# ---- design 1 ----
### Logic cells by family, design 1

(4 px per µm)
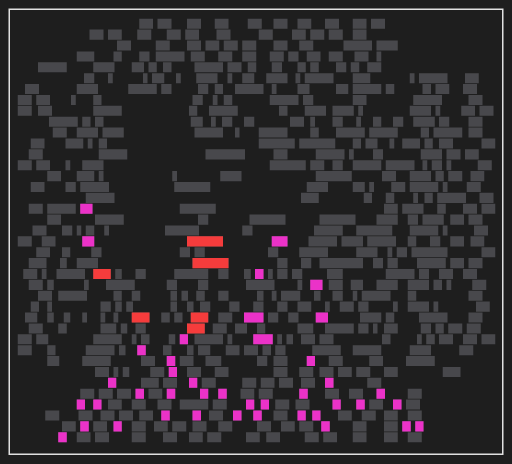

--- src/rtl/regfile_access_ctrl.sv ---
// Write-port arbiter and debug dump sequencer for the 8 x 32 register file.
// Core and debug writers share one port round-robin; a dump freezes writes and streams every register.
module regfile_access_ctrl #(
    parameter int NUM_REGS = 8,
    parameter int ADDR_W   = 5,
    parameter int DATA_W   = 32
) (
    input  logic              clk,
    input  logic              reset,
    input  logic [ADDR_W-1:0] core_rs,
    input  logic              core_wr_valid,
    input  logic [ADDR_W-1:0] core_wr_addr,
    input  logic [DATA_W-1:0] core_wr_data,
    output logic              core_wr_ready,
    input  logic              dbg_wr_valid,
    input  logic [ADDR_W-1:0] dbg_wr_addr,
    input  logic [DATA_W-1:0] dbg_wr_data,
    output logic              dbg_wr_ready,
    output logic              wr_err,
    input  logic              dump_start,
    output logic              dump_busy,
    output logic              dump_valid,
    output logic [2:0]        dump_index,
    output logic [DATA_W-1:0] dump_data,
    output logic              dump_done,
    output logic [ADDR_W-1:0] rf_rs,
    output logic              rf_RegWrite,
    output logic [ADDR_W-1:0] rf_write_reg,
    output logic [DATA_W-1:0] rf_write_data,
    input  logic [DATA_W-1:0] rf_a
);

    typedef enum logic [1:0] {IDLE, DRAIN, READ} state_t;

    localparam logic [ADDR_W:0] REG_LIMIT = (ADDR_W + 1)'(NUM_REGS);
    localparam logic [2:0]      LAST_IDX  = 3'(NUM_REGS - 1);

    state_t            state;
    logic [2:0]        cnt;
    logic              favor_core;

    logic              arb_open;
    logic              grant_core;
    logic              grant_dbg;
    logic              xfer;
    logic              xfer_in_range;
    logic [ADDR_W-1:0] xfer_addr;
    logic [DATA_W-1:0] xfer_data;

    // The pointer only matters on contention; a lone requester is always granted.
    always_comb begin
        arb_open      = (state == IDLE) && !dump_start;
        grant_core    = arb_open && core_wr_valid && (!dbg_wr_valid || favor_core);
        grant_dbg     = arb_open && dbg_wr_valid && (!core_wr_valid || !favor_core);
        xfer          = grant_core || grant_dbg;
        xfer_addr     = grant_core ? core_wr_addr : dbg_wr_addr;
        xfer_data     = grant_core ? core_wr_data : dbg_wr_data;
        xfer_in_range = ({1'b0, xfer_addr} < REG_LIMIT);
    end

    assign core_wr_ready = grant_core;
    assign dbg_wr_ready  = grant_dbg;
    assign dump_busy     = (state != IDLE);
    assign rf_rs         = (state == READ) ? ADDR_W'(cnt) : core_rs;
    assign dump_data     = dump_valid ? rf_a : '0;

    always_ff @(posedge clk) begin
        if (reset) begin
            state      <= IDLE;
            cnt        <= '0;
            dump_valid <= 1'b0;
            dump_index <= '0;
            dump_done  <= 1'b0;
        end else begin
            dump_valid <= 1'b0;
            dump_done  <= 1'b0;
            case (state)
                IDLE: begin
                    if (dump_start) begin
                        state <= DRAIN;
                    end
                end
                DRAIN: begin
                    cnt   <= '0;
                    state <= READ;
                end
                READ: begin
                    // rf_a lags rf_rs by one cycle, so the index is registered alongside it.
                    dump_valid <= 1'b1;
                    dump_index <= cnt;
                    dump_done  <= (cnt == LAST_IDX);
                    cnt        <= cnt + 3'd1;
                    if (cnt == LAST_IDX) begin
                        state <= IDLE;
                    end
                end
                default: state <= IDLE;
            endcase
        end
    end

    always_ff @(posedge clk) begin
        if (reset) begin
            rf_RegWrite   <= 1'b0;
            rf_write_reg  <= '0;
            rf_write_data <= '0;
            wr_err        <= 1'b0;
            favor_core    <= 1'b1;
        end else begin
            rf_RegWrite <= xfer && xfer_in_range;
            wr_err      <= xfer && !xfer_in_range;
            if (xfer && xfer_in_range) begin
                rf_write_reg  <= xfer_addr;
                rf_write_data <= xfer_data;
            end
            if (xfer && core_wr_valid && dbg_wr_valid) begin
                favor_core <= grant_dbg;
            end
        end
    end

endmodule

--- config.mk ---
export PLATFORM = sky130hd
export DESIGN_NAME = regfile_access_ctrl
export DESIGN_NICKNAME = d
export VERILOG_FILES = /design/src/rtl/regfile_access_ctrl.sv
export SDC_FILE = /design/constraint.sdc
export NUM_CORES = 1
export LEC_CHECK = 0
export ABC_AREA = 0
export CELL_PAD_IN_SITES_DETAIL_PLACEMENT = 1
export CELL_PAD_IN_SITES_GLOBAL_PLACEMENT = 1
export CORE_ASPECT_RATIO = 0.9
export CORE_UTILIZATION = 21
export DETAILED_ROUTE_END_ITERATION = 7
export PLACE_DENSITY = 0.72
export SETUP_SLACK_MARGIN = 0.15
export SLEW_MARGIN = 20
export SYNTH_ARGS = -nofsm -noshare
export SYNTH_HDL_FRONTEND = slang
export SYNTH_SLANG_ARGS = --single-unit
--- constraint.sdc ---
create_clock -name clk -period 2.1 [get_ports clk]
set_input_delay 0.315 -clock clk [delete_from_list [all_inputs] [get_ports clk]]
set_output_delay 0.315 -clock clk [all_outputs]
set_load 0.01 [all_outputs]
# ---- design 2 ----
<file path="config.mk">
export PLATFORM = sky130hd
export DESIGN_NAME = keypad_scanner
export DESIGN_NICKNAME = d
export VERILOG_FILES = /design/src/rtl/keypad_scanner.sv
export SDC_FILE = /design/constraint.sdc
export NUM_CORES = 1
export LEC_CHECK = 0
export CORE_UTILIZATION = 64
export DETAILED_ROUTE_END_ITERATION = 10
export GPL_TIMING_DRIVEN = 0
export PLACE_DENSITY = 0.84
export SLEW_MARGIN = 20
export SYNTH_ARGS = -nofsm -noshare
export SYNTH_HDL_FRONTEND = slang
export SYNTH_SLANG_ARGS = --single-unit
</file>
<file path="constraint.sdc">
create_clock -name clk -period 6.2 [get_ports clk]
set_input_delay 1.24 -clock clk [delete_from_list [all_inputs] [get_ports clk]]
set_output_delay 1.24 -clock clk [all_outputs]
set_load 0.1 [all_outputs]
</file>
<file path="src/rtl/keypad_scanner.sv">
`default_nettype none
// ============================================================================
// keypad_scanner : 4x4 matrix keypad scanner with whole-scan debounce
// Revision       : 1.0
// ============================================================================
module keypad_scanner #(
  parameter int SCAN_CYCLES    = 100000,
  parameter int DEBOUNCE_SCANS = 4
) (
  input  logic       clk,
  input  logic       rst_n,
  input  logic [3:0] row,
  output logic [3:0] col,
  output logic [3:0] key,
  output logic       key_valid,
  output logic       key_held
);

  localparam int CNT_W = (SCAN_CYCLES > 1) ? $clog2(SCAN_CYCLES) : 1;
  localparam int RUN_W = $clog2(DEBOUNCE_SCANS + 1);
  localparam logic [CNT_W-1:0] c_cnt_last = CNT_W'(SCAN_CYCLES - 1);
  localparam logic [RUN_W-1:0] c_run_max  = RUN_W'(DEBOUNCE_SCANS);

  logic [3:0]       r_row_meta;
  logic [3:0]       r_row_s;
  logic [CNT_W-1:0] r_cnt;
  logic [1:0]       r_col_idx;
  logic [3:0]       r_col;
  logic [1:0]       r_hits;
  logic [3:0]       r_code;
  logic [4:0]       r_prev;
  logic [RUN_W-1:0] r_run;
  logic [4:0]       r_acc;
  logic [3:0]       r_key;
  logic             r_key_valid;
  logic             r_key_held;

  logic             w_sample;
  logic             w_last_col;
  logic [3:0]       w_row_low;
  logic [2:0]       w_col_cnt;
  logic [1:0]       w_col_hits;
  logic [1:0]       w_row_sel;
  logic [2:0]       w_hits_sum;
  logic [1:0]       w_hits_next;
  logic [3:0]       w_code_next;
  logic [4:0]       w_result;
  logic [RUN_W-1:0] w_run_next;
  logic             w_accept;

  function automatic logic [3:0] decode(input logic [1:0] r, input logic [1:0] c);
    case ({r, c})
      4'h0: decode = 4'h1;  4'h1: decode = 4'h2;  4'h2: decode = 4'h3;  4'h3: decode = 4'hA;
      4'h4: decode = 4'h4;  4'h5: decode = 4'h5;  4'h6: decode = 4'h6;  4'h7: decode = 4'hB;
      4'h8: decode = 4'h7;  4'h9: decode = 4'h8;  4'hA: decode = 4'h9;  4'hB: decode = 4'hC;
      4'hC: decode = 4'h0;  4'hD: decode = 4'hF;  4'hE: decode = 4'hE;  default: decode = 4'hD;
    endcase
  endfunction

  assign w_sample   = (r_cnt == c_cnt_last);
  assign w_last_col = (r_col_idx == 2'd3);
  assign w_row_low  = ~r_row_s;

  assign w_col_cnt  = {2'b00, w_row_low[0]} + {2'b00, w_row_low[1]}
                    + {2'b00, w_row_low[2]} + {2'b00, w_row_low[3]};
  assign w_col_hits = (w_col_cnt >= 3'd2) ? 2'd2 : w_col_cnt[1:0];
  assign w_row_sel  = w_row_low[0] ? 2'd0 : w_row_low[1] ? 2'd1 : w_row_low[2] ? 2'd2 : 2'd3;

  // Hit count saturates at 2: any multi-key or ghosted pattern collapses to NONE.
  assign w_hits_sum  = {1'b0, r_hits} + {1'b0, w_col_hits};
  assign w_hits_next = (w_hits_sum >= 3'd2) ? 2'd2 : w_hits_sum[1:0];
  assign w_code_next = (r_hits == 2'd0 && w_col_hits == 2'd1) ? decode(w_row_sel, r_col_idx) : r_code;
  assign w_result    = (w_hits_next == 2'd1) ? {1'b1, w_code_next} : 5'b0_0000;

  assign w_run_next = (w_result != r_prev) ? RUN_W'(1) :
                      (r_run == c_run_max) ? r_run : r_run + RUN_W'(1);
  assign w_accept   = (w_run_next == c_run_max);

  always_ff @(posedge clk or negedge rst_n) begin
    if (!rst_n) begin
      r_row_meta  <= 4'hF;
      r_row_s     <= 4'hF;
      r_cnt       <= '0;
      r_col_idx   <= 2'd0;
      r_col       <= 4'b1110;
      r_hits      <= 2'd0;
      r_code      <= 4'h0;
      r_prev      <= 5'b0_0000;
      r_run       <= '0;
      r_acc       <= 5'b0_0000;
      r_key       <= 4'h0;
      r_key_valid <= 1'b0;
      r_key_held  <= 1'b0;
    end else begin
      r_row_meta  <= row;
      r_row_s     <= r_row_meta;
      r_key_valid <= 1'b0;
      if (w_sample) begin
        r_cnt     <= '0;
        r_col_idx <= r_col_idx + 2'd1;
        r_col     <= ~(4'b0001 << (r_col_idx + 2'd1));
        if (w_last_col) begin
          r_hits <= 2'd0;
          r_code <= 4'h0;
          r_prev <= w_result;
          r_run  <= w_run_next;
          if (w_accept) begin
            r_acc      <= w_result;
            r_key_held <= w_result[4];
            if (w_result[4] && (w_result != r_acc)) begin
              r_key       <= w_result[3:0];
              r_key_valid <= 1'b1;
            end
          end
        end else begin
          r_hits <= w_hits_next;
          r_code <= w_code_next;
        end
      end else begin
        r_cnt <= r_cnt + CNT_W'(1);
      end
    end
  end

  assign col       = r_col;
  assign key       = r_key;
  assign key_valid = r_key_valid;
  assign key_held  = r_key_held;

endmodule
`default_nettype wire

</file>

==> notes/layouts.md <==
Pictures saved along the way, in no particular order.

Cells by drive strength.
picture 1
(4 px per µm)
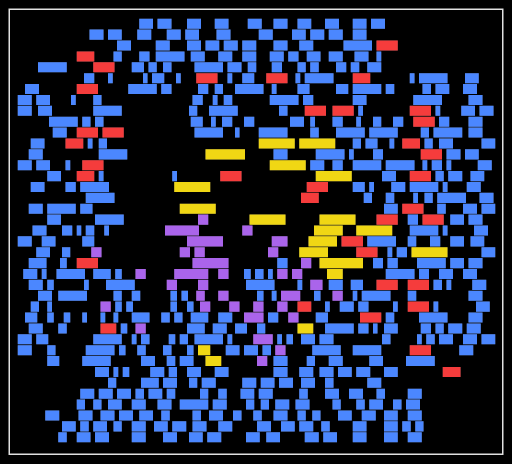
picture 2
(6 px per µm)
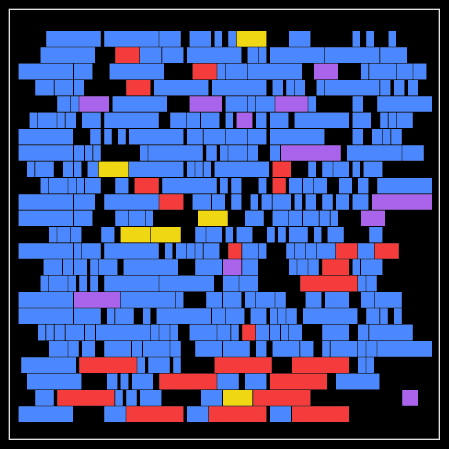
picture 1 -> design 1
picture 2 -> design 2
The one with the largest die is picture 1.

### Nets reached from selected ports, design 2

(4 px per µm)
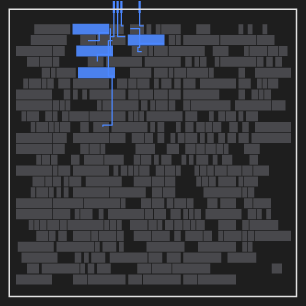
| port | colour | direction | end cells | buffers | wire |
|---|---|---|---|---|---|
| `key` | blue | output | 4 | 4 | 84.3 µm |

==> reports/metrics.yaml, design 2 <==
die_w_um: 71.44
setup_violations: 0
largestClassByArea: "logic gates"
fin_setup_tns_ps: 0
synth.area.top_cells: "dfrtp_1, dfstp_2, ha_1"
cts_made_buffers: 5
ys_sh_adder: 0.06569
final_antenna_net_count: 0
place.detailed.hpwl_mm: 4.528
clk-power_mw: 0.212
area_growth_pct: 10.10
cellPowerDensity_nw_per_um2: 184.8
gp_congestion: 0.9498
power.total_mw: 0.6276
fill_cells: 314
grt_first_pass_wirelength_mm: 10.61
outcome: "complete, no violations"
io_pins: 16
finish.utilization: 0.7542
### Placement view, design 1

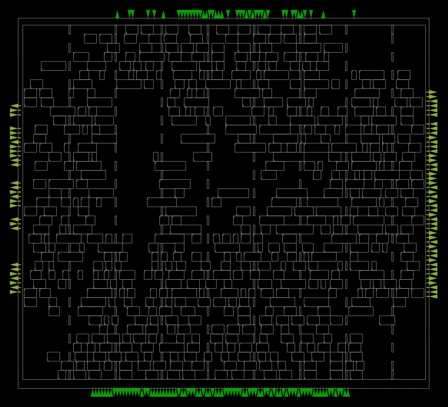
Final Non-Filler Cells: 697
fill cell count: 1444
floorplan core area: 12780 µm²

## Picture notes: 'Logic cells by family' of design 1
| family | colour | cells | most used |
|---|---|---|---|
| adder and majority cells | red | 6 | ha_1 |
| AND and OR gates | magenta | 41 | and2_1 |

==> reports/metrics.yaml, design 1 <==
cts_made_buffers: 5
tool_warnings: 32
simple_gate_area_frac: 0.2325
post_route_cells_drive_above_1_share: 0.1670
vias_per_cell: 4.816
largestClassByArea: "buffers"
bufAreaShareNonClock: 0.4306
synth-async-reset-ratio: 0
aoi_share: 0.2573
wirelength_mm: 13.14
grt_max_degree: 37
port_buffers: 199
postPlaceCellArea_um2: 5001
clk-power_mw: 0.940
ff2ff_path_depth: 6
outcome: "complete, no violations"
rsz0062_at_grt: "yes"

# ---- design 3 ----
### Placement view, design 3

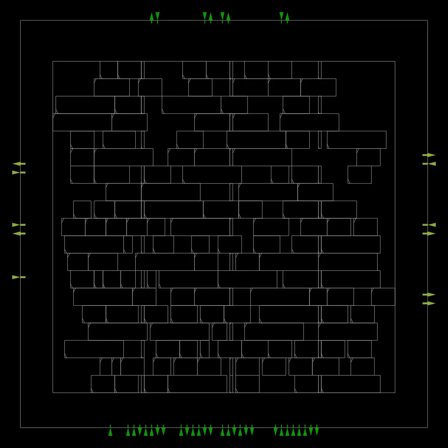

File: src/rtl/io_pkg.sv
// rtl/io_pkg.sv - shared types and constants for the io_interface block
package io_pkg;

    localparam int DATA_W           = 8;
    localparam int IN_DEPTH_DEFAULT = 2;

    typedef enum logic {
        IDLE = 1'b0,
        SEND = 1'b1
    } out_state_t;

endpackage

File: src/rtl/io_interface_if.sv
// rtl/io_interface_if.sv - keyboard-side push and printer-side pop byte handshakes
interface io_interface_if;

    logic                       in_valid;
    logic [io_pkg::DATA_W-1:0]  in_data;
    logic                       in_ready;
    logic                       out_valid;
    logic [io_pkg::DATA_W-1:0]  out_data;
    logic                       out_ready;

    // External devices: keyboard pushes bytes, printer pops them
    modport master (
        output in_valid, in_data, out_ready,
        input  in_ready, out_valid, out_data
    );

    // The io_interface block itself
    modport slave (
        input  in_valid, in_data, out_ready,
        output in_ready, out_valid, out_data
    );

endinterface

File: src/rtl/io_byte_fifo.sv
// rtl/io_byte_fifo.sv - small input byte buffer feeding INPR
module io_byte_fifo
    import io_pkg::*;
#(
    parameter int DEPTH = IN_DEPTH_DEFAULT
) (
    input  logic                    clk,
    input  logic                    rst_n,
    input  logic                    push,
    input  logic                    pop,
    input  logic [DATA_W-1:0]       wdata,
    output logic [DATA_W-1:0]       head,
    output logic [$clog2(DEPTH):0]  count,
    output logic                    full,
    output logic                    empty
);

    localparam int PW = $clog2(DEPTH);
    localparam logic [PW:0] FULL_CNT = DEPTH[PW:0];

    logic [DATA_W-1:0] mem [DEPTH];
    logic [PW-1:0]     wr_ptr;
    logic [PW-1:0]     rd_ptr;
    logic              do_push;
    logic              do_pop;

    // A full buffer refuses pushes even when a pop frees a slot this cycle
    assign full    = (count == FULL_CNT);
    assign empty   = (count == '0);
    assign do_push = push & ~full;
    assign do_pop  = pop & ~empty;
    assign head    = mem[rd_ptr];

    // Storage, wrapping pointers (DEPTH is a power of two) and occupancy
    always_ff @(posedge clk or negedge rst_n) begin
        if (!rst_n) begin
            for (int i = 0; i < DEPTH; i++) begin
                mem[i] <= '0;
            end
            wr_ptr <= '0;
            rd_ptr <= '0;
            count  <= '0;
        end else begin
            if (do_push) begin
                mem[wr_ptr] <= wdata;
                wr_ptr      <= wr_ptr + 1'b1;
            end
            if (do_pop) begin
                rd_ptr <= rd_ptr + 1'b1;
            end
            if (do_push && !do_pop) begin
                count <= count + 1'b1;
            end else if (!do_push && do_pop) begin
                count <= count - 1'b1;
            end
        end
    end

endmodule

File: src/rtl/io_interface.sv
// rtl/io_interface.sv - INPR/OUTR device interface with flags and interrupt request
module io_interface
    import io_pkg::*;
#(
    parameter int IN_DEPTH = IN_DEPTH_DEFAULT
) (
    input  logic                clk,
    input  logic                rst_n,
    io_interface_if.slave       bus,
    output logic [DATA_W-1:0]   inpr_outdata,
    input  logic                inp_clr,
    input  logic                out_load,
    input  logic [DATA_W-1:0]   ac_low,
    input  logic                ien_set,
    input  logic                ien_clr,
    input  logic                irq_ack,
    output logic                fgi,
    output logic                fgo,
    output logic                ien,
    output logic                irq
);

    logic [$clog2(IN_DEPTH):0] count;
    logic                      full;
    logic                      empty;
    out_state_t                state;
    out_state_t                state_n;
    logic                      load_en;
    logic                      send_valid;
    logic [DATA_W-1:0]         out_data_q;

    io_byte_fifo #(
        .DEPTH (IN_DEPTH)
    ) u_fifo (
        .clk   (clk),
        .rst_n (rst_n),
        .push  (bus.in_valid),
        .pop   (inp_clr),
        .wdata (bus.in_data),
        .head  (inpr_outdata),
        .count (count),
        .full  (full),
        .empty (empty)
    );

    assign bus.in_ready  = ~full;
    assign fgi           = (count != '0);
    assign bus.out_valid = send_valid;
    assign bus.out_data  = out_data_q;

    // Output FSM state register
    always_ff @(posedge clk or negedge rst_n) begin
        if (!rst_n) begin
            state <= IDLE;
        end else begin
            state <= state_n;
        end
    end

    // Output FSM: OUTR is only loadable while idle, held until the printer takes it
    always_comb begin
        state_n    = state;
        fgo        = 1'b0;
        send_valid = 1'b0;
        load_en    = 1'b0;
        case (state)
            IDLE: begin
                fgo = 1'b1;
                if (out_load) begin
                    load_en = 1'b1;
                    state_n = SEND;
                end
            end
            SEND: begin
                send_valid = 1'b1;
                if (bus.out_ready) begin
                    state_n = IDLE;
                end
            end
            default: state_n = IDLE;
        endcase
    end

    // OUTR holding register, frozen for the whole SEND phase
    always_ff @(posedge clk or negedge rst_n) begin
        if (!rst_n) begin
            out_data_q <= '0;
        end else if (load_en) begin
            out_data_q <= ac_low;
        end
    end

    // Interrupt enable (clear beats set) and registered interrupt request
    always_ff @(posedge clk or negedge rst_n) begin
        if (!rst_n) begin
            ien <= 1'b0;
            irq <= 1'b0;
        end else begin
            if (ien_clr || irq_ack) begin
                ien <= 1'b0;
            end else if (ien_set) begin
                ien <= 1'b1;
            end
            irq <= ien & (~empty | fgo);
        end
    end

endmodule

File: src/flat_wrapper.sv
// flat-port wrapper written by rule: the top's interface ports become plain ports
module io_interface_flat import io_pkg::*;
#(
    parameter int IN_DEPTH = IN_DEPTH_DEFAULT
)
  (clk, rst_n, inpr_outdata, inp_clr, out_load, ac_low, ien_set, ien_clr, irq_ack, fgi, fgo, ien, irq, bus_in_valid, bus_in_data, bus_out_ready, bus_in_ready, bus_out_valid, bus_out_data);
  io_interface_if bus_i ();
  input  logic clk;
  input  logic rst_n;
  output logic [DATA_W-1:0] inpr_outdata;
  input  logic inp_clr;
  input  logic out_load;
  input  logic [DATA_W-1:0] ac_low;
  input  logic ien_set;
  input  logic ien_clr;
  input  logic irq_ack;
  output logic fgi;
  output logic fgo;
  output logic ien;
  output logic irq;
  input wire logic [$bits(bus_i.in_valid)-1:0] bus_in_valid;
  input wire logic [$bits(bus_i.in_data)-1:0] bus_in_data;
  input wire logic [$bits(bus_i.out_ready)-1:0] bus_out_ready;
  output wire logic [$bits(bus_i.in_ready)-1:0] bus_in_ready;
  output wire logic [$bits(bus_i.out_valid)-1:0] bus_out_valid;
  output wire logic [$bits(bus_i.out_data)-1:0] bus_out_data;
  assign bus_i.in_valid = bus_in_valid;
  assign bus_i.in_data = bus_in_data;
  assign bus_i.out_ready = bus_out_ready;
  assign bus_in_ready = bus_i.in_ready;
  assign bus_out_valid = bus_i.out_valid;
  assign bus_out_data = bus_i.out_data;
  io_interface #(.IN_DEPTH(IN_DEPTH)) u_core (.clk(clk), .rst_n(rst_n), .bus(bus_i), .inpr_outdata(inpr_outdata), .inp_clr(inp_clr), .out_load(out_load), .ac_low(ac_low), .ien_set(ien_set), .ien_clr(ien_clr), .irq_ack(irq_ack), .fgi(fgi), .fgo(fgo), .ien(ien), .irq(irq));
endmodule
File: config.mk
export PLATFORM = sky130hd
export DESIGN_NAME = io_interface_flat
export DESIGN_NICKNAME = d
export VERILOG_FILES = /design/src/rtl/io_pkg.sv /design/src/rtl/io_interface_if.sv /design/src/rtl/io_byte_fifo.sv /design/src/rtl/io_interface.sv /design/src/flat_wrapper.sv
export SDC_FILE = /design/constraint.sdc
export NUM_CORES = 1
export LEC_CHECK = 0
export CORE_MARGIN = 5
export CORE_UTILIZATION = 48
export CTS_CLUSTER_SIZE = 10
export DETAILED_ROUTE_END_ITERATION = 10
export GPL_ROUTABILITY_DRIVEN = 0
export HOLD_SLACK_MARGIN = 0.15
export PLACE_DENSITY = 0.84
export SLEW_MARGIN = 25
export SYNTH_ARGS = -nofsm -noshare
export SYNTH_HDL_FRONTEND = slang
export SYNTH_SLANG_ARGS = --single-unit
File: constraint.sdc
create_clock -name clk -period 4.3 [get_ports clk]
set_input_delay 0.86 -clock clk [delete_from_list [all_inputs] [get_ports clk]]
set_output_delay 0.86 -clock clk [all_outputs]
set_load 0.01 [all_outputs]
# ---- design 4 ----
`src/rtl/excess_to_binary_if.sv`:
```
// Digit-word bus for the excess-3 decoder: source drives in_valid/X, decoder returns B/err.
// err_count exists only when EXCESS_ERRCNT_EN is defined.
interface excess_to_binary_if #(parameter int DIGITS = 1);
  logic                  in_valid;
  logic [4*DIGITS-1:0]   X;
  logic                  out_valid;
  logic [4*DIGITS-1:0]   B;
  logic [DIGITS-1:0]     err;
  logic                  any_err;
`ifdef EXCESS_ERRCNT_EN
  logic [7:0]            err_count;
`endif

`ifdef EXCESS_ERRCNT_EN
  modport master (output in_valid, X, input out_valid, B, err, any_err, err_count);
  modport slave  (input in_valid, X, output out_valid, B, err, any_err, err_count);
`else
  modport master (output in_valid, X, input out_valid, B, err, any_err);
  modport slave  (input in_valid, X, output out_valid, B, err, any_err);
`endif
endinterface

```
`src/rtl/excess_to_binary.sv`:
```
// Registered excess-3 to binary decoder, DIGITS independent digits per beat, 1-cycle latency.
// Optional saturating bad-beat counter enabled by EXCESS_ERRCNT_EN.
module excess_to_binary #(
  parameter int DIGITS = 1
) (
  input  logic                clk,
  input  logic                rst,
  excess_to_binary_if.slave   bus
);

  logic [4*DIGITS-1:0] w_b;
  logic [DIGITS-1:0]   w_err;

  logic                r_valid;
  logic [4*DIGITS-1:0] r_b;
  logic [DIGITS-1:0]   r_err;
  logic                r_any_err;

  // Wrapping 4-bit subtract per digit; illegal codes still produce the wrapped value.
  always_comb begin
    w_b   = '0;
    w_err = '0;
    for (int i = 0; i < DIGITS; i++) begin
      w_b[4*i +: 4] = bus.X[4*i +: 4] - 4'd3;
      w_err[i]      = (bus.X[4*i +: 4] < 4'd3) || (bus.X[4*i +: 4] > 4'd12);
    end
  end

  always_ff @(posedge clk or posedge rst) begin
    if (rst) begin
      r_valid   <= 1'b0;
      r_b       <= '0;
      r_err     <= '0;
      r_any_err <= 1'b0;
    end else begin
      r_valid <= bus.in_valid;
      if (bus.in_valid) begin
        r_b       <= w_b;
        r_err     <= w_err;
        r_any_err <= |w_err;
      end
    end
  end

  assign bus.out_valid = r_valid;
  assign bus.B         = r_b;
  assign bus.err       = r_err;
  assign bus.any_err   = r_any_err;

`ifdef EXCESS_ERRCNT_EN
  logic [7:0] r_err_count;

  always_ff @(posedge clk or posedge rst) begin
    if (rst) begin
      r_err_count <= 8'd0;
    end else if (bus.in_valid && (|w_err) && (r_err_count != 8'hFF)) begin
      r_err_count <= r_err_count + 8'd1;
    end
  end

  assign bus.err_count = r_err_count;
`endif

endmodule

```
`src/flat_wrapper.sv`:
```
// flat-port wrapper written by rule: the top's interface ports become plain ports
module excess_to_binary_flat 
#(
  parameter int DIGITS = 1
)
  (clk, rst, bus_in_valid, bus_X, bus_out_valid, bus_B, bus_err, bus_any_err);
  excess_to_binary_if #(.DIGITS(DIGITS)) bus_i ();
  input  logic clk;
  input  logic rst;
  input wire logic [$bits(bus_i.in_valid)-1:0] bus_in_valid;
  input wire logic [$bits(bus_i.X)-1:0] bus_X;
  output wire logic [$bits(bus_i.out_valid)-1:0] bus_out_valid;
  output wire logic [$bits(bus_i.B)-1:0] bus_B;
  output wire logic [$bits(bus_i.err)-1:0] bus_err;
  output wire logic [$bits(bus_i.any_err)-1:0] bus_any_err;
  assign bus_i.in_valid = bus_in_valid;
  assign bus_i.X = bus_X;
  assign bus_out_valid = bus_i.out_valid;
  assign bus_B = bus_i.B;
  assign bus_err = bus_i.err;
  assign bus_any_err = bus_i.any_err;
  excess_to_binary #(.DIGITS(DIGITS)) u_core (.clk(clk), .rst(rst), .bus(bus_i));
endmodule
```
`config.mk`:
```
export PLATFORM = sky130hd
export DESIGN_NAME = excess_to_binary_flat
export DESIGN_NICKNAME = d
export VERILOG_FILES = /design/src/rtl/excess_to_binary_if.sv /design/src/rtl/excess_to_binary.sv /design/src/flat_wrapper.sv
export SDC_FILE = /design/constraint.sdc
export NUM_CORES = 1
export LEC_CHECK = 0
export CAP_MARGIN = 20
export CORE_AREA = 2 2 39 41
export CTS_CLUSTER_SIZE = 25
export DETAILED_ROUTE_END_ITERATION = 10
export DIE_AREA = 0 0 41 43
export PLACE_DENSITY_LB_ADDON = 0.3
export RECOVER_POWER = 25
export SLEW_MARGIN = 0
export SYNTH_ARGS = -nofsm -noshare
export SYNTH_HDL_FRONTEND = slang
export SYNTH_SLANG_ARGS = --single-unit
```
`constraint.sdc`:
```
create_clock -name clk -period 1.2 [get_ports clk]
set_clock_uncertainty 0.2 [all_clocks]
set_input_delay 0.24 -clock clk [delete_from_list [all_inputs] [get_ports clk]]
set_output_delay 0.24 -clock clk [all_outputs]
set_load 0.01 [all_outputs]
```
### Logic cells by family, design 3

(8 px per µm)
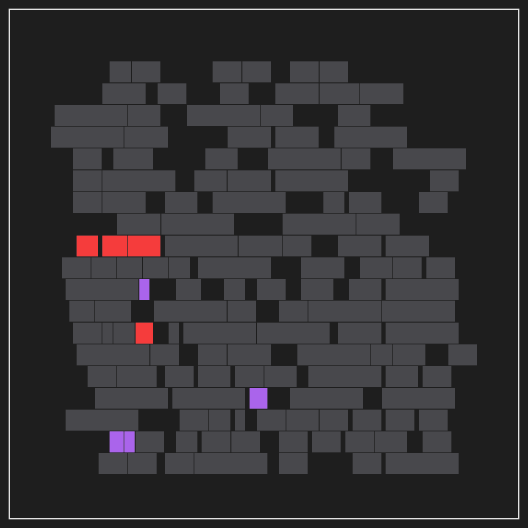
| family | colour | cells | where |
|---|---|---|---|
| AND and OR gates | red | 4 | middle left |
| NOR gates | purple | 4 | lower left |

### Pin placement, design 3

(8 px per µm) Pins as bars across the die edge, other pins in grey.
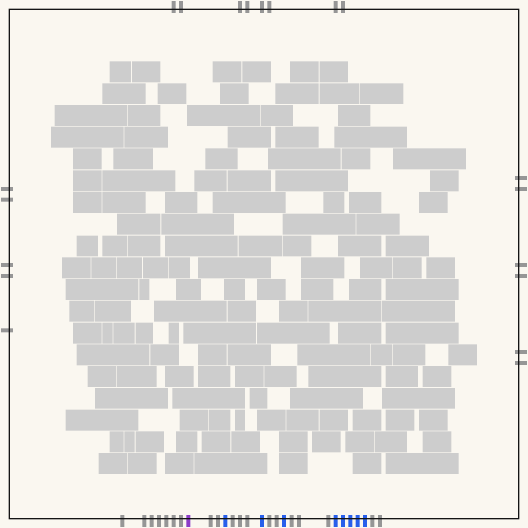
| port | colour | pins | direction | edge |
|---|---|---|---|---|
| `ac_low` | blue | 8 | input | bottom |
| `fgo` | purple | 1 | output | bottom |
all pins by edge: 28 bottom, 8 top, 6 right, 5 left

## Picture notes: 'Placement view' of design 3
floorplan core area: 2758 µm²
FP Rows: 19
Layout Utilization: 0.6951

==> reports/metrics.yaml, design 3 <==
die_w_um: 63.50
synth.most_common_cell: "dfrtp_1"
cts_sinks: 31
hold_path_depth: 1
p_leak_nw: 0.8398
hold_violations: 0
taps: 31
syn_area_per_cell_um2: 15.97
cellPowerDensity_nw_per_um2: 679.9
swShare: 0.2969
port_buffers: 46
topRoutingLayerUsed: "met4"
bufAreaShareNonClock: 0.2441
required_ps: 3440
flop_cell: "dfrtp_1"
cts_buffer_depth: 2
ys_sh_adder: 0.009107
pg_comb_mw: 0.614
worst-path-buf-inv: 1
r2r-start: "u_core.u_fifo.count[0]$_DFFE_PN0P_"
met1_usage: 0.1722
pre_cts_slack_ps: 1844
die_area_um2: 4032
min-delay-start: "u_core.u_fifo.wr_ptr$_DFFE_PN0P_"
ys_chip_area_um2: 1374
edf_count: 0
drt-wirelength-per-cell_um: 17.23
vias_per_cell: 5.113
post_route_cells_drive_above_1_share: 0.3212
setup_violations: 0
ys_seq_frac: 0.5647
logic_family: "multiplexers"
io_pins: 47
crit_type: "reg2out"
crit_start: "u_core.u_fifo.rd_ptr$_DFFE_PN0P_"
ys_sh_mux: 0.3060
crit_path_end: "inpr_outdata[2]"
wl_met2_mm: 1.506
ys_cells: 86
grt_first_pass_wirelength_mm: 4.912
largestClassByArea: "sequential cells"
cpMaxStageDelayCell: "dfrtp_1"
crit_chain: "mux2_2 -> clkdlybuf4s50_1"
clk-power_mw: 0.191
logic_area_um2: 561.8
final_layout_top_logic_cells: "clkdlybuf4s50_1, dfrtp_1, mux2_2, mux2_4, clkbuf_4"
synthXorXnorAreaFrac: 0.03188
aoi_share: 0.01093
peakVddDrop_mv: 0.4679
outcome: "complete, no violations"
nFlopsAndLatches: 31
simple_gate_area_frac: 0.05100
final_antenna_net_count: 0
seq-cell-share: 0.4047
synth.distinct_cells: 20
use_met2: 0.2652
grt_pass1_vias: 1023
via_count: 859
synthesis.area_um2: 1374
min_to: "u_core.u_fifo.wr_ptr$_DFFE_PN0P_"
whs_ps: 499.9
initial_core_util: 0.4982
maxCapViolCount: 0
antenna_found_initial: 0
### Pin placement, design 4

(12 px per µm) Pins as bars across the die edge, other pins in grey.
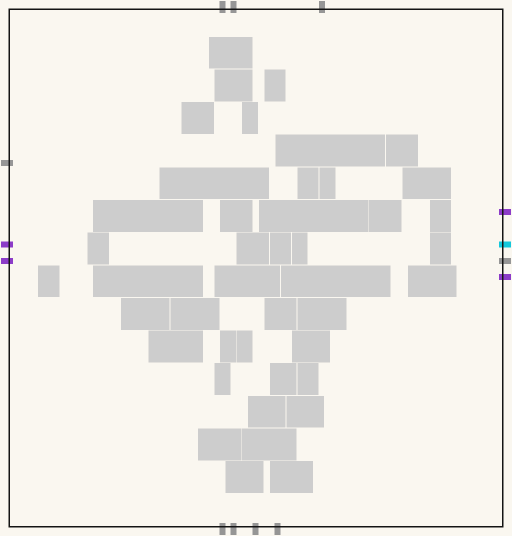
| port | colour | pins | direction | edge |
|---|---|---|---|---|
| `bus_B` | purple | 4 | output | 2 left, 2 right |
| `bus_err` | cyan | 1 | output | right |

==> reports/metrics.yaml, design 4 <==
buffers: 16
use_met2: 0.1000
clockPowerShare: 0.329
diodes: 0
die_w_um: 41
topRoutingLayerUsed: "met3"
wirelength_um: 528
finalMaxSlewViolations: 0
crit_chain: "buf_2"
taps: 16
layout_top_cell: "dfrtp_1"
gp_congestion: 0.5880
peakVddDrop_mv: 0.4583
met1_usage: 0.07541
grt_max_degree: 7
top_cell_area_share: 0.5217
hold_violations: 0
synthXorXnorAreaFrac: 0.06087
p_seq_mw: 0.239
intPower_mw: 0.4168
setup_violations: 0
final-seq-area_um2: 150.1
crit_start: "u_core.bus.B[0]$_DFFE_PP0P_"
yosysWarnings: 0
nClkBuffers: 3
timing.final.ws_setup_ps: 6.163
die_h_um: 43
cts-root-buf: "clkbuf_4"
outcome: "complete, no violations"
post_route_cells_drive_above_1_share: 0.4186
finish.utilization: 0.3282
synth.area.top_cells: "dfrtp_1, mux2_2, ha_1"
ys_seq_frac: 0.5217
worst-path-buf-inv: 1
logic_area_um2: 116.4
min_period_ps: 1194
synth.most_common_cell: "dfrtp_1"
cts_made_buffers: 3
r2r_setup_slack_ps: 240
cts_buffer_depth: 2
seqPwrFrac: 0.432
crit_type: "reg2out"
port_buffers: 13
cts_hold_buffers: 0
required_ps: 760
rsz0062_at_grt: "yes"
simple_gate_area_frac: 0.04348
whs_ps: 149.0
swShare: 0.2465

# ---- design 5 ----
### Pin placement, design 5

(4 px per µm) Pins as bars across the die edge, other pins in grey.
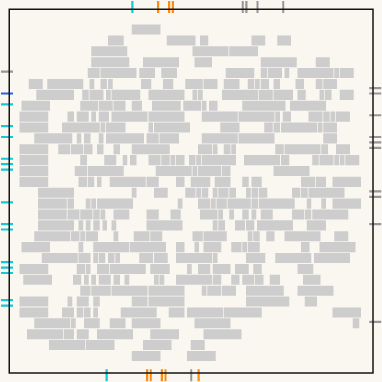

$ cat src/rtl/spi_eeprom_pkg.sv
// Shared opcodes, FSM state type and status-byte helper for the SPI EEPROM slave.
package spi_eeprom_pkg;

  localparam logic [7:0] OP_WRITE = 8'h02;
  localparam logic [7:0] OP_READ  = 8'h03;
  localparam logic [7:0] OP_WRDI  = 8'h04;
  localparam logic [7:0] OP_RDSR  = 8'h05;
  localparam logic [7:0] OP_WREN  = 8'h06;

  typedef enum logic [2:0] {
    ST_IDLE,
    ST_CMD,
    ST_ADDR_HI,
    ST_ADDR_LO,
    ST_RD_DATA,
    ST_WR_DATA,
    ST_RDSR,
    ST_IGNORE
  } state_t;

  function automatic logic [7:0] status_byte(input logic wel);
    return {6'b0, wel, 1'b0};
  endfunction

endpackage

$ cat src/rtl/spi_in_sync.sv
// Multi-stage synchroniser for one asynchronous SPI pin with single-clk edge strobes.
module spi_in_sync #(
  parameter int   SYNC_STAGES = 2,
  parameter logic RESET_VAL   = 1'b0
) (
  input  logic clk,
  input  logic rst_n,
  input  logic d,
  output logic q,
  output logic rise,
  output logic fall
);

  logic [SYNC_STAGES-1:0] chain;
  logic                   prev;

  always_ff @(posedge clk or negedge rst_n) begin
    if (!rst_n) begin
      chain <= {SYNC_STAGES{RESET_VAL}};
      prev  <= RESET_VAL;
    end else begin
      chain <= {chain[SYNC_STAGES-2:0], d};
      prev  <= chain[SYNC_STAGES-1];
    end
  end

  assign q    = chain[SYNC_STAGES-1];
  assign rise = q & ~prev;
  assign fall = ~q & prev;

endmodule

$ cat src/rtl/spi_eeprom_slave.sv
// SPI mode-0 EEPROM-style slave (WREN/WRDI/RDSR/READ/WRITE) fronting a byte RAM.
module spi_eeprom_slave
  import spi_eeprom_pkg::*;
#(
  parameter int SYNC_STAGES = 2
) (
  input  logic        clk,
  input  logic        rst_n,
  input  logic        spi_csn,
  input  logic        spi_sck,
  input  logic        spi_mosi,
  output logic        spi_miso,
  output logic        spi_miso_oe,
  output logic        a_wen,
  output logic [15:0] a_addr,
  output logic [7:0]  a_din,
  input  logic [7:0]  a_dout,
  output logic        wel
);

  localparam int SW = $clog2(SYNC_STAGES + 2);

  logic csn_q, csn_rise_raw, csn_fall_raw;
  logic sck_q, sck_rise_raw, sck_fall_raw;
  logic mosi_q, mosi_rise, mosi_fall;
  logic unused_ok;

  spi_in_sync #(.SYNC_STAGES(SYNC_STAGES), .RESET_VAL(1'b1)) u_csn_sync (
    .clk(clk), .rst_n(rst_n), .d(spi_csn), .q(csn_q), .rise(csn_rise_raw), .fall(csn_fall_raw)
  );
  spi_in_sync #(.SYNC_STAGES(SYNC_STAGES), .RESET_VAL(1'b0)) u_sck_sync (
    .clk(clk), .rst_n(rst_n), .d(spi_sck), .q(sck_q), .rise(sck_rise_raw), .fall(sck_fall_raw)
  );
  spi_in_sync #(.SYNC_STAGES(SYNC_STAGES), .RESET_VAL(1'b0)) u_mosi_sync (
    .clk(clk), .rst_n(rst_n), .d(spi_mosi), .q(mosi_q), .rise(mosi_rise), .fall(mosi_fall)
  );

  assign unused_ok = &{1'b0, sck_q, mosi_rise, mosi_fall};

  // Edges are masked until the synchronisers have flushed their reset values,
  // so a reset released inside a CSN-low frame lands in IGNORE, not CMD.
  logic [SW-1:0] settle_cnt;
  logic          settled;

  assign settled = (settle_cnt == SW'(SYNC_STAGES + 1));

  always_ff @(posedge clk or negedge rst_n) begin
    if (!rst_n)        settle_cnt <= '0;
    else if (!settled) settle_cnt <= settle_cnt + SW'(1);
  end

  logic csn_rise, csn_fall, sck_rise, sck_fall;
  assign csn_rise = settled & csn_rise_raw;
  assign csn_fall = settled & csn_fall_raw;
  assign sck_rise = settled & sck_rise_raw;
  assign sck_fall = settled & sck_fall_raw;

  state_t      state;
  logic [6:0]  shreg;
  logic [2:0]  bit_cnt;
  logic [7:0]  txsh;
  logic        is_read;
  logic        wr_inc;
  logic [1:0]  rd_stage;
  logic [7:0]  rx_byte;
  logic        byte_done;
  logic        tx_active;

  assign rx_byte   = {shreg, mosi_q};
  assign byte_done = sck_rise && (bit_cnt == 3'd7) && (state != ST_IDLE);
  assign tx_active = (state == ST_RD_DATA) || (state == ST_RDSR);

  always_ff @(posedge clk or negedge rst_n) begin
    if (!rst_n) begin
      state       <= ST_IDLE;
      shreg       <= '0;
      bit_cnt     <= '0;
      txsh        <= '0;
      a_addr      <= '0;
      a_din       <= '0;
      a_wen       <= 1'b0;
      wel         <= 1'b0;
      is_read     <= 1'b0;
      wr_inc      <= 1'b0;
      rd_stage    <= '0;
      spi_miso    <= 1'b0;
      spi_miso_oe <= 1'b0;
    end else begin
      a_wen       <= 1'b0;
      wr_inc      <= 1'b0;
      spi_miso_oe <= tx_active;

      if (wr_inc) a_addr <= a_addr + 16'd1;

      if (!tx_active) begin
        spi_miso <= 1'b0;
      end else if (sck_fall) begin
        spi_miso <= txsh[7];
        txsh     <= {txsh[6:0], 1'b0};
      end

      // Prefetch: address held for one clk, RAM data taken on the next.
      case (rd_stage)
        2'd1: rd_stage <= 2'd2;
        2'd2: begin
          txsh     <= a_dout;
          a_addr   <= a_addr + 16'd1;
          rd_stage <= 2'd0;
        end
        default: ;
      endcase

      if (sck_rise && state != ST_IDLE) begin
        shreg   <= rx_byte[6:0];
        bit_cnt <= bit_cnt + 3'd1;
      end

      if (byte_done) begin
        case (state)
          ST_CMD: begin
            is_read <= (rx_byte == OP_READ);
            case (rx_byte)
              OP_WREN: begin wel <= 1'b1; state <= ST_IGNORE; end
              OP_WRDI: begin wel <= 1'b0; state <= ST_IGNORE; end
              OP_RDSR: begin txsh <= status_byte(wel); state <= ST_RDSR; end
              OP_READ, OP_WRITE: state <= ST_ADDR_HI;
              default: state <= ST_IGNORE;
            endcase
          end
          ST_ADDR_HI: begin
            a_addr[15:8] <= rx_byte;
            state        <= ST_ADDR_LO;
          end
          ST_ADDR_LO: begin
            a_addr[7:0] <= rx_byte;
            if (is_read) begin
              rd_stage <= 2'd1;
              state    <= ST_RD_DATA;
            end else begin
              state <= ST_WR_DATA;
            end
          end
          ST_RD_DATA: rd_stage <= 2'd1;
          ST_WR_DATA: begin
            a_wen  <= wel;
            a_din  <= rx_byte;
            wr_inc <= 1'b1;
          end
          ST_RDSR: txsh <= status_byte(wel);
          default: ;
        endcase
      end

      if (state == ST_IDLE && settled && !csn_q)
        state <= csn_fall ? ST_CMD : ST_IGNORE;

      // Placed last so a frame end wins over any byte-driven transition above.
      if (csn_rise) begin
        state   <= ST_IDLE;
        shreg   <= '0;
        bit_cnt <= '0;
        if (state == ST_WR_DATA) wel <= 1'b0;
      end
    end
  end

endmodule

$ cat config.mk
export PLATFORM = sky130hd
export DESIGN_NAME = spi_eeprom_slave
export DESIGN_NICKNAME = d
export VERILOG_FILES = /design/src/rtl/spi_eeprom_pkg.sv /design/src/rtl/spi_in_sync.sv /design/src/rtl/spi_eeprom_slave.sv
export SDC_FILE = /design/constraint.sdc
export NUM_CORES = 1
export LEC_CHECK = 0
export CAP_MARGIN = 20
export CORE_MARGIN = 2
export CORE_UTILIZATION = 40
export DETAILED_ROUTE_END_ITERATION = 8
export HOLD_SLACK_MARGIN = 0.06
export MAX_ROUTING_LAYER = met4
export SLEW_MARGIN = 10
export SYNTH_ARGS = -nofsm -noshare
export SYNTH_HDL_FRONTEND = slang
export SYNTH_HIERARCHICAL = 1
export SYNTH_SLANG_ARGS = --single-unit
$ cat constraint.sdc
create_clock -name clk -period 2.1 [get_ports clk]
set_input_delay 0.63 -clock clk [delete_from_list [all_inputs] [get_ports clk]]
set_output_delay 0.63 -clock clk [all_outputs]
set_load 0.1 [all_outputs]
# ---- design 6 ----
$ cat src/rtl/room_occupancy_ctrl.sv
// rtl/room_occupancy_ctrl.sv - door crossing decoder driving the room occupancy counter
module room_occupancy_ctrl #(
    parameter int CAPACITY = 15,
    parameter int WIDTH    = 4,
    parameter int TIMEOUT  = 1000,
    parameter int TIMER_W  = 10
) (
    input  logic             clk,
    input  logic             clr,
    input  logic             sens_a,
    input  logic             sens_b,
    input  logic [WIDTH-1:0] number,
    output logic             cnt_en,
    output logic             cnt_up,
    output logic             reject,
    output logic             fault,
    output logic             full,
    output logic             empty,
    output logic             light
);

    typedef enum logic [2:0] {
        IDLE, ENT1, ENT2, ENT3, EXT1, EXT2, EXT3, ABORT
    } state_t;

    localparam logic [TIMER_W-1:0] TIMEOUT_V  = TIMER_W'(TIMEOUT);
    localparam logic [WIDTH-1:0]   CAPACITY_V = WIDTH'(CAPACITY);

    state_t             state, state_next;
    logic [TIMER_W-1:0] timer, timer_next;
    logic               a_m, a_s, b_m, b_s;
    logic [1:0]         ab;
    logic               commit_ent, commit_ext;

    assign full  = (number >= CAPACITY_V);
    assign empty = (number == '0);
    assign light = ~empty;
    assign ab    = {a_s, b_s};

    always_ff @(posedge clk or negedge clr) begin
        if (!clr) begin
            a_m    <= 1'b0;
            a_s    <= 1'b0;
            b_m    <= 1'b0;
            b_s    <= 1'b0;
            state  <= IDLE;
            timer  <= '0;
            cnt_en <= 1'b0;
            cnt_up <= 1'b0;
            reject <= 1'b0;
            fault  <= 1'b0;
        end else begin
            a_m    <= sens_a;
            a_s    <= a_m;
            b_m    <= sens_b;
            b_s    <= b_m;
            state  <= state_next;
            timer  <= timer_next;
            cnt_en <= (commit_ent & ~full) | (commit_ext & ~empty);
            reject <= (commit_ent & full) | (commit_ext & empty);
            fault  <= (state_next == ABORT);
            // Direction only moves on an accepted commit; rejects leave it alone.
            if (commit_ent && !full)
                cnt_up <= 1'b1;
            else if (commit_ext && !empty)
                cnt_up <= 1'b0;
        end
    end

    always_comb begin
        state_next = state;
        commit_ent = 1'b0;
        commit_ext = 1'b0;
        timer_next = '0;
        case (state)
            IDLE: case (ab)
                2'b10:   state_next = ENT1;
                2'b01:   state_next = EXT1;
                2'b11:   state_next = ABORT;
                default: state_next = IDLE;
            endcase
            ENT1: case (ab)
                2'b11:   state_next = ENT2;
                2'b00:   state_next = IDLE;
                2'b01:   state_next = ABORT;
                default: state_next = ENT1;
            endcase
            ENT2: case (ab)
                2'b01:   state_next = ENT3;
                2'b10:   state_next = ENT1;
                2'b00:   state_next = ABORT;
                default: state_next = ENT2;
            endcase
            ENT3: case (ab)
                2'b11:   state_next = ENT2;
                2'b10:   state_next = ABORT;
                2'b00: begin
                    state_next = IDLE;
                    commit_ent = 1'b1;
                end
                default: state_next = ENT3;
            endcase
            EXT1: case (ab)
                2'b11:   state_next = EXT2;
                2'b00:   state_next = IDLE;
                2'b10:   state_next = ABORT;
                default: state_next = EXT1;
            endcase
            EXT2: case (ab)
                2'b10:   state_next = EXT3;
                2'b01:   state_next = EXT1;
                2'b00:   state_next = ABORT;
                default: state_next = EXT2;
            endcase
            EXT3: case (ab)
                2'b11:   state_next = EXT2;
                2'b01:   state_next = ABORT;
                2'b00: begin
                    state_next = IDLE;
                    commit_ext = 1'b1;
                end
                default: state_next = EXT3;
            endcase
            default: state_next = (ab == 2'b00) ? IDLE : ABORT;
        endcase

        // A crossing that sits still too long is abandoned; any real step resets the clock.
        if (state != IDLE && state != ABORT && state_next == state && timer == TIMEOUT_V)
            state_next = ABORT;

        if (state_next == state && state != IDLE && state != ABORT)
            timer_next = timer + 1'b1;
    end

endmodule

$ cat config.mk
export PLATFORM = sky130hd
export DESIGN_NAME = room_occupancy_ctrl
export DESIGN_NICKNAME = d
export VERILOG_FILES = /design/src/rtl/room_occupancy_ctrl.sv
export SDC_FILE = /design/constraint.sdc
export NUM_CORES = 1
export LEC_CHECK = 0
export CAP_MARGIN = 25
export CELL_PAD_IN_SITES_DETAIL_PLACEMENT = 0
export CELL_PAD_IN_SITES_GLOBAL_PLACEMENT = 1
export CORE_MARGIN = 2
export CORE_UTILIZATION = 38
export DETAILED_ROUTE_END_ITERATION = 16
export PLACE_DENSITY_LB_ADDON = 0.08
export SKIP_CTS_REPAIR_TIMING = 1
export SLEW_MARGIN = 20
export SYNTH_ARGS = -nofsm -noshare
export SYNTH_HDL_FRONTEND = slang
export SYNTH_SLANG_ARGS = --single-unit
$ cat constraint.sdc
create_clock -name clk -period 2.09 [get_ports clk]
set_clock_uncertainty 0.15 [all_clocks]
set_input_delay 0.418 -clock clk [delete_from_list [all_inputs] [get_ports clk]]
set_output_delay 0.418 -clock clk [all_outputs]
set_load 0.005 [all_outputs]
# ---- design 7 ----
==> src/rtl/rr_arb_mux.sv <==
// N-channel round-robin arbiter feeding a single registered output word with valid/ready on both sides.
// Define ARB_MUX_HOLD_EN to add the in_hold port and burst locking onto one channel.
module rr_arb_mux #(
  parameter int DATA_BITS = 8,
  parameter int CHANNELS  = 4,
  parameter int SEL_BITS  = $clog2(CHANNELS)
) (
  input  logic                          clk,
  input  logic                          reset,
  input  logic [CHANNELS-1:0]           in_valid,
  input  logic [CHANNELS*DATA_BITS-1:0] in_data,
  output logic [CHANNELS-1:0]           in_ready,
`ifdef ARB_MUX_HOLD_EN
  input  logic [CHANNELS-1:0]           in_hold,
`endif
  output logic                          out_valid,
  output logic [DATA_BITS-1:0]          out_data,
  output logic [SEL_BITS-1:0]           out_sel,
  input  logic                          out_ready
);

  typedef enum logic {EMPTY = 1'b0, FULL = 1'b1} state_e;

  state_e                state_q;
  logic [DATA_BITS-1:0]  out_data_q;
  logic [SEL_BITS-1:0]   out_sel_q;
  logic [SEL_BITS-1:0]   last_grant_q;
`ifdef ARB_MUX_HOLD_EN
  logic                  lock_q;
  logic [SEL_BITS-1:0]   lock_ch_q;
`endif

  logic [DATA_BITS-1:0]  chan_data [CHANNELS];
  logic [CHANNELS-1:0]   req;
  logic [SEL_BITS-1:0]   winner;
  logic                  found;
  logic                  load_en;
  logic                  transfer;

  always_comb begin
    for (int i = 0; i < CHANNELS; i++) chan_data[i] = in_data[i*DATA_BITS +: DATA_BITS];
  end

  // While a burst lock is held only the locked channel may compete.
  always_comb begin
    req = in_valid;
`ifdef ARB_MUX_HOLD_EN
    if (lock_q) req = in_valid & (CHANNELS'(1) << lock_ch_q);
`endif
  end

  // NOTE: every signal written here gets a default first so no latch is inferred.
  always_comb begin : arbiter
    logic [SEL_BITS-1:0] idx;
    found  = 1'b0;
    winner = '0;
    for (int k = 1; k <= CHANNELS; k++) begin
      idx = SEL_BITS'((int'(last_grant_q) + k) % CHANNELS);
      if (!found && req[idx]) begin
        found  = 1'b1;
        winner = idx;
      end
    end
  end

  assign load_en  = (state_q == EMPTY) || out_ready;
  assign transfer = !reset && load_en && found;

  always_comb begin
    in_ready = '0;
    if (transfer) in_ready[winner] = 1'b1;
  end

  // NOTE: sequential state uses non-blocking assignments only, so every register samples pre-edge values.
  always_ff @(posedge clk) begin
    if (reset) begin
      state_q      <= EMPTY;
      out_data_q   <= '0;
      out_sel_q    <= '0;
      last_grant_q <= SEL_BITS'(CHANNELS - 1);
`ifdef ARB_MUX_HOLD_EN
      lock_q       <= 1'b0;
      lock_ch_q    <= '0;
`endif
    end else begin
      case (state_q)
        EMPTY:   if (transfer) state_q <= FULL;
        FULL:    if (!transfer && out_ready) state_q <= EMPTY;
        default: state_q <= EMPTY;
      endcase
      // A drain with no refill leaves the stale word and select in place.
      if (transfer) begin
        out_data_q   <= chan_data[winner];
        out_sel_q    <= winner;
        last_grant_q <= winner;
`ifdef ARB_MUX_HOLD_EN
        lock_q       <= in_hold[winner];
        lock_ch_q    <= winner;
`endif
      end
    end
  end

  assign out_valid = (state_q == FULL);
  assign out_data  = out_data_q;
  assign out_sel   = out_sel_q;

endmodule

==> config.mk <==
export PLATFORM = sky130hd
export DESIGN_NAME = rr_arb_mux
export DESIGN_NICKNAME = d
export VERILOG_FILES = /design/src/rtl/rr_arb_mux.sv
export SDC_FILE = /design/constraint.sdc
export NUM_CORES = 1
export LEC_CHECK = 0
export ABC_AREA = 1
export CORE_MARGIN = 3
export CORE_UTILIZATION = 40
export CTS_CLUSTER_SIZE = 10
export DETAILED_ROUTE_END_ITERATION = 16
export PLACE_DENSITY = 0.89
export SLEW_MARGIN = 30
export SYNTH_ARGS = -nofsm -noshare
export SYNTH_HDL_FRONTEND = slang
export SYNTH_SLANG_ARGS = --single-unit
==> constraint.sdc <==
create_clock -name clk -period 2.3 [get_ports clk]
set_input_delay 0.345 -clock clk [delete_from_list [all_inputs] [get_ports clk]]
set_output_delay 0.345 -clock clk [all_outputs]
set_load 0.005 [all_outputs]
# ---- design 8 ----
<file path="config.mk">
export PLATFORM = sky130hd
export DESIGN_NAME = link_sprite_ctrl
export DESIGN_NICKNAME = d
export VERILOG_FILES = /design/src/rtl/link_sprite_ctrl.sv
export SDC_FILE = /design/constraint.sdc
export NUM_CORES = 1
export LEC_CHECK = 0
export ABC_AREA = 1
export CORE_ASPECT_RATIO = 1.25
export CORE_MARGIN = 8
export CORE_UTILIZATION = 55
export DETAILED_ROUTE_END_ITERATION = 8
export PLACE_DENSITY_LB_ADDON = 0.08
export SLEW_MARGIN = 10
export SYNTH_ARGS = -nofsm -noshare
export SYNTH_HDL_FRONTEND = slang
export SYNTH_SLANG_ARGS = --single-unit
</file>
<file path="constraint.sdc">
create_clock -name vga_clk -period 4.69 [get_ports vga_clk]
set_input_delay 1.407 -clock vga_clk [delete_from_list [all_inputs] [get_ports vga_clk]]
set_output_delay 1.407 -clock vga_clk [all_outputs]
set_load 0.02 [all_outputs]
</file>
<file path="src/rtl/link_sprite_ctrl.sv">
// rtl/link_sprite_ctrl.sv - Link sprite ROM sequencer: frame latch, walk animation, pixel pipeline
module link_sprite_ctrl #(
  parameter int unsigned ANIM_PERIOD     = 8,
  parameter logic [2:0]  TRANSPARENT_IDX = 3'd0
) (
  input  logic        vga_clk,
  input  logic        reset_n,
  input  logic [9:0]  DrawX,
  input  logic [9:0]  DrawY,
  input  logic        blank,
  input  logic        frame_start,
  input  logic [9:0]  link_x,
  input  logic [9:0]  link_y,
  input  logic [1:0]  dir_req,
  input  logic        moving,
  output logic [1:0]  rom_sel,
  output logic [10:0] rom_address,
  input  logic [2:0]  rom_q,
  output logic [2:0]  pixel_index,
  output logic        sprite_on
);

  typedef enum logic [1:0] {STAND, WALK_A, WALK_B} state_t;

  localparam logic [7:0] CNT_LAST = 8'(ANIM_PERIOD - 1);

  state_t      state;
  logic [7:0]  anim_cnt;
  logic [9:0]  pos_x;
  logic [9:0]  pos_y;
  logic        mov;
  logic        anim_frame;
  logic [10:0] dx;
  logic [10:0] dy;
  logic        in_box;
  logic        in_box_d1;
  logic        in_box_d2;
  logic        blank_d1;
  logic        blank_d2;
  logic        draw_now;

  assign anim_frame = mov && (state == WALK_B);

  // Zero-extended 11-bit differences: a negative offset sets the upper bits, so one
  // range test rejects both sides and the sprite never wraps around the screen edge.
  assign dx     = {1'b0, DrawX} - {1'b0, pos_x};
  assign dy     = {1'b0, DrawY} - {1'b0, pos_y};
  assign in_box = (dx[10:5] == 6'd0) && (dy[10:5] == 6'd0);

  assign draw_now = in_box_d2 && blank_d2 && (rom_q != TRANSPARENT_IDX);

  always_ff @(posedge vga_clk or negedge reset_n) begin
    if (!reset_n) begin
      state    <= STAND;
      anim_cnt <= 8'd0;
      pos_x    <= 10'd0;
      pos_y    <= 10'd0;
      rom_sel  <= 2'd0;
      mov      <= 1'b0;
    end else if (frame_start) begin
      pos_x   <= link_x;
      pos_y   <= link_y;
      rom_sel <= dir_req;
      mov     <= moving;
      if (!moving) begin
        state    <= STAND;
        anim_cnt <= 8'd0;
      end else if (state == STAND || dir_req != rom_sel) begin
        state    <= WALK_A;
        anim_cnt <= 8'd0;
      end else if (anim_cnt == CNT_LAST) begin
        anim_cnt <= 8'd0;
        state    <= (state == WALK_A) ? WALK_B : WALK_A;
      end else begin
        anim_cnt <= anim_cnt + 8'd1;
      end
    end
  end

  // Three-edge pixel path: address, external ROM read, then opacity decision.
  always_ff @(posedge vga_clk or negedge reset_n) begin
    if (!reset_n) begin
      rom_address <= 11'd0;
      in_box_d1   <= 1'b0;
      in_box_d2   <= 1'b0;
      blank_d1    <= 1'b0;
      blank_d2    <= 1'b0;
      sprite_on   <= 1'b0;
      pixel_index <= 3'd0;
    end else begin
      rom_address <= in_box ? {anim_frame, dy[4:0], dx[4:0]} : 11'd0;
      in_box_d1   <= in_box;
      blank_d1    <= blank;
      in_box_d2   <= in_box_d1;
      blank_d2    <= blank_d1;
      sprite_on   <= draw_now;
      pixel_index <= draw_now ? rom_q : 3'd0;
    end
  end

endmodule

</file>
# ---- design 9 ----
File: src/rtl/dsp_mac_sequencer.sv
// dsp_mac_sequencer
//   Drives one DSP48A1 slice as a signed 18x18 multiply-accumulate engine.
//   It computes the dot product of cfg_len operand pairs and returns the
//   48-bit sum.
//
//   The slice is assumed to have its A1/B1, M, OPMODE, C and P registers
//   enabled. The A0/B0 registers are bypassed.
//
//   Ports:
//     clk, rst              clock; asynchronous active-high reset
//     start, cfg_len, busy  vector start (sampled only in IDLE), length, busy flag
//     in_valid/in_ready     operand handshake, carrying in_a and in_b
//     dsp_*                 slice controls and data, and the slice P input
//     res_valid/res_ready   result handshake; res_data mirrors dsp_p
//
//   Optional feature (macro DSP_SEQ_ROUND_EN):
//     The first beat loads Z=C with C = 2**(RND_SHIFT-1).
//     This adds a rounding constant to the sum.
module dsp_mac_sequencer #(
    parameter int LEN_W     = 10,
    parameter int RND_SHIFT = 8
) (
    input  logic             clk,
    input  logic             rst,
    input  logic             start,
    input  logic [LEN_W-1:0] cfg_len,
    output logic             busy,
    input  logic             in_valid,
    output logic             in_ready,
    input  logic [17:0]      in_a,
    input  logic [17:0]      in_b,
    output logic [17:0]      dsp_a,
    output logic [17:0]      dsp_b,
    output logic [47:0]      dsp_c,
    output logic [7:0]       dsp_opmode,
    output logic             dsp_cea,
    output logic             dsp_ceb,
    output logic             dsp_cem,
    output logic             dsp_ceopmode,
    output logic             dsp_cec,
    output logic             dsp_cep,
    input  logic [47:0]      dsp_p,
    output logic             res_valid,
    input  logic             res_ready,
    output logic [47:0]      res_data
);

    typedef enum logic [1:0] {IDLE, ACC, DRAIN, DONE} state_t;

    localparam logic [47:0] RND_C = 48'd1 << (RND_SHIFT - 1);
`ifdef DSP_SEQ_ROUND_EN
    localparam logic [7:0] OPM_FIRST = 8'h0D;  // X=M, Z=C
`else
    localparam logic [7:0] OPM_FIRST = 8'h01;  // X=M, Z=0
`endif
    localparam logic [7:0] OPM_ACC = 8'h09;    // X=M, Z=P

    state_t             state_q, state_d;
    logic [LEN_W-1:0]   beats_q, beats_d;
    logic               first_q, first_d;
    // Tag pipe: stage1 is seen by OPMODE, stage2 is seen by CEP.
    logic               t1_vld_q, t1_first_q, t2_vld_q;
    logic               en_q;
    logic               accept;
    logic               start_ok;

    assign accept   = in_valid & in_ready;
    assign start_ok = (state_q == IDLE) && start && (cfg_len != '0);

    // State register
    always_ff @(posedge clk or posedge rst) begin
        if (rst) state_q <= IDLE;
        else     state_q <= state_d;
    end

    // Datapath registers
    always_ff @(posedge clk or posedge rst) begin
        if (rst) begin
            beats_q    <= '0;
            first_q    <= 1'b0;
            t1_vld_q   <= 1'b0;
            t1_first_q <= 1'b0;
            t2_vld_q   <= 1'b0;
            en_q       <= 1'b0;
        end else begin
            beats_q    <= beats_d;
            first_q    <= first_d;
            t1_vld_q   <= accept;
            t1_first_q <= first_q;
            t2_vld_q   <= t1_vld_q;
            en_q       <= 1'b1;
        end
    end

    // Next-state logic and counter/flag updates
    always_comb begin
        state_d = state_q;
        beats_d = beats_q;
        first_d = first_q;
        if (start_ok) begin
            beats_d = cfg_len;
            first_d = 1'b1;
        end else if (accept) begin
            beats_d = beats_q - LEN_W'(1);
            first_d = 1'b0;
        end
        case (state_q)
            IDLE:  if (start_ok) state_d = ACC;
            ACC:   if (accept && beats_q == LEN_W'(1)) state_d = DRAIN;
            // When stage1 is empty, only stage2 can still be in flight.
            // That beat lands in P on this edge, so P is final in DONE.
            DRAIN: if (!t1_vld_q) state_d = DONE;
            DONE:  if (res_ready) state_d = IDLE;
            default: state_d = IDLE;
        endcase
    end

    // Outputs
    always_comb begin
        busy         = (state_q != IDLE);
        in_ready     = (state_q == ACC) && (beats_q != '0);
        res_valid    = (state_q == DONE);
        res_data     = dsp_p;
        dsp_a        = accept ? in_a : 18'd0;
        dsp_b        = accept ? in_b : 18'd0;
        dsp_cea      = accept;
        dsp_ceb      = accept;
        dsp_cem      = en_q;
        dsp_ceopmode = en_q;
        dsp_cep      = t2_vld_q;
        dsp_opmode   = 8'h00;
        if (t1_vld_q) dsp_opmode = t1_first_q ? OPM_FIRST : OPM_ACC;
`ifdef DSP_SEQ_ROUND_EN
        dsp_cec      = en_q;
        dsp_c        = en_q ? RND_C : 48'd0;
`else
        dsp_cec      = 1'b0;
        dsp_c        = 48'd0 & RND_C;
`endif
    end

endmodule

File: config.mk
export PLATFORM = sky130hd
export DESIGN_NAME = dsp_mac_sequencer
export DESIGN_NICKNAME = d
export VERILOG_FILES = /design/src/rtl/dsp_mac_sequencer.sv
export SDC_FILE = /design/constraint.sdc
export NUM_CORES = 1
export LEC_CHECK = 0
export CORE_AREA = 2 2 95 97
export CTS_CLUSTER_DIAMETER = 60
export DETAILED_ROUTE_END_ITERATION = 6
export DIE_AREA = 0 0 97 99
export GPL_TIMING_DRIVEN = 0
export MAX_ROUTING_LAYER = met4
export PLACE_DENSITY = 0.85
export SLEW_MARGIN = 25
export SYNTH_ARGS = -nofsm -noshare
export SYNTH_HDL_FRONTEND = slang
export SYNTH_SLANG_ARGS = --single-unit
File: constraint.sdc
create_clock -name clk -period 3.3 [get_ports clk]
set_input_delay 0.33 -clock clk [delete_from_list [all_inputs] [get_ports clk]]
set_output_delay 0.33 -clock clk [all_outputs]
set_load 0.05 [all_outputs]
### Nets reached from selected ports, design 5

(3 px per µm)
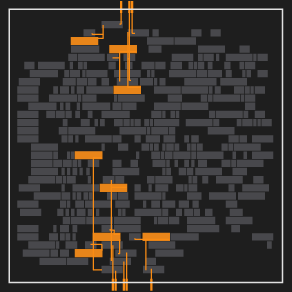
| port | colour | direction | end cells | buffers | wire |
|---|---|---|---|---|---|
| `a_din` | orange | output | 8 | 8 | 235 µm |

Notes on 'Pin placement' of design 5 above:
| port | colour | pins | direction | edge |
|---|---|---|---|---|
| `a_din` | orange | 8 | output | 5 bottom, 3 top |
| `spi_mosi` | blue | 1 | input | left |
| `a_addr` | cyan | 16 | output | 14 left, 1 top, 1 bottom |

==> reports/metrics.yaml, design 5 <==
port_buffers: 40
crit_family: "simple AND/OR/NAND/NOR gates"
pg_comb_mw: 0.509
finish.utilization: 0.5601
taps: 99
power.group.top: "sequential cells"
crit_path_end: "wel$_DFF_PN0_"
final_antenna_net_count: 0
logic_area_um2: 1368
outcome: "complete, no violations"
clk-power_mw: 1.12
nFlopsAndLatches: 63
grt_first_pass_wirelength_mm: 10.88
r2r-start: "bit_cnt[0]$_DFFE_PN0P_"
tool_warnings: 29
syn_area_per_cell_um2: 10.86
use_met2: 0.2568
via_count: 2160
largestClassByArea: "sequential cells"
tritoncts: "built"
cp_max_fo: 3
track_usage: 0.1716
seqPwrFrac: 0.468
worst_pin_slew_ps: 385.6
clk_pin_slew_ps: 70
grt_pass1_vias: 2248
p_comb_frac: 0.166
swShare: 0.2902
worst-path-buf-inv: 0
timing.final.ws_setup_ps: 267.1
final_layout_top_logic_cells: "dfrtp_1, nand2_1, buf_12"
synthesis.area_um2: 2998
antenna_found_initial: 0
hold_violations: 0
initial_core_util: 0.4133
crit_chain: "ha_1 -> ha_1 -> nand3_2 -> or3_4 -> nor4b_4 -> mux2i_1 -> nor2_1"
intPower_mw: 2.172
grt_max_degree: 64
grt.busiest_layer: "met2"
inv_count: 6
cts_setup_buffers: 0
fin_cells: 433
drt-met1-wl_mm: 2.890
pre_cts_slack_ps: 274.0
wirelength_mm: 6.133
largest_reg_flops: 16
place.detailed.hpwl_mm: 4.255
cp.arrival_ps: 2050
finalMaxSlewViolations: 0
### Nets reached from selected ports, design 9

(3 px per µm)
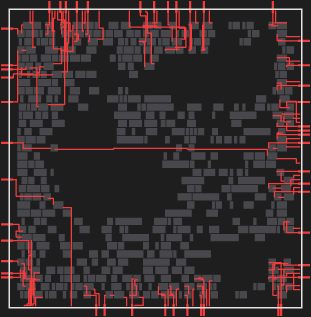
| port | colour | direction | end cells | buffers | wire |
|---|---|---|---|---|---|
| `dsp_p` | red | input | 0 | 96 | 1220 µm |

==> reports/metrics.yaml, design 9 <==
simple_gate_area_frac: 0.2233
drtPass1Iterations: 4
min-delay-start: "first_q$_DFFE_PP0P_"
seq-cell-share: 0.1073
whs_ps: 385.9
common_cells: "buf_4, and2_1, dfrtp_1"
power.group.top: "combinational logic"
wirelength_mm: 7.143
worst-path-stages: 7
intPower_mw: 0.9536
bufAreaShareNonClock: 0.5798
grt_pass1_vias: 2200
fin_setup_tns_ps: 0
rsz0062_at_grt: "no"
outcome: "complete, no violations"
cp-end-kind: "output port"
final_antenna_net_count: 0
buffers: 257
drt-met1-wl_mm: 2.873
die_w_um: 97
io_pins: 248
drtIter0Drc: 39
grt.busiest_layer: "met2"
maxCapViolCount: 0
grt_max_degree: 18
synth_cells: 254
clk-power_mw: 0.168
seqPwrFrac: 0.192
ys_seq_frac: 0.2008
power.total_mw: 2.091
ys_chip_area_um2: 2118
topRoutingLayerUsed: "met4"
reg_top3: "beats_q x10, state_q x2"
design_area_um2: 3966
ys_sh_mux: 0.01654
r2r-end: "beats_q[2]$_DFFE_PP0P_"
power.switching_mw: 1.138
crit_family: "buffers and inverters"
min_to: "t1_first_q$_DFF_PP0_"
synth.area.top_cells: "buf_4, dfrtp_1, and2_1"
tritoncts: "built"
comb_share: 0.2599
### Placement view, design 8

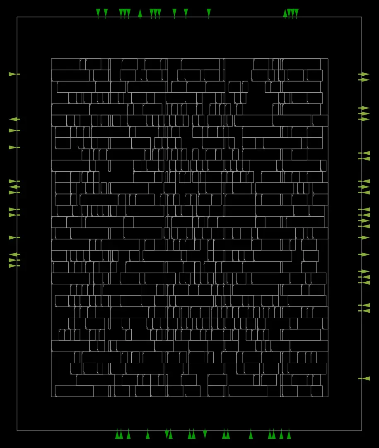
flop share of the area: 0.3320
Taps Inserted: 64
fill cell count: 427
floorplan core area: 5443 µm²

==> reports/metrics.yaml, design 8 <==
logic_gates: 279
cts_hold_buffers: 0
top_register: "rom_address"
crit_family: "simple AND/OR/NAND/NOR gates"
r2r-end: "rom_address[2]$_DFF_PN0_"
cp-end-kind: "register"
met1_usage: 0.1894
ys.flops: 52
grt_pass1_vias: 2792
ys_cells: 402
rsz0062_at_grt: "no"
synthXorXnorAreaFrac: 0.02266
crit_start: "DrawX[0]"
inv_count: 65
tool_warnings: 26
synth_top_cell_by_area: "dfrtp_1"
syn_nets: 475
finalMaxSlewViolations: 0
layout_top_cell: "nand2_1"
clk-power_mw: 0.306
design_area_um2: 3920
finish.utilization: 0.7202
tritoncts: "built"
drt-met1-wl_mm: 2.812
grt.busiest_layer: "met2"
top_cell_area_share: 0.4209
drtPass1Iterations: 4
synth-async-reset-ratio: 1.000
outcome: "complete, no violations"
flop_cell: "dfrtp_1"
use_met2: 0.3064
synth.area.top_cells: "dfrtp_1, nand2_1, ha_1"
ys_chip_area_um2: 3092
cp.arrival_ps: 3530
wl_met2_mm: 3.540
buffers: 68
worst-path-stages: 14
fin_setup_tns_ps: 0
timing.final.ws_setup_ps: 1395
antenna_found_initial: 0
ys_seq_frac: 0.4209
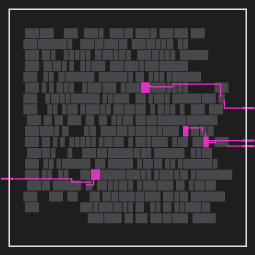
*Nets reached from selected ports, design 7*
(4 px per µm)
| port | colour | direction | end cells | buffers | wire |
|---|---|---|---|---|---|
| `in_ready` | magenta | output | 4 | 4 | 76.8 µm |

==> reports/metrics.yaml, design 7 <==
power.total_mw: 2.878
power.group.top: "combinational logic"
grt-ovfl-total: 0
logic_gates: 155
p_seq_mw: 0.405
p_comb_frac: 0.809
clkCellAreaFrac: 0.01304
ys_sh_adder: 0
seq-cell-share: 0.1316
pg_comb_mw: 2.33
worst-path-stages: 12
cpMaxStageDelayCell: "clkdlybuf4s50_1"
drt-wirelength-per-cell_um: 14.08
min_to: "out_sel[0]$_SDFFE_PP0P_"
yosysWarnings: 0
synth-async-reset-ratio: 0
place.detailed.hpwl_mm: 2.740
drtIter0Drc: 70
pre_cts_slack_ps: -342.6
required_ps: 1960
htree_levels: 1
cp-end-kind: "output port"
rsz0062_at_grt: "yes"
worst-path-buf-inv: 4
vias_per_cell: 5.195
outcome: "complete, no violations"
final_antenna_net_count: 0
synth_top_cell_by_area: "nand2_1"
met3_usage: 0.07895
drt-met1-wl_mm: 1.669
cp_max_fo: 5
ys.flops: 13
wl_met2_mm: 2.061
use_met2: 0.3722
syn_area_per_cell_um2: 5.759
cts_sinks: 13
### Nets reached from selected ports, design 6

(4 px per µm)
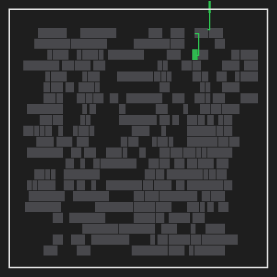
| port | colour | direction | end cells | buffers | wire |
|---|---|---|---|---|---|
| `light` | green | output | 1 | 1 | 12.1 µm |

### Pin placement, design 6

(8 px per µm) Pins as bars across the die edge, other pins in grey.
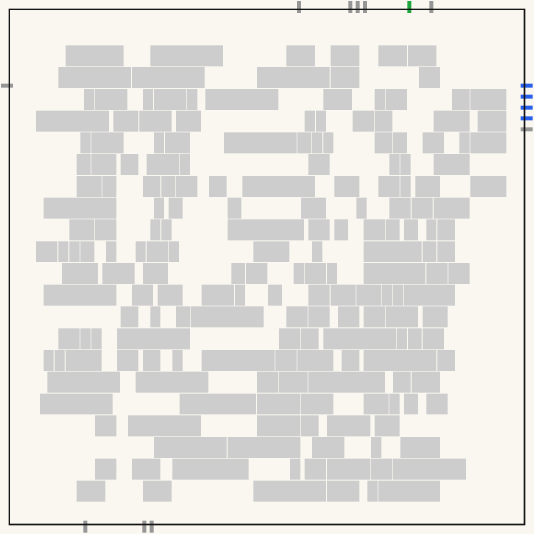
| port | colour | pins | direction | edge |
|---|---|---|---|---|
| `light` | green | 1 | output | top |
| `number` | blue | 4 | input | right |
all pins by edge: 6 top, 5 right, 3 bottom, 1 left

==> reports/metrics.yaml, design 6 <==
outcome: "finished, violations left"
violations: "negative setup slack"
cp_max_fo: 5
htree_levels: 1
intPower_mw: 1.206
edf_count: 0
grt.busiest_layer: "met2"
nFlopsAndLatches: 21
ff2ff_path_depth: 9
power.group.top: "combinational logic"
core_area_um2: 3416
met1_usage: 0.1733
grt_max_degree: 22
hold_violations: 0
wl_met2_mm: 1.762
synthXorXnorAreaFrac: 0.05086
synth.distinct_cells: 42
peakVddDrop_mv: 0.5792
comb_share: 0.4830
fin_cells: 241
min_period_ps: 2171
largestClassByArea: "logic gates"
max_clock_freq_mhz: 460.7
use_met2: 0.2930
seq-cell-share: 0.2619
tool_warnings: 35
p_seq_mw: 0.571
cp-end-kind: "register"
inv_count: 8
ys_seq_frac: 0.3815
r2r-end: "timer[4]$_DFF_PN0_"
top_cell_area_share: 0.3815
buffers: 44
min_to: "b_s$_DFF_PN0_"
final_layout_top_logic_cells: "buf_4, nand2_1, dfrtp_1"
final-seq-area_um2: 529.3
die_w_um: 64.21
diodes: 0
pre_cts_slack_ps: -248.6
synth.area.top_cells: "dfrtp_1, ha_1, nand2_1"
routed-wl-met3_um: 46
cts_buffer_depth: 2
p_comb_frac: 0.637
flop_cell: "dfrtp_1"
grt_pass1_vias: 1201
met3_usage: 0.01937
drcViolationCount: 0
dp_cells: 232
area_growth_pct: 46.68
timing.final.ws_setup_ps: -80.53
gp_congestion: 0.8186
finalMaxSlewViolations: 0
nClkBuffers: 4
max_stage_delay_ps: 490
cpMaxStageDelayCell: "or4b_4"
crit_chain: "buf_6 -> ha_4 -> or4b_4 -> o31ai_4 -> buf_4 -> nor2_4 -> nand4_4 -> buf_12 -> nor2_4"
final_nets: 214
slew_headroom: 0.6751
setup_violations: 11
fin_setup_tns_ps: -636.3

==> notes/layouts.md <==
Pictures saved along the way, in no particular order.

Logic cells by family.
shot_01.png
(8 px per µm)
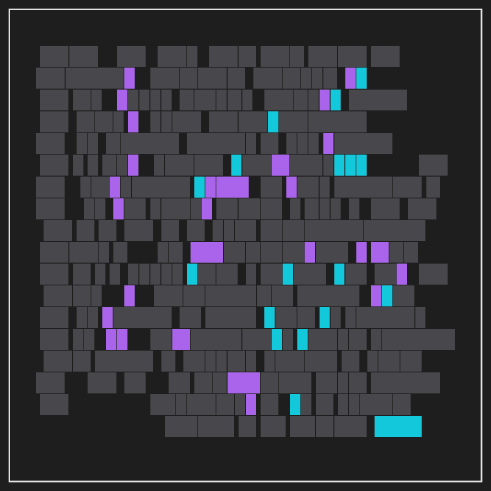
shot_02.png
(4 px per µm)
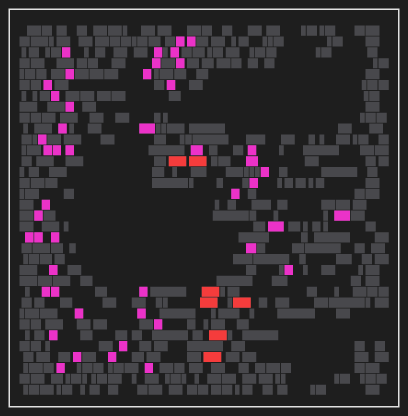
shot_03.png
(4 px per µm)
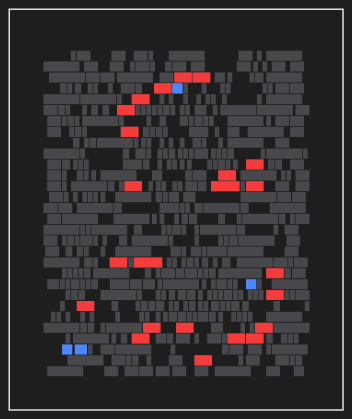
shot_04.png
(8 px per µm)
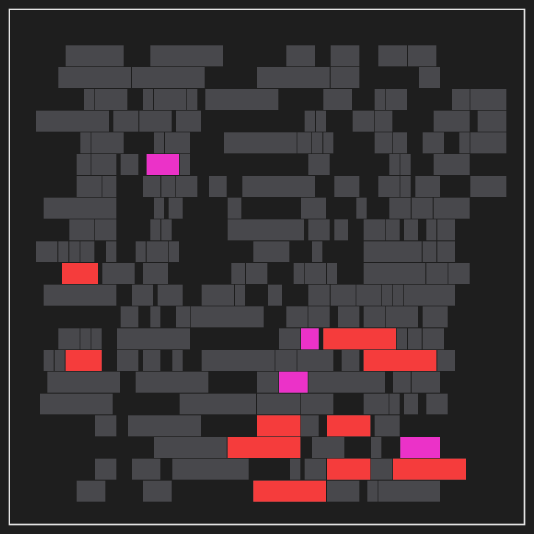
shot_05.png
(4 px per µm)
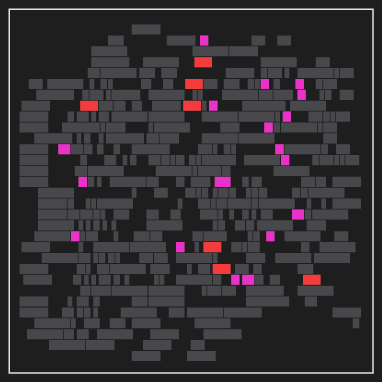
- design 8 = shot_03.png
- design 7 = shot_01.png
- design 9 = shot_02.png
- design 6 = shot_04.png
- design 5 = shot_05.png
Of these, largest die: shot_02.png


# ---- design 10 ----
### Cells by drive strength, design 10

(8 px per µm)
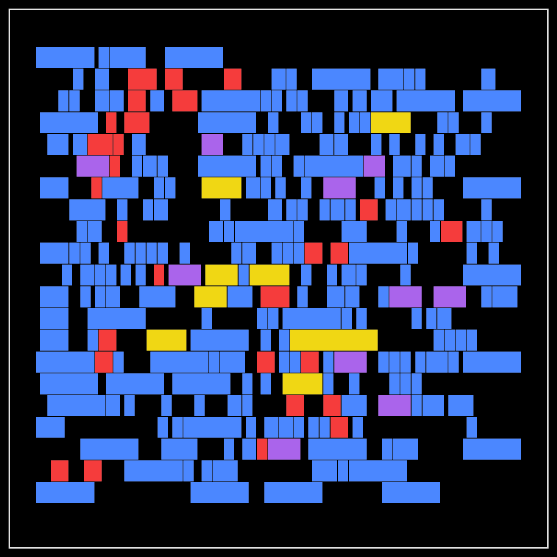

===== config.mk =====
export PLATFORM = sky130hd
export DESIGN_NAME = bird_motion_ctrl_flat
export DESIGN_NICKNAME = d
export VERILOG_FILES = /design/src/rtl/flappy_pkg.sv /design/src/rtl/bird_motion_ctrl_if.sv /design/src/rtl/tick_gen.sv /design/src/rtl/bird_motion_ctrl.sv /design/src/flat_wrapper.sv
export SDC_FILE = /design/constraint.sdc
export NUM_CORES = 1
export LEC_CHECK = 0
export ABC_AREA = 1
export CORE_MARGIN = 3
export CORE_UTILIZATION = 50
export CTS_CLUSTER_SIZE = 30
export DETAILED_ROUTE_END_ITERATION = 8
export GPL_TIMING_DRIVEN = 0
export PLACE_DENSITY = 0.65
export SYNTH_ARGS = -nofsm -noshare
export SYNTH_HDL_FRONTEND = slang
export SYNTH_HIERARCHICAL = 1
export SYNTH_SLANG_ARGS = --single-unit

===== constraint.sdc =====
create_clock -name clk -period 4.55 [get_ports clk]
set_input_delay 0.6825 -clock clk [delete_from_list [all_inputs] [get_ports clk]]
set_output_delay 0.6825 -clock clk [all_outputs]
set_load 0.02 [all_outputs]

===== src/rtl/flappy_pkg.sv =====
`default_nettype none
// ============================================================================
// Module      : flappy_pkg
// Description : Shared types and default constants for the flappy game blocks.
// Revision    : 1.0 - initial release
// ============================================================================
package flappy_pkg;

    // Bird motion controller states
    typedef enum logic [1:0] {
        WAIT_START = 2'd0,
        RISE       = 2'd1,
        FALL       = 2'd2,
        FROZEN     = 2'd3
    } bird_state_t;

    // 4 Hz motion tick at 50 MHz
    localparam int TICK_DIV_DEF   = 12_500_000;
    // Motion ticks of rise per accepted flap
    localparam int FLAP_TICKS_DEF = 2;
    // 20 ms of stable key level at 50 MHz
    localparam int DEB_CYCLES_DEF = 1_000_000;

endpackage : flappy_pkg
`default_nettype wire


===== src/rtl/bird_motion_ctrl_if.sv =====
`default_nettype none
// ============================================================================
// Module      : bird_motion_ctrl_if
// Description : Key / game-state inputs and motion outputs of the bird motion
//               controller. The slave modport is the controller side, the
//               master modport is the side that drives the key and game state
//               and consumes the motion tick.
// Revision    : 1.0 - initial release
// ============================================================================
interface bird_motion_ctrl_if;

    logic key_n;      // raw flap key, active-low, asynchronous
    logic game_over;  // 1 = game ended
    logic enable;     // 1-cycle motion tick
    logic up;         // direction level, 1 = rise
    logic flap;       // 1-cycle pulse per accepted press

    modport master (
        output key_n,
        output game_over,
        input  enable,
        input  up,
        input  flap
    );

    modport slave (
        input  key_n,
        input  game_over,
        output enable,
        output up,
        output flap
    );

endinterface : bird_motion_ctrl_if
`default_nettype wire


===== src/rtl/tick_gen.sv =====
`default_nettype none
// ============================================================================
// Module      : tick_gen
// Description : Free-running divider producing a 1-cycle tick every DIV
//               cycles. While hold is high the count is parked at 0, so the
//               first tick after release comes DIV cycles later.
// Revision    : 1.0 - initial release
// ============================================================================
module tick_gen #(
    parameter int DIV = 4
) (
    input  wire  clk,
    input  wire  reset,
    input  wire  hold,
    output logic tick
);

    localparam int              c_cnt_w = (DIV > 1) ? $clog2(DIV) : 1;
    localparam logic [c_cnt_w-1:0] c_last = c_cnt_w'(DIV - 1);

    logic [c_cnt_w-1:0] count_q;
    logic [c_cnt_w-1:0] count_d;

    if (DIV < 2) begin : g_bad_div
        $error("tick_gen: DIV must be at least 2");
    end

    // Next count: park at 0 on hold, wrap after the last count
    always_comb begin
        count_d = count_q + 1'b1;
        if (hold || (count_q == c_last)) begin
            count_d = '0;
        end
    end

    // Count register
    always_ff @(posedge clk) begin
        if (reset) begin
            count_q <= '0;
        end else begin
            count_q <= count_d;
        end
    end

    assign tick = (count_q == c_last);

endmodule : tick_gen
`default_nettype wire


===== src/rtl/bird_motion_ctrl.sv =====
`default_nettype none
// ============================================================================
// Module      : bird_motion_ctrl
// Description : Conditions the raw flap key and produces the motion tick and
//               up/down direction level for the bird column cells. Freezes
//               bird motion on game over until reset.
//               Optional build macro DEBOUNCE_EN: accept a key level only
//               after DEB_CYCLES consecutive stable cycles.
// Revision    : 1.0 - initial release
// ============================================================================
module bird_motion_ctrl
    import flappy_pkg::*;
#(
    parameter int TICK_DIV   = TICK_DIV_DEF,
    parameter int FLAP_TICKS = FLAP_TICKS_DEF,
    parameter int DEB_CYCLES = DEB_CYCLES_DEF
) (
    input  wire                 clk,
    input  wire                 reset,
    bird_motion_ctrl_if.slave   bus
);

    localparam int                 c_rise_w = $clog2(FLAP_TICKS + 1);
    localparam logic [c_rise_w-1:0] c_reload = c_rise_w'(FLAP_TICKS);
    localparam logic [c_rise_w-1:0] c_one    = c_rise_w'(1);

    if (FLAP_TICKS < 1) begin : g_bad_flap_ticks
        $error("bird_motion_ctrl: FLAP_TICKS must be at least 1");
    end
    if (DEB_CYCLES < 1) begin : g_bad_deb_cycles
        $error("bird_motion_ctrl: DEB_CYCLES must be at least 1");
    end

    // ------------------------------------------------------------------
    // Key input path
    // ------------------------------------------------------------------
    logic sync1_q;
    logic sync2_q;
    logic w_key_lvl_n;   // conditioned key level, active-low
    logic w_key;
    logic key_prev_q;
    logic flap_q;

    // Two-stage synchronizer; resets to the released level
    always_ff @(posedge clk) begin
        if (reset) begin
            sync1_q <= 1'b1;
            sync2_q <= 1'b1;
        end else begin
            sync1_q <= bus.key_n;
            sync2_q <= sync1_q;
        end
    end

`ifdef DEBOUNCE_EN
    localparam int                c_deb_w    = $clog2(DEB_CYCLES + 1);
    localparam logic [c_deb_w-1:0] c_deb_last = c_deb_w'(DEB_CYCLES - 1);

    logic               deb_q;
    logic               deb_d;
    logic [c_deb_w-1:0] deb_cnt_q;
    logic [c_deb_w-1:0] deb_cnt_d;

    // Count cycles the synced level differs from the accepted one; any
    // return to the accepted level restarts the count
    always_comb begin
        deb_d     = deb_q;
        deb_cnt_d = '0;
        if (sync2_q != deb_q) begin
            if (deb_cnt_q == c_deb_last) begin
                deb_d     = sync2_q;
                deb_cnt_d = '0;
            end else begin
                deb_cnt_d = deb_cnt_q + 1'b1;
            end
        end
    end

    // Debounce registers
    always_ff @(posedge clk) begin
        if (reset) begin
            deb_q     <= 1'b1;
            deb_cnt_q <= '0;
        end else begin
            deb_q     <= deb_d;
            deb_cnt_q <= deb_cnt_d;
        end
    end

    assign w_key_lvl_n = deb_q;
`else
    assign w_key_lvl_n = sync2_q;
`endif

    assign w_key = ~w_key_lvl_n;

    // Press edge detect; flap is registered so a held key yields one pulse
    always_ff @(posedge clk) begin
        if (reset) begin
            key_prev_q <= 1'b0;
            flap_q     <= 1'b0;
        end else begin
            key_prev_q <= w_key;
            flap_q     <= w_key & ~key_prev_q;
        end
    end

    // ------------------------------------------------------------------
    // Motion tick
    // ------------------------------------------------------------------
    bird_state_t state_q;
    bird_state_t state_d;
    logic        w_tick;
    logic        w_hold;

    assign w_hold = (state_q == WAIT_START);

    tick_gen #(
        .DIV   (TICK_DIV)
    ) u_tick_gen (
        .clk   (clk),
        .reset (reset),
        .hold  (w_hold),
        .tick  (w_tick)
    );

    // ------------------------------------------------------------------
    // Motion FSM
    // ------------------------------------------------------------------
    logic [c_rise_w-1:0] rise_left_q;
    logic [c_rise_w-1:0] rise_left_d;
    logic                pending_q;
    logic                pending_d;
    logic                up_q;
    logic                up_d;

    // Next state, rise counter and pending flap; game over has top priority
    always_comb begin
        state_d     = state_q;
        rise_left_d = rise_left_q;
        pending_d   = pending_q;
        if (bus.game_over) begin
            state_d     = FROZEN;
            rise_left_d = '0;
            pending_d   = 1'b0;
        end else begin
            case (state_q)
                WAIT_START: begin
                    if (flap_q) begin
                        state_d     = RISE;
                        rise_left_d = c_reload;
                    end
                end
                RISE, FALL: begin
                    if (w_tick) begin
                        // A flap on the tick cycle is consumed here as well
                        pending_d = 1'b0;
                        if (pending_q || flap_q) begin
                            state_d     = RISE;
                            rise_left_d = c_reload;
                        end else if (state_q == RISE) begin
                            rise_left_d = rise_left_q - 1'b1;
                            if (rise_left_q == c_one) begin
                                state_d = FALL;
                            end
                        end
                    end else if (flap_q) begin
                        pending_d = 1'b1;
                    end
                end
                FROZEN: begin
                    state_d = FROZEN;
                end
                default: begin
                    state_d = WAIT_START;
                end
            endcase
        end
        up_d = (state_d == RISE);
    end

    // FSM state registers
    always_ff @(posedge clk) begin
        if (reset) begin
            state_q     <= WAIT_START;
            rise_left_q <= '0;
            pending_q   <= 1'b0;
            up_q        <= 1'b0;
        end else begin
            state_q     <= state_d;
            rise_left_q <= rise_left_d;
            pending_q   <= pending_d;
            up_q        <= up_d;
        end
    end

    // In FROZEN the tick keeps running; the cells hold on game over themselves
    assign bus.enable = w_tick & (state_q != WAIT_START);
    assign bus.up     = up_q;
    assign bus.flap   = flap_q;

endmodule : bird_motion_ctrl
`default_nettype wire


===== src/flat_wrapper.sv =====
// flat-port wrapper written by rule: the top's interface ports become plain ports
module bird_motion_ctrl_flat import flappy_pkg::*;
#(
    parameter int TICK_DIV   = TICK_DIV_DEF,
    parameter int FLAP_TICKS = FLAP_TICKS_DEF,
    parameter int DEB_CYCLES = DEB_CYCLES_DEF
)
  (clk, reset, bus_key_n, bus_game_over, bus_enable, bus_up, bus_flap);
  bird_motion_ctrl_if bus_i ();
  input  wire clk;
  input  wire reset;
  input wire logic [$bits(bus_i.key_n)-1:0] bus_key_n;
  input wire logic [$bits(bus_i.game_over)-1:0] bus_game_over;
  output wire logic [$bits(bus_i.enable)-1:0] bus_enable;
  output wire logic [$bits(bus_i.up)-1:0] bus_up;
  output wire logic [$bits(bus_i.flap)-1:0] bus_flap;
  assign bus_i.key_n = bus_key_n;
  assign bus_i.game_over = bus_game_over;
  assign bus_enable = bus_i.enable;
  assign bus_up = bus_i.up;
  assign bus_flap = bus_i.flap;
  bird_motion_ctrl #(.TICK_DIV(TICK_DIV), .FLAP_TICKS(FLAP_TICKS), .DEB_CYCLES(DEB_CYCLES)) u_core (.clk(clk), .reset(reset), .bus(bus_i));
endmodule

# ---- design 11 ----
`src/rtl/decode_stage_p.sv`:
```
// decode_stage_p: decode stage with register bank, valid/ready handshake, flush and load-use stall
//
// Ports:
//   clk, reset (async, active-low)
//   in_valid/in_ready/ir         : instruction from fetch
//   flush                        : kill held and incoming instruction
//   wr_en/wr_addr/wr_data        : writeback into the register bank
//   out_valid/out_ready          : handshake toward execute
//   op, a_out, b_out, imm_out,
//   addr_d_out                   : registered decoded fields and operands
//   read_mmu, write_mmu,
//   byte_select_mmu              : registered memory-access controls
//
// Optional feature: define BYPASS_EN so a same-cycle writeback feeds the captured operands.
module decode_stage_p #(
   parameter int XLEN     = 32,
   parameter int NREGS    = 32,
   parameter int IMM_W    = 15,
   parameter int ZERO_REG = 1,
   localparam int AW      = $clog2(NREGS)
) (
   input  logic            clk,
   input  logic            reset,
   input  logic            in_valid,
   output logic            in_ready,
   input  logic [31:0]     ir,
   input  logic            flush,
   input  logic            wr_en,
   input  logic [AW-1:0]   wr_addr,
   input  logic [XLEN-1:0] wr_data,
   output logic            out_valid,
   input  logic            out_ready,
   output logic [6:0]      op,
   output logic [XLEN-1:0] a_out,
   output logic [XLEN-1:0] b_out,
   output logic [XLEN-1:0] imm_out,
   output logic [AW-1:0]   addr_d_out,
   output logic            read_mmu,
   output logic            write_mmu,
   output logic            byte_select_mmu
);
   localparam logic [6:0] LDW = 7'h11, LDB = 7'h12, STW = 7'h13, STB = 7'h14;
   logic [XLEN-1:0] bank_q [NREGS];
   logic            zr, wr_ok, adv, hazard, cap;
   logic [6:0]      opc;
   logic [AW-1:0]   ra, rb, rd;
   logic [XLEN-1:0] a_rd, b_rd, imm_ext;
   logic            valid_q, valid_d, rmmu_q, rmmu_d, wmmu_q, wmmu_d, bsel_q, bsel_d;
   logic [6:0]      op_q, op_d;
   logic [XLEN-1:0] a_q, a_d, b_q, b_d, imm_q, imm_d;
   logic [AW-1:0]   rd_q, rd_d;

   assign zr      = (ZERO_REG != 0);
   assign opc     = ir[31:25];
   assign rd      = AW'(ir[24:20]);
   assign ra      = AW'(ir[19:15]);
   assign rb      = AW'(ir[14:10]);
   assign imm_ext = XLEN'($signed(ir[IMM_W-1:0]));
   assign wr_ok   = wr_en & ~(zr & (wr_addr == '0));

`ifdef BYPASS_EN
   // wr_ok already excludes r0 when it is hardwired, so r0 is never bypassed
   assign a_rd = (wr_ok && wr_addr == ra) ? wr_data : bank_q[ra];
   assign b_rd = (wr_ok && wr_addr == rb) ? wr_data : bank_q[rb];
`else
   assign a_rd = bank_q[ra];
   assign b_rd = bank_q[rb];
`endif

   // a load in the output register whose destination is a source of the incoming ir
   // must let one bubble pass so execute can forward the loaded value
   assign adv      = ~valid_q | out_ready;
   assign hazard   = valid_q & rmmu_q & in_valid & ((ra == rd_q) | (rb == rd_q)) & ~(zr & (rd_q == '0));
   assign in_ready = flush | (adv & ~hazard);
   assign cap      = ~flush & adv & ~hazard & in_valid;

   always_comb begin
      valid_d = flush ? 1'b0 : (adv ? (in_valid & ~hazard) : valid_q);
      op_d    = cap ? opc : op_q;
      a_d     = cap ? a_rd : a_q;
      b_d     = cap ? b_rd : b_q;
      imm_d   = cap ? imm_ext : imm_q;
      rd_d    = cap ? rd : rd_q;
      rmmu_d  = cap ? (opc == LDW || opc == LDB) : rmmu_q;
      wmmu_d  = cap ? (opc == STW || opc == STB) : wmmu_q;
      bsel_d  = cap ? (opc == LDB || opc == STB) : bsel_q;
   end

   always_ff @(posedge clk or negedge reset) begin
      if (!reset) begin
         for (int i = 0; i < NREGS; i++) bank_q[i] <= '0;
      end else if (wr_ok) begin
         bank_q[wr_addr] <= wr_data;
      end
   end

   always_ff @(posedge clk or negedge reset) begin
      if (!reset) begin
         valid_q <= 1'b0;
         op_q    <= '0;
         a_q     <= '0;
         b_q     <= '0;
         imm_q   <= '0;
         rd_q    <= '0;
         rmmu_q  <= 1'b0;
         wmmu_q  <= 1'b0;
         bsel_q  <= 1'b0;
      end else begin
         valid_q <= valid_d;
         op_q    <= op_d;
         a_q     <= a_d;
         b_q     <= b_d;
         imm_q   <= imm_d;
         rd_q    <= rd_d;
         rmmu_q  <= rmmu_d;
         wmmu_q  <= wmmu_d;
         bsel_q  <= bsel_d;
      end
   end

   assign out_valid       = valid_q;
   assign op              = op_q;
   assign a_out           = a_q;
   assign b_out           = b_q;
   assign imm_out         = imm_q;
   assign addr_d_out      = rd_q;
   assign read_mmu        = rmmu_q;
   assign write_mmu       = wmmu_q;
   assign byte_select_mmu = bsel_q;
endmodule

```
`config.mk`:
```
export PLATFORM = sky130hd
export DESIGN_NAME = decode_stage_p
export DESIGN_NICKNAME = d
export VERILOG_FILES = /design/src/rtl/decode_stage_p.sv
export SDC_FILE = /design/constraint.sdc
export NUM_CORES = 2
export LEC_CHECK = 0
export CAP_MARGIN = 20
export CORE_ASPECT_RATIO = 0.6
export CORE_UTILIZATION = 50
export DETAILED_ROUTE_END_ITERATION = 8
export PLACE_DENSITY = 0.67
export SLEW_MARGIN = 20
export SYNTH_ARGS = -nofsm -noshare
export SYNTH_HDL_FRONTEND = slang
export SYNTH_SLANG_ARGS = --single-unit
```
`constraint.sdc`:
```
create_clock -name clk -period 5.25 [get_ports clk]
set_input_delay 1.05 -clock clk [delete_from_list [all_inputs] [get_ports clk]]
set_output_delay 1.05 -clock clk [all_outputs]
set_load 0.05 [all_outputs]
```
# ---- design 12 ----
**src/rtl/pipelined_control_if.sv**
```systemverilog
// Fetch-to-decode instruction handshake for the myMIPS pipelined control unit.
interface pipelined_control_if #(
  parameter int INSTR_W = 16
);
  logic               instr_valid;
  logic [INSTR_W-1:0] instr_data;
  logic               instr_ready;

  modport master (output instr_valid, output instr_data, input  instr_ready);
  modport slave  (input  instr_valid, input  instr_data, output instr_ready);
endinterface

```
**src/rtl/pipelined_control.sv**
```systemverilog
// Single-stage decode/control unit for the 16-bit myMIPS core: valid/ready fetch
// handshake, load-use stall, post-jump/branch squash and illegal-opcode detection.
module pipelined_control #(
  parameter int                INSTR_W     = 16,
  parameter int                REG_AW      = 4,
  parameter int                FLUSH_DEPTH = 3,
  parameter logic [REG_AW-1:0] LINK_REG    = '1
) (
  input  logic               clk,
  input  logic               rst,
  pipelined_control_if.slave fetch,
  input  logic               branch_taken,
  output logic               dec_valid,
  output logic [REG_AW-1:0]  addr_rs,
  output logic [REG_AW-1:0]  addr_rt,
  output logic [REG_AW-1:0]  addr_rd,
  output logic               rd_rs,
  output logic               rd_rt,
  output logic [5:0]         imm,
  output logic [2:0]         shamt,
  output logic [11:0]        jaddr,
  output logic [2:0]         alu_cmd,
  output logic               op2_sel,
  output logic               shamt_imm_sel,
  output logic               res_sel,
  output logic               jump_sel,
  output logic               beq_sel,
  output logic               wb_sel,
  output logic               save_pc_sel,
  output logic               ram_rd,
  output logic               ram_wr,
  output logic               wb_wr,
  output logic [REG_AW-1:0]  wb_waddr,
  output logic               flush_active,
  output logic               illegal_op
);
  typedef enum logic [1:0] {BOOT, RUN, STALL, FLUSH} state_t;

  localparam logic [2:0] ALU_ADD = 3'b000, ALU_SUB = 3'b001, ALU_SLL = 3'b010,
                         ALU_SLT = 3'b011, ALU_SRL = 3'b100, ALU_AND = 3'b101,
                         ALU_OR  = 3'b110, ALU_EQ  = 3'b111;
  localparam logic [3:0] FLUSH_LOAD = 4'(FLUSH_DEPTH);

  typedef struct packed {
    logic [2:0]        alu_cmd;
    logic              op2_sel;
    logic              shamt_imm_sel;
    logic              res_sel;
    logic              jump_sel;
    logic              beq_sel;
    logic              wb_sel;
    logic              save_pc_sel;
    logic              ram_rd;
    logic              ram_wr;
    logic              wb_wr;
    logic [REG_AW-1:0] wb_waddr;
    logic              illegal;
  } ctrl_t;

  // Control word of a bubble: also the reset value of the registered outputs.
  function automatic ctrl_t idle_ctrl();
    ctrl_t c;
    c         = '0;
    c.res_sel = 1'b1;
    c.beq_sel = 1'b1;
    return c;
  endfunction

  state_t     state;
  logic [3:0] flush_cnt;
  logic       rd_en;
  ctrl_t      ctrl_q;
  ctrl_t      dec;
  logic       dec_flush;
  logic       stall;
  logic       accept;
  logic [3:0] opcode;
  logic [2:0] fcode;

  assign opcode  = fetch.instr_data[15:12];
  assign fcode   = fetch.instr_data[2:0];
  assign addr_rs = REG_AW'(fetch.instr_data[11:9]);
  assign addr_rt = REG_AW'(fetch.instr_data[8:6]);
  assign addr_rd = REG_AW'(fetch.instr_data[5:3]);

  // A live lw in the output register whose non-zero target feeds the incoming word.
  assign stall = (state == RUN) && fetch.instr_valid && dec_valid && ctrl_q.ram_rd &&
                 (ctrl_q.wb_waddr != '0) &&
                 ((ctrl_q.wb_waddr == addr_rs) || (ctrl_q.wb_waddr == addr_rt));

  assign fetch.instr_ready = ((state == RUN) && !stall) || (state == STALL) || (state == FLUSH);
  assign accept            = fetch.instr_valid && fetch.instr_ready;

  always_comb begin
    dec       = idle_ctrl();
    dec_flush = 1'b0;
    case (opcode)
      4'd0: begin
        dec.wb_wr    = 1'b1;
        dec.wb_waddr = addr_rd;
        case (fcode)
          3'd0: dec.alu_cmd = ALU_ADD;
          3'd1: dec.alu_cmd = ALU_SUB;
          3'd2: dec.alu_cmd = ALU_AND;
          3'd3: dec.alu_cmd = ALU_OR;
          3'd4: dec.alu_cmd = ALU_SLT;
          3'd5: begin
            dec.alu_cmd       = ALU_SLL;
            dec.op2_sel       = 1'b1;
            dec.shamt_imm_sel = 1'b1;
          end
          3'd6: begin
            dec.alu_cmd       = ALU_SRL;
            dec.op2_sel       = 1'b1;
            dec.shamt_imm_sel = 1'b1;
          end
          default: begin
            dec.alu_cmd  = ALU_ADD;
            dec.jump_sel = 1'b1;
            dec.wb_wr    = 1'b0;
            dec.wb_waddr = '0;
            dec_flush    = 1'b1;
          end
        endcase
      end
      4'd1: begin
        dec.op2_sel  = 1'b1;
        dec.wb_sel   = 1'b1;
        dec.wb_wr    = 1'b1;
        dec.wb_waddr = addr_rt;
      end
      4'd3: begin
        dec.alu_cmd  = ALU_SLT;
        dec.op2_sel  = 1'b1;
        dec.wb_wr    = 1'b1;
        dec.wb_waddr = addr_rt;
      end
      4'd4: begin
        dec.op2_sel  = 1'b1;
        dec.ram_rd   = 1'b1;
        dec.res_sel  = 1'b0;
        dec.wb_wr    = 1'b1;
        dec.wb_waddr = addr_rt;
      end
      4'd5: begin
        dec.op2_sel = 1'b1;
        dec.ram_wr  = 1'b1;
      end
      4'd6: begin
        dec.alu_cmd = ALU_EQ;
        dec.beq_sel = 1'b0;
      end
      4'd7: begin
        dec.op2_sel  = 1'b1;
        dec.jump_sel = 1'b1;
        dec_flush    = 1'b1;
      end
      4'd8: begin
        dec.op2_sel     = 1'b1;
        dec.jump_sel    = 1'b1;
        dec.wb_sel      = 1'b1;
        dec.save_pc_sel = 1'b1;
        dec.wb_wr       = 1'b1;
        dec.wb_waddr    = LINK_REG;
        dec_flush       = 1'b1;
      end
      default: dec.illegal = 1'b1;
    endcase
  end

  // Outputs default to a bubble each edge; branch_taken outranks every other action.
  always_ff @(posedge clk or posedge rst) begin
    if (rst) begin
      state        <= BOOT;
      flush_cnt    <= '0;
      flush_active <= 1'b0;
      rd_en        <= 1'b0;
      ctrl_q       <= idle_ctrl();
      dec_valid    <= 1'b0;
      imm          <= '0;
      shamt        <= '0;
      jaddr        <= '0;
    end else begin
      rd_en     <= 1'b1;
      ctrl_q    <= idle_ctrl();
      dec_valid <= 1'b0;
      imm       <= '0;
      shamt     <= '0;
      jaddr     <= '0;
      if (branch_taken) begin
        state        <= FLUSH;
        flush_cnt    <= FLUSH_LOAD;
        flush_active <= 1'b1;
      end else begin
        case (state)
          BOOT: state <= RUN;
          FLUSH: begin
            flush_cnt <= flush_cnt - 4'd1;
            if (flush_cnt == 4'd1) begin
              state        <= RUN;
              flush_active <= 1'b0;
            end
          end
          default: begin
            if (stall) begin
              state <= STALL;
            end else if (accept) begin
              ctrl_q    <= dec;
              dec_valid <= 1'b1;
              imm       <= fetch.instr_data[5:0];
              shamt     <= fetch.instr_data[5:3];
              jaddr     <= fetch.instr_data[11:0];
              if (dec_flush) begin
                state        <= FLUSH;
                flush_cnt    <= FLUSH_LOAD;
                flush_active <= 1'b1;
              end else begin
                state <= RUN;
              end
            end else begin
              state <= RUN;
            end
          end
        endcase
      end
    end
  end

  assign rd_rs         = rd_en;
  assign rd_rt         = rd_en;
  assign alu_cmd       = ctrl_q.alu_cmd;
  assign op2_sel       = ctrl_q.op2_sel;
  assign shamt_imm_sel = ctrl_q.shamt_imm_sel;
  assign res_sel       = ctrl_q.res_sel;
  assign jump_sel      = ctrl_q.jump_sel;
  assign beq_sel       = ctrl_q.beq_sel;
  assign wb_sel        = ctrl_q.wb_sel;
  assign save_pc_sel   = ctrl_q.save_pc_sel;
  assign ram_rd        = ctrl_q.ram_rd;
  assign ram_wr        = ctrl_q.ram_wr;
  assign wb_wr         = ctrl_q.wb_wr;
  assign wb_waddr      = ctrl_q.wb_waddr;
  assign illegal_op    = ctrl_q.illegal;
endmodule

```
**src/flat_wrapper.sv**
```systemverilog
// flat-port wrapper written by rule: the top's interface ports become plain ports
module pipelined_control_flat 
#(
  parameter int                INSTR_W     = 16,
  parameter int                REG_AW      = 4,
  parameter int                FLUSH_DEPTH = 3,
  parameter logic [REG_AW-1:0] LINK_REG    = '1
)
  (clk, rst, branch_taken, dec_valid, addr_rs, addr_rt, addr_rd, rd_rs, rd_rt, imm, shamt, jaddr, alu_cmd, op2_sel, shamt_imm_sel, res_sel, jump_sel, beq_sel, wb_sel, save_pc_sel, ram_rd, ram_wr, wb_wr, wb_waddr, flush_active, illegal_op, fetch_instr_valid, fetch_instr_data, fetch_instr_ready);
  pipelined_control_if #(.INSTR_W(INSTR_W)) fetch_i ();
  input  logic clk;
  input  logic rst;
  input  logic branch_taken;
  output logic dec_valid;
  output logic [REG_AW-1:0] addr_rs;
  output logic [REG_AW-1:0] addr_rt;
  output logic [REG_AW-1:0] addr_rd;
  output logic rd_rs;
  output logic rd_rt;
  output logic [5:0] imm;
  output logic [2:0] shamt;
  output logic [11:0] jaddr;
  output logic [2:0] alu_cmd;
  output logic op2_sel;
  output logic shamt_imm_sel;
  output logic res_sel;
  output logic jump_sel;
  output logic beq_sel;
  output logic wb_sel;
  output logic save_pc_sel;
  output logic ram_rd;
  output logic ram_wr;
  output logic wb_wr;
  output logic [REG_AW-1:0] wb_waddr;
  output logic flush_active;
  output logic illegal_op;
  input wire logic [$bits(fetch_i.instr_valid)-1:0] fetch_instr_valid;
  input wire logic [$bits(fetch_i.instr_data)-1:0] fetch_instr_data;
  output wire logic [$bits(fetch_i.instr_ready)-1:0] fetch_instr_ready;
  assign fetch_i.instr_valid = fetch_instr_valid;
  assign fetch_i.instr_data = fetch_instr_data;
  assign fetch_instr_ready = fetch_i.instr_ready;
  pipelined_control #(.INSTR_W(INSTR_W), .REG_AW(REG_AW), .FLUSH_DEPTH(FLUSH_DEPTH), .LINK_REG(LINK_REG)) u_core (.clk(clk), .rst(rst), .fetch(fetch_i), .branch_taken(branch_taken), .dec_valid(dec_valid), .addr_rs(addr_rs), .addr_rt(addr_rt), .addr_rd(addr_rd), .rd_rs(rd_rs), .rd_rt(rd_rt), .imm(imm), .shamt(shamt), .jaddr(jaddr), .alu_cmd(alu_cmd), .op2_sel(op2_sel), .shamt_imm_sel(shamt_imm_sel), .res_sel(res_sel), .jump_sel(jump_sel), .beq_sel(beq_sel), .wb_sel(wb_sel), .save_pc_sel(save_pc_sel), .ram_rd(ram_rd), .ram_wr(ram_wr), .wb_wr(wb_wr), .wb_waddr(wb_waddr), .flush_active(flush_active), .illegal_op(illegal_op));
endmodule
```
**config.mk**
```make
export PLATFORM = sky130hd
export DESIGN_NAME = pipelined_control_flat
export DESIGN_NICKNAME = d
export VERILOG_FILES = /design/src/rtl/pipelined_control_if.sv /design/src/rtl/pipelined_control.sv /design/src/flat_wrapper.sv
export SDC_FILE = /design/constraint.sdc
export NUM_CORES = 1
export LEC_CHECK = 0
export ABC_AREA = 1
export CORE_MARGIN = 2
export CORE_UTILIZATION = 40
export CTS_CLUSTER_DIAMETER = 100
export CTS_CLUSTER_SIZE = 12
export DETAILED_ROUTE_END_ITERATION = 16
export PLACE_DENSITY = 0.76
export SYNTH_ARGS = -nofsm -noshare
export SYNTH_HDL_FRONTEND = slang
export SYNTH_SLANG_ARGS = --single-unit
```
**constraint.sdc**
```tcl
create_clock -name clk -period 1.8 [get_ports clk]
set_clock_uncertainty 0.15 [all_clocks]
set_input_delay 0.27 -clock clk [delete_from_list [all_inputs] [get_ports clk]]
set_output_delay 0.27 -clock clk [all_outputs]
set_load 0.01 [all_outputs]
```
# ---- design 13 ----
[src/rtl/digi_ota_pkg.sv]
// digi_ota_pkg: shared types and constants for the OTA offset-trim sequencer.
//   TRIM_W / TRIM_MID : trim code width and mid-scale starting code
//   SAMPLE_N          : comparator samples per trial (3 with DIGI_OTA_MAJORITY_EN, else 1)
//   ota_state_e       : sequencer states
//   maj3()            : 2-of-3 majority vote
package digi_ota_pkg;
  localparam int TRIM_W = 6;
  localparam logic [TRIM_W-1:0] TRIM_MID = 6'b100000;
`ifdef DIGI_OTA_MAJORITY_EN
  localparam int SAMPLE_N = 3;
`else
  localparam int SAMPLE_N = 1;
`endif

  typedef enum logic [2:0] {
    ST_IDLE, ST_SETTLE, ST_SAMPLE, ST_DECIDE, ST_DONE
  } ota_state_e;

  function automatic logic maj3(input logic [2:0] v);
    return (v[0] & v[1]) | (v[0] & v[2]) | (v[1] & v[2]);
  endfunction
endpackage

[src/rtl/digi_ota_sync2.sv]
// digi_ota_sync2: two-flop synchronizer for the asynchronous comparator output.
//   clk, rst_n : clock, async active-low reset (flops clear to 0)
//   d          : asynchronous input
//   q          : synchronized output, two cycles of latency
module digi_ota_sync2 (
  input  logic clk,
  input  logic rst_n,
  input  logic d,
  output logic q
);
  logic meta;

  always_ff @(posedge clk or negedge rst_n) begin
    if (!rst_n) begin
      meta <= 1'b0;
      q    <= 1'b0;
    end else begin
      meta <= d;
      q    <= meta;
    end
  end
endmodule

[src/rtl/digi_ota_trim_seq.sv]
// digi_ota_trim_seq: successive-approximation offset-trim sequencer for an OTA.
// Each of the 6 trim bits takes N settle cycles, SAMPLE_N sample cycles and one
// decide cycle, so done pulses 6*(N+SAMPLE_N+1) cycles after start is accepted.
// Build option: DIGI_OTA_MAJORITY_EN -> 3-sample majority vote per trial.
//   clk, rst_n     : clock, async active-low reset
//   start, abort   : begin a run (IDLE only) / cancel a run (wins over start)
//   settle_cycles  : settle cycles per trial, 0 treated as 1
//   cmp_in         : asynchronous comparator, 1 means trim code too high
//   ota_en, trim   : OTA enable and trim code
//   busy, done     : not-IDLE flag, one-cycle completion pulse
//   result         : last completed trim code
module digi_ota_trim_seq
  import digi_ota_pkg::*;
(
  input  logic              clk,
  input  logic              rst_n,
  input  logic              start,
  input  logic              abort,
  input  logic [3:0]        settle_cycles,
  input  logic              cmp_in,
  output logic              ota_en,
  output logic [TRIM_W-1:0] trim,
  output logic              busy,
  output logic              done,
  output logic [TRIM_W-1:0] result
);
  localparam logic [3:0] SMP_LAST = 4'(SAMPLE_N - 1);

  ota_state_e        state, state_nx;
  logic              cmp_s;
  logic [3:0]        cnt, n_q;
  logic [2:0]        bidx;
  logic              sample;
  logic [TRIM_W-1:0] trim_dec;

  digi_ota_sync2 u_sync (.clk(clk), .rst_n(rst_n), .d(cmp_in), .q(cmp_s));

`ifdef DIGI_OTA_MAJORITY_EN
  logic [2:0] smp;
  assign sample = maj3(smp);
`else
  logic smp;
  assign sample = smp;
`endif

  // Resolve the current bit from the sample and arm the next lower bit.
  always_comb begin
    trim_dec = trim;
    if (sample) trim_dec[bidx] = 1'b0;
    if (bidx != 3'd0) trim_dec[bidx - 3'd1] = 1'b1;
  end

  always_ff @(posedge clk or negedge rst_n) begin
    if (!rst_n) state <= ST_IDLE;
    else        state <= state_nx;
  end

  always_comb begin
    state_nx = state;
    case (state)
      ST_IDLE:   if (start && !abort) state_nx = ST_SETTLE;
      ST_SETTLE: if (cnt == n_q - 4'd1) state_nx = ST_SAMPLE;
      ST_SAMPLE: if (cnt == SMP_LAST) state_nx = ST_DECIDE;
      ST_DECIDE: state_nx = (bidx == 3'd0) ? ST_DONE : ST_SETTLE;
      ST_DONE:   state_nx = ST_IDLE;
      default:   state_nx = ST_IDLE;
    endcase
    if (abort && state != ST_IDLE) state_nx = ST_IDLE;
  end

  assign busy = (state != ST_IDLE);
  assign done = (state == ST_DONE);

  always_ff @(posedge clk or negedge rst_n) begin
    if (!rst_n) begin
      trim   <= TRIM_MID;
      result <= TRIM_MID;
      cnt    <= 4'd0;
      n_q    <= 4'd0;
      bidx   <= 3'd0;
      smp    <= '0;
      ota_en <= 1'b0;
    end else begin
      // Registered so the analog enable never glitches on state decode.
      ota_en <= (state_nx == ST_SETTLE) || (state_nx == ST_SAMPLE) ||
                (state_nx == ST_DECIDE);
      // Per-state dwell counter restarts on every state change.
      if (state_nx != state || state == ST_IDLE) cnt <= 4'd0;
      else                                       cnt <= cnt + 4'd1;

      if (abort && state != ST_IDLE) begin
        trim <= result;
      end else begin
        case (state)
          ST_IDLE: begin
            trim <= result;
            if (start) begin
              n_q  <= (settle_cycles == 4'd0) ? 4'd1 : settle_cycles;
              trim <= TRIM_MID;
              bidx <= 3'd5;
            end
          end
`ifdef DIGI_OTA_MAJORITY_EN
          ST_SAMPLE: smp <= {smp[1:0], cmp_s};
`else
          ST_SAMPLE: smp <= cmp_s;
`endif
          ST_DECIDE: begin
            trim <= trim_dec;
            if (bidx != 3'd0) bidx <= bidx - 3'd1;
          end
          ST_DONE: result <= trim;
          default: ;
        endcase
      end
    end
  end
endmodule

[config.mk]
export PLATFORM = sky130hd
export DESIGN_NAME = digi_ota_trim_seq
export DESIGN_NICKNAME = d
export VERILOG_FILES = /design/src/rtl/digi_ota_pkg.sv /design/src/rtl/digi_ota_sync2.sv /design/src/rtl/digi_ota_trim_seq.sv
export SDC_FILE = /design/constraint.sdc
export NUM_CORES = 1
export LEC_CHECK = 0
export ABC_AREA = 1
export CORE_UTILIZATION = 48
export DETAILED_ROUTE_END_ITERATION = 8
export PLACE_DENSITY = 0.77
export SYNTH_ARGS = -nofsm -noshare
export SYNTH_HDL_FRONTEND = slang
export SYNTH_SLANG_ARGS = --single-unit
export TNS_END_PERCENT = 100
[constraint.sdc]
create_clock -name clk -period 1.6 [get_ports clk]
set_input_delay 0.24 -clock clk [delete_from_list [all_inputs] [get_ports clk]]
set_output_delay 0.24 -clock clk [all_outputs]
set_load 0.05 [all_outputs]
### Wiring heat map, design 10

(6 px per µm) The die is cut into 13 by 13 equal tiles; black is low, pale yellow is high, scaled to the fullest tile. Values are wire area over tile area, all layers added.
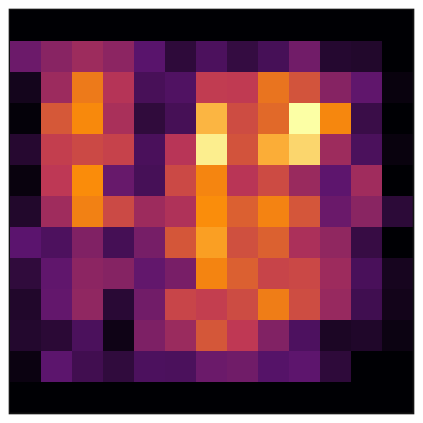
tiles over half the peak: 27%
densest ninth of the die: centre
nearly empty tiles: 20%

## Picture notes: 'Cells by drive strength' of design 10
| size | colour | cells |
|---|---|---|
| _2 cells | red | 28 |
| _0 and _1 cells | blue | 238 |
| _6 and larger | yellow | 8 |
| _3 and _4 cells | purple | 10 |

==> reports/metrics.yaml, design 10 <==
common_cells: "nand2_1, nor2_1, dfxtp_1"
drt-wirelength-per-cell_um: 10.50
grt_max_degree: 13
whs_ps: 393.7
io_pins: 7
seq-cell-share: 0.3242
cts_setup_buffers: 0
ys_seq_frac: 0.3644
ff2ff_path_depth: 14
design_area_um2: 2100
hold_violations: 0
power.group.top: "sequential cells"
top_cell_area_share: 0.3644
timing.final.ws_setup_ps: 1662
port_buffers: 6
cp-end-kind: "output port"
die_w_um: 67.13
period_used_share: 0.6346
grt.busiest_layer: "met2"
simple_gate_area_frac: 0.3945
tool_warnings: 28
outcome: "complete, no violations"
taps: 46
cellPowerDensity_nw_per_um2: 309.3
cpMaxStageDelayCell: "clkdlybuf4s50_1"
p_seq_mw: 0.308
met3_usage: 0.04553
r2r-end: "u_core/state_q[0]$_SDFF_PP0_"
yosysWarnings: 6
fin_cells: 330
final_layout_top_logic_cells: "nand2_1, nor2_1, dfxtp_1"
cts_made_buffers: 5
max_clock_freq_mhz: 346.3
cts-root-buf: "clkbuf_8"
logic_gates: 195
clk_latency_ps: 290
fin_setup_tns_ps: 0
drtIter0Drc: 67
die_h_um: 67.13
crit_family: "buffers and inverters"
min-delay-start: "u_core/key_prev_q$_SDFF_PP0_"
tritoncts: "built"
slew_headroom: 0.8375
diodes: 0
max_stage_delay_ps: 610
crit_type: "reg2out"
clk_pin_slew_ps: 70
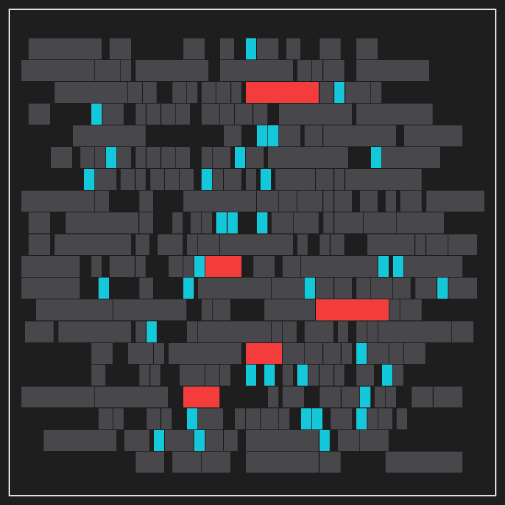
*Logic cells by family, design 13*
(8 px per µm)
| family | colour | cells | most used |
|---|---|---|---|
| inverters | cyan | 35 | inv_1 |
| adder and majority cells | red | 5 | ha_1 |

==> reports/metrics.yaml, design 13 <==
cpMaxStageDelayCell: "dfrtp_1"
via_count: 1520
crit_type: "reg2reg"
clkCellAreaFrac: 0.02670
drtIter0Drc: 86
grt.busiest_layer: "met2"
startpoint_type: "register"
period_used_share: 1.026
area_growth_pct: 36.42
violations: "negative setup slack"
logic_gates: 140
synth.most_common_cell: "nand2_1"
cts_buffer_depth: 2
swShare: 0.4247
cellPowerDensity_nw_per_um2: 1305
gp_congestion: 0.8451
met1_usage: 0.3471
comb_share: 0.3810
cts-root-buf: "clkbuf_4"
place.detailed.hpwl_mm: 2.712
worst-path-stages: 14
peakVddDrop_mv: 0.7624
pre_cts_slack_ps: -48.57
final_antenna_net_count: 0
ys_seq_frac: 0.4568
synth.distinct_cells: 28
synth_top_cell_by_area: "dfrtp_1"
synth-async-reset-ratio: 1.000
outcome: "finished, violations left"
tritoncts: "built"
wl_met2_mm: 1.823
crit_start: "n_q[0]$_DFFE_PN0P_"
setup_violations: 4
cp_max_fo: 4
drt-met1-wl_mm: 1.861
cts_resized: 5
ys.flops: 30
crit_family: "simple AND/OR/NAND/NOR gates"
synthXorXnorAreaFrac: 0.02656
logic_area_um2: 857.1
cts_sinks: 30
timing.final.ws_setup_ps: -41.47
met3_usage: 0.07463
taps: 44
grt-ovfl-total: 0
finalMaxSlewViolations: 0
io_pins: 24
worst-path-buf-inv: 2
aoi_share: 0.1495
whs_ps: 284.0
r2r_setup_slack_ps: -40
final_layout_top_logic_cells: "nand2_1, buf_4, inv_1, dfrtp_1"
largestClassByArea: "logic gates"
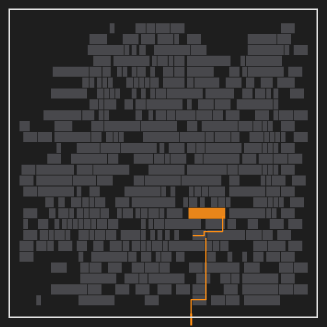
*Nets reached from selected ports, design 12*
(4 px per µm)
| port | colour | direction | end cells | buffers | wire |
|---|---|---|---|---|---|
| `wb_wr` | orange | output | 1 | 1 | 35.5 µm |

==> reports/metrics.yaml, design 12 <==
rows: 26
whs_ps: 187.3
r2r_setup_slack_ps: -60
p_comb_frac: 0.271
startpoint_type: "input port"
grt_pass1_vias: 1889
cpMaxStageDelayCell: "clkdlybuf4s50_1"
edf_count: 0
gp_congestion: 0.8965
cts_sinks: 39
ff2ff_path_depth: 10
outcome: "finished, violations left"
crit_path_end: "fetch_instr_ready"
die_area_um2: 5874
crit_start: "fetch_instr_data[9]"
pg_comb_mw: 0.675
cp.arrival_ps: 1460
synth-async-reset-ratio: 1.000
via_count: 1942
port_buffers: 72
io_pins: 76
comb_share: 0.2803
ys_sh_mux: 0
ys_cells: 246
clk_latency_ps: 290
synth.most_common_cell: "nand2_1"
final_nets: 379
logic_family: "simple AND/OR/NAND/NOR gates"
final_layout_top_logic_cells: "clkdlybuf4s50_1, buf_4, nand2_1"
clockPowerShare: 0.348
cellPowerDensity_nw_per_um2: 704.9
buffers: 123
wirelength_mm: 5.263
cp_max_fo: 2
synthesis.area_um2: 2111
reg_top3: "u_core.jaddr x7, u_core.imm x5"
design_area_um2: 3540
taps: 70
initial_core_util: 0.4133
top_register: "u_core.jaddr"
bufAreaShareNonClock: 0.3362
simple_gate_area_frac: 0.2531
drtPass1Iterations: 5
violations: "negative setup slack"
cp-end-kind: "output port"
drt-met1-wl_mm: 2.145
logic_gates: 146
cts_hold_buffers: 0
common_cells: "nand2_1, dfrtp_1, inv_1"
timing.final.ws_setup_ps: -82.09
htree_levels: 2
grt_max_degree: 40
setup_violations: 34
seqPwrFrac: 0.381
logic_area_um2: 992.2
inv_count: 38
p_leak_nw: 1.712
post_route_cells_drive_above_1_share: 0.3588
### Logic cells by family, design 11

(1.5 px per µm)
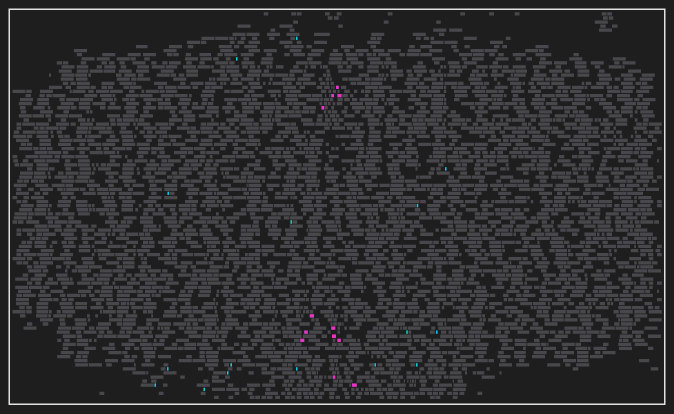
| family | colour | cells | most used |
|---|---|---|---|
| AND and OR gates | magenta | 12 | or3b_2 |
| inverters | cyan | 16 | inv_1 |

### Pin placement, design 11

(1.5 px per µm) Pins as bars across the die edge, other pins in grey.
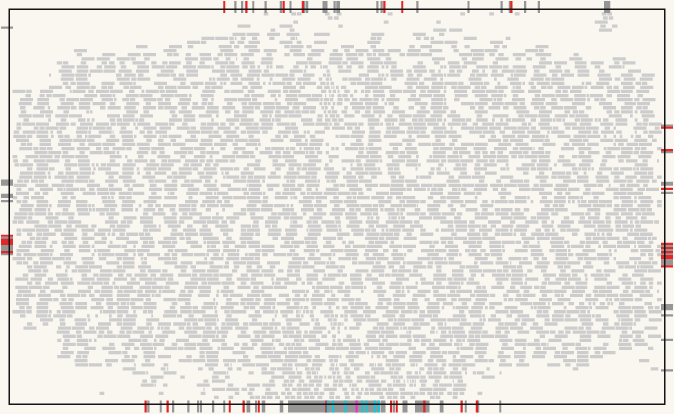
| port | colour | pins | direction | edge |
|---|---|---|---|---|
| `op` | cyan | 7 | output | bottom |
| `a_out` | red | 32 | output | 11 bottom, 9 right, 7 top, 5 left |
| `in_ready` | magenta | 1 | output | bottom |
all pins by edge: 112 bottom, 33 top, 26 right, 17 left

==> reports/metrics.yaml, design 11 <==
inv_count: 16
timing.final.ws_setup_ps: 1387
cp_max_fo: 10
grt_pass1_vias: 35074
outcome: "finished, violations left"
drcViolationCount: 4
cts_sinks: 1119
ys.flops: 1119
use_met2: 0.4388
clk-power_mw: 8.73
startpoint_type: "input port"
period_used_share: 0.7358
p_comb_frac: 0.216
fill_cells: 8750
logic_gates: 2026
finalMaxSlewViolations: 0
synthXorXnorAreaFrac: 0.001860
pre_cts_slack_ps: 1111
die_w_um: 435.9
nFlopsAndLatches: 1119
buffers: 280
required_ps: 4200
finish.utilization: 0.5679
r2r_setup_slack_ps: 2670
violations: "design-rule violations"
vias_per_cell: 6.713
syn_nets: 3656

# ---- design 14 ----
### Logic cells by family, design 14

(4 px per µm)
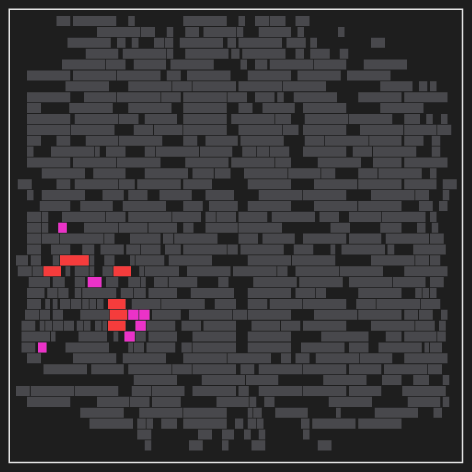

==> src/rtl/fetch_buffer.sv <==
// Instruction fetch buffer: a circular FIFO between the fetch and decode stages.
// Status flags come only from registered pointers/count, so nothing in them depends on this cycle's push/pop.
module fetch_buffer #(
   parameter int IFB_DEPTH = 4,
   parameter int IFB_WIDTH = 38
) (
   input  logic                         s_clk_i,
   input  logic                         s_reset_i,
   input  logic                         s_flush_i,
   input  logic                         s_push_i,
   input  logic [IFB_WIDTH-1:0]         s_push_data_i,
   input  logic                         s_pop_i,
   output logic [IFB_WIDTH-1:0]         s_pop_data_o,
   output logic                         s_valid_o,
   output logic                         s_full_o,
   output logic                         s_afull_o,
   output logic [$clog2(IFB_DEPTH):0]   s_count_o,
   output logic                         s_ferr_o,
   output logic                         s_ovf_o
);

   localparam int PTR_W = $clog2(IFB_DEPTH);
   localparam int CNT_W = PTR_W + 1;

   logic [IFB_WIDTH-1:0] mem_q [IFB_DEPTH];
   logic [PTR_W-1:0]     rd_ptr_q, rd_ptr_d;
   logic [PTR_W-1:0]     wr_ptr_q, wr_ptr_d;
   logic [CNT_W-1:0]     count_q, count_d;
   logic                 ovf_q, ovf_d;
   logic                 wr_en_d;
   logic                 push_ok, pop_ok;
   logic [IFB_WIDTH-1:0] head_data;

   // Handshake: a pop is taken when s_pop_i and s_valid_o are both high; a push is
   // taken when s_push_i is high and the buffer is not full, or a pop is taken in the
   // same cycle. A refused push is dropped and raises the sticky overflow flag.
   assign s_valid_o = (count_q != '0);
   assign s_full_o  = (count_q == CNT_W'(IFB_DEPTH));
   assign s_afull_o = (count_q >= CNT_W'(IFB_DEPTH - 1));
   assign s_count_o = count_q;
   assign s_ovf_o   = ovf_q;

   assign pop_ok  = s_pop_i && s_valid_o;
   assign push_ok = s_push_i && (!s_full_o || pop_ok);

   assign head_data    = mem_q[rd_ptr_q];
   assign s_pop_data_o = s_valid_o ? head_data : '0;
   assign s_ferr_o     = s_valid_o && (head_data[34:32] != 3'd0);

   always_comb begin
      rd_ptr_d = rd_ptr_q;
      wr_ptr_d = wr_ptr_q;
      count_d  = count_q;
      ovf_d    = ovf_q;
      wr_en_d  = 1'b0;
      if (s_flush_i) begin
         rd_ptr_d = '0;
         wr_ptr_d = '0;
         count_d  = '0;
         ovf_d    = 1'b0;
      end else begin
         if (push_ok) begin
            wr_en_d  = 1'b1;
            wr_ptr_d = wr_ptr_q + PTR_W'(1);
         end
         if (pop_ok) begin
            rd_ptr_d = rd_ptr_q + PTR_W'(1);
         end
         if (push_ok && !pop_ok) begin
            count_d = count_q + CNT_W'(1);
         end else if (pop_ok && !push_ok) begin
            count_d = count_q - CNT_W'(1);
         end
         if (s_push_i && !push_ok) begin
            ovf_d = 1'b1;
         end
      end
   end

   always_ff @(posedge s_clk_i) begin
      if (s_reset_i) begin
         rd_ptr_q <= '0;
         wr_ptr_q <= '0;
         count_q  <= '0;
         ovf_q    <= 1'b0;
      end else begin
         rd_ptr_q <= rd_ptr_d;
         wr_ptr_q <= wr_ptr_d;
         count_q  <= count_d;
         ovf_q    <= ovf_d;
      end
   end

   // Storage is never reset; the pointers and count decide what is visible.
   always_ff @(posedge s_clk_i) begin
      if (!s_reset_i && wr_en_d) begin
         mem_q[wr_ptr_q] <= s_push_data_i;
      end
   end

endmodule

==> config.mk <==
export PLATFORM = sky130hd
export DESIGN_NAME = fetch_buffer
export DESIGN_NICKNAME = d
export VERILOG_FILES = /design/src/rtl/fetch_buffer.sv
export SDC_FILE = /design/constraint.sdc
export NUM_CORES = 1
export LEC_CHECK = 0
export CAP_MARGIN = 25
export CORE_UTILIZATION = 51
export CTS_BUF_LIST = sky130_fd_sc_hd__clkbuf_8
export DETAILED_ROUTE_END_ITERATION = 6
export PLACE_DENSITY = 0.78
export SYNTH_ARGS = -nofsm -noshare
export SYNTH_HDL_FRONTEND = slang
export SYNTH_SLANG_ARGS = --single-unit
==> constraint.sdc <==
create_clock -name s_clk_i -period 2.3 [get_ports s_clk_i]
set_clock_uncertainty 0.05 [all_clocks]
set_input_delay 0.575 -clock s_clk_i [delete_from_list [all_inputs] [get_ports s_clk_i]]
set_output_delay 0.575 -clock s_clk_i [all_outputs]
set_load 0.005 [all_outputs]
# ---- design 15 ----
==> src/rtl/decim_output_packer_if.sv <==
// decim_output_packer_if: sample input stream and packed-word output stream of decim_output_packer
interface decim_output_packer_if #(
    parameter int IN_WIDTH  = 16,
    parameter int OUT_WIDTH = 8,
    parameter int PACK      = 4
);
    logic                      valid_in;
    logic [IN_WIDTH-1:0]       data_in;
    logic                      m_valid;
    logic                      m_ready;
    logic [PACK*OUT_WIDTH-1:0] m_data;

    modport master (output valid_in, data_in, m_ready, input m_valid, m_data);
    modport slave  (input valid_in, data_in, m_ready, output m_valid, m_data);
endinterface

==> src/rtl/decim_output_packer.sv <==
// decim_output_packer: requantize decimated samples, pack PACK lanes per word, buffer words in a FIFO
// Optional macro DECIM_PACK_ROUND_EN: round half toward +inf before the shift instead of flooring.
module decim_output_packer #(
    parameter int IN_WIDTH   = 16,
    parameter int OUT_WIDTH  = 8,
    parameter int SHIFT      = 8,
    parameter int PACK       = 4,
    parameter int FIFO_DEPTH = 8
) (
    input  logic                        clk,
    input  logic                        reset,
    decim_output_packer_if.slave        bus,
    input  logic                        clear_ovf,
    output logic                        overflow,
    output logic [$clog2(FIFO_DEPTH):0] fifo_level
);
    localparam int LW = PACK > 1 ? $clog2(PACK) : 1;
    localparam int PW = $clog2(FIFO_DEPTH);
    localparam int WW = PACK * OUT_WIDTH;
    localparam logic signed [IN_WIDTH:0] SAT_MAX = (IN_WIDTH+1)'((1 << (OUT_WIDTH-1)) - 1);
    localparam logic signed [IN_WIDTH:0] SAT_MIN = (IN_WIDTH+1)'(-(1 << (OUT_WIDTH-1)));
`ifdef DECIM_PACK_ROUND_EN
    localparam logic signed [IN_WIDTH:0] HALF = (IN_WIDTH+1)'(1 << (SHIFT-1));
`endif

    logic signed [IN_WIDTH:0] ext, biased, shifted;
    logic [OUT_WIDTH-1:0]     q_d, q_q;
    logic                     valid_q;
    logic [LW-1:0]            lane_d, lane_q;
    logic [WW-1:0]            word_d, word_q;
    logic [WW-1:0]            mem_q [FIFO_DEPTH];
    logic [PW-1:0]            wr_ptr_q, rd_ptr_q;
    logic [PW:0]              level_d, level_q;
    logic                     overflow_d, overflow_q;
    logic                     last, push, pop, full, accept, drop;

    // Requantize one extra bit wide so the rounding bias and the shift can never wrap
    always_comb begin
        ext = {bus.data_in[IN_WIDTH-1], bus.data_in};
`ifdef DECIM_PACK_ROUND_EN
        biased = ext + HALF;
`else
        biased = ext;
`endif
        shifted = biased >>> SHIFT;
        q_d = shifted > SAT_MAX ? SAT_MAX[OUT_WIDTH-1:0] :
              shifted < SAT_MIN ? SAT_MIN[OUT_WIDTH-1:0] : shifted[OUT_WIDTH-1:0];
    end

    // Stage 1: register the requantized sample with its valid flag
    always_ff @(posedge clk or posedge reset) begin
        if (reset) begin
            valid_q <= 1'b0;
            q_q     <= '0;
        end else begin
            valid_q <= bus.valid_in;
            if (bus.valid_in) q_q <= q_d;
        end
    end

    // Lane insertion, FIFO push/pop arbitration and sticky overflow next state
    always_comb begin
        word_d = word_q;
        word_d[int'(lane_q)*OUT_WIDTH +: OUT_WIDTH] = q_q;
        last       = lane_q == LW'(PACK-1);
        push       = valid_q && last;
        pop        = bus.m_valid && bus.m_ready;
        full       = level_q == (PW+1)'(FIFO_DEPTH);
        accept     = push && (!full || pop);
        drop       = push && !accept;
        lane_d     = !valid_q ? lane_q : last ? '0 : lane_q + LW'(1);
        level_d    = level_q + (PW+1)'(accept) - (PW+1)'(pop);
        overflow_d = drop || (overflow_q && !clear_ovf);
    end

    // Stage 2: lane counter, partial word, FIFO pointers/level and overflow flag
    always_ff @(posedge clk or posedge reset) begin
        if (reset) begin
            lane_q     <= '0;
            word_q     <= '0;
            wr_ptr_q   <= '0;
            rd_ptr_q   <= '0;
            level_q    <= '0;
            overflow_q <= 1'b0;
        end else begin
            lane_q     <= lane_d;
            if (valid_q) word_q <= word_d;
            wr_ptr_q   <= wr_ptr_q + PW'(accept);
            rd_ptr_q   <= rd_ptr_q + PW'(pop);
            level_q    <= level_d;
            overflow_q <= overflow_d;
        end
    end

    // Word storage; a push into a full FIFO with a pop reuses the slot being vacated
    always_ff @(posedge clk) begin
        if (accept) mem_q[wr_ptr_q] <= word_d;
    end

    assign bus.m_valid = level_q != '0;
    assign bus.m_data  = bus.m_valid ? mem_q[rd_ptr_q] : '0;
    assign overflow    = overflow_q;
    assign fifo_level  = level_q;
endmodule

==> src/flat_wrapper.sv <==
// flat-port wrapper written by rule: the top's interface ports become plain ports
module decim_output_packer_flat 
#(
    parameter int IN_WIDTH   = 16,
    parameter int OUT_WIDTH  = 8,
    parameter int SHIFT      = 8,
    parameter int PACK       = 4,
    parameter int FIFO_DEPTH = 8
)
  (clk, reset, clear_ovf, overflow, fifo_level, bus_valid_in, bus_data_in, bus_m_ready, bus_m_valid, bus_m_data);
  decim_output_packer_if #(.IN_WIDTH(IN_WIDTH), .OUT_WIDTH(OUT_WIDTH), .PACK(PACK)) bus_i ();
  input  logic clk;
  input  logic reset;
  input  logic clear_ovf;
  output logic overflow;
  output logic [$clog2(FIFO_DEPTH):0] fifo_level;
  input wire logic [$bits(bus_i.valid_in)-1:0] bus_valid_in;
  input wire logic [$bits(bus_i.data_in)-1:0] bus_data_in;
  input wire logic [$bits(bus_i.m_ready)-1:0] bus_m_ready;
  output wire logic [$bits(bus_i.m_valid)-1:0] bus_m_valid;
  output wire logic [$bits(bus_i.m_data)-1:0] bus_m_data;
  assign bus_i.valid_in = bus_valid_in;
  assign bus_i.data_in = bus_data_in;
  assign bus_i.m_ready = bus_m_ready;
  assign bus_m_valid = bus_i.m_valid;
  assign bus_m_data = bus_i.m_data;
  decim_output_packer #(.IN_WIDTH(IN_WIDTH), .OUT_WIDTH(OUT_WIDTH), .SHIFT(SHIFT), .PACK(PACK), .FIFO_DEPTH(FIFO_DEPTH)) u_core (.clk(clk), .reset(reset), .bus(bus_i), .clear_ovf(clear_ovf), .overflow(overflow), .fifo_level(fifo_level));
endmodule
==> config.mk <==
export PLATFORM = sky130hd
export DESIGN_NAME = decim_output_packer_flat
export DESIGN_NICKNAME = d
export VERILOG_FILES = /design/src/rtl/decim_output_packer_if.sv /design/src/rtl/decim_output_packer.sv /design/src/flat_wrapper.sv
export SDC_FILE = /design/constraint.sdc
export NUM_CORES = 1
export LEC_CHECK = 0
export CAP_MARGIN = 20
export CORE_UTILIZATION = 55
export CTS_CLUSTER_SIZE = 12
export DETAILED_ROUTE_END_ITERATION = 10
export HOLD_SLACK_MARGIN = 0.1
export PLACE_DENSITY_LB_ADDON = 0.05
export SETUP_SLACK_MARGIN = 0.15
export SYNTH_ARGS = -nofsm -noshare
export SYNTH_HDL_FRONTEND = slang
export SYNTH_SLANG_ARGS = --single-unit
==> constraint.sdc <==
create_clock -name clk -period 4.6 [get_ports clk]
set_input_delay 0.69 -clock clk [delete_from_list [all_inputs] [get_ports clk]]
set_output_delay 0.69 -clock clk [all_outputs]
set_load 0.03 [all_outputs]
# ---- design 16 ----
## src/rtl/hazard_stall_controller_pkg.sv

```systemverilog
// Shared types for the hazard/stall controller: hazard classes, FSM states,
// statistics-counter indices and the load-stall reload helper.
package hazard_stall_controller_pkg;

    typedef enum logic [1:0] {
        HS_NONE    = 2'b00,
        HS_LOAD    = 2'b01,
        HS_BRANCH  = 2'b10,
        HS_CONTROL = 2'b11
    } hazard_status_e;

    typedef enum logic {
        ST_RUN      = 1'b0,
        ST_LD_STALL = 1'b1
    } fsm_state_e;

    localparam int NUM_STAT_CNT = 4;
    localparam int CNT_LOAD     = 0;
    localparam int CNT_BRANCH   = 1;
    localparam int CNT_CONTROL  = 2;
    localparam int CNT_STALL    = 3;

    // Down-counter only has to hold LOAD_STALL_CYC-2, at most 1.
    localparam int DCNT_W = 2;

    function automatic logic [DCNT_W-1:0] stall_reload(input int cyc);
        return (cyc > 1) ? DCNT_W'(cyc - 2) : '0;
    endfunction

endpackage

```

## src/rtl/hazard_stall_controller_if.sv

```systemverilog
// Pipeline-side bundle of the hazard controller: ID/EX/MEM hazard inputs,
// stall/flush controls and statistics counters.
interface hazard_stall_controller_if #(
    parameter int REG_AW = 5,
    parameter int CNT_W  = 32
);
    import hazard_stall_controller_pkg::*;

    logic              valid_id;
    logic [REG_AW-1:0] rs_id;
    logic [REG_AW-1:0] rt_id;
    logic              uses_rt_id;
    logic              memread_ex;
    logic              regwrite_ex;
    logic [REG_AW-1:0] rd_ex;
    logic              memread_mem;
    logic [REG_AW-1:0] rd_mem;
    logic              branch_id;
    logic              jump_id;
    logic              branch_taken;
    logic              stat_clr;

    logic              stall_pc;
    logic              stall_ifid;
    logic              bubble_idex;
    logic              flush_ifid;
    hazard_status_e    hazard_status;
    logic [CNT_W-1:0]  load_cnt;
    logic [CNT_W-1:0]  branch_cnt;
    logic [CNT_W-1:0]  control_cnt;
    logic [CNT_W-1:0]  stall_cyc_cnt;

    modport master (
        output valid_id, rs_id, rt_id, uses_rt_id,
        output memread_ex, regwrite_ex, rd_ex, memread_mem, rd_mem,
        output branch_id, jump_id, branch_taken, stat_clr,
        input  stall_pc, stall_ifid, bubble_idex, flush_ifid, hazard_status,
        input  load_cnt, branch_cnt, control_cnt, stall_cyc_cnt
    );

    modport slave (
        input  valid_id, rs_id, rt_id, uses_rt_id,
        input  memread_ex, regwrite_ex, rd_ex, memread_mem, rd_mem,
        input  branch_id, jump_id, branch_taken, stat_clr,
        output stall_pc, stall_ifid, bubble_idex, flush_ifid, hazard_status,
        output load_cnt, branch_cnt, control_cnt, stall_cyc_cnt
    );

endinterface

```

## src/rtl/sat_counter.sv

```systemverilog
// Saturating up-counter with synchronous clear; clear wins over increment.
module sat_counter #(
    parameter int CNT_W = 32
) (
    input  logic             clk,
    input  logic             rst_n,
    input  logic             inc_i,
    input  logic             clr_i,
    output logic [CNT_W-1:0] cnt_o
);

    logic [CNT_W-1:0] cnt_q;
    logic [CNT_W-1:0] cnt_d;

    always_comb begin
        cnt_d = cnt_q;
        if (clr_i) begin
            cnt_d = '0;
        end else if (inc_i && (cnt_q != '1)) begin
            cnt_d = cnt_q + CNT_W'(1);
        end
    end

    always_ff @(posedge clk) begin
        if (!rst_n) begin
            cnt_q <= '0;
        end else begin
            cnt_q <= cnt_d;
        end
    end

    assign cnt_o = cnt_q;

endmodule

```

## src/rtl/hazard_stall_controller.sv

```systemverilog
// Detects load-use, branch-dependency and control hazards for the ID stage,
// drives stall/bubble/flush controls and keeps saturating hazard statistics.
module hazard_stall_controller
    import hazard_stall_controller_pkg::*;
#(
    parameter int REG_AW         = 5,
    parameter int CNT_W          = 32,
    parameter int LOAD_STALL_CYC = 1
) (
    input  logic                      clk,
    input  logic                      rst_n,
    hazard_stall_controller_if.slave  bus
);

    localparam bit                MULTI_CYC   = (LOAD_STALL_CYC > 1);
    localparam logic [DCNT_W-1:0] DCNT_RELOAD = stall_reload(LOAD_STALL_CYC);

    fsm_state_e               state_q;
    fsm_state_e               state_d;
    logic [DCNT_W-1:0]        dcnt_q;
    logic [DCNT_W-1:0]        dcnt_d;

    logic                     src_ex_hit;
    logic                     src_mem_hit;
    logic                     load_use;
    logic                     branch_dep;
    logic                     ctrl;
    logic                     in_run;
    logic                     stall;
    logic                     flush;
    hazard_status_e           status;
    logic [NUM_STAT_CNT-1:0]  cnt_inc;
    logic [CNT_W-1:0]         cnt_val [NUM_STAT_CNT];

    // Register 0 is hardwired, so a producer writing it never creates a dependency.
    function automatic logic src_hit(
        input logic [REG_AW-1:0] rd,
        input logic [REG_AW-1:0] rs,
        input logic [REG_AW-1:0] rt,
        input logic              uses_rt
    );
        return (rd != '0) && ((rd == rs) || (uses_rt && (rd == rt)));
    endfunction

    assign src_ex_hit  = bus.valid_id && src_hit(bus.rd_ex,  bus.rs_id, bus.rt_id, bus.uses_rt_id);
    assign src_mem_hit = bus.valid_id && src_hit(bus.rd_mem, bus.rs_id, bus.rt_id, bus.uses_rt_id);

    assign load_use   = bus.memread_ex && src_ex_hit;
    assign branch_dep = bus.valid_id && bus.branch_id &&
                        ((bus.regwrite_ex && src_ex_hit) || (bus.memread_mem && src_mem_hit));
    assign ctrl       = bus.valid_id && (bus.jump_id || (bus.branch_id && bus.branch_taken));

    assign in_run = (state_q == ST_RUN);
    assign stall  = rst_n && ((in_run && (load_use || branch_dep)) || (state_q == ST_LD_STALL));
    assign flush  = rst_n && ctrl && !stall;

    always_comb begin
        status = HS_NONE;
        if (!rst_n) begin
            status = HS_NONE;
        end else if ((state_q == ST_LD_STALL) || (in_run && load_use)) begin
            status = HS_LOAD;
        end else if (in_run && branch_dep) begin
            status = HS_BRANCH;
        end else if (flush) begin
            status = HS_CONTROL;
        end
    end

    // Extra load bubbles beyond the first; a load_use inside LD_STALL is already covered.
    always_comb begin
        state_d = state_q;
        dcnt_d  = dcnt_q;
        case (state_q)
            ST_RUN: begin
                if (MULTI_CYC && load_use) begin
                    state_d = ST_LD_STALL;
                    dcnt_d  = DCNT_RELOAD;
                end
            end
            ST_LD_STALL: begin
                if (dcnt_q == '0) begin
                    state_d = ST_RUN;
                end else begin
                    dcnt_d = dcnt_q - 1'b1;
                end
            end
            default: begin
                state_d = ST_RUN;
                dcnt_d  = '0;
            end
        endcase
    end

    always_ff @(posedge clk) begin
        if (!rst_n) begin
            state_q <= ST_RUN;
            dcnt_q  <= '0;
        end else begin
            state_q <= state_d;
            dcnt_q  <= dcnt_d;
        end
    end

    assign cnt_inc[CNT_LOAD]    = rst_n && in_run && load_use;
    assign cnt_inc[CNT_BRANCH]  = rst_n && in_run && branch_dep && !load_use;
    assign cnt_inc[CNT_CONTROL] = flush;
    assign cnt_inc[CNT_STALL]   = stall;

    for (genvar gi = 0; gi < NUM_STAT_CNT; gi++) begin : g_stat
        sat_counter #(
            .CNT_W (CNT_W)
        ) u_cnt (
            .clk   (clk),
            .rst_n (rst_n),
            .inc_i (cnt_inc[gi]),
            .clr_i (bus.stat_clr),
            .cnt_o (cnt_val[gi])
        );
    end

    assign bus.stall_pc      = stall;
    assign bus.stall_ifid    = stall;
    assign bus.bubble_idex   = stall;
    assign bus.flush_ifid    = flush;
    assign bus.hazard_status = status;
    assign bus.load_cnt      = cnt_val[CNT_LOAD];
    assign bus.branch_cnt    = cnt_val[CNT_BRANCH];
    assign bus.control_cnt   = cnt_val[CNT_CONTROL];
    assign bus.stall_cyc_cnt = cnt_val[CNT_STALL];

endmodule

```

## src/flat_wrapper.sv

```systemverilog
// flat-port wrapper written by rule: the top's interface ports become plain ports
module hazard_stall_controller_flat import hazard_stall_controller_pkg::*;
#(
    parameter int REG_AW         = 5,
    parameter int CNT_W          = 32,
    parameter int LOAD_STALL_CYC = 1
)
  (clk, rst_n, bus_valid_id, bus_rs_id, bus_rt_id, bus_uses_rt_id, bus_memread_ex, bus_regwrite_ex, bus_rd_ex, bus_memread_mem, bus_rd_mem, bus_branch_id, bus_jump_id, bus_branch_taken, bus_stat_clr, bus_stall_pc, bus_stall_ifid, bus_bubble_idex, bus_flush_ifid, bus_hazard_status, bus_load_cnt, bus_branch_cnt, bus_control_cnt, bus_stall_cyc_cnt);
  hazard_stall_controller_if #(.REG_AW(REG_AW), .CNT_W(CNT_W)) bus_i ();
  input  logic clk;
  input  logic rst_n;
  input wire logic [$bits(bus_i.valid_id)-1:0] bus_valid_id;
  input wire logic [$bits(bus_i.rs_id)-1:0] bus_rs_id;
  input wire logic [$bits(bus_i.rt_id)-1:0] bus_rt_id;
  input wire logic [$bits(bus_i.uses_rt_id)-1:0] bus_uses_rt_id;
  input wire logic [$bits(bus_i.memread_ex)-1:0] bus_memread_ex;
  input wire logic [$bits(bus_i.regwrite_ex)-1:0] bus_regwrite_ex;
  input wire logic [$bits(bus_i.rd_ex)-1:0] bus_rd_ex;
  input wire logic [$bits(bus_i.memread_mem)-1:0] bus_memread_mem;
  input wire logic [$bits(bus_i.rd_mem)-1:0] bus_rd_mem;
  input wire logic [$bits(bus_i.branch_id)-1:0] bus_branch_id;
  input wire logic [$bits(bus_i.jump_id)-1:0] bus_jump_id;
  input wire logic [$bits(bus_i.branch_taken)-1:0] bus_branch_taken;
  input wire logic [$bits(bus_i.stat_clr)-1:0] bus_stat_clr;
  output wire logic [$bits(bus_i.stall_pc)-1:0] bus_stall_pc;
  output wire logic [$bits(bus_i.stall_ifid)-1:0] bus_stall_ifid;
  output wire logic [$bits(bus_i.bubble_idex)-1:0] bus_bubble_idex;
  output wire logic [$bits(bus_i.flush_ifid)-1:0] bus_flush_ifid;
  output wire logic [$bits(bus_i.hazard_status)-1:0] bus_hazard_status;
  output wire logic [$bits(bus_i.load_cnt)-1:0] bus_load_cnt;
  output wire logic [$bits(bus_i.branch_cnt)-1:0] bus_branch_cnt;
  output wire logic [$bits(bus_i.control_cnt)-1:0] bus_control_cnt;
  output wire logic [$bits(bus_i.stall_cyc_cnt)-1:0] bus_stall_cyc_cnt;
  assign bus_i.valid_id = bus_valid_id;
  assign bus_i.rs_id = bus_rs_id;
  assign bus_i.rt_id = bus_rt_id;
  assign bus_i.uses_rt_id = bus_uses_rt_id;
  assign bus_i.memread_ex = bus_memread_ex;
  assign bus_i.regwrite_ex = bus_regwrite_ex;
  assign bus_i.rd_ex = bus_rd_ex;
  assign bus_i.memread_mem = bus_memread_mem;
  assign bus_i.rd_mem = bus_rd_mem;
  assign bus_i.branch_id = bus_branch_id;
  assign bus_i.jump_id = bus_jump_id;
  assign bus_i.branch_taken = bus_branch_taken;
  assign bus_i.stat_clr = bus_stat_clr;
  assign bus_stall_pc = bus_i.stall_pc;
  assign bus_stall_ifid = bus_i.stall_ifid;
  assign bus_bubble_idex = bus_i.bubble_idex;
  assign bus_flush_ifid = bus_i.flush_ifid;
  assign bus_hazard_status = bus_i.hazard_status;
  assign bus_load_cnt = bus_i.load_cnt;
  assign bus_branch_cnt = bus_i.branch_cnt;
  assign bus_control_cnt = bus_i.control_cnt;
  assign bus_stall_cyc_cnt = bus_i.stall_cyc_cnt;
  hazard_stall_controller #(.REG_AW(REG_AW), .CNT_W(CNT_W), .LOAD_STALL_CYC(LOAD_STALL_CYC)) u_core (.clk(clk), .rst_n(rst_n), .bus(bus_i));
endmodule
```

## config.mk

```make
export PLATFORM = sky130hd
export DESIGN_NAME = hazard_stall_controller_flat
export DESIGN_NICKNAME = d
export VERILOG_FILES = /design/src/rtl/hazard_stall_controller_pkg.sv /design/src/rtl/hazard_stall_controller_if.sv /design/src/rtl/sat_counter.sv /design/src/rtl/hazard_stall_controller.sv /design/src/flat_wrapper.sv
export SDC_FILE = /design/constraint.sdc
export NUM_CORES = 1
export LEC_CHECK = 0
export CAP_MARGIN = 20
export CORE_UTILIZATION = 28
export DETAILED_ROUTE_END_ITERATION = 7
export HOLD_SLACK_MARGIN = 0.1
export PLACE_DENSITY = 0.54
export SYNTH_ARGS = -nofsm -noshare
export SYNTH_HDL_FRONTEND = slang
export SYNTH_SLANG_ARGS = --single-unit
```

## constraint.sdc

```tcl
create_clock -name clk -period 6 [get_ports clk]
set_clock_uncertainty 0.05 [all_clocks]
set_input_delay 0.6 -clock clk [delete_from_list [all_inputs] [get_ports clk]]
set_output_delay 0.6 -clock clk [all_outputs]
set_load 0.05 [all_outputs]
```

# ---- design 17 ----
## src/rtl/pdm_decimator_pkg.sv

```systemverilog
// rtl/pdm_decimator_pkg.sv - shared CIC constants, fill FSM states and saturation helper
package pdm_decimator_pkg;

   localparam int CIC_ORDER          = 3;
   localparam int PCM_BITS_DEFAULT   = 12;
   localparam int DECIM_LOG2_DEFAULT = 8;
   localparam int ACC_BITS_DEFAULT   = 28;

   // Ticks seen since reset; the first three only prime the comb delays
   typedef enum logic [1:0] {
      FILL_0,
      FILL_1,
      FILL_2,
      FILL_RUN
   } fill_state_e;

   function automatic int cic_gain_log2(input int decim_log2);
      return CIC_ORDER * decim_log2;
   endfunction

   // Clamp a signed value into the range of a signed word of the given width
   function automatic longint sat_clip(input longint v, input int bits);
      longint hi;
      longint lo;
      hi = (64'sd1 <<< (bits - 1)) - 64'sd1;
      lo = -(64'sd1 <<< (bits - 1));
      if (v > hi) begin
         return hi;
      end
      if (v < lo) begin
         return lo;
      end
      return v;
   endfunction

endpackage

```

## src/rtl/pdm_decimator_comb.sv

```systemverilog
// rtl/pdm_decimator_comb.sv - one registered CIC comb stage, y = x - x_prev at the decimated rate
module cic_comb_stage
   import pdm_decimator_pkg::*;
#(
   parameter int ACC_BITS = ACC_BITS_DEFAULT
) (
   input  logic                clk,
   input  logic                rst_n,
   input  logic                en_i,
   input  logic [ACC_BITS-1:0] x_i,
   output logic [ACC_BITS-1:0] y_o
);

   logic [ACC_BITS-1:0] prev_q;
   logic [ACC_BITS-1:0] prev_d;
   logic [ACC_BITS-1:0] y_q;
   logic [ACC_BITS-1:0] y_d;

   always_comb begin
      prev_d = prev_q;
      y_d    = y_q;
      if (en_i) begin
         prev_d = x_i;
         y_d    = x_i - prev_q;
      end
   end

   always_ff @(posedge clk) begin
      if (!rst_n) begin
         prev_q <= '0;
         y_q    <= '0;
      end else begin
         prev_q <= prev_d;
         y_q    <= y_d;
      end
   end

   assign y_o = y_q;

endmodule

```

## src/rtl/pdm_decimator.sv

```systemverilog
// rtl/pdm_decimator.sv - 3rd-order CIC decimator turning a 1-bit PDM stream into saturated signed PCM
module pdm_decimator
   import pdm_decimator_pkg::*;
#(
   parameter int DATA_BITS  = PCM_BITS_DEFAULT,
   parameter int DECIM_LOG2 = DECIM_LOG2_DEFAULT,
   parameter int ACC_BITS   = ACC_BITS_DEFAULT
) (
   input  logic                 clk,
   input  logic                 rst_n,
   input  logic                 pdm_en,
   input  logic                 din,
   output logic [DATA_BITS-1:0] dout,
   output logic                 dout_valid
);

   localparam int SHIFT = cic_gain_log2(DECIM_LOG2) - (DATA_BITS - 1);

   // The comb pipeline is 4 clk deep, so ticks closer than that would collide
   if (DECIM_LOG2 < 2) begin : g_chk_ratio
      $error("pdm_decimator: DECIM_LOG2 must be at least 2");
   end
   if (ACC_BITS < cic_gain_log2(DECIM_LOG2) + 2) begin : g_chk_acc
      $error("pdm_decimator: ACC_BITS too small for the CIC gain");
   end
   if (SHIFT < 0) begin : g_chk_shift
      $error("pdm_decimator: DATA_BITS wider than the CIC gain");
   end

   logic                        sync1_q;
   logic                        sync2_q;
   logic signed [ACC_BITS-1:0]  x_in;

   logic signed [ACC_BITS-1:0]  i1_q;
   logic signed [ACC_BITS-1:0]  i1_d;
   logic signed [ACC_BITS-1:0]  i2_q;
   logic signed [ACC_BITS-1:0]  i2_d;
   logic signed [ACC_BITS-1:0]  i3_q;
   logic signed [ACC_BITS-1:0]  i3_d;

   logic [DECIM_LOG2-1:0]       cnt_q;
   logic [DECIM_LOG2-1:0]       cnt_d;
   logic                        tick_q;
   logic                        tick_d;

   fill_state_e                 fill_q;
   fill_state_e                 fill_d;
   logic                        emit_now;

   logic [2:0]                  pipe_q;
   logic [2:0]                  pipe_d;
   logic [2:0]                  emit_q;
   logic [2:0]                  emit_d;

   logic [ACC_BITS-1:0]         c1_y;
   logic [ACC_BITS-1:0]         c2_y;
   logic [ACC_BITS-1:0]         c3_y;
   logic signed [ACC_BITS-1:0]  c3_s;
   logic signed [ACC_BITS-1:0]  scaled;

   logic [DATA_BITS-1:0]        dout_q;
   logic [DATA_BITS-1:0]        dout_d;
   logic                        valid_q;
   logic                        valid_d;

   // Synced bit maps to +1 / -1
   assign x_in = sync2_q ? ACC_BITS'(1) : '1;

   always_comb begin
      i1_d   = i1_q;
      i2_d   = i2_q;
      i3_d   = i3_q;
      cnt_d  = cnt_q;
      tick_d = 1'b0;
      if (pdm_en) begin
         i1_d   = i1_q + x_in;
         i2_d   = i2_q + i1_q;
         i3_d   = i3_q + i2_q;
         cnt_d  = cnt_q + DECIM_LOG2'(1);
         tick_d = &cnt_q;
      end
   end

   always_comb begin
      fill_d   = fill_q;
      emit_now = 1'b0;
      if (tick_q) begin
         case (fill_q)
            FILL_0:  fill_d = FILL_1;
            FILL_1:  fill_d = FILL_2;
            FILL_2:  fill_d = FILL_RUN;
            default: begin
               fill_d   = FILL_RUN;
               emit_now = 1'b1;
            end
         endcase
      end
   end

   // Strobes for comb stages 2, 3 and the output register; independent of pdm_en
   assign pipe_d = {pipe_q[1:0], tick_q};
   assign emit_d = {emit_q[1:0], emit_now};

   cic_comb_stage #(.ACC_BITS(ACC_BITS)) u_comb1 (
      .clk   (clk),
      .rst_n (rst_n),
      .en_i  (tick_q),
      .x_i   (i3_q),
      .y_o   (c1_y)
   );

   cic_comb_stage #(.ACC_BITS(ACC_BITS)) u_comb2 (
      .clk   (clk),
      .rst_n (rst_n),
      .en_i  (pipe_q[0]),
      .x_i   (c1_y),
      .y_o   (c2_y)
   );

   cic_comb_stage #(.ACC_BITS(ACC_BITS)) u_comb3 (
      .clk   (clk),
      .rst_n (rst_n),
      .en_i  (pipe_q[1]),
      .x_i   (c2_y),
      .y_o   (c3_y)
   );

   assign c3_s   = $signed(c3_y);
   assign scaled = c3_s >>> SHIFT;

   always_comb begin
      dout_d  = dout_q;
      valid_d = emit_q[2];
      if (emit_q[2]) begin
         dout_d = DATA_BITS'(sat_clip(longint'(scaled), DATA_BITS));
      end
   end

   always_ff @(posedge clk) begin
      if (!rst_n) begin
         sync1_q <= 1'b0;
         sync2_q <= 1'b0;
         i1_q    <= '0;
         i2_q    <= '0;
         i3_q    <= '0;
         cnt_q   <= '0;
         tick_q  <= 1'b0;
         fill_q  <= FILL_0;
         pipe_q  <= '0;
         emit_q  <= '0;
         dout_q  <= '0;
         valid_q <= 1'b0;
      end else begin
         sync1_q <= din;
         sync2_q <= sync1_q;
         i1_q    <= i1_d;
         i2_q    <= i2_d;
         i3_q    <= i3_d;
         cnt_q   <= cnt_d;
         tick_q  <= tick_d;
         fill_q  <= fill_d;
         pipe_q  <= pipe_d;
         emit_q  <= emit_d;
         dout_q  <= dout_d;
         valid_q <= valid_d;
      end
   end

   assign dout       = dout_q;
   assign dout_valid = valid_q;

endmodule

```

## config.mk

```make
export PLATFORM = sky130hd
export DESIGN_NAME = pdm_decimator
export DESIGN_NICKNAME = d
export VERILOG_FILES = /design/src/rtl/pdm_decimator_pkg.sv /design/src/rtl/pdm_decimator_comb.sv /design/src/rtl/pdm_decimator.sv
export SDC_FILE = /design/constraint.sdc
export NUM_CORES = 1
export LEC_CHECK = 0
export ABC_AREA = 1
export CORE_MARGIN = 3
export CORE_UTILIZATION = 26
export CTS_CLUSTER_DIAMETER = 120
export DETAILED_ROUTE_END_ITERATION = 10
export PLACE_DENSITY = 0.46
export SLEW_MARGIN = 15
export SYNTH_ARGS = -nofsm -noshare
export SYNTH_HDL_FRONTEND = slang
export SYNTH_HIERARCHICAL = 1
export SYNTH_SLANG_ARGS = --single-unit
export TNS_END_PERCENT = 10
```

## constraint.sdc

```tcl
create_clock -name clk -period 4.5 [get_ports clk]
set_input_delay 1.35 -clock clk [delete_from_list [all_inputs] [get_ports clk]]
set_output_delay 1.35 -clock clk [all_outputs]
set_load 0.02 [all_outputs]
```


## Gallery

Pin placement.
panel A
(3 px per µm) Pins as bars across the die edge, other pins in grey.
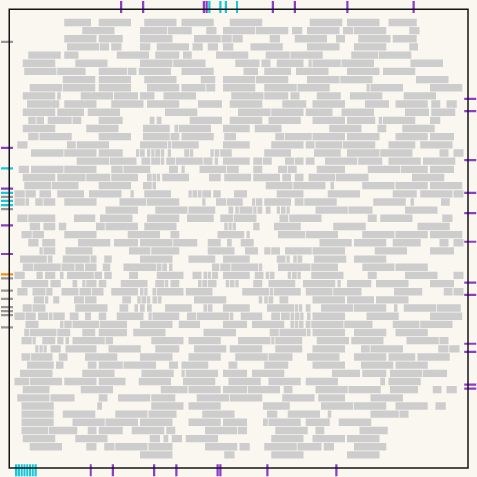
panel B
(1.5 px per µm) Pins as bars across the die edge, other pins in grey.
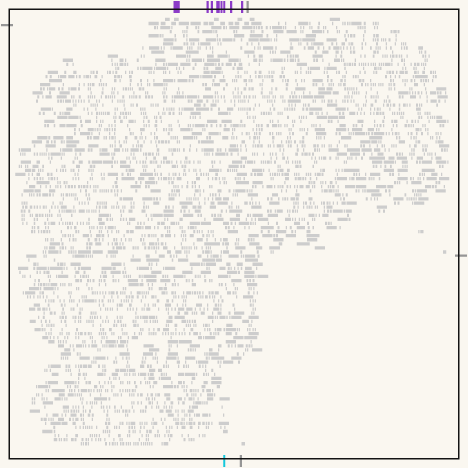
panel C
(3 px per µm) Pins as bars across the die edge, other pins in grey.
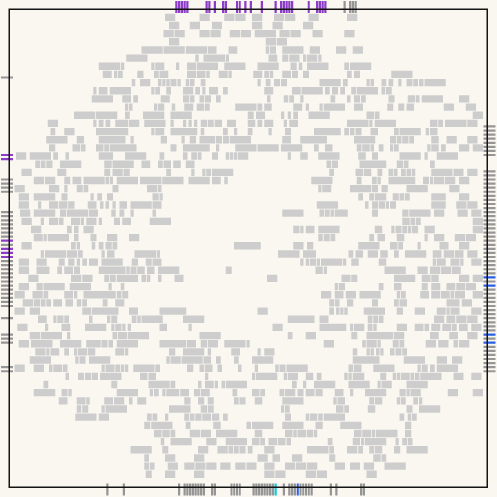
panel D
(4 px per µm) Pins as bars across the die edge, other pins in grey.
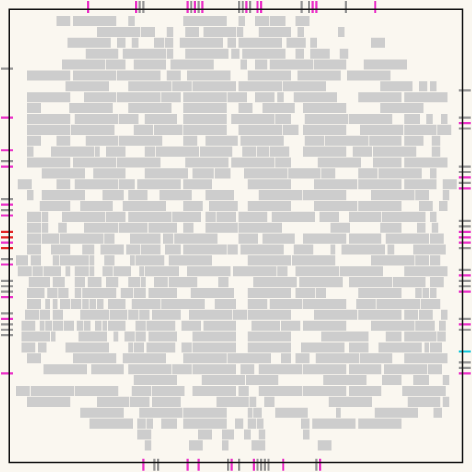
- design 14 = panel D
- design 16 = panel C
- design 17 = panel B
- design 15 = panel A
The one with the largest die is panel B.
The one with the fewest pins is panel B.

### Placement view, design 17

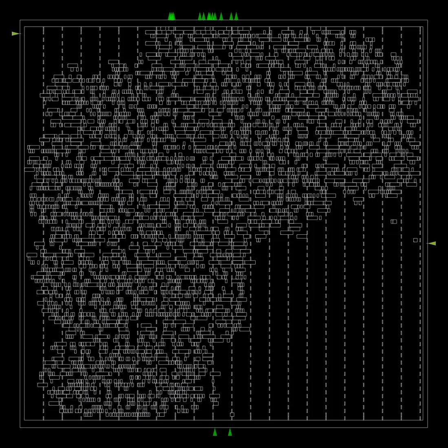
Layout Utilization: 0.2955
fill cell count: 9606

==> reports/metrics.yaml, design 17 <==
final-seq-area_um2: 5408
p_leak_nw: 13.70
fin_setup_tns_ps: 0
power.total_mw: 8.079
design_area_um2: 24880
p_seq_mw: 2.64
syn_area_per_cell_um2: 5.781
rsz0062_at_grt: "no"
clkCellAreaFrac: 0.05033
cp-end-kind: "output port"
diodes: 0
vias_per_cell: 4.261
grt-ovfl-total: 0
hold_class: "reg2reg"
max_clock_freq_mhz: 347.8
maxCapViolCount: 0
met3_usage: 0.01744
seq-cell-share: 0.2173
grt_first_pass_wirelength_mm: 107.7
whs_ps: 409.3
gp_congestion: 0.8635
intPower_mw: 5.131
seqPwrFrac: 0.327
power.group.top: "clock"
wirelength_mm: 66.49
period_used_share: 0.6390
outcome: "complete, no violations"
yosysWarnings: 6
post_route_cells_drive_above_1_share: 0.05256
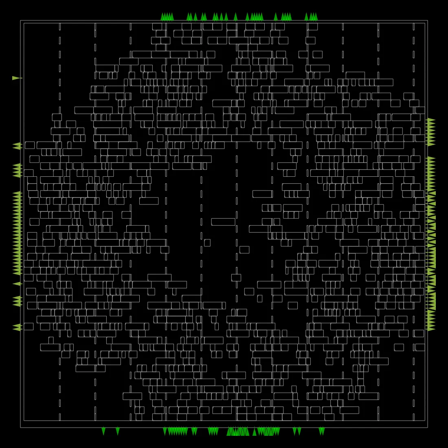
*Placement view, design 16*
Layout Utilization: 0.3868
fill cell count: 2520
floorplan core area: 24250 µm²
FP Rows: 57

### Cells by drive strength, design 16

(3 px per µm)
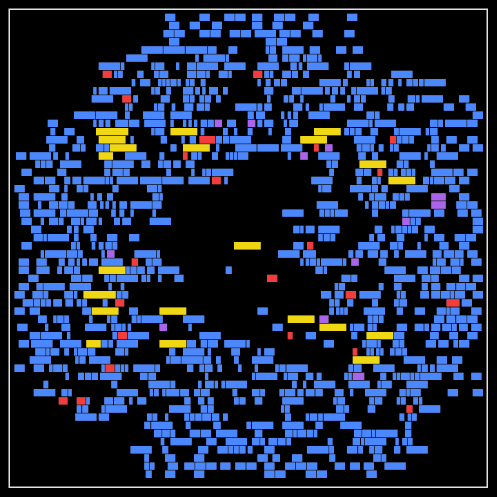
| size | colour | cells |
|---|---|---|
| _2 cells | red | 22 |
| _6 and larger | yellow | 21 |
| _3 and _4 cells | purple | 12 |
| _0 and _1 cells | blue | 965 |

==> reports/metrics.yaml, design 16 <==
r2r_setup_slack_ps: 3110
topRoutingLayerUsed: "met4"
drt-met1-wl_mm: 10.17
drtPass1Iterations: 4
postPlaceCellArea_um2: 8808
min-delay-start: "u_core.g_stat[2].u_cnt.cnt_o[10]$_SDFFE_PP0P_"
synth_cells: 863
crit_type: "in2out"
fin_setup_tns_ps: 0
r2r-end: "u_core.g_stat[0].u_cnt.cnt_o[25]$_SDFFE_PP0P_"
use_met2: 0.2671
die_h_um: 158.8
cts-root-buf: "clkbuf_16"
logic_gates: 660
synth-async-reset-ratio: 0
clk_latency_ps: 410
cp-end-kind: "output port"
seqPwrFrac: 0.438
clk_pin_slew_ps: 50
cp_max_fo: 18
worst-path-stages: 8
ff2ff_path_depth: 8
ys_sh_mux: 0.02470
layout_top_cell: "clkdlybuf4s50_1"
via_count: 6728
timing.final.ws_setup_ps: 1709
post_route_cells_drive_above_1_share: 0.05392
cts_made_buffers: 17
fin_cells: 1345
antenna_found_initial: 1
buffers: 170
grt.busiest_layer: "met2"
comb_share: 0.4252
routed-wl-met3_mm: 1.039
ys_seq_frac: 0.3807
drtIter0Drc: 422
met3_usage: 0.04545
cellPowerDensity_nw_per_um2: 211.8
cp.arrival_ps: 3640
tritoncts: "built"
swShare: 0.2275
p_comb_frac: 0.046
worst_pin_slew_ps: 969.6
yosysWarnings: 0
outcome: "complete, no violations"
ys_chip_area_um2: 6888
synthesis.area_um2: 6888
crit_top_cell: "clkdlybuf4s50_1"
largest_reg_flops: 128
wirelength_mm: 20.94
area_growth_pct: 36.19
period_used_share: 0.7152
place.detailed.hpwl_mm: 14.96
pg_comb_mw: 0.0920
crit_start: "bus_rd_mem[3]"
diodes: 1
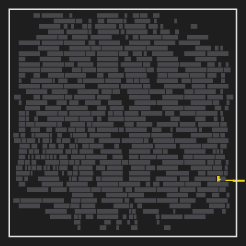
*Nets reached from selected ports, design 14*
(2 px per µm)
| port | colour | direction | end cells | buffers | wire |
|---|---|---|---|---|---|
| `s_valid_o` | yellow | output | 1 | 1 | 6.00 µm |

About 'Logic cells by family' of design 14:
| family | colour | cells | most used |
|---|---|---|---|
| AND and OR gates | magenta | 7 | and3_2 |
| adder and majority cells | red | 6 | ha_1 |

==> reports/metrics.yaml, design 14 <==
power.total_mw: 5.941
cts_buffer_depth: 2
hold_class: "reg2reg"
p_leak_nw: 2.920
logic_gates: 119
antenna_found_initial: 0
common_cells: "edfxtp_1, mux4_2, nor2b_1"
intPower_mw: 4.567
ff2ff_path_depth: 8
crit_chain: "buf_12 -> buf_8 -> buf_6 -> mux4_2 -> nor2b_1 -> buf_2"
fin_cells: 607
synthXorXnorAreaFrac: 0.005583
cts_made_buffers: 17
max_stage_delay_ps: 490
clk_pin_slew_ps: 80
min-delay-start: "s_ovf_o$_SDFFE_PP0P_"
top_register: "mem_q"
edf_count: 152
setup_violations: 39
synth.most_common_cell: "edfxtp_1"
syn_nets: 349
core_area_um2: 12010
flop_cell: "edfxtp_1"
fin_setup_tns_ps: -7487
r2r-end: "s_count_o[2]$_SDFFE_PP0P_"
finalMaxSlewViolations: 0
final-seq-area_um2: 4778
die_area_um2: 12750
ys_sh_mux: 0.1380
aoi_share: 0.009372
outcome: "finished, violations left"
dp_cells: 548
grt-ovfl-total: 0
nClkBuffers: 17
final_layout_top_logic_cells: "edfxtp_1, clkdlybuf4s50_1, mux4_2"
violations: "negative setup slack"
r2r-start: "s_count_o[1]$_SDFFE_PP0P_"
yosysWarnings: 0
die_w_um: 112.9
hold_violations: 0
routed-wl-met3_um: 676
wl_met2_mm: 6.170
slew_headroom: 0.7463
maxCapViolCount: 0
drt-met1-wl_mm: 4.845
top_cell_area_share: 0.7274
design_area_um2: 8323
ys.flops: 162
hold_path_depth: 2
cpMaxStageDelayCell: "mux4_2"
drtIter0Drc: 216
timing.final.ws_setup_ps: -265.3
largest_reg_flops: 152
drcViolationCount: 0
cp_max_fo: 5
io_pins: 89
rows: 40
crit_family: "multiplexers"
port_buffers: 88
area_growth_pct: 32.64
### Nets reached from selected ports, design 15

(2 px per µm)
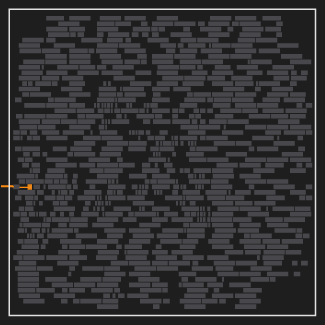
| port | colour | direction | end cells | buffers | wire |
|---|---|---|---|---|---|
| `clear_ovf` | orange | input | 1 | 1 | 7.50 µm |

==> reports/metrics.yaml, design 15 <==
simple_gate_area_frac: 0.02635
gp_congestion: 0.7747
fill_cells: 1486
clk_latency_ps: 500
clock-skew-final_ps: 17.98
ff2ff_path_depth: 5
worst_pin_slew_ps: 966.9
max_stage_delay_ps: 980
clkCellAreaFrac: 0.07696
crit_type: "reg2out"
antenna_found_initial: 0
cts_hold_buffers: 0
track_usage: 0.2240
r2r_setup_slack_ps: 1510
min-delay-start: "u_core.word_q[8]$_DFFE_PP0P_"
crit_chain: "buf_12 -> mux4_2 -> a22o_1 -> clkdlybuf4s50_1"
hold_violations: 0
seq-cell-share: 0.6307
grt_first_pass_wirelength_mm: 38.58
flop_cell: "edfxtp_1"
ys_cells: 646
fin_setup_tns_ps: 0
rows: 54
ys_chip_area_um2: 12440
ys_sh_adder: 0.01469
top_register: "u_core.mem_q"
p_seq_mw: 3.85
outcome: "finished, violations left"
violations: "design-rule violations"
largestClassByArea: "sequential cells"
maxCapViolCount: 0
met3_usage: 0.03470
logic_family: "multiplexers"
synth_top_cell_by_area: "edfxtp_1"
initial_core_util: 0.5648
synth_cells: 646
final_nets: 743
drtPass1Iterations: 7
cts_buffer_depth: 3
drcViolationCount: 4
finish.utilization: 0.6510
clk-power_mw: 2.64
tritoncts: "built"
wl_met2_mm: 12.20
die_area_um2: 23220
crit_path_end: "bus_m_data[25]"
cts_resized: 0
largest_reg_flops: 256
logic_gates: 260
htree_levels: 2
drtIter0Drc: 498
finalMaxSlewViolations: 0
comb_share: 0.2115
place.detailed.hpwl_mm: 14.10
power.group.top: "sequential cells"
worst-path-buf-inv: 2

# ---- design 18 ----
### Cells by drive strength, design 18

(2 px per µm)
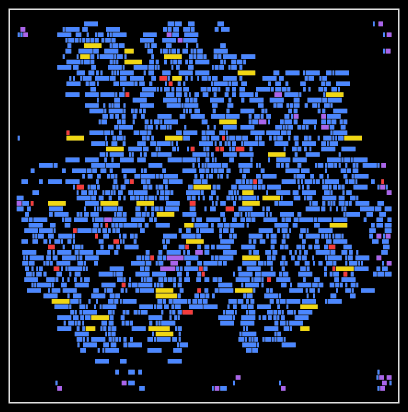

## config.mk

```make
export PLATFORM = sky130hd
export DESIGN_NAME = ibpl_in6_debounced
export DESIGN_NICKNAME = d
export VERILOG_FILES = /design/src/rtl/ibpl_pkg.sv /design/src/rtl/ibpl_debounce.sv /design/src/rtl/ibpl_in6_debounced.sv
export SDC_FILE = /design/constraint.sdc
export NUM_CORES = 1
export LEC_CHECK = 0
export CORE_AREA = 3 3 191 193
export CTS_CLUSTER_DIAMETER = 100
export DETAILED_ROUTE_END_ITERATION = 6
export DIE_AREA = 0 0 194 196
export GPL_TIMING_DRIVEN = 0
export MAX_ROUTING_LAYER = met4
export PLACE_DENSITY = 0.6
export SYNTH_ARGS = -nofsm -noshare
export SYNTH_HDL_FRONTEND = slang
export SYNTH_SLANG_ARGS = --single-unit
```

## constraint.sdc

```tcl
create_clock -name clk -period 3.6 [get_ports clk]
set_input_delay 0.54 -clock clk [delete_from_list [all_inputs] [get_ports clk]]
set_output_delay 0.54 -clock clk [all_outputs]
set_load 0.05 [all_outputs]
```

## src/rtl/ibpl_pkg.sv

```systemverilog
// Shared constants for the input-only IBPL cardlet: channel counts, the mask of
// channels that exist on the pins, and the activity-LED stretch counter width.
package ibpl_pkg;

    localparam int N_DIOB     = 6;
    localparam int N_INTERNAL = 8;
    localparam int LED_CNT_W  = 24;
    localparam int DEB_CNT_W  = 16;

    localparam logic [N_INTERNAL-1:0] DIOB_CHANNEL_MASK = 8'h3F;

    typedef logic [LED_CNT_W-1:0] led_cnt_t;
    typedef logic [DEB_CNT_W-1:0] deb_cnt_t;

    // True when a slot configuration asks for something this cardlet cannot do:
    // drive a pin, or read a channel that has no pin behind it.
    function automatic logic config_error(input logic [N_INTERNAL-1:0] in_en,
                                          input logic [N_INTERNAL-1:0] out_en);
        return (|(out_en & DIOB_CHANNEL_MASK)) | (|(in_en & ~DIOB_CHANNEL_MASK));
    endfunction

endpackage

```

## src/rtl/ibpl_debounce.sv

```systemverilog
// One pin channel: two-flop synchronizer, persistence counter and accepted level.
// o_accept pulses in the cycle whose rising edge loads a new level into o_stable.
module ibpl_debounce
    import ibpl_pkg::*;
#(
    parameter int DEBOUNCE_CYCLES = 250
) (
    input  logic clk,
    input  logic reset,
    input  logic i_pin,
    output logic o_stable,
    output logic o_accept
);

    localparam deb_cnt_t CNT_LAST = DEB_CNT_W'(DEBOUNCE_CYCLES - 1);

    logic     r_sync1;
    logic     r_sync2;
    logic     r_stable;
    deb_cnt_t r_cnt;
    logic     w_differs;

    assign w_differs = (r_sync2 != r_stable);
    assign o_accept  = w_differs && (r_cnt == CNT_LAST);
    assign o_stable  = r_stable;

    always_ff @(posedge clk) begin
        if (reset) begin
            r_sync1  <= 1'b0;
            r_sync2  <= 1'b0;
            r_stable <= 1'b0;
            r_cnt    <= '0;
        end else begin
            r_sync1 <= i_pin;
            r_sync2 <= r_sync1;
            // Any cycle where the synchronized level matches the accepted one restarts the count.
            if (!w_differs) begin
                r_cnt <= '0;
            end else if (r_cnt == CNT_LAST) begin
                r_stable <= r_sync2;
                r_cnt    <= '0;
            end else begin
                r_cnt <= r_cnt + 1'b1;
            end
        end
    end

endmodule

```

## src/rtl/ibpl_in6_debounced.sv

```systemverilog
// Six-channel debounced input cardlet: pins are never driven, accepted levels are
// masked by input_enable, and each accepted edge stretches an activity LED.
module ibpl_in6_debounced
    import ibpl_pkg::*;
#(
    parameter int DEBOUNCE_CYCLES    = 250,
    parameter int LED_STRETCH_CYCLES = 12_500_000
) (
    input  logic                  clk,
    input  logic                  reset,
    input  logic [N_DIOB-1:0]     diob_in,
    input  logic [N_INTERNAL-1:0] input_enable,
    input  logic [N_INTERNAL-1:0] output_enable,
    input  logic [N_INTERNAL-1:0] internal_out,
    output logic [N_DIOB-1:0]     diob_dir,
    output logic [N_DIOB-1:0]     diob_out,
    output logic [N_INTERNAL-1:0] internal_in,
    output logic [N_INTERNAL-1:0] diob_led1,
    output logic [N_INTERNAL-1:0] diob_led2,
    output logic                  plugin_error
);

    localparam led_cnt_t STRETCH_LOAD = LED_CNT_W'(LED_STRETCH_CYCLES);
    localparam int       N_SPARE      = N_INTERNAL - N_DIOB;

    logic [N_DIOB-1:0] w_stable;
    logic [N_DIOB-1:0] w_accept;
    logic [N_DIOB-1:0] w_led_active;
    logic [N_DIOB-1:0] w_masked;
    logic              r_plugin_error;
    logic              w_unused;

    generate
        for (genvar gi = 0; gi < N_DIOB; gi++) begin : g_chan
            led_cnt_t r_stretch;

            ibpl_debounce #(
                .DEBOUNCE_CYCLES(DEBOUNCE_CYCLES)
            ) u_debounce (
                .clk     (clk),
                .reset   (reset),
                .i_pin   (diob_in[gi]),
                .o_stable(w_stable[gi]),
                .o_accept(w_accept[gi])
            );

            // A new edge reloads the full on-time rather than adding to what is left.
            always_ff @(posedge clk) begin
                if (reset) begin
                    r_stretch <= '0;
                end else if (w_accept[gi]) begin
                    r_stretch <= STRETCH_LOAD;
                end else if (r_stretch != '0) begin
                    r_stretch <= r_stretch - 1'b1;
                end
            end

            assign w_led_active[gi] = (r_stretch != '0);
        end
    endgenerate

    always_ff @(posedge clk) begin
        if (reset) begin
            r_plugin_error <= 1'b0;
        end else begin
            r_plugin_error <= config_error(input_enable, output_enable);
        end
    end

    assign w_masked     = w_stable & input_enable[N_DIOB-1:0];
    assign diob_dir     = '0;
    assign diob_out     = '0;
    assign internal_in  = {{N_SPARE{1'b0}}, w_masked};
    assign diob_led1    = {{N_SPARE{1'b0}}, w_masked};
    assign diob_led2    = {{N_SPARE{1'b0}}, w_led_active & input_enable[N_DIOB-1:0]};
    assign plugin_error = r_plugin_error;

    // Data toward the cardlet has nowhere to go on an input-only board.
    assign w_unused = ^{internal_out, output_enable[N_INTERNAL-1:N_DIOB]};

endmodule
```

# ---- design 19 ----
--- src/rtl/rca_div_if.sv ---
// Divider request/result bundle: operands and start handshake in, quotient/remainder out.
// Latency: none (wires only).
// Backpressure: in_div_ready from the divider gates acceptance of in_div_start.
//
// Ports (signals):
//   in_div_start / in_div_ready         request handshake
//   in_div_dividend [2W], in_div_divisor [W]  operands
//   out_div_quotient [2W], out_div_remainder [W], out_div_valid, out_div_by_zero  results
interface rca_div_if #(
   parameter int DATA_WIDTH = 32
);
   logic                      in_div_start;
   logic                      in_div_ready;
   logic [2*DATA_WIDTH-1:0]   in_div_dividend;
   logic [DATA_WIDTH-1:0]     in_div_divisor;
   logic [2*DATA_WIDTH-1:0]   out_div_quotient;
   logic [DATA_WIDTH-1:0]     out_div_remainder;
   logic                      out_div_valid;
   logic                      out_div_by_zero;

   // Requester side.
   modport master (
      output in_div_start, in_div_dividend, in_div_divisor,
      input  in_div_ready, out_div_quotient, out_div_remainder, out_div_valid, out_div_by_zero
   );

   // Divider side.
   modport slave (
      input  in_div_start, in_div_dividend, in_div_divisor,
      output in_div_ready, out_div_quotient, out_div_remainder, out_div_valid, out_div_by_zero
   );
endinterface

--- src/rtl/rca_div.sv ---
// Sequential radix-2 restoring divider: 2W-bit dividend / W-bit divisor -> 2W-bit quotient, W-bit remainder.
// Latency: valid in the cycle after edge k+2W+1 for a start accepted at edge k (k+1 for divisor 0).
// Backpressure: in_div_ready only in IDLE; starts while busy are dropped; enable=0 freezes everything.
//
// Ports:
//   clk     rising-edge clock
//   rst_n   synchronous active-low reset (wins over enable)
//   enable  clock enable for all state, including the valid pulse
//   div     rca_div_if.slave: start/ready handshake, operands, results, valid, by_zero
module rca_div #(
   parameter int DATA_WIDTH = 32
) (
   input  logic      clk,
   input  logic      rst_n,
   input  logic      enable,
   rca_div_if.slave  div
);

   localparam int W     = DATA_WIDTH;
   localparam int CNT_W = $clog2(2 * W) + 1;
   localparam logic [CNT_W-1:0] LAST_ITER = CNT_W'(2 * W - 1);

   typedef enum logic [1:0] {
      IDLE = 2'd0,
      RUN  = 2'd1,
      DONE = 2'd2
   } state_t;

   state_t state_q;
   state_t state_d;

   // dvd_q starts as the dividend and fills with quotient bits from the bottom
   // as the dividend bits are shifted out of the top.
   logic [2*W-1:0]   dvd_q;
   logic [W-1:0]     dsr_q;
   logic [W-1:0]     rem_q;
   logic [CNT_W-1:0] cnt_q;
   logic             dz_q;

   logic [2*W-1:0]   quo_q;
   logic [W-1:0]     rem_out_q;
   logic             vld_q;
   logic             bz_q;

   logic [W:0]       trial;
   logic [W-1:0]     diff;
   logic             qbit;

   // Trial remainder is W+1 bits so a full-scale partial remainder shifted
   // left never loses its top bit. When the subtraction succeeds the result
   // is below the divisor, so the low W bits of the difference are exact.
   assign trial = {rem_q, dvd_q[2*W-1]};
   assign qbit  = (trial >= {1'b0, dsr_q});
   assign diff  = trial[W-1:0] - dsr_q;

   always_ff @(posedge clk) begin
      if (!rst_n) begin
         state_q <= IDLE;
      end else if (enable) begin
         state_q <= state_d;
      end
   end

   always_comb begin
      state_d = state_q;
      case (state_q)
         IDLE: begin
            if (div.in_div_start) begin
               state_d = (div.in_div_divisor == '0) ? DONE : RUN;
            end
         end
         RUN: begin
            if (cnt_q == LAST_ITER) begin
               state_d = DONE;
            end
         end
         DONE:    state_d = IDLE;
         default: state_d = IDLE;
      endcase
   end

   always_ff @(posedge clk) begin
      if (!rst_n) begin
         dvd_q     <= '0;
         dsr_q     <= '0;
         rem_q     <= '0;
         cnt_q     <= '0;
         dz_q      <= 1'b0;
         quo_q     <= '0;
         rem_out_q <= '0;
         vld_q     <= 1'b0;
         bz_q      <= 1'b0;
      end else if (enable) begin
         // Valid is a single enabled-cycle pulse; with enable low it simply holds.
         vld_q <= 1'b0;
         case (state_q)
            IDLE: begin
               if (div.in_div_start) begin
                  dvd_q <= div.in_div_dividend;
                  dsr_q <= div.in_div_divisor;
                  rem_q <= '0;
                  cnt_q <= '0;
                  dz_q  <= (div.in_div_divisor == '0);
               end
            end
            RUN: begin
               rem_q <= qbit ? diff : trial[W-1:0];
               dvd_q <= {dvd_q[2*W-2:0], qbit};
               cnt_q <= cnt_q + CNT_W'(1);
            end
            DONE: begin
               vld_q <= 1'b1;
               bz_q  <= dz_q;
               // For a zero divisor no iterations ran, so dvd_q still holds the dividend.
               quo_q     <= dz_q ? '1 : dvd_q;
               rem_out_q <= dz_q ? dvd_q[W-1:0] : rem_q;
            end
            default: ;
         endcase
      end
   end

   assign div.in_div_ready      = (state_q == IDLE);
   assign div.out_div_quotient  = quo_q;
   assign div.out_div_remainder = rem_out_q;
   assign div.out_div_valid     = vld_q;
   assign div.out_div_by_zero   = bz_q;

endmodule

--- src/flat_wrapper.sv ---
// flat-port wrapper written by rule: the top's interface ports become plain ports
module rca_div_flat 
#(
   parameter int DATA_WIDTH = 32
)
  (clk, rst_n, enable, div_in_div_start, div_in_div_dividend, div_in_div_divisor, div_in_div_ready, div_out_div_quotient, div_out_div_remainder, div_out_div_valid, div_out_div_by_zero);
  rca_div_if #(.DATA_WIDTH(DATA_WIDTH)) div_i ();
  input  logic clk;
  input  logic rst_n;
  input  logic enable;
  input wire logic [$bits(div_i.in_div_start)-1:0] div_in_div_start;
  input wire logic [$bits(div_i.in_div_dividend)-1:0] div_in_div_dividend;
  input wire logic [$bits(div_i.in_div_divisor)-1:0] div_in_div_divisor;
  output wire logic [$bits(div_i.in_div_ready)-1:0] div_in_div_ready;
  output wire logic [$bits(div_i.out_div_quotient)-1:0] div_out_div_quotient;
  output wire logic [$bits(div_i.out_div_remainder)-1:0] div_out_div_remainder;
  output wire logic [$bits(div_i.out_div_valid)-1:0] div_out_div_valid;
  output wire logic [$bits(div_i.out_div_by_zero)-1:0] div_out_div_by_zero;
  assign div_i.in_div_start = div_in_div_start;
  assign div_i.in_div_dividend = div_in_div_dividend;
  assign div_i.in_div_divisor = div_in_div_divisor;
  assign div_in_div_ready = div_i.in_div_ready;
  assign div_out_div_quotient = div_i.out_div_quotient;
  assign div_out_div_remainder = div_i.out_div_remainder;
  assign div_out_div_valid = div_i.out_div_valid;
  assign div_out_div_by_zero = div_i.out_div_by_zero;
  rca_div #(.DATA_WIDTH(DATA_WIDTH)) u_core (.clk(clk), .rst_n(rst_n), .enable(enable), .div(div_i));
endmodule
--- config.mk ---
export PLATFORM = sky130hd
export DESIGN_NAME = rca_div_flat
export DESIGN_NICKNAME = d
export VERILOG_FILES = /design/src/rtl/rca_div_if.sv /design/src/rtl/rca_div.sv /design/src/flat_wrapper.sv
export SDC_FILE = /design/constraint.sdc
export NUM_CORES = 1
export LEC_CHECK = 0
export CORE_MARGIN = 4
export CORE_UTILIZATION = 40
export CTS_CLUSTER_SIZE = 24
export DETAILED_ROUTE_END_ITERATION = 6
export MAX_ROUTING_LAYER = met4
export SYNTH_ARGS = -nofsm -noshare
export SYNTH_HDL_FRONTEND = slang
export SYNTH_SLANG_ARGS = --single-unit
--- constraint.sdc ---
create_clock -name clk -period 4.5 [get_ports clk]
set_input_delay 0.9 -clock clk [delete_from_list [all_inputs] [get_ports clk]]
set_output_delay 0.9 -clock clk [all_outputs]
set_load 0.02 [all_outputs]
# ---- design 20 ----
### src/rtl/ff256_mult_arbiter_pkg.sv
// Shared constants for the GF(256) multiplier arbiter: sequencer encodings,
// the zero byte and the field doubling step for polynomial 0x11B.
package ff256_mult_arbiter_pkg;

   localparam logic [1:0] ARB_IDLE = 2'd0;
   localparam logic [1:0] ARB_MULT = 2'd1;
   localparam logic [1:0] ARB_DONE = 2'd2;

   localparam logic [7:0] FF256_ZERO = 8'h00;

   // Multiply by x modulo x^8 + x^4 + x^3 + x + 1.
   function automatic logic [7:0] gf256_xtime(input logic [7:0] v);
      return {v[6:0], 1'b0} ^ (v[7] ? 8'h1B : 8'h00);
   endfunction

endpackage

### src/rtl/ff256_mult_multiplier.sv
// Combinational GF(256) multiplier, field polynomial 0x11B.
module ff256_mult_multiplier
   import ff256_mult_arbiter_pkg::*;
(
   input  logic [7:0] a,
   input  logic [7:0] b,
   output logic [7:0] p_out
);

   logic [7:0] acc;
   logic [7:0] shifted;

   // Shift-and-add: accumulate a * x^i for every set bit i of b.
   always_comb begin
      acc     = FF256_ZERO;
      shifted = a;
      for (int i = 0; i < 8; i++) begin
         if (b[i]) acc = acc ^ shifted;
         shifted = gf256_xtime(shifted);
      end
      p_out = acc;
   end

endmodule

### src/rtl/ff256_rr_pick.sv
// Combinational round-robin select: first set request after last_id, wrapping.
module ff256_rr_pick #(
   parameter int NUM_REQ  = 4,
   parameter int ID_WIDTH = 2
) (
   input  logic [NUM_REQ-1:0]  req,
   input  logic [ID_WIDTH-1:0] last_id,
   output logic                found,
   output logic [ID_WIDTH-1:0] winner
);

   // Walk offsets from farthest to nearest so the nearest hit is written last.
   always_comb begin
      int idx;
      found  = 1'b0;
      winner = '0;
      idx    = 0;
      for (int i = NUM_REQ; i >= 1; i--) begin
         idx = int'(last_id) + i;
         if (idx >= NUM_REQ) idx = idx - NUM_REQ;
         if (req[idx]) begin
            found  = 1'b1;
            winner = idx[ID_WIDTH-1:0];
         end
      end
   end

endmodule

### src/rtl/ff256_mult_arbiter.sv
// Shares one GF(256) multiplier among NUM_REQ clients with round-robin grant,
// a three-state IDLE/MULT/DONE sequencer and a broadcast result with one-hot ack.
module ff256_mult_arbiter
   import ff256_mult_arbiter_pkg::*;
#(
   parameter int NUM_REQ   = 4,
   parameter int ID_WIDTH  = 2,
   parameter int CNT_WIDTH = 16
) (
   input  logic                   clk,
   input  logic                   reset,
   input  logic [NUM_REQ-1:0]     req_i,
   input  logic [NUM_REQ*8-1:0]   a_i,
   input  logic [NUM_REQ*8-1:0]   b_i,
   output logic [NUM_REQ-1:0]     ack_o,
   output logic [7:0]             res_o,
   output logic [ID_WIDTH-1:0]    res_id_o,
   output logic                   busy_o,
   output logic [CNT_WIDTH-1:0]   op_cnt_o
);

   logic [1:0]          state_reg;
   logic [7:0]          op_a_reg;
   logic [7:0]          op_b_reg;
   logic [ID_WIDTH-1:0] cur_id_reg;
   logic [ID_WIDTH-1:0] last_id_reg;

   logic                found;
   logic [ID_WIDTH-1:0] winner;
   logic [7:0]          p_out;
   logic [7:0]          a_slice [NUM_REQ];
   logic [7:0]          b_slice [NUM_REQ];

   genvar gi;
   generate
      for (gi = 0; gi < NUM_REQ; gi++) begin : g_slice
         assign a_slice[gi] = a_i[gi*8 +: 8];
         assign b_slice[gi] = b_i[gi*8 +: 8];
      end
   endgenerate

   ff256_rr_pick #(
      .NUM_REQ  (NUM_REQ),
      .ID_WIDTH (ID_WIDTH)
   ) u_pick (
      .req     (req_i),
      .last_id (last_id_reg),
      .found   (found),
      .winner  (winner)
   );

   ff256_mult_multiplier u_mult (
      .a     (op_a_reg),
      .b     (op_b_reg),
      .p_out (p_out)
   );

   assign busy_o = (state_reg == ARB_MULT) || (state_reg == ARB_DONE);

   // Result, ack, count and pointer all update on the MULT->DONE edge so that
   // everything a client observes is aligned to the single DONE cycle.
   always_ff @(posedge clk) begin
      if (reset) begin
         state_reg   <= ARB_IDLE;
         op_a_reg    <= FF256_ZERO;
         op_b_reg    <= FF256_ZERO;
         cur_id_reg  <= '0;
         last_id_reg <= ID_WIDTH'(NUM_REQ - 1);
         ack_o       <= '0;
         res_o       <= FF256_ZERO;
         res_id_o    <= '0;
         op_cnt_o    <= '0;
      end else begin
         ack_o <= '0;
         case (state_reg)
            ARB_IDLE: begin
               if (found) begin
                  op_a_reg   <= a_slice[winner];
                  op_b_reg   <= b_slice[winner];
                  cur_id_reg <= winner;
                  state_reg  <= ARB_MULT;
               end
            end
            ARB_MULT: begin
               res_o       <= p_out;
               res_id_o    <= cur_id_reg;
               ack_o       <= NUM_REQ'(1) << cur_id_reg;
               op_cnt_o    <= op_cnt_o + 1'b1;
               last_id_reg <= cur_id_reg;
               state_reg   <= ARB_DONE;
            end
            ARB_DONE: begin
               state_reg <= ARB_IDLE;
            end
            default: begin
               state_reg <= ARB_IDLE;
            end
         endcase
      end
   end

endmodule

### config.mk
export PLATFORM = sky130hd
export DESIGN_NAME = ff256_mult_arbiter
export DESIGN_NICKNAME = d
export VERILOG_FILES = /design/src/rtl/ff256_mult_arbiter_pkg.sv /design/src/rtl/ff256_mult_multiplier.sv /design/src/rtl/ff256_rr_pick.sv /design/src/rtl/ff256_mult_arbiter.sv
export SDC_FILE = /design/constraint.sdc
export NUM_CORES = 1
export LEC_CHECK = 0
export CAP_MARGIN = 20
export CORE_MARGIN = 3
export CORE_UTILIZATION = 45
export CTS_CLUSTER_DIAMETER = 50
export DETAILED_ROUTE_END_ITERATION = 7
export GPL_ROUTABILITY_DRIVEN = 0
export GPL_TIMING_DRIVEN = 0
export PLACE_DENSITY = 0.86
export REMOVE_ABC_BUFFERS = 1
export SYNTH_ARGS = -nofsm -noshare
export SYNTH_HDL_FRONTEND = slang
export SYNTH_SLANG_ARGS = --single-unit
### constraint.sdc
create_clock -name clk -period 2.06 [get_ports clk]
set_clock_uncertainty 0.15 [all_clocks]
set_input_delay 0.515 -clock clk [delete_from_list [all_inputs] [get_ports clk]]
set_output_delay 0.515 -clock clk [all_outputs]
set_load 0.01 [all_outputs]

==> gallery <==
Pin placement.
(a)
(4 px per µm) Pins as bars across the die edge, other pins in grey.
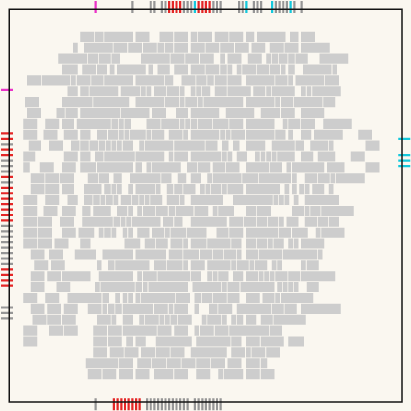
(b)
(3 px per µm) Pins as bars across the die edge, other pins in grey.
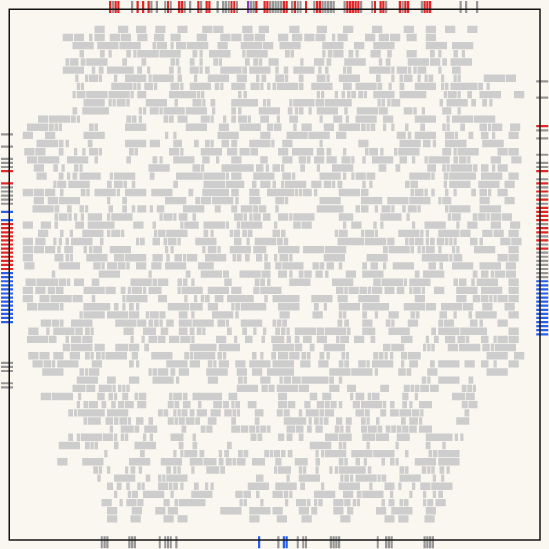
(c)
(2 px per µm) Pins as bars across the die edge, other pins in grey.
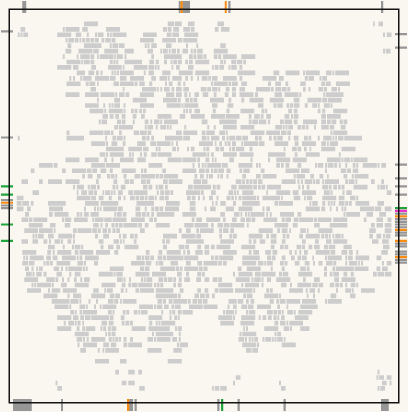
For design 19, see (b).
For design 18, see (c).
For design 20, see (a).
The one with the largest die is (c).
The one with the smallest die is (a).

Key to (c):
| port | colour | pins | direction | edge |
|---|---|---|---|---|
| `diob_in` | green | 6 | input | 4 left, 1 right, 1 bottom |
| `plugin_error` | magenta | 1 | output | right |
| `input_enable` | orange | 8 | input | 4 right, 2 top, 1 left, 1 bottom |
all pins by edge: 25 right, 23 bottom, 11 top, 10 left

### Nets reached from selected ports, design 20

(3 px per µm)
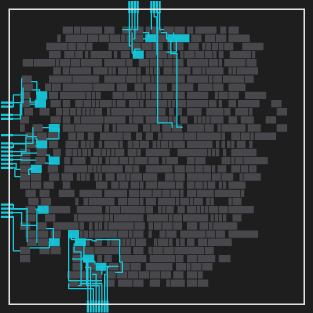
| port | colour | direction | end cells | buffers | wire |
|---|---|---|---|---|---|
| `b_i` | cyan | input | 16 | 32 | 622 µm |

### Logic cells by family, design 20

(4 px per µm)
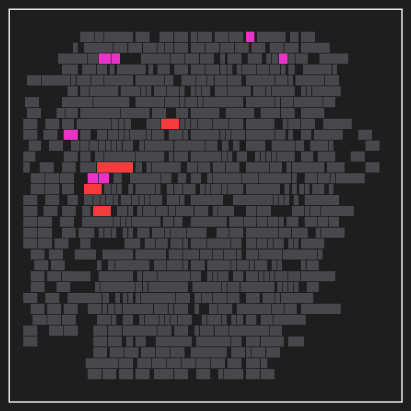
| family | colour | cells | most used |
|---|---|---|---|
| adder and majority cells | red | 4 | ha_1 |
| AND and OR gates | magenta | 7 | and3_1 |

==> reports/metrics.yaml, design 20 <==
setup_violations: 7
clk-power_mw: 0.647
top_register: "op_cnt_o"
crit_start: "op_a_reg[7]$_SDFFE_PP0P_"
outcome: "finished, violations left"
cellPowerDensity_nw_per_um2: 710.3
logic_gates: 350
power.switching_mw: 1.480
grt-ovfl-total: 0
fill_cells: 510
io_pins: 101
min-delay-start: "state_reg[1]$_SDFFE_PP0P_"
synth_top_cell_by_area: "dfxtp_1"
logic_family: "XOR/XNOR gates"
worst-path-stages: 8
fin_cells: 664
diodes: 0
die_area_um2: 9571
clk_latency_ps: 330
timing.final.ws_setup_ps: -267.4
core_area_um2: 7968
tool_warnings: 29
worst_pin_slew_ps: 940.9
cts_resized: 45
syn_area_per_cell_um2: 8.684
crit_type: "reg2reg"
drt-wirelength-per-cell_um: 18.43
post_route_cells_drive_above_1_share: 0.2100
cp_max_fo: 5
violations: "negative setup slack"
nFlopsAndLatches: 52
hold_class: "reg2reg"
final_antenna_net_count: 0
wirelength_mm: 12.24
startpoint_type: "register"
largest_reg_flops: 16
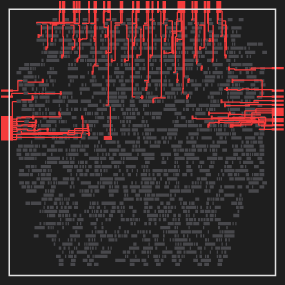
*Nets reached from selected ports, design 19*
(1.5 px per µm)
| port | colour | direction | end cells | buffers | wire |
|---|---|---|---|---|---|
| `div_in_div_dividend` | red | input | 64 | 64 | 2400 µm |

### Cells by drive strength, design 19

(3 px per µm)
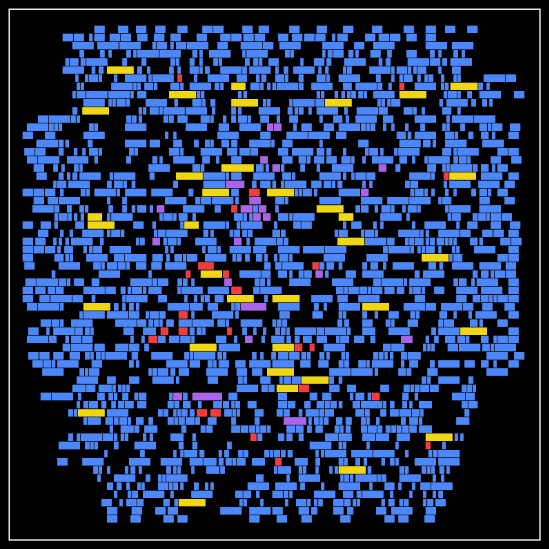
| size | colour | cells |
|---|---|---|
| _2 cells | red | 24 |
| _6 and larger | yellow | 35 |
| _0 and _1 cells | blue | 1504 |
| _3 and _4 cells | purple | 23 |

==> reports/metrics.yaml, design 19 <==
crit_family: "simple AND/OR/NAND/NOR gates"
io_pins: 199
crit_type: "reg2reg"
cp_max_fo: 36
outcome: "complete, no violations"
peakVddDrop_mv: 0.2452
max_clock_freq_mhz: 314.5
worst-path-buf-inv: 0
aoi_share: 0.1654
inv_count: 41
grt-ovfl-total: 0
drt-wirelength-per-cell_um: 17.29
tool_warnings: 28
clk-power_mw: 2.11
ys_cells: 1430
whs_ps: 453.8
worst_pin_slew_ps: 1107
area_growth_pct: 26.45
drt-met1-wl_mm: 15.65
cts_buffer_depth: 3
cts_resized: 0
seqPwrFrac: 0.405
port_buffers: 198
clk_pin_slew_ps: 60
final-seq-area_um2: 4728
synth_top_cell_by_area: "dfxtp_1"
bufAreaShareNonClock: 0.1468
drcViolationCount: 0
wl_met2_mm: 15.89
cts_setup_buffers: 0
vias_per_cell: 5.368
comb_share: 0.4206
p_leak_nw: 5.045
swShare: 0.2999
finish.utilization: 0.5151
yosysWarnings: 0
hold_path_depth: 2
period_used_share: 0.7065
post_route_cells_drive_above_1_share: 0.05170
logic_family: "simple AND/OR/NAND/NOR gates"
gp_congestion: 0.8998
synth-async-reset-ratio: 0
cellPowerDensity_nw_per_um2: 395.2
layout_top_cell: "nand2_1"
clk_latency_ps: 540
design_area_um2: 14350
ys_seq_frac: 0.4163
r2r_setup_slack_ps: 1320
worst-path-stages: 9
initial_core_util: 0.4074
rsz0062_at_grt: "no"
finalMaxSlewViolations: 0
required_ps: 4920
### Placement view, design 18

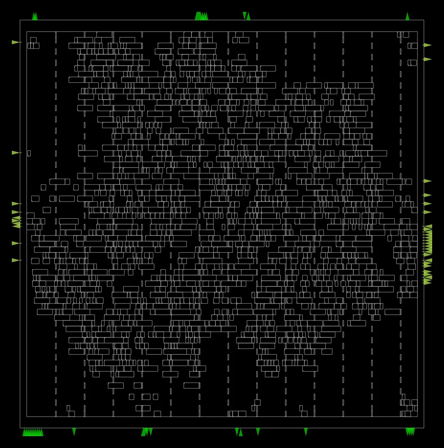
FP Rows: 68
Final Non-Filler Cells: 1976

Notes on 'Cells by drive strength' of design 18 above:
| size | colour | cells |
|---|---|---|
| _3 and _4 cells | purple | 34 |
| _2 cells | red | 33 |
| _0 and _1 cells | blue | 1417 |
| _6 and larger | yellow | 37 |

==> reports/metrics.yaml, design 18 <==
layout_top_cell: "dfxtp_1"
grt_pass1_vias: 9453
swShare: 0.4073
logic_family: "simple AND/OR/NAND/NOR gates"
diodes: 0
cts_setup_buffers: 0
ys_seq_frac: 0.4250
final_antenna_net_count: 0
die_w_um: 194
antenna_found_initial: 0
place.detailed.hpwl_mm: 18.41
cp.arrival_ps: 2950
finish.utilization: 0.4092
crit_family: "simple AND/OR/NAND/NOR gates"
ys.flops: 259
power.group.top: "combinational logic"
tritoncts: "built"
synthXorXnorAreaFrac: 0.1185
nClkBuffers: 43
final_layout_top_logic_cells: "dfxtp_1, nor2_1, xor2_1"
crit_path_end: "diob_led2[2]"
r2r-start: "g_chan[4].r_stretch[12]$_SDFFE_PP0P_"
die_area_um2: 38020
seqPwrFrac: 0.331
use_met2: 0.2237
maxCapViolCount: 0
common_cells: "dfxtp_1, nor2_1, xor2_1"
min_period_ps: 3486
post_route_cells_drive_above_1_share: 0.06838
synth-async-reset-ratio: 0
wl_met2_mm: 11.90
drt-met1-wl_mm: 13.06
crit_top_cell: "or4_4"
comb_share: 0.4697
seq-cell-share: 0.3650
p_leak_nw: 5.057
cp-end-kind: "output port"
largest_reg_flops: 144
outcome: "complete, no violations"
met1_usage: 0.1906
postPlaceCellArea_um2: 13220
max_stage_delay_ps: 580
gp_congestion: 0.8454
cts_resized: 18

# ---- design 21 ----
### Cells by drive strength, design 21

(6 px per µm)
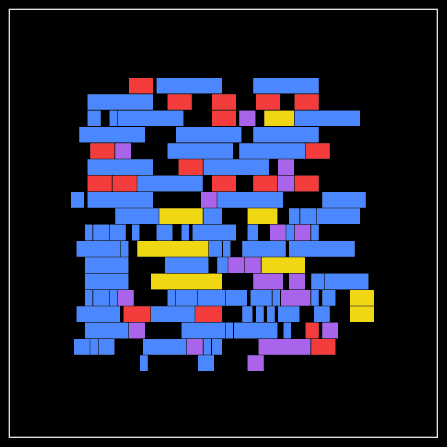

`src/rtl/serial_add_sequencer_if.sv`:
```
// Request/response bundle for serial_add_sequencer: operand handshake in,
// result handshake out, plus the busy indicator.
interface serial_add_sequencer_if #(
    parameter int WIDTH = 8
);
    logic             i_valid;
    logic             o_ready;
    logic [WIDTH-1:0] i_add_term1;
    logic [WIDTH-1:0] i_add_term2;
    logic             o_valid;
    logic             i_ready;
    logic [WIDTH:0]   o_result;
    logic             o_busy;

    // Requester/consumer side
    modport master (
        output i_valid, i_add_term1, i_add_term2, i_ready,
        input  o_ready, o_valid, o_result, o_busy
    );

    // Adder side
    modport slave (
        input  i_valid, i_add_term1, i_add_term2, i_ready,
        output o_ready, o_valid, o_result, o_busy
    );
endinterface

```
`src/rtl/serial_add_sequencer.sv`:
```
// Bit-serial unsigned adder: one full_adder cell is reused for WIDTH cycles,
// LSB first, with the carry held in a register between cycles.

// Single-bit full adder cell reused by the sequencer.
module full_adder (
    input  logic i_bit1,
    input  logic i_bit2,
    input  logic i_carry,
    output logic o_sum,
    output logic o_carry
);
    assign o_sum   = i_bit1 ^ i_bit2 ^ i_carry;
    assign o_carry = (i_bit1 & i_bit2) | (i_carry & (i_bit1 ^ i_bit2));
endmodule

module serial_add_sequencer #(
    parameter int WIDTH = 8
) (
    input  logic                  i_clk,
    input  logic                  i_rst,
    serial_add_sequencer_if.slave bus
);
    localparam int CNT_W = $clog2(WIDTH + 1);
    localparam logic [CNT_W-1:0] LAST_BIT = CNT_W'(WIDTH - 1);

    typedef enum logic [1:0] {
        ST_IDLE = 2'd0,
        ST_BUSY = 2'd1,
        ST_DONE = 2'd2
    } state_t;

    state_t           state_q, state_d;
    logic [WIDTH-1:0] a_q, a_d;
    logic [WIDTH-1:0] b_q, b_d;
    logic             carry_q, carry_d;
    logic [CNT_W-1:0] cnt_q, cnt_d;
    logic [WIDTH:0]   result_q, result_d;
    logic [WIDTH-1:0] low_shift;
    logic             fa_sum;
    logic             fa_carry;

    // The only arithmetic cell on the sum path: always fed by the operand LSBs.
    full_adder u_full_adder (
        .i_bit1  (a_q[0]),
        .i_bit2  (b_q[0]),
        .i_carry (carry_q),
        .o_sum   (fa_sum),
        .o_carry (fa_carry)
    );

    // Next-state and datapath update for the IDLE/BUSY/DONE sequence.
    always_comb begin
        state_d   = state_q;
        a_d       = a_q;
        b_d       = b_q;
        carry_d   = carry_q;
        cnt_d     = cnt_q;
        result_d  = result_q;
        // New sum bit enters at the top of the sum field, older bits move down.
        low_shift            = result_q[WIDTH-1:0] >> 1;
        low_shift[WIDTH-1]   = fa_sum;

        case (state_q)
            ST_IDLE: begin
                if (bus.i_valid) begin
                    a_d      = bus.i_add_term1;
                    b_d      = bus.i_add_term2;
                    carry_d  = 1'b0;
                    cnt_d    = '0;
                    result_d = '0;
                    state_d  = ST_BUSY;
                end
            end
            ST_BUSY: begin
                a_d      = a_q >> 1;
                b_d      = b_q >> 1;
                carry_d  = fa_carry;
                cnt_d    = cnt_q + CNT_W'(1);
                result_d = {result_q[WIDTH], low_shift};
                if (cnt_q == LAST_BIT) begin
                    result_d[WIDTH] = fa_carry;
                    state_d         = ST_DONE;
                end
            end
            ST_DONE: begin
                if (bus.i_ready) begin
                    state_d = ST_IDLE;
                end
            end
            default: begin
                state_d = ST_IDLE;
            end
        endcase
    end

    // Control and visible result: cleared by reset, dropping any in-flight add.
    always_ff @(posedge i_clk) begin
        if (i_rst) begin
            state_q  <= ST_IDLE;
            carry_q  <= 1'b0;
            cnt_q    <= '0;
            result_q <= '0;
        end else begin
            state_q  <= state_d;
            carry_q  <= carry_d;
            cnt_q    <= cnt_d;
            result_q <= result_d;
        end
    end

    // Operand shift registers: always reloaded on accept, so no reset needed.
    always_ff @(posedge i_clk) begin
        a_q <= a_d;
        b_q <= b_d;
    end

    assign bus.o_ready  = (state_q == ST_IDLE);
    assign bus.o_busy   = (state_q == ST_BUSY);
    assign bus.o_valid  = (state_q == ST_DONE);
    assign bus.o_result = result_q;
endmodule
```
`src/flat_wrapper.sv`:
```
// flat-port wrapper written by rule: the top's interface ports become plain ports
module serial_add_sequencer_flat 
#(
    parameter int WIDTH = 8
)
  (i_clk, i_rst, bus_i_valid, bus_i_add_term1, bus_i_add_term2, bus_i_ready, bus_o_ready, bus_o_valid, bus_o_result, bus_o_busy);
  serial_add_sequencer_if #(.WIDTH(WIDTH)) bus_i ();
  input  logic i_clk;
  input  logic i_rst;
  input wire logic [$bits(bus_i.i_valid)-1:0] bus_i_valid;
  input wire logic [$bits(bus_i.i_add_term1)-1:0] bus_i_add_term1;
  input wire logic [$bits(bus_i.i_add_term2)-1:0] bus_i_add_term2;
  input wire logic [$bits(bus_i.i_ready)-1:0] bus_i_ready;
  output wire logic [$bits(bus_i.o_ready)-1:0] bus_o_ready;
  output wire logic [$bits(bus_i.o_valid)-1:0] bus_o_valid;
  output wire logic [$bits(bus_i.o_result)-1:0] bus_o_result;
  output wire logic [$bits(bus_i.o_busy)-1:0] bus_o_busy;
  assign bus_i.i_valid = bus_i_valid;
  assign bus_i.i_add_term1 = bus_i_add_term1;
  assign bus_i.i_add_term2 = bus_i_add_term2;
  assign bus_i.i_ready = bus_i_ready;
  assign bus_o_ready = bus_i.o_ready;
  assign bus_o_valid = bus_i.o_valid;
  assign bus_o_result = bus_i.o_result;
  assign bus_o_busy = bus_i.o_busy;
  serial_add_sequencer #(.WIDTH(WIDTH)) u_core (.i_clk(i_clk), .i_rst(i_rst), .bus(bus_i));
endmodule
```
`config.mk`:
```
export PLATFORM = sky130hd
export DESIGN_NAME = serial_add_sequencer_flat
export DESIGN_NICKNAME = d
export VERILOG_FILES = /design/src/rtl/serial_add_sequencer_if.sv /design/src/rtl/serial_add_sequencer.sv /design/src/flat_wrapper.sv
export SDC_FILE = /design/constraint.sdc
export NUM_CORES = 1
export LEC_CHECK = 0
export CORE_MARGIN = 10
export CORE_UTILIZATION = 51
export DETAILED_ROUTE_END_ITERATION = 10
export DONT_BUFFER_PORTS = 1
export PLACE_DENSITY = 0.66
export SYNTH_ARGS = -nofsm -noshare
export SYNTH_HDL_FRONTEND = slang
export SYNTH_SLANG_ARGS = --single-unit
```
`constraint.sdc`:
```
create_clock -name i_clk -period 1.5 [get_ports i_clk]
set_input_delay 0.375 -clock i_clk [delete_from_list [all_inputs] [get_ports i_clk]]
set_output_delay 0.375 -clock i_clk [all_outputs]
set_load 0.05 [all_outputs]
```
# ---- design 22 ----
<file path="src/rtl/ldst_mem_access_pkg.sv">
// Shared definitions for the load/store memory access block: access sizes,
// exception codes, FSM state encoding and the misalignment predicate.
package ldst_mem_access_pkg;

    localparam int SIZE_DATA      = 32;
    localparam int LDST_TYPES_LOG = 2;

    localparam logic [LDST_TYPES_LOG-1:0] LDST_BYTE      = 2'd0;
    localparam logic [LDST_TYPES_LOG-1:0] LDST_HALF_WORD = 2'd1;
    localparam logic [LDST_TYPES_LOG-1:0] LDST_WORD      = 2'd2;

    localparam logic [1:0] EXC_OK       = 2'b00;
    localparam logic [1:0] EXC_MISALIGN = 2'b01;
    localparam logic [1:0] EXC_TIMEOUT  = 2'b10;

    typedef enum logic [1:0] {
        ST_IDLE = 2'd0,
        ST_MEM  = 2'd1,
        ST_RESP = 2'd2
    } state_e;

    // Size encoding 3 behaves as a word access.
    function automatic logic is_misaligned(input logic [LDST_TYPES_LOG-1:0] size,
                                           input logic [1:0] addr_lo);
        logic mis;
        case (size)
            LDST_BYTE:      mis = 1'b0;
            LDST_HALF_WORD: mis = addr_lo[0];
            default:        mis = |addr_lo;
        endcase
        return mis;
    endfunction

endpackage

</file>
<file path="src/rtl/ldst_lane_align.sv">
// Combinational little-endian lane steering: byte enables and replicated
// store data on the way out, lane select plus zero/sign extension on the way in.
module ldst_lane_align
    import ldst_mem_access_pkg::*;
(
    input  logic [1:0]                addr_lo_i,
    input  logic [LDST_TYPES_LOG-1:0] size_i,
    input  logic                      signed_i,
    input  logic [SIZE_DATA-1:0]      store_data_i,
    input  logic [SIZE_DATA-1:0]      rdata_i,
    output logic [3:0]                be_o,
    output logic [SIZE_DATA-1:0]      wdata_o,
    output logic [SIZE_DATA-1:0]      load_data_o
);

    logic [7:0]  byte_sel;
    logic [15:0] half_sel;

    always_comb begin
        byte_sel    = rdata_i[{addr_lo_i, 3'b000} +: 8];
        half_sel    = addr_lo_i[1] ? rdata_i[31:16] : rdata_i[15:0];
        be_o        = 4'b1111;
        wdata_o     = store_data_i;
        load_data_o = rdata_i;
        // Low address bits below the access size are ignored (forced alignment).
        case (size_i)
            LDST_BYTE: begin
                be_o        = 4'b0001 << addr_lo_i;
                wdata_o     = {4{store_data_i[7:0]}};
                load_data_o = {{24{signed_i & byte_sel[7]}}, byte_sel};
            end
            LDST_HALF_WORD: begin
                be_o        = 4'b0011 << {addr_lo_i[1], 1'b0};
                wdata_o     = {2{store_data_i[15:0]}};
                load_data_o = {{16{signed_i & half_sel[15]}}, half_sel};
            end
            default: begin
                be_o        = 4'b1111;
                wdata_o     = store_data_i;
                load_data_o = rdata_i;
            end
        endcase
    end

endmodule

</file>
<file path="src/rtl/ldst_mem_access.sv">
// Load/store memory access unit: one outstanding request, bounded wait for ack.
// Define LDST_MISALIGN_TRAP_EN to trap misaligned half/word accesses with exc=01.
module ldst_mem_access
    import ldst_mem_access_pkg::*;
#(
    parameter int TAG_W          = 8,
    parameter int TIMEOUT_CYCLES = 64
) (
    input  logic                      clk,
    input  logic                      reset,
    input  logic                      req_valid_i,
    output logic                      req_ready_o,
    input  logic [SIZE_DATA-1:0]      addr_i,
    input  logic [LDST_TYPES_LOG-1:0] ldstSize_i,
    input  logic                      isStore_i,
    input  logic                      signed_i,
    input  logic [SIZE_DATA-1:0]      storeData_i,
    input  logic [TAG_W-1:0]          tag_i,
    output logic                      mem_req_o,
    output logic                      mem_we_o,
    output logic [SIZE_DATA-1:0]      mem_addr_o,
    output logic [3:0]                mem_be_o,
    output logic [SIZE_DATA-1:0]      mem_wdata_o,
    input  logic                      mem_ack_i,
    input  logic [SIZE_DATA-1:0]      mem_rdata_i,
    output logic                      resp_valid_o,
    input  logic                      resp_ready_i,
    output logic [SIZE_DATA-1:0]      resp_data_o,
    output logic [TAG_W-1:0]          resp_tag_o,
    output logic [1:0]                resp_exc_o,
    output logic [1:0]                dbg_state_o
);

    localparam int CNT_W = $clog2(TIMEOUT_CYCLES + 1);

    state_e                    state_q;
    logic [SIZE_DATA-1:0]      addr_q;
    logic [SIZE_DATA-1:0]      sdata_q;
    logic [LDST_TYPES_LOG-1:0] size_q;
    logic                      store_q;
    logic                      signed_q;
    logic [CNT_W-1:0]          cnt_q;
    logic [SIZE_DATA-1:0]      resp_data_q;
    logic [TAG_W-1:0]          resp_tag_q;
    logic [1:0]                resp_exc_q;

    logic [3:0]           lane_be;
    logic [SIZE_DATA-1:0] lane_wdata;
    logic [SIZE_DATA-1:0] lane_load;

    ldst_lane_align u_lane (
        .addr_lo_i    (addr_q[1:0]),
        .size_i       (size_q),
        .signed_i     (signed_q),
        .store_data_i (sdata_q),
        .rdata_i      (mem_rdata_i),
        .be_o         (lane_be),
        .wdata_o      (lane_wdata),
        .load_data_o  (lane_load)
    );

    // Valid/ready: a transfer happens on a rising edge where both are high;
    // valid holds with its payload stable until that edge.
    always_ff @(posedge clk or posedge reset) begin
        if (reset) begin
            state_q     <= ST_IDLE;
            addr_q      <= '0;
            sdata_q     <= '0;
            size_q      <= '0;
            store_q     <= 1'b0;
            signed_q    <= 1'b0;
            cnt_q       <= '0;
            resp_data_q <= '0;
            resp_tag_q  <= '0;
            resp_exc_q  <= EXC_OK;
        end else begin
            case (state_q)
                ST_IDLE: begin
                    if (req_valid_i) begin
                        addr_q      <= addr_i;
                        sdata_q     <= storeData_i;
                        size_q      <= ldstSize_i;
                        store_q     <= isStore_i;
                        signed_q    <= signed_i;
                        cnt_q       <= '0;
                        resp_tag_q  <= tag_i;
                        resp_data_q <= '0;
                        resp_exc_q  <= EXC_OK;
`ifdef LDST_MISALIGN_TRAP_EN
                        if (is_misaligned(ldstSize_i, addr_i[1:0])) begin
                            resp_exc_q <= EXC_MISALIGN;
                            state_q    <= ST_RESP;
                        end else begin
                            state_q    <= ST_MEM;
                        end
`else
                        state_q     <= ST_MEM;
`endif
                    end
                end
                ST_MEM: begin
                    cnt_q <= cnt_q + CNT_W'(1);
                    // An ack arriving on the expiry cycle still completes normally.
                    if (mem_ack_i) begin
                        resp_data_q <= store_q ? '0 : lane_load;
                        resp_exc_q  <= EXC_OK;
                        state_q     <= ST_RESP;
                    end else if (cnt_q == CNT_W'(TIMEOUT_CYCLES - 1)) begin
                        resp_data_q <= '0;
                        resp_exc_q  <= EXC_TIMEOUT;
                        state_q     <= ST_RESP;
                    end
                end
                ST_RESP: begin
                    if (resp_ready_i) begin
                        state_q <= ST_IDLE;
                    end
                end
                default: state_q <= ST_IDLE;
            endcase
        end
    end

    assign req_ready_o  = (state_q == ST_IDLE);
    assign mem_req_o    = (state_q == ST_MEM);
    assign mem_we_o     = mem_req_o & store_q;
    assign mem_addr_o   = {addr_q[SIZE_DATA-1:2], 2'b00};
    assign mem_be_o     = mem_req_o ? lane_be : 4'b0000;
    assign mem_wdata_o  = lane_wdata;
    assign resp_valid_o = (state_q == ST_RESP);
    assign resp_data_o  = resp_data_q;
    assign resp_tag_o   = resp_tag_q;
    assign resp_exc_o   = resp_exc_q;
    assign dbg_state_o  = state_q;

endmodule

</file>
<file path="config.mk">
export PLATFORM = sky130hd
export DESIGN_NAME = ldst_mem_access
export DESIGN_NICKNAME = d
export VERILOG_FILES = /design/src/rtl/ldst_mem_access_pkg.sv /design/src/rtl/ldst_lane_align.sv /design/src/rtl/ldst_mem_access.sv
export SDC_FILE = /design/constraint.sdc
export NUM_CORES = 1
export LEC_CHECK = 0
export CORE_ASPECT_RATIO = 0.7
export CORE_MARGIN = 2
export CORE_UTILIZATION = 44
export CTS_BUF_LIST = sky130_fd_sc_hd__clkbuf_4 sky130_fd_sc_hd__clkbuf_8 sky130_fd_sc_hd__clkbuf_16
export CTS_CLUSTER_DIAMETER = 30
export DETAILED_ROUTE_END_ITERATION = 12
export PLACE_DENSITY = 0.92
export SLEW_MARGIN = 25
export SYNTH_ARGS = -nofsm -noshare
export SYNTH_HDL_FRONTEND = slang
export SYNTH_SLANG_ARGS = --single-unit
</file>
<file path="constraint.sdc">
create_clock -name clk -period 11.9 [get_ports clk]
set_input_delay 2.38 -clock clk [delete_from_list [all_inputs] [get_ports clk]]
set_output_delay 2.38 -clock clk [all_outputs]
set_load 0.02 [all_outputs]
</file>
# ---- design 23 ----
File: src/rtl/pc_sequencer.sv
// Multi-cycle FETCH/EXEC/MEM controller for the 9-bit miniMips core: owns the PC,
// steps decoder/ALU/data memory and halts on HALT_INSTR. Optional cycle_cnt via SEQ_CYCLE_COUNT_EN.
module pc_sequencer #(
    parameter int unsigned       PC_W       = 10,
    parameter logic [8:0]        HALT_INSTR = 9'h1FF,
    parameter logic [PC_W-1:0]   START_PC   = '0
) (
    input  logic            clk,
    input  logic            rst_n,
    input  logic            start,
    output logic [PC_W-1:0] imem_addr,
    input  logic [8:0]      imem_data,
    output logic [8:0]      instr,
    input  logic            is_mem_op,
    input  logic            branch_taken,
    input  logic [PC_W-1:0] branch_target,
    output logic            exec_en,
    output logic            mem_req,
    input  logic            mem_ack,
    output logic [PC_W-1:0] pc,
    output logic            busy,
    output logic            done,
    output logic [15:0]     retired_cnt
`ifdef SEQ_CYCLE_COUNT_EN
    ,
    output logic [23:0]     cycle_cnt
`endif
);

    typedef enum logic [2:0] {
        S_IDLE,
        S_FETCH,
        S_EXEC,
        S_MEM,
        S_DONE
    } state_t;

    state_t          r_state;
    state_t          w_state_next;
    logic            r_start_q;
    logic [PC_W-1:0] r_pc;
    logic [PC_W-1:0] w_pc_next;
    logic [PC_W-1:0] w_pc_inc;
    logic [8:0]      r_instr;
    logic [15:0]     r_retired;
    logic            w_edge;
    logic            w_run_start;
    logic            w_retire;
    logic            w_load_instr;

    assign w_edge    = start & ~r_start_q;
    assign w_pc_inc  = r_pc + PC_W'(1);
    assign imem_addr = r_pc;
    assign pc        = r_pc;
    assign instr     = r_instr;
    assign retired_cnt = r_retired;

    always_ff @(posedge clk or negedge rst_n) begin
        if (!rst_n) begin
            r_state   <= S_IDLE;
            r_start_q <= 1'b0;
            r_pc      <= START_PC;
            r_instr   <= '0;
            r_retired <= '0;
        end else begin
            r_state   <= w_state_next;
            r_start_q <= start;
            r_pc      <= w_pc_next;
            if (w_load_instr) begin
                r_instr <= imem_data;
            end
            if (w_run_start) begin
                r_retired <= '0;
            end else if (w_retire && (r_retired != 16'hFFFF)) begin
                r_retired <= r_retired + 16'd1;
            end
        end
    end

    // Outputs are pure decodes of the state, so an async reset drops mem_req at once.
    always_comb begin
        w_state_next = r_state;
        w_pc_next    = r_pc;
        w_run_start  = 1'b0;
        w_retire     = 1'b0;
        w_load_instr = 1'b0;
        exec_en      = 1'b0;
        mem_req      = 1'b0;
        busy         = 1'b0;
        done         = 1'b0;
        case (r_state)
            S_IDLE, S_DONE: begin
                done = (r_state == S_DONE);
                if (w_edge) begin
                    w_state_next = S_FETCH;
                    w_pc_next    = START_PC;
                    w_run_start  = 1'b1;
                end
            end
            S_FETCH: begin
                busy         = 1'b1;
                w_load_instr = 1'b1;
                w_state_next = S_EXEC;
            end
            S_EXEC: begin
                busy    = 1'b1;
                exec_en = 1'b1;
                if (r_instr == HALT_INSTR) begin
                    w_state_next = S_DONE;
                end else if (is_mem_op) begin
                    // memory path has priority over a coincident branch
                    w_state_next = S_MEM;
                end else begin
                    w_pc_next    = branch_taken ? branch_target : w_pc_inc;
                    w_retire     = 1'b1;
                    w_state_next = S_FETCH;
                end
            end
            S_MEM: begin
                busy    = 1'b1;
                mem_req = 1'b1;
                if (mem_ack) begin
                    w_pc_next    = w_pc_inc;
                    w_retire     = 1'b1;
                    w_state_next = S_FETCH;
                end
            end
            default: begin
                w_state_next = S_IDLE;
            end
        endcase
    end

`ifdef SEQ_CYCLE_COUNT_EN
    logic [23:0] r_cycle;

    always_ff @(posedge clk or negedge rst_n) begin
        if (!rst_n) begin
            r_cycle <= '0;
        end else if (w_run_start) begin
            r_cycle <= '0;
        end else if (busy && (r_cycle != 24'hFFFFFF)) begin
            r_cycle <= r_cycle + 24'd1;
        end
    end

    assign cycle_cnt = r_cycle;
`endif

endmodule

File: config.mk
export PLATFORM = sky130hd
export DESIGN_NAME = pc_sequencer
export DESIGN_NICKNAME = d
export VERILOG_FILES = /design/src/rtl/pc_sequencer.sv
export SDC_FILE = /design/constraint.sdc
export NUM_CORES = 1
export LEC_CHECK = 0
export CORE_ASPECT_RATIO = 0.7
export CORE_UTILIZATION = 23
export CTS_BUF_LIST = sky130_fd_sc_hd__clkbuf_8
export DETAILED_ROUTE_END_ITERATION = 8
export PLACE_DENSITY = 0.53
export RECOVER_POWER = 100
export SYNTH_ARGS = -nofsm -noshare
export SYNTH_HDL_FRONTEND = slang
export SYNTH_SLANG_ARGS = --single-unit
File: constraint.sdc
create_clock -name clk -period 4.8 [get_ports clk]
set_input_delay 1.44 -clock clk [delete_from_list [all_inputs] [get_ports clk]]
set_output_delay 1.44 -clock clk [all_outputs]
set_load 0.02 [all_outputs]
# ---- design 24 ----
**src/rtl/univ_shift_nbit.sv**
```systemverilog
// univ_shift_nbit: N-bit universal register (hold / shift right / shift left /
// parallel load) with a counted burst-shift mode reporting busy and done.
module univ_shift_nbit #(
   parameter int unsigned N  = 16,
   parameter int unsigned CW = $clog2(N+1)
) (
   input  logic          clk,
   input  logic          reset_ah_in,
   input  logic          en_in,
   input  logic [1:0]    mode_in,
   input  logic [N-1:0]  d_in,
   input  logic          sin_msb_in,
   input  logic          sin_lsb_in,
   input  logic          start_in,
   input  logic [CW-1:0] count_in,
   output logic [N-1:0]  q_out,
   output logic          sout_lsb_out,
   output logic          sout_msb_out,
   output logic          busy_out,
   output logic          done_out
);

   typedef enum logic {
      IDLE,
      BURST
   } state_t;

   typedef enum logic [1:0] {
      M_HOLD  = 2'b00,
      M_RIGHT = 2'b01,
      M_LEFT  = 2'b10,
      M_LOAD  = 2'b11
   } mode_t;

   state_t        state, state_nxt;
   logic [N-1:0]  q_nxt;
   logic [CW-1:0] cnt, cnt_nxt;
   logic          dir_left, dir_left_nxt;
   logic          busy_nxt, done_nxt;
   logic [N-1:0]  q_shr, q_shl;
   logic [CW-1:0] count_clamped;
   logic          shift_mode;

   assign q_shr         = {sin_msb_in, q_out[N-1:1]};
   assign q_shl         = {q_out[N-2:0], sin_lsb_in};
   assign count_clamped = (count_in > CW'(N)) ? CW'(N) : count_in;
   assign shift_mode    = (mode_in == M_RIGHT) || (mode_in == M_LEFT);

   assign sout_lsb_out = q_out[0];
   assign sout_msb_out = q_out[N-1];

   // State, data, counter and flag registers; reset wins over everything.
   always_ff @(posedge clk) begin
      if (reset_ah_in) begin
         state    <= IDLE;
         q_out    <= '0;
         cnt      <= '0;
         dir_left <= 1'b0;
         busy_out <= 1'b0;
         done_out <= 1'b0;
      end else begin
         state    <= state_nxt;
         q_out    <= q_nxt;
         cnt      <= cnt_nxt;
         dir_left <= dir_left_nxt;
         busy_out <= busy_nxt;
         done_out <= done_nxt;
      end
   end

   // Next-state and datapath selection; done is a one-cycle pulse by default.
   always_comb begin
      state_nxt    = state;
      q_nxt        = q_out;
      cnt_nxt      = cnt;
      dir_left_nxt = dir_left;
      busy_nxt     = busy_out;
      done_nxt     = 1'b0;
      unique case (state)
         IDLE: begin
            if (en_in) begin
               if (start_in && shift_mode) begin
                  if (count_in == '0) begin
                     done_nxt = 1'b1;
                  end else begin
                     cnt_nxt      = count_clamped;
                     dir_left_nxt = mode_in[1];
                     busy_nxt     = 1'b1;
                     state_nxt    = BURST;
                  end
               end else begin
                  unique case (mode_in)
                     M_HOLD:  q_nxt = q_out;
                     M_RIGHT: q_nxt = q_shr;
                     M_LEFT:  q_nxt = q_shl;
                     M_LOAD:  q_nxt = d_in;
                     default: q_nxt = q_out;
                  endcase
               end
            end
         end
         BURST: begin
            if (en_in) begin
               q_nxt   = dir_left ? q_shl : q_shr;
               cnt_nxt = cnt - CW'(1);
               if (cnt == CW'(1)) begin
                  busy_nxt  = 1'b0;
                  done_nxt  = 1'b1;
                  state_nxt = IDLE;
               end
            end
         end
         default: state_nxt = IDLE;
      endcase
   end

endmodule
```
**config.mk**
```make
export PLATFORM = sky130hd
export DESIGN_NAME = univ_shift_nbit
export DESIGN_NICKNAME = d
export VERILOG_FILES = /design/src/rtl/univ_shift_nbit.sv
export SDC_FILE = /design/constraint.sdc
export NUM_CORES = 1
export LEC_CHECK = 0
export ABC_AREA = 1
export CORE_ASPECT_RATIO = 1.4
export CORE_MARGIN = 4
export CORE_UTILIZATION = 51
export DETAILED_ROUTE_END_ITERATION = 6
export GPL_ROUTABILITY_DRIVEN = 0
export MAX_ROUTING_LAYER = met4
export PLACE_DENSITY = 0.86
export SYNTH_ARGS = -nofsm -noshare
export SYNTH_HDL_FRONTEND = slang
export SYNTH_SLANG_ARGS = --single-unit
```
**constraint.sdc**
```tcl
create_clock -name clk -period 4.1 [get_ports clk]
set_input_delay 0.82 -clock clk [delete_from_list [all_inputs] [get_ports clk]]
set_output_delay 0.82 -clock clk [all_outputs]
set_load 0.005 [all_outputs]
```
### Nets reached from selected ports, design 24

(4 px per µm)
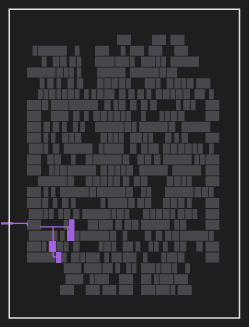
| port | colour | direction | end cells | buffers | wire |
|---|---|---|---|---|---|
| `en_in` | purple | input | 4 | 1 | 22.4 µm |

==> reports/metrics.yaml, design 24 <==
synth_cells: 281
power.group.top: "sequential cells"
grt_first_pass_wirelength_mm: 8.066
aoi_share: 0.3162
met3_usage: 0.01849
clock-skew-final_ps: 5.616
min_to: "busy_out$_SDFFE_PP0P_"
inv_count: 30
worst_pin_slew_ps: 755.7
wl_met2_mm: 2.420
die_area_um2: 4391
pre_cts_slack_ps: 1392
clk_latency_ps: 280
largestClassByArea: "logic gates"
area_growth_pct: 28.64
yosysWarnings: 0
clk-power_mw: 0.158
crit_type: "in2reg"
logic_area_um2: 1001
outcome: "complete, no violations"
taps: 39
ys_chip_area_um2: 1725
syn_nets: 315
edf_count: 0
cp_max_fo: 17
crit_start: "mode_in[1]"
initial_core_util: 0.5421
cpMaxStageDelayCell: "clkdlybuf4s50_1"
rsz0062_at_grt: "no"
min-delay-start: "busy_out$_SDFFE_PP0P_"
max_stage_delay_ps: 530
final-seq-area_um2: 500.5
drcViolationCount: 0
synth.distinct_cells: 18
r2r_setup_slack_ps: 2210
slew_headroom: 0.4955
logic_gates: 209
die_w_um: 57.16
fill_cells: 311
### Cells by drive strength, design 22

(3 px per µm)
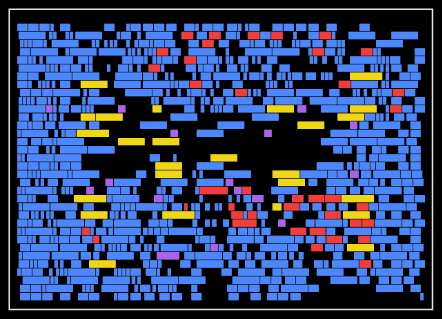
| size | colour | cells |
|---|---|---|
| _0 and _1 cells | blue | 722 |
| _6 and larger | yellow | 25 |
| _2 cells | red | 39 |
| _3 and _4 cells | purple | 16 |

==> reports/metrics.yaml, design 22 <==
final-seq-area_um2: 2954
clockPowerShare: 0.224
synth_top_cell_by_area: "dfrtp_1"
met1_usage: 0.3293
required_ps: 9520
synth-async-reset-ratio: 1.000
gp_congestion: 0.8381
cp.arrival_ps: 2740
crit_chain: "buf_4 -> inv_1 -> o21ai_1 -> and2_1 -> clkdlybuf4s50_1"
synth_cells: 618
logic_area_um2: 2320
pg_comb_mw: 1.28
cts_sinks: 118
common_cells: "nand2_1, dfrtp_1, buf_4"
seqPwrFrac: 0.277
drtPass1Iterations: 5
hold_path_depth: 2
p_leak_nw: 3.823
dp_cells: 932
io_pins: 229
p_comb_frac: 0.500
track_usage: 0.2537
syn_area_per_cell_um2: 9.299
top_cell_area_share: 0.5138
port_buffers: 225
crit_start: "size_q[1]$_DFFE_PP0P_"
intPower_mw: 1.525
ff2ff_path_depth: 5
ys_seq_frac: 0.5138
power.switching_mw: 1.027
ys.flops: 118
outcome: "complete, no violations"
hold_violations: 0
edf_count: 0
routed-wl-met3_mm: 1.641
simple_gate_area_frac: 0.1877
cts_hold_buffers: 0
cts-root-buf: "clkbuf_16"
power.total_mw: 2.553
largestClassByArea: "sequential cells"
startpoint_type: "register"
core_area_um2: 12590
r2r-end: "resp_data_o[18]$_DFFE_PP0P_"
synth.area.top_cells: "dfrtp_1, nand2_1, buf_4"
drtIter0Drc: 350
drcViolationCount: 0
cts_buffer_depth: 2
final_antenna_net_count: 0
power.group.top: "combinational logic"
final_layout_top_logic_cells: "nand2_1, clkdlybuf4s50_1, dfrtp_1"
setup_violations: 0
grt_first_pass_wirelength_mm: 27.94
drt-wirelength-per-cell_um: 17.65
finalMaxSlewViolations: 0
flop_cell: "dfrtp_1"
met3_usage: 0.09726
crit_path_end: "mem_be_o[0]"
cts_setup_buffers: 0
worst-path-stages: 5
synthesis.area_um2: 5747
peakVddDrop_mv: 0.1609
yosysWarnings: 0
taps: 162
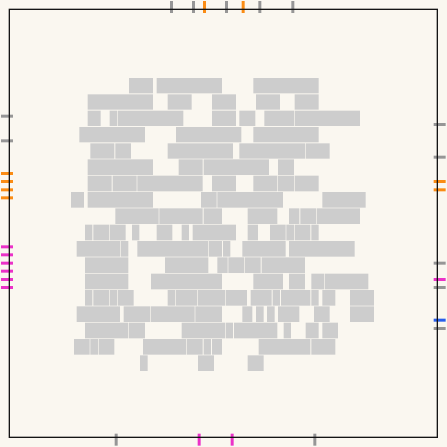
*Pin placement, design 21*
(6 px per µm) Pins as bars across the die edge, other pins in grey.
| port | colour | pins | direction | edge |
|---|---|---|---|---|
| `bus_o_result` | magenta | 9 | output | 6 left, 2 bottom, 1 right |
| `bus_o_ready` | blue | 1 | output | right |
| `bus_i_add_term2` | orange | 8 | input | 4 left, 2 right, 2 top |
all pins by edge: 12 left, 9 right, 7 top, 4 bottom

Notes on 'Cells by drive strength' of design 21 above:
| size | colour | cells |
|---|---|---|
| _6 and larger | yellow | 8 |
| _3 and _4 cells | purple | 18 |
| _2 cells | red | 18 |
| _0 and _1 cells | blue | 77 |

==> reports/metrics.yaml, design 21 <==
outcome: "complete, no violations"
grt_first_pass_wirelength_mm: 4.264
aoi_share: 0.08553
crit_chain: "nor2b_4 -> buf_12 -> buf_12"
cellPowerDensity_nw_per_um2: 1096
crit_path_end: "bus_o_busy"
met1_usage: 0.1226
design_area_um2: 1618
post_route_cells_drive_above_1_share: 0.3636
pre_cts_slack_ps: 203.3
cts_buffer_depth: 2
worst_pin_slew_ps: 565.4
cts_sinks: 32
synth_top_cell_by_area: "edfxtp_1"
synth_cells: 104
vias_per_cell: 5.662
rows: 18
min_to: "u_core.state_q[1]$_SDFFE_PP0P_"
drt-met1-wl_mm: 1.121
top_cell_area_share: 0.3609
comb_share: 0.3094
p_leak_nw: 0.6047
syn_area_per_cell_um2: 12.80
hold_class: "in2reg"
seqPwrFrac: 0.569
fin_cells: 151
swShare: 0.2253
peakVddDrop_mv: 0.8753
### Pin placement, design 23

(4 px per µm) Pins as bars across the die edge, other pins in grey.
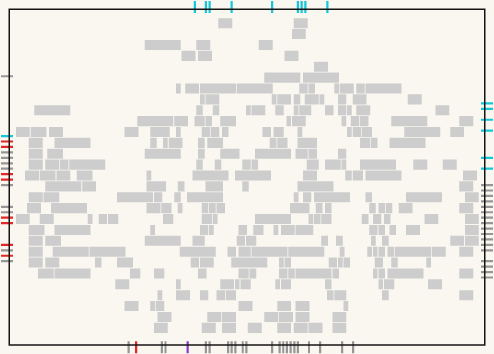
| port | colour | pins | direction | edge |
|---|---|---|---|---|
| `imem_data` | red | 9 | input | 8 left, 1 bottom |
| `exec_en` | purple | 1 | output | bottom |
| `retired_cnt` | cyan | 16 | output | 9 top, 6 right, 1 left |
all pins by edge: 23 bottom, 23 right, 19 left, 9 top

### Placement view, design 23

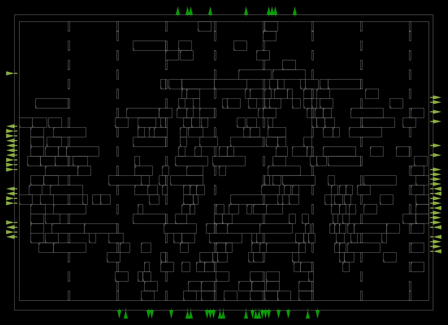
flop count: 39
flop share of the area: 0.3234

==> reports/metrics.yaml, design 23 <==
met1_usage: 0.1720
swShare: 0.4387
cpMaxStageDelayCell: "a31oi_1"
drtPass1Iterations: 4
cts_sinks: 39
vias_per_cell: 4.657
finalMaxSlewViolations: 40
min-delay-start: "retired_cnt[9]$_DFFE_PN0P_"
cts_hold_buffers: 0
worst-path-buf-inv: 1
cp_max_fo: 17
clk_pin_slew_ps: 90
area_growth_pct: 38.14
crit_chain: "dlygate4sd3_1 -> or4b_1 -> o21ai_0 -> a31oi_1 -> o21bai_1 -> o2bb2ai_1"
dp_cells: 406
yosysWarnings: 0
worst_pin_slew_ps: 2145
cts_buffer_depth: 2
ys_sh_mux: 0.1014
die_h_um: 83.54
fin_cells: 414
slew_headroom: -0.4300
bufAreaShareNonClock: 0.2450
p_seq_mw: 0.563
final-seq-area_um2: 975.9
grt_pass1_vias: 1799
clk_latency_ps: 290
required_ps: 5010
gp_congestion: 0.7352
wl_met2_mm: 2.382
violations: "max-capacitance violations, max-slew violations"
final_layout_top_logic_cells: "dlygate4sd3_1, dfrtp_1, nand2_1"
drt-wirelength-per-cell_um: 13.97
place.detailed.hpwl_mm: 4.107
drt-met1-wl_mm: 3.039
core_area_um2: 9144
postPlaceCellArea_um2: 2938
logic_gates: 168
power.group.top: "combinational logic"
die_w_um: 118.5
taps: 124
top_cell_area_share: 0.4467
rsz0062_at_grt: "no"
edf_count: 0
peakVddDrop_mv: 0.2084
rows: 29
r2r-end: "imem_addr[9]$_DFFE_PN0P_"
common_cells: "dfrtp_1, nand2_1, o21ai_0"
ff2ff_path_depth: 5
design_area_um2: 3018
synth.area.top_cells: "dfrtp_1, mux2i_1, mux2_2"
met3_usage: 0.03620
grt_first_pass_wirelength_mm: 9.349
period_used_share: 0.7378
cellPowerDensity_nw_per_um2: 516.7
final_antenna_net_count: 0
clk-power_mw: 0.218
outcome: "finished, violations left"
initial_core_util: 0.2389
maxCapViolCount: 1
ys_chip_area_um2: 2185
antenna_found_initial: 0
pg_comb_mw: 0.778
power.switching_mw: 0.6842
max_stage_delay_ps: 660
finish.utilization: 0.3300
crit_path_end: "imem_addr[9]$_DFFE_PN0P_"

# ---- design 25 ----
[config.mk]
export PLATFORM = sky130hd
export DESIGN_NAME = alu_issue_queue
export DESIGN_NICKNAME = d
export VERILOG_FILES = /design/src/rtl/alu_issue_queue.sv
export SDC_FILE = /design/constraint.sdc
export NUM_CORES = 1
export LEC_CHECK = 0
export CAP_MARGIN = 15
export CORE_ASPECT_RATIO = 2
export CORE_MARGIN = 5
export CORE_UTILIZATION = 49
export CTS_BUF_LIST = sky130_fd_sc_hd__clkbuf_16
export DETAILED_ROUTE_END_ITERATION = 8
export GPL_TIMING_DRIVEN = 0
export PLACE_DENSITY = 0.78
export SYNTH_ARGS = -nofsm -noshare
export SYNTH_HDL_FRONTEND = slang
export SYNTH_SLANG_ARGS = --single-unit
export TNS_END_PERCENT = 5
[constraint.sdc]
create_clock -name clk -period 4.3 [get_ports clk]
set_input_delay 0.43 -clock clk [delete_from_list [all_inputs] [get_ports clk]]
set_output_delay 0.43 -clock clk [all_outputs]
set_load 0.01 [all_outputs]
[src/rtl/alu_issue_queue.sv]
// Command FIFO and issue stage in front of the combinational ADDU/SUBU ALU.
// Issues one command per cycle and holds the ALU result in a valid/ready register.
module alu_issue_queue #(
  parameter int DEPTH = 4,
  parameter int WIDTH = 64
) (
  input  logic                     clk,
  input  logic                     reset,
  input  logic                     in_valid,
  output logic                     in_ready,
  input  logic [1:0]               in_instruction,
  input  logic [WIDTH-1:0]         in_op1,
  input  logic [WIDTH-1:0]         in_op2,
  output logic [WIDTH-1:0]         alu_op1,
  output logic [WIDTH-1:0]         alu_op2,
  output logic [1:0]               alu_instruction,
  output logic                     alu_enable,
  output logic                     alu_reset,
  input  logic [WIDTH-1:0]         alu_result,
  input  logic                     alu_carryout,
  output logic                     out_valid,
  input  logic                     out_ready,
  output logic [WIDTH-1:0]         out_result,
  output logic                     out_carry,
  output logic                     out_illegal,
  output logic [$clog2(DEPTH):0]   count,
  output logic [1:0]               dbg_state
);

  localparam int AW = $clog2(DEPTH);
  localparam int CW = AW + 1;

  // Both ports: a beat transfers on a rising edge where valid & ready are high;
  // data must be stable while valid is high and ready is low.

  typedef struct packed {
    logic [1:0]       instr;
    logic [WIDTH-1:0] op1;
    logic [WIDTH-1:0] op2;
  } entry_t;

  typedef enum logic [1:0] {
    ST_IDLE  = 2'd0,
    ST_RUN   = 2'd1,
    ST_STALL = 2'd2,
    ST_DRAIN = 2'd3
  } state_e;

  entry_t           mem_q [DEPTH];
  entry_t           mem_d [DEPTH];
  entry_t           last_q, last_d;
  entry_t           head;
  entry_t           bus;
  logic [AW-1:0]    wp_q, wp_d;
  logic [AW-1:0]    rp_q, rp_d;
  logic [CW-1:0]    count_q, count_d;
  logic             out_valid_q, out_valid_d;
  logic [WIDTH-1:0] out_result_q, out_result_d;
  logic             out_carry_q, out_carry_d;
  logic             out_illegal_q, out_illegal_d;
  logic             push;
  logic             issue;
  logic             head_legal;
  state_e           state;

  assign head       = mem_q[rp_q];
  assign head_legal = ~head.instr[1];
  assign in_ready   = (count_q != CW'(DEPTH));
  assign push       = in_valid & in_ready;
  assign issue      = (count_q != '0) & (~out_valid_q | out_ready);

  // When empty the buses keep showing the last issued command.
  assign bus             = (count_q != '0) ? head : last_q;
  assign alu_op1         = bus.op1;
  assign alu_op2         = bus.op2;
  assign alu_instruction = bus.instr;
  assign alu_enable      = issue & head_legal & reset;
  assign alu_reset       = ~reset;

  assign out_valid   = out_valid_q;
  assign out_result  = out_result_q;
  assign out_carry   = out_carry_q;
  assign out_illegal = out_illegal_q;
  assign count       = count_q;
  assign dbg_state   = state;

  always_comb begin
    mem_d         = mem_q;
    last_d        = last_q;
    wp_d          = wp_q;
    rp_d          = rp_q;
    out_valid_d   = out_valid_q;
    out_result_d  = out_result_q;
    out_carry_d   = out_carry_q;
    out_illegal_d = out_illegal_q;

    if (push) begin
      mem_d[wp_q] = '{instr: in_instruction, op1: in_op1, op2: in_op2};
      wp_d        = wp_q + AW'(1);
    end

    if (issue) begin
      rp_d        = rp_q + AW'(1);
      last_d      = head;
      out_valid_d = 1'b1;
      if (head_legal) begin
        out_result_d  = alu_result;
        out_carry_d   = alu_carryout;
        out_illegal_d = 1'b0;
      end else begin
        out_result_d  = '0;
        out_carry_d   = 1'b0;
        out_illegal_d = 1'b1;
      end
    end else if (out_valid_q & out_ready) begin
      out_valid_d = 1'b0;
    end

    count_d = count_q + CW'(push) - CW'(issue);
  end

  always_comb begin
    state = ST_STALL;
    if (count_q == '0) begin
      state = out_valid_q ? ST_DRAIN : ST_IDLE;
    end else if (issue) begin
      state = ST_RUN;
    end
  end

  always_ff @(posedge clk) begin
    mem_q <= mem_d;
    if (!reset) begin
      last_q        <= '0;
      wp_q          <= '0;
      rp_q          <= '0;
      count_q       <= '0;
      out_valid_q   <= 1'b0;
      out_result_q  <= '0;
      out_carry_q   <= 1'b0;
      out_illegal_q <= 1'b0;
    end else begin
      last_q        <= last_d;
      wp_q          <= wp_d;
      rp_q          <= rp_d;
      count_q       <= count_d;
      out_valid_q   <= out_valid_d;
      out_result_q  <= out_result_d;
      out_carry_q   <= out_carry_d;
      out_illegal_q <= out_illegal_d;
    end
  end

endmodule

# ---- design 26 ----
`config.mk`:
```
export PLATFORM = sky130hd
export DESIGN_NAME = wb_master_arbiter
export DESIGN_NICKNAME = d
export VERILOG_FILES = /design/src/rtl/wb_arb_pkg.sv /design/src/rtl/wb_master_arbiter_watchdog.sv /design/src/rtl/wb_master_arbiter.sv
export SDC_FILE = /design/constraint.sdc
export NUM_CORES = 1
export LEC_CHECK = 0
export CORE_AREA = 2 2 124 126
export DETAILED_ROUTE_END_ITERATION = 10
export DIE_AREA = 0 0 126 128
export SLEW_MARGIN = 25
export SYNTH_ARGS = -nofsm -noshare
export SYNTH_HDL_FRONTEND = slang
export SYNTH_SLANG_ARGS = --single-unit
export TNS_END_PERCENT = 1
```
`constraint.sdc`:
```
create_clock -name clk_i -period 3.6 [get_ports clk_i]
set_input_delay 0.54 -clock clk_i [delete_from_list [all_inputs] [get_ports clk_i]]
set_output_delay 0.54 -clock clk_i [all_outputs]
set_load 0.1 [all_outputs]
```
`src/rtl/wb_arb_pkg.sv`:
```
// Shared types and constants for the two-master Wishbone arbiter.
// Watchdog build option: WB_ARB_TIMEOUT_EN.
package wb_arb_pkg;

  typedef enum logic {
    ARB_IDLE,
    ARB_BUSY
  } arb_state_t;

  typedef logic [1:0] arb_grant_t;

  localparam arb_grant_t GNT_NONE = 2'b00;
  localparam arb_grant_t GNT_M0   = 2'b01;
  localparam arb_grant_t GNT_M1   = 2'b10;

  localparam logic [31:0] WB_ARB_ABORT_DATA = 32'hDEAD_BEEF;

  // Round-robin pick: on a tie the master that did not own the bus last wins.
  function automatic arb_grant_t arb_pick(
    input logic       req0,
    input logic       req1,
    input arb_grant_t last
  );
    arb_grant_t g;
    g = GNT_NONE;
    if (req0 && req1) begin
      g = (last == GNT_M0) ? GNT_M1 : GNT_M0;
    end else if (req0) begin
      g = GNT_M0;
    end else if (req1) begin
      g = GNT_M1;
    end
    return g;
  endfunction

endpackage

```
`src/rtl/wb_master_arbiter_watchdog.sv`:
```
// Wait-cycle counter for the arbiter; pulses abort_o for one cycle
// when the granted strobe has waited TIMEOUT_CYCLES without an ack.
module wb_arb_watchdog #(
  parameter int TIMEOUT_CYCLES = 255,
  parameter int TO_CNT_W       = 8
) (
  input  logic clk_i,
  input  logic rst_n,
  input  logic busy_i,
  input  logic stb_i,
  input  logic ack_i,
  output logic abort_o
);

  localparam logic [TO_CNT_W-1:0] Limit =
    TO_CNT_W'(TIMEOUT_CYCLES);

  logic [TO_CNT_W-1:0] cnt_q;
  logic [TO_CNT_W-1:0] cnt_d;

  assign abort_o = busy_i && (cnt_q == Limit);

  always_comb begin
    cnt_d = cnt_q;
    if (!busy_i || ack_i || abort_o) begin
      cnt_d = '0;
    end else if (stb_i) begin
      cnt_d = cnt_q + 1'b1;
    end
  end

  always_ff @(posedge clk_i or negedge rst_n) begin
    if (!rst_n) begin
      cnt_q <= '0;
    end else begin
      cnt_q <= cnt_d;
    end
  end

endmodule

```
`src/rtl/wb_master_arbiter.sv`:
```
// Two-master round-robin Wishbone arbiter, grant held per cyc window.
// Define WB_ARB_TIMEOUT_EN to build the missing-ack watchdog.
module wb_master_arbiter
  import wb_arb_pkg::*;
#(
  parameter int TIMEOUT_CYCLES = 255,
  parameter int TO_CNT_W       = 8
) (
  input  logic        clk_i,
  input  logic        rst_n,

  input  logic [31:0] m0_wb_dat_i,
  input  logic [31:0] m0_wb_adr_i,
  input  logic [3:0]  m0_wb_sel_i,
  input  logic        m0_wb_we_i,
  input  logic        m0_wb_cyc_i,
  input  logic        m0_wb_stb_i,
  output logic [31:0] m0_wb_dat_o,
  output logic        m0_wb_ack_o,

  input  logic [31:0] m1_wb_dat_i,
  input  logic [31:0] m1_wb_adr_i,
  input  logic [3:0]  m1_wb_sel_i,
  input  logic        m1_wb_we_i,
  input  logic        m1_wb_cyc_i,
  input  logic        m1_wb_stb_i,
  output logic [31:0] m1_wb_dat_o,
  output logic        m1_wb_ack_o,

  output logic [31:0] s_wb_dat_o,
  output logic [31:0] s_wb_adr_o,
  output logic [3:0]  s_wb_sel_o,
  output logic        s_wb_we_o,
  output logic        s_wb_cyc_o,
  output logic        s_wb_stb_o,
  input  logic [31:0] s_wb_dat_i,
  input  logic        s_wb_ack_i,

  output logic [1:0]  grant_o,
  output logic        err_o
);

  if ((2 ** TO_CNT_W) <= TIMEOUT_CYCLES) begin : g_bad_cfg
    $error("TO_CNT_W too narrow for TIMEOUT_CYCLES");
  end

  arb_state_t state_q;
  arb_grant_t grant_q;
  arb_grant_t last_q;
  arb_grant_t pick;

  logic req0;
  logic req1;
  logic busy;
  logic sel0;
  logic sel1;
  logic gnt_cyc;
  logic gnt_stb;
  logic abort;

  assign req0 = m0_wb_cyc_i & m0_wb_stb_i;
  assign req1 = m1_wb_cyc_i & m1_wb_stb_i;
  assign pick = arb_pick(req0, req1, last_q);

  assign busy = (state_q == ARB_BUSY);
  assign sel0 = busy & grant_q[0];
  assign sel1 = busy & grant_q[1];

  assign grant_o = grant_q;

  always_ff @(posedge clk_i or negedge rst_n) begin
    if (!rst_n) begin
      state_q <= ARB_IDLE;
      grant_q <= GNT_NONE;
      last_q  <= GNT_M1;
    end else begin
      unique case (state_q)
        ARB_IDLE: begin
          if (req0 || req1) begin
            grant_q <= pick;
            state_q <= ARB_BUSY;
          end
        end
        ARB_BUSY: begin
          if (!gnt_cyc) begin
            last_q  <= grant_q;
            grant_q <= GNT_NONE;
            state_q <= ARB_IDLE;
          end
        end
      endcase
    end
  end

  // Request path follows the owner; idle drives an all-zero bus.
  always_comb begin
    gnt_cyc    = 1'b0;
    gnt_stb    = 1'b0;
    s_wb_dat_o = '0;
    s_wb_adr_o = '0;
    s_wb_sel_o = '0;
    s_wb_we_o  = 1'b0;
    unique case (1'b1)
      sel0: begin
        gnt_cyc    = m0_wb_cyc_i;
        gnt_stb    = m0_wb_stb_i;
        s_wb_dat_o = m0_wb_dat_i;
        s_wb_adr_o = m0_wb_adr_i;
        s_wb_sel_o = m0_wb_sel_i;
        s_wb_we_o  = m0_wb_we_i;
      end
      sel1: begin
        gnt_cyc    = m1_wb_cyc_i;
        gnt_stb    = m1_wb_stb_i;
        s_wb_dat_o = m1_wb_dat_i;
        s_wb_adr_o = m1_wb_adr_i;
        s_wb_sel_o = m1_wb_sel_i;
        s_wb_we_o  = m1_wb_we_i;
      end
      default: begin
      end
    endcase
  end

  assign s_wb_cyc_o = gnt_cyc & ~abort;
  assign s_wb_stb_o = gnt_stb & ~abort;

  always_comb begin
    m0_wb_ack_o = 1'b0;
    m0_wb_dat_o = '0;
    m1_wb_ack_o = 1'b0;
    m1_wb_dat_o = '0;
    unique case (1'b1)
      sel0: begin
        m0_wb_ack_o = s_wb_ack_i | abort;
        m0_wb_dat_o = abort ? WB_ARB_ABORT_DATA
                            : s_wb_dat_i;
      end
      sel1: begin
        m1_wb_ack_o = s_wb_ack_i | abort;
        m1_wb_dat_o = abort ? WB_ARB_ABORT_DATA
                            : s_wb_dat_i;
      end
      default: begin
      end
    endcase
  end

`ifdef WB_ARB_TIMEOUT_EN
  logic err_q;

  wb_arb_watchdog #(
    .TIMEOUT_CYCLES (TIMEOUT_CYCLES),
    .TO_CNT_W       (TO_CNT_W)
  ) u_wdog (
    .clk_i   (clk_i),
    .rst_n   (rst_n),
    .busy_i  (busy),
    .stb_i   (gnt_stb),
    .ack_i   (s_wb_ack_i),
    .abort_o (abort)
  );

  always_ff @(posedge clk_i or negedge rst_n) begin
    if (!rst_n) begin
      err_q <= 1'b0;
    end else if (abort) begin
      err_q <= 1'b1;
    end
  end

  assign err_o = err_q | abort;
`else
  assign abort = 1'b0;
  assign err_o = 1'b0;
`endif

endmodule
```

==> notes/layouts.md <==
Pictures saved along the way, in no particular order.

Pin placement.
image #1
(4 px per µm) Pins as bars across the die edge, other pins in grey.
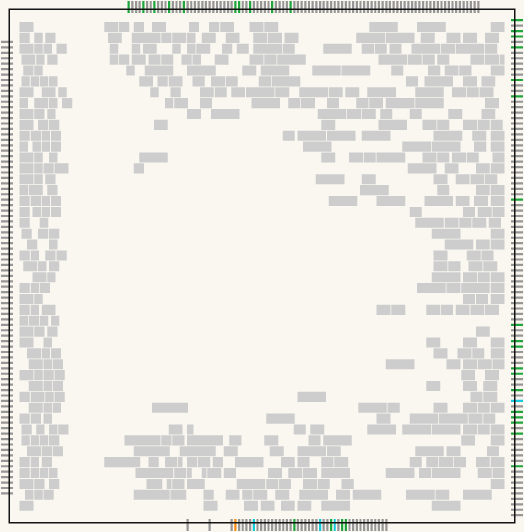
image #2
(2 px per µm) Pins as bars across the die edge, other pins in grey.
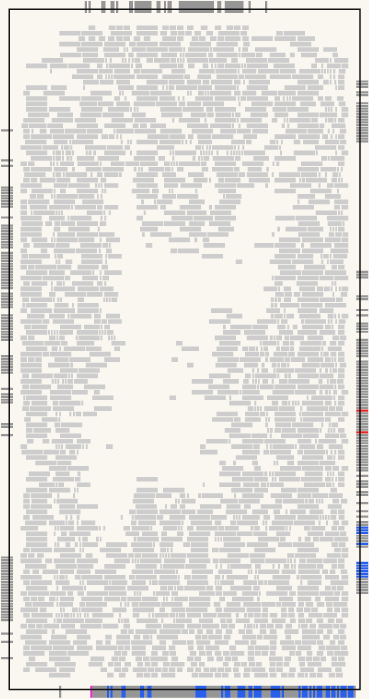
| picture | from |
|---|---|
| image #2 | design 25 |
| image #1 | design 26 |
Of these, largest die: image #2
Of these, most pins: image #2

Key to image #2:
| port | colour | pins | direction | edge |
|---|---|---|---|---|
| `alu_instruction` | red | 2 | output | right |
| `alu_carryout` | magenta | 1 | input | bottom |
| `out_result` | blue | 64 | output | 54 bottom, 10 right |

### Nets reached from selected ports, design 25

(1 px per µm)
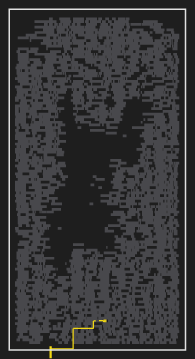
| port | colour | direction | end cells | buffers | wire |
|---|---|---|---|---|---|
| `alu_carryout` | yellow | input | 1 | 1 | 79.8 µm |

### Placement view, design 25

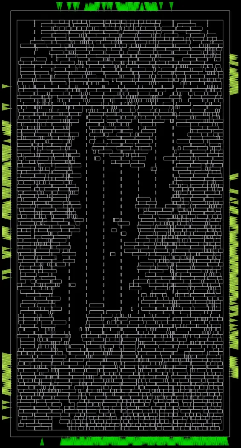
fill cell count: 3827
flop share of the area: 0.5848
Layout Utilization: 0.6278
FP Rows: 120

==> reports/metrics.yaml, design 25 <==
outcome: "complete, no violations"
finalMaxSlewViolations: 0
syn_area_per_cell_um2: 16.70
largestClassByArea: "sequential cells"
p_leak_nw: 11.90
worst-path-stages: 6
worst-path-buf-inv: 3
comb_share: 0.1910
wl_met2_mm: 34.84
nFlopsAndLatches: 723
design_area_um2: 33650
tool_warnings: 30
fin_cells: 2794
cts_sinks: 723
timing.final.ws_setup_ps: 390.4
crit_start: "count[1]$_SDFF_PN0_"
clk_latency_ps: 620
hold_violations: 0
synth.area.top_cells: "edfxtp_1, dfxtp_1, mux4_2"
ys.flops: 723
htree_levels: 2
drtPass1Iterations: 5
clkCellAreaFrac: 0.05781
final_antenna_net_count: 0
io_pins: 404
port_buffers: 403
grt-ovfl-total: 0
nClkBuffers: 63
antenna_found_initial: 14
hold_class: "in2reg"
cts_setup_buffers: 0
die_w_um: 174.7
r2r-end: "last_q[58]$_SDFFE_PN0P_"
taps: 671
swShare: 0.3252
die_h_um: 339.4
met3_usage: 0.05111
cp.arrival_ps: 3480
die_area_um2: 59280
maxCapViolCount: 0
max_clock_freq_mhz: 255.8
setup_violations: 0
bufAreaShareNonClock: 0.1401
ys_chip_area_um2: 26580
cts_buffer_depth: 3
min_to: "out_result[38]$_SDFFE_PN0P_"
whs_ps: 414.3
seqPwrFrac: 0.392
largest_reg_flops: 520
cts-root-buf: "clkbuf_16"
### Cells by drive strength, design 26

(4 px per µm)
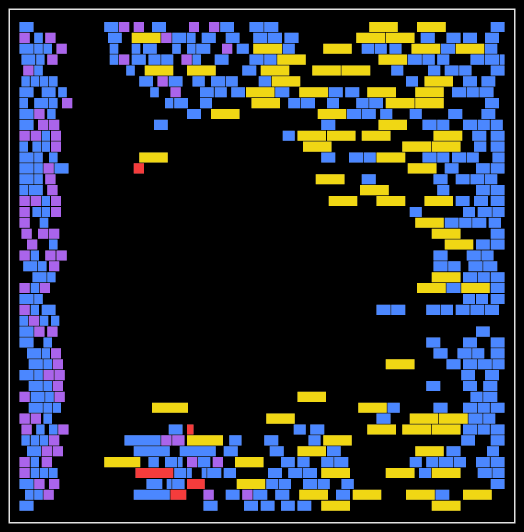
| size | colour | cells |
|---|---|---|
| _0 and _1 cells | blue | 329 |
| _6 and larger | yellow | 75 |
| _2 cells | red | 5 |
| _3 and _4 cells | purple | 72 |

### Placement view, design 26

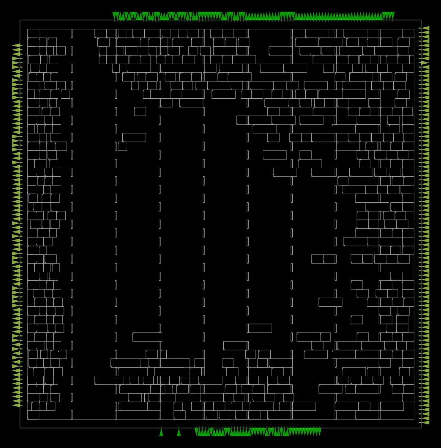
FP Rows: 45
Taps Inserted: 188
Final Non-Filler Cells: 669

==> reports/metrics.yaml, design 26 <==
clock-skew-final_ps: 0.4370
logic_family: "AND-OR/OR-AND gates"
startpoint_type: "register"
pg_comb_mw: 3.99
grt.busiest_layer: "met2"
grt_pass1_vias: 2875
worst-path-stages: 5
logic_area_um2: 1154
largestClassByArea: "buffers"
crit_family: "buffers and inverters"
top_cell_area_share: 0.4220
synthXorXnorAreaFrac: 0
flop_cell: "dfrtp_1"
synth_cells: 191
hold_path_depth: 1
wirelength_mm: 12.69
drt-met1-wl_mm: 4.812
design_area_um2: 5335
synth-async-reset-ratio: 1.000
synth.most_common_cell: "a22o_1"
ys.flops: 5
outcome: "complete, no violations"
grt_max_degree: 73
met1_usage: 0.1671
drcViolationCount: 0
diodes: 0
cp.arrival_ps: 2100
drtIter0Drc: 127
power.total_mw: 4.266
yosysWarnings: 0
clkCellAreaFrac: 0.01501
aoi_share: 0.4467
final_layout_top_logic_cells: "clkdlybuf4s50_1, a22o_1, buf_12"
die_area_um2: 16130
worst_pin_slew_ps: 784.0
pre_cts_slack_ps: 1203
drtPass1Iterations: 4
timing.final.ws_setup_ps: 963.5
period_used_share: 0.7324
min_period_ps: 2636
cts_hold_buffers: 0
hold_class: "reg2reg"
cts_buffer_depth: 2
met3_usage: 0.02379


## Gallery

Nets reached from selected ports.
Plate I
(4 px per µm)
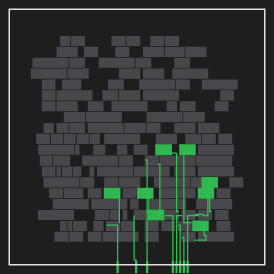
Plate II
(1 px per µm)
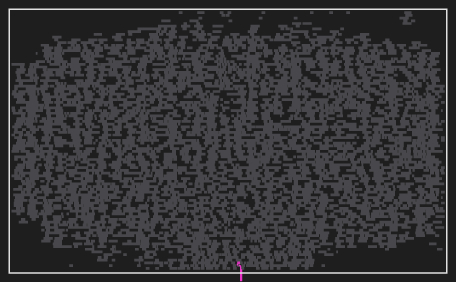
Plate III
(1.5 px per µm)
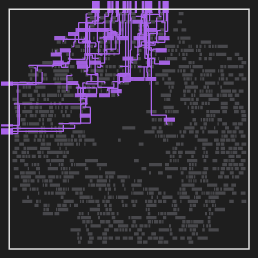
Plate IV
(6 px per µm)
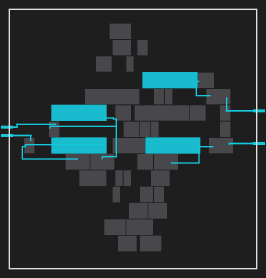
Plate V
(1 px per µm)
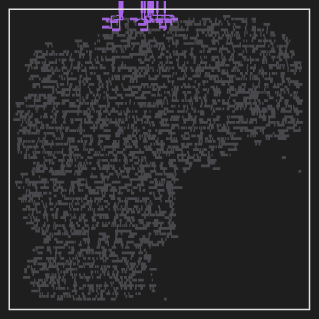
Plate VI
(1.5 px per µm)
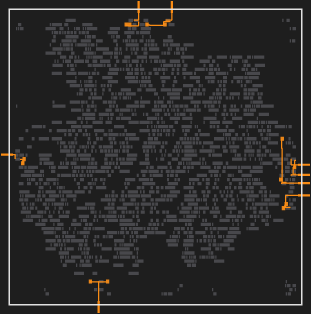
| from | picture |
|---|---|
| design 11 | Plate II |
| design 17 | Plate V |
| design 3 | Plate I |
| design 18 | Plate VI |
| design 4 | Plate IV |
| design 16 | Plate III |
Of these, largest die: Plate II
Of these, fewest cells: Plate IV

Key to Plate II:
| port | colour | direction | end cells | buffers | wire |
|---|---|---|---|---|---|
| `in_ready` | magenta | output | 1 | 1 | 10.3 µm |


## Gallery

Cells by drive strength.
(a)
(2 px per µm)
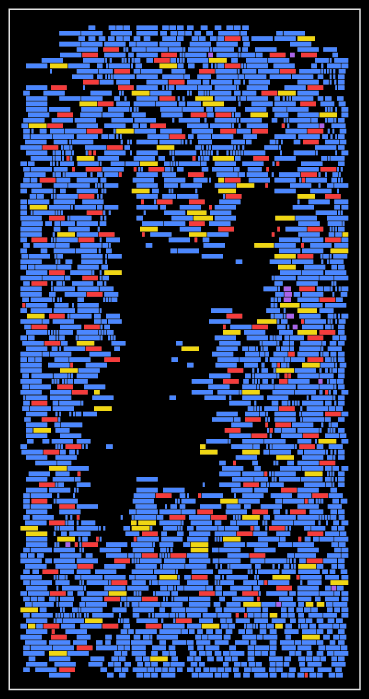
(b)
(4 px per µm)
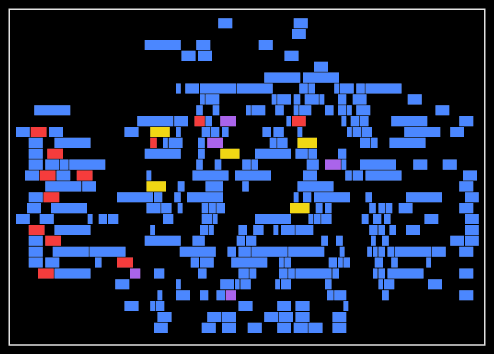
(c)
(4 px per µm)
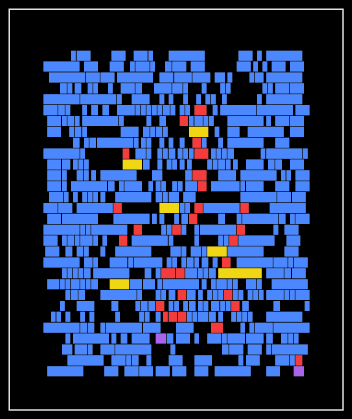
(d)
(1.5 px per µm)
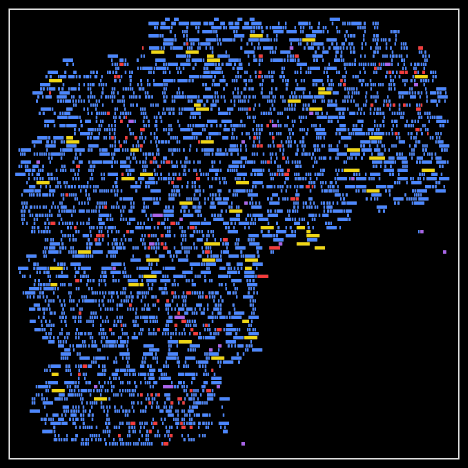
(e)
(6 px per µm)
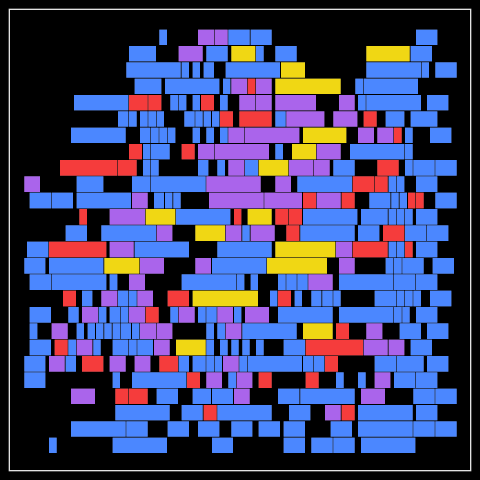
(f)
(8 px per µm)
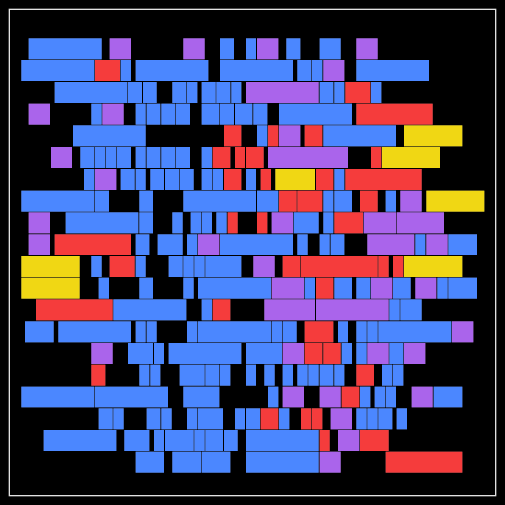
- most cells: (d)
- smallest die: (f)
(d) is design 17.
(f) is design 13.
(a) is design 25.
(c) is design 8.
(e) is design 12.
(b) is design 23.

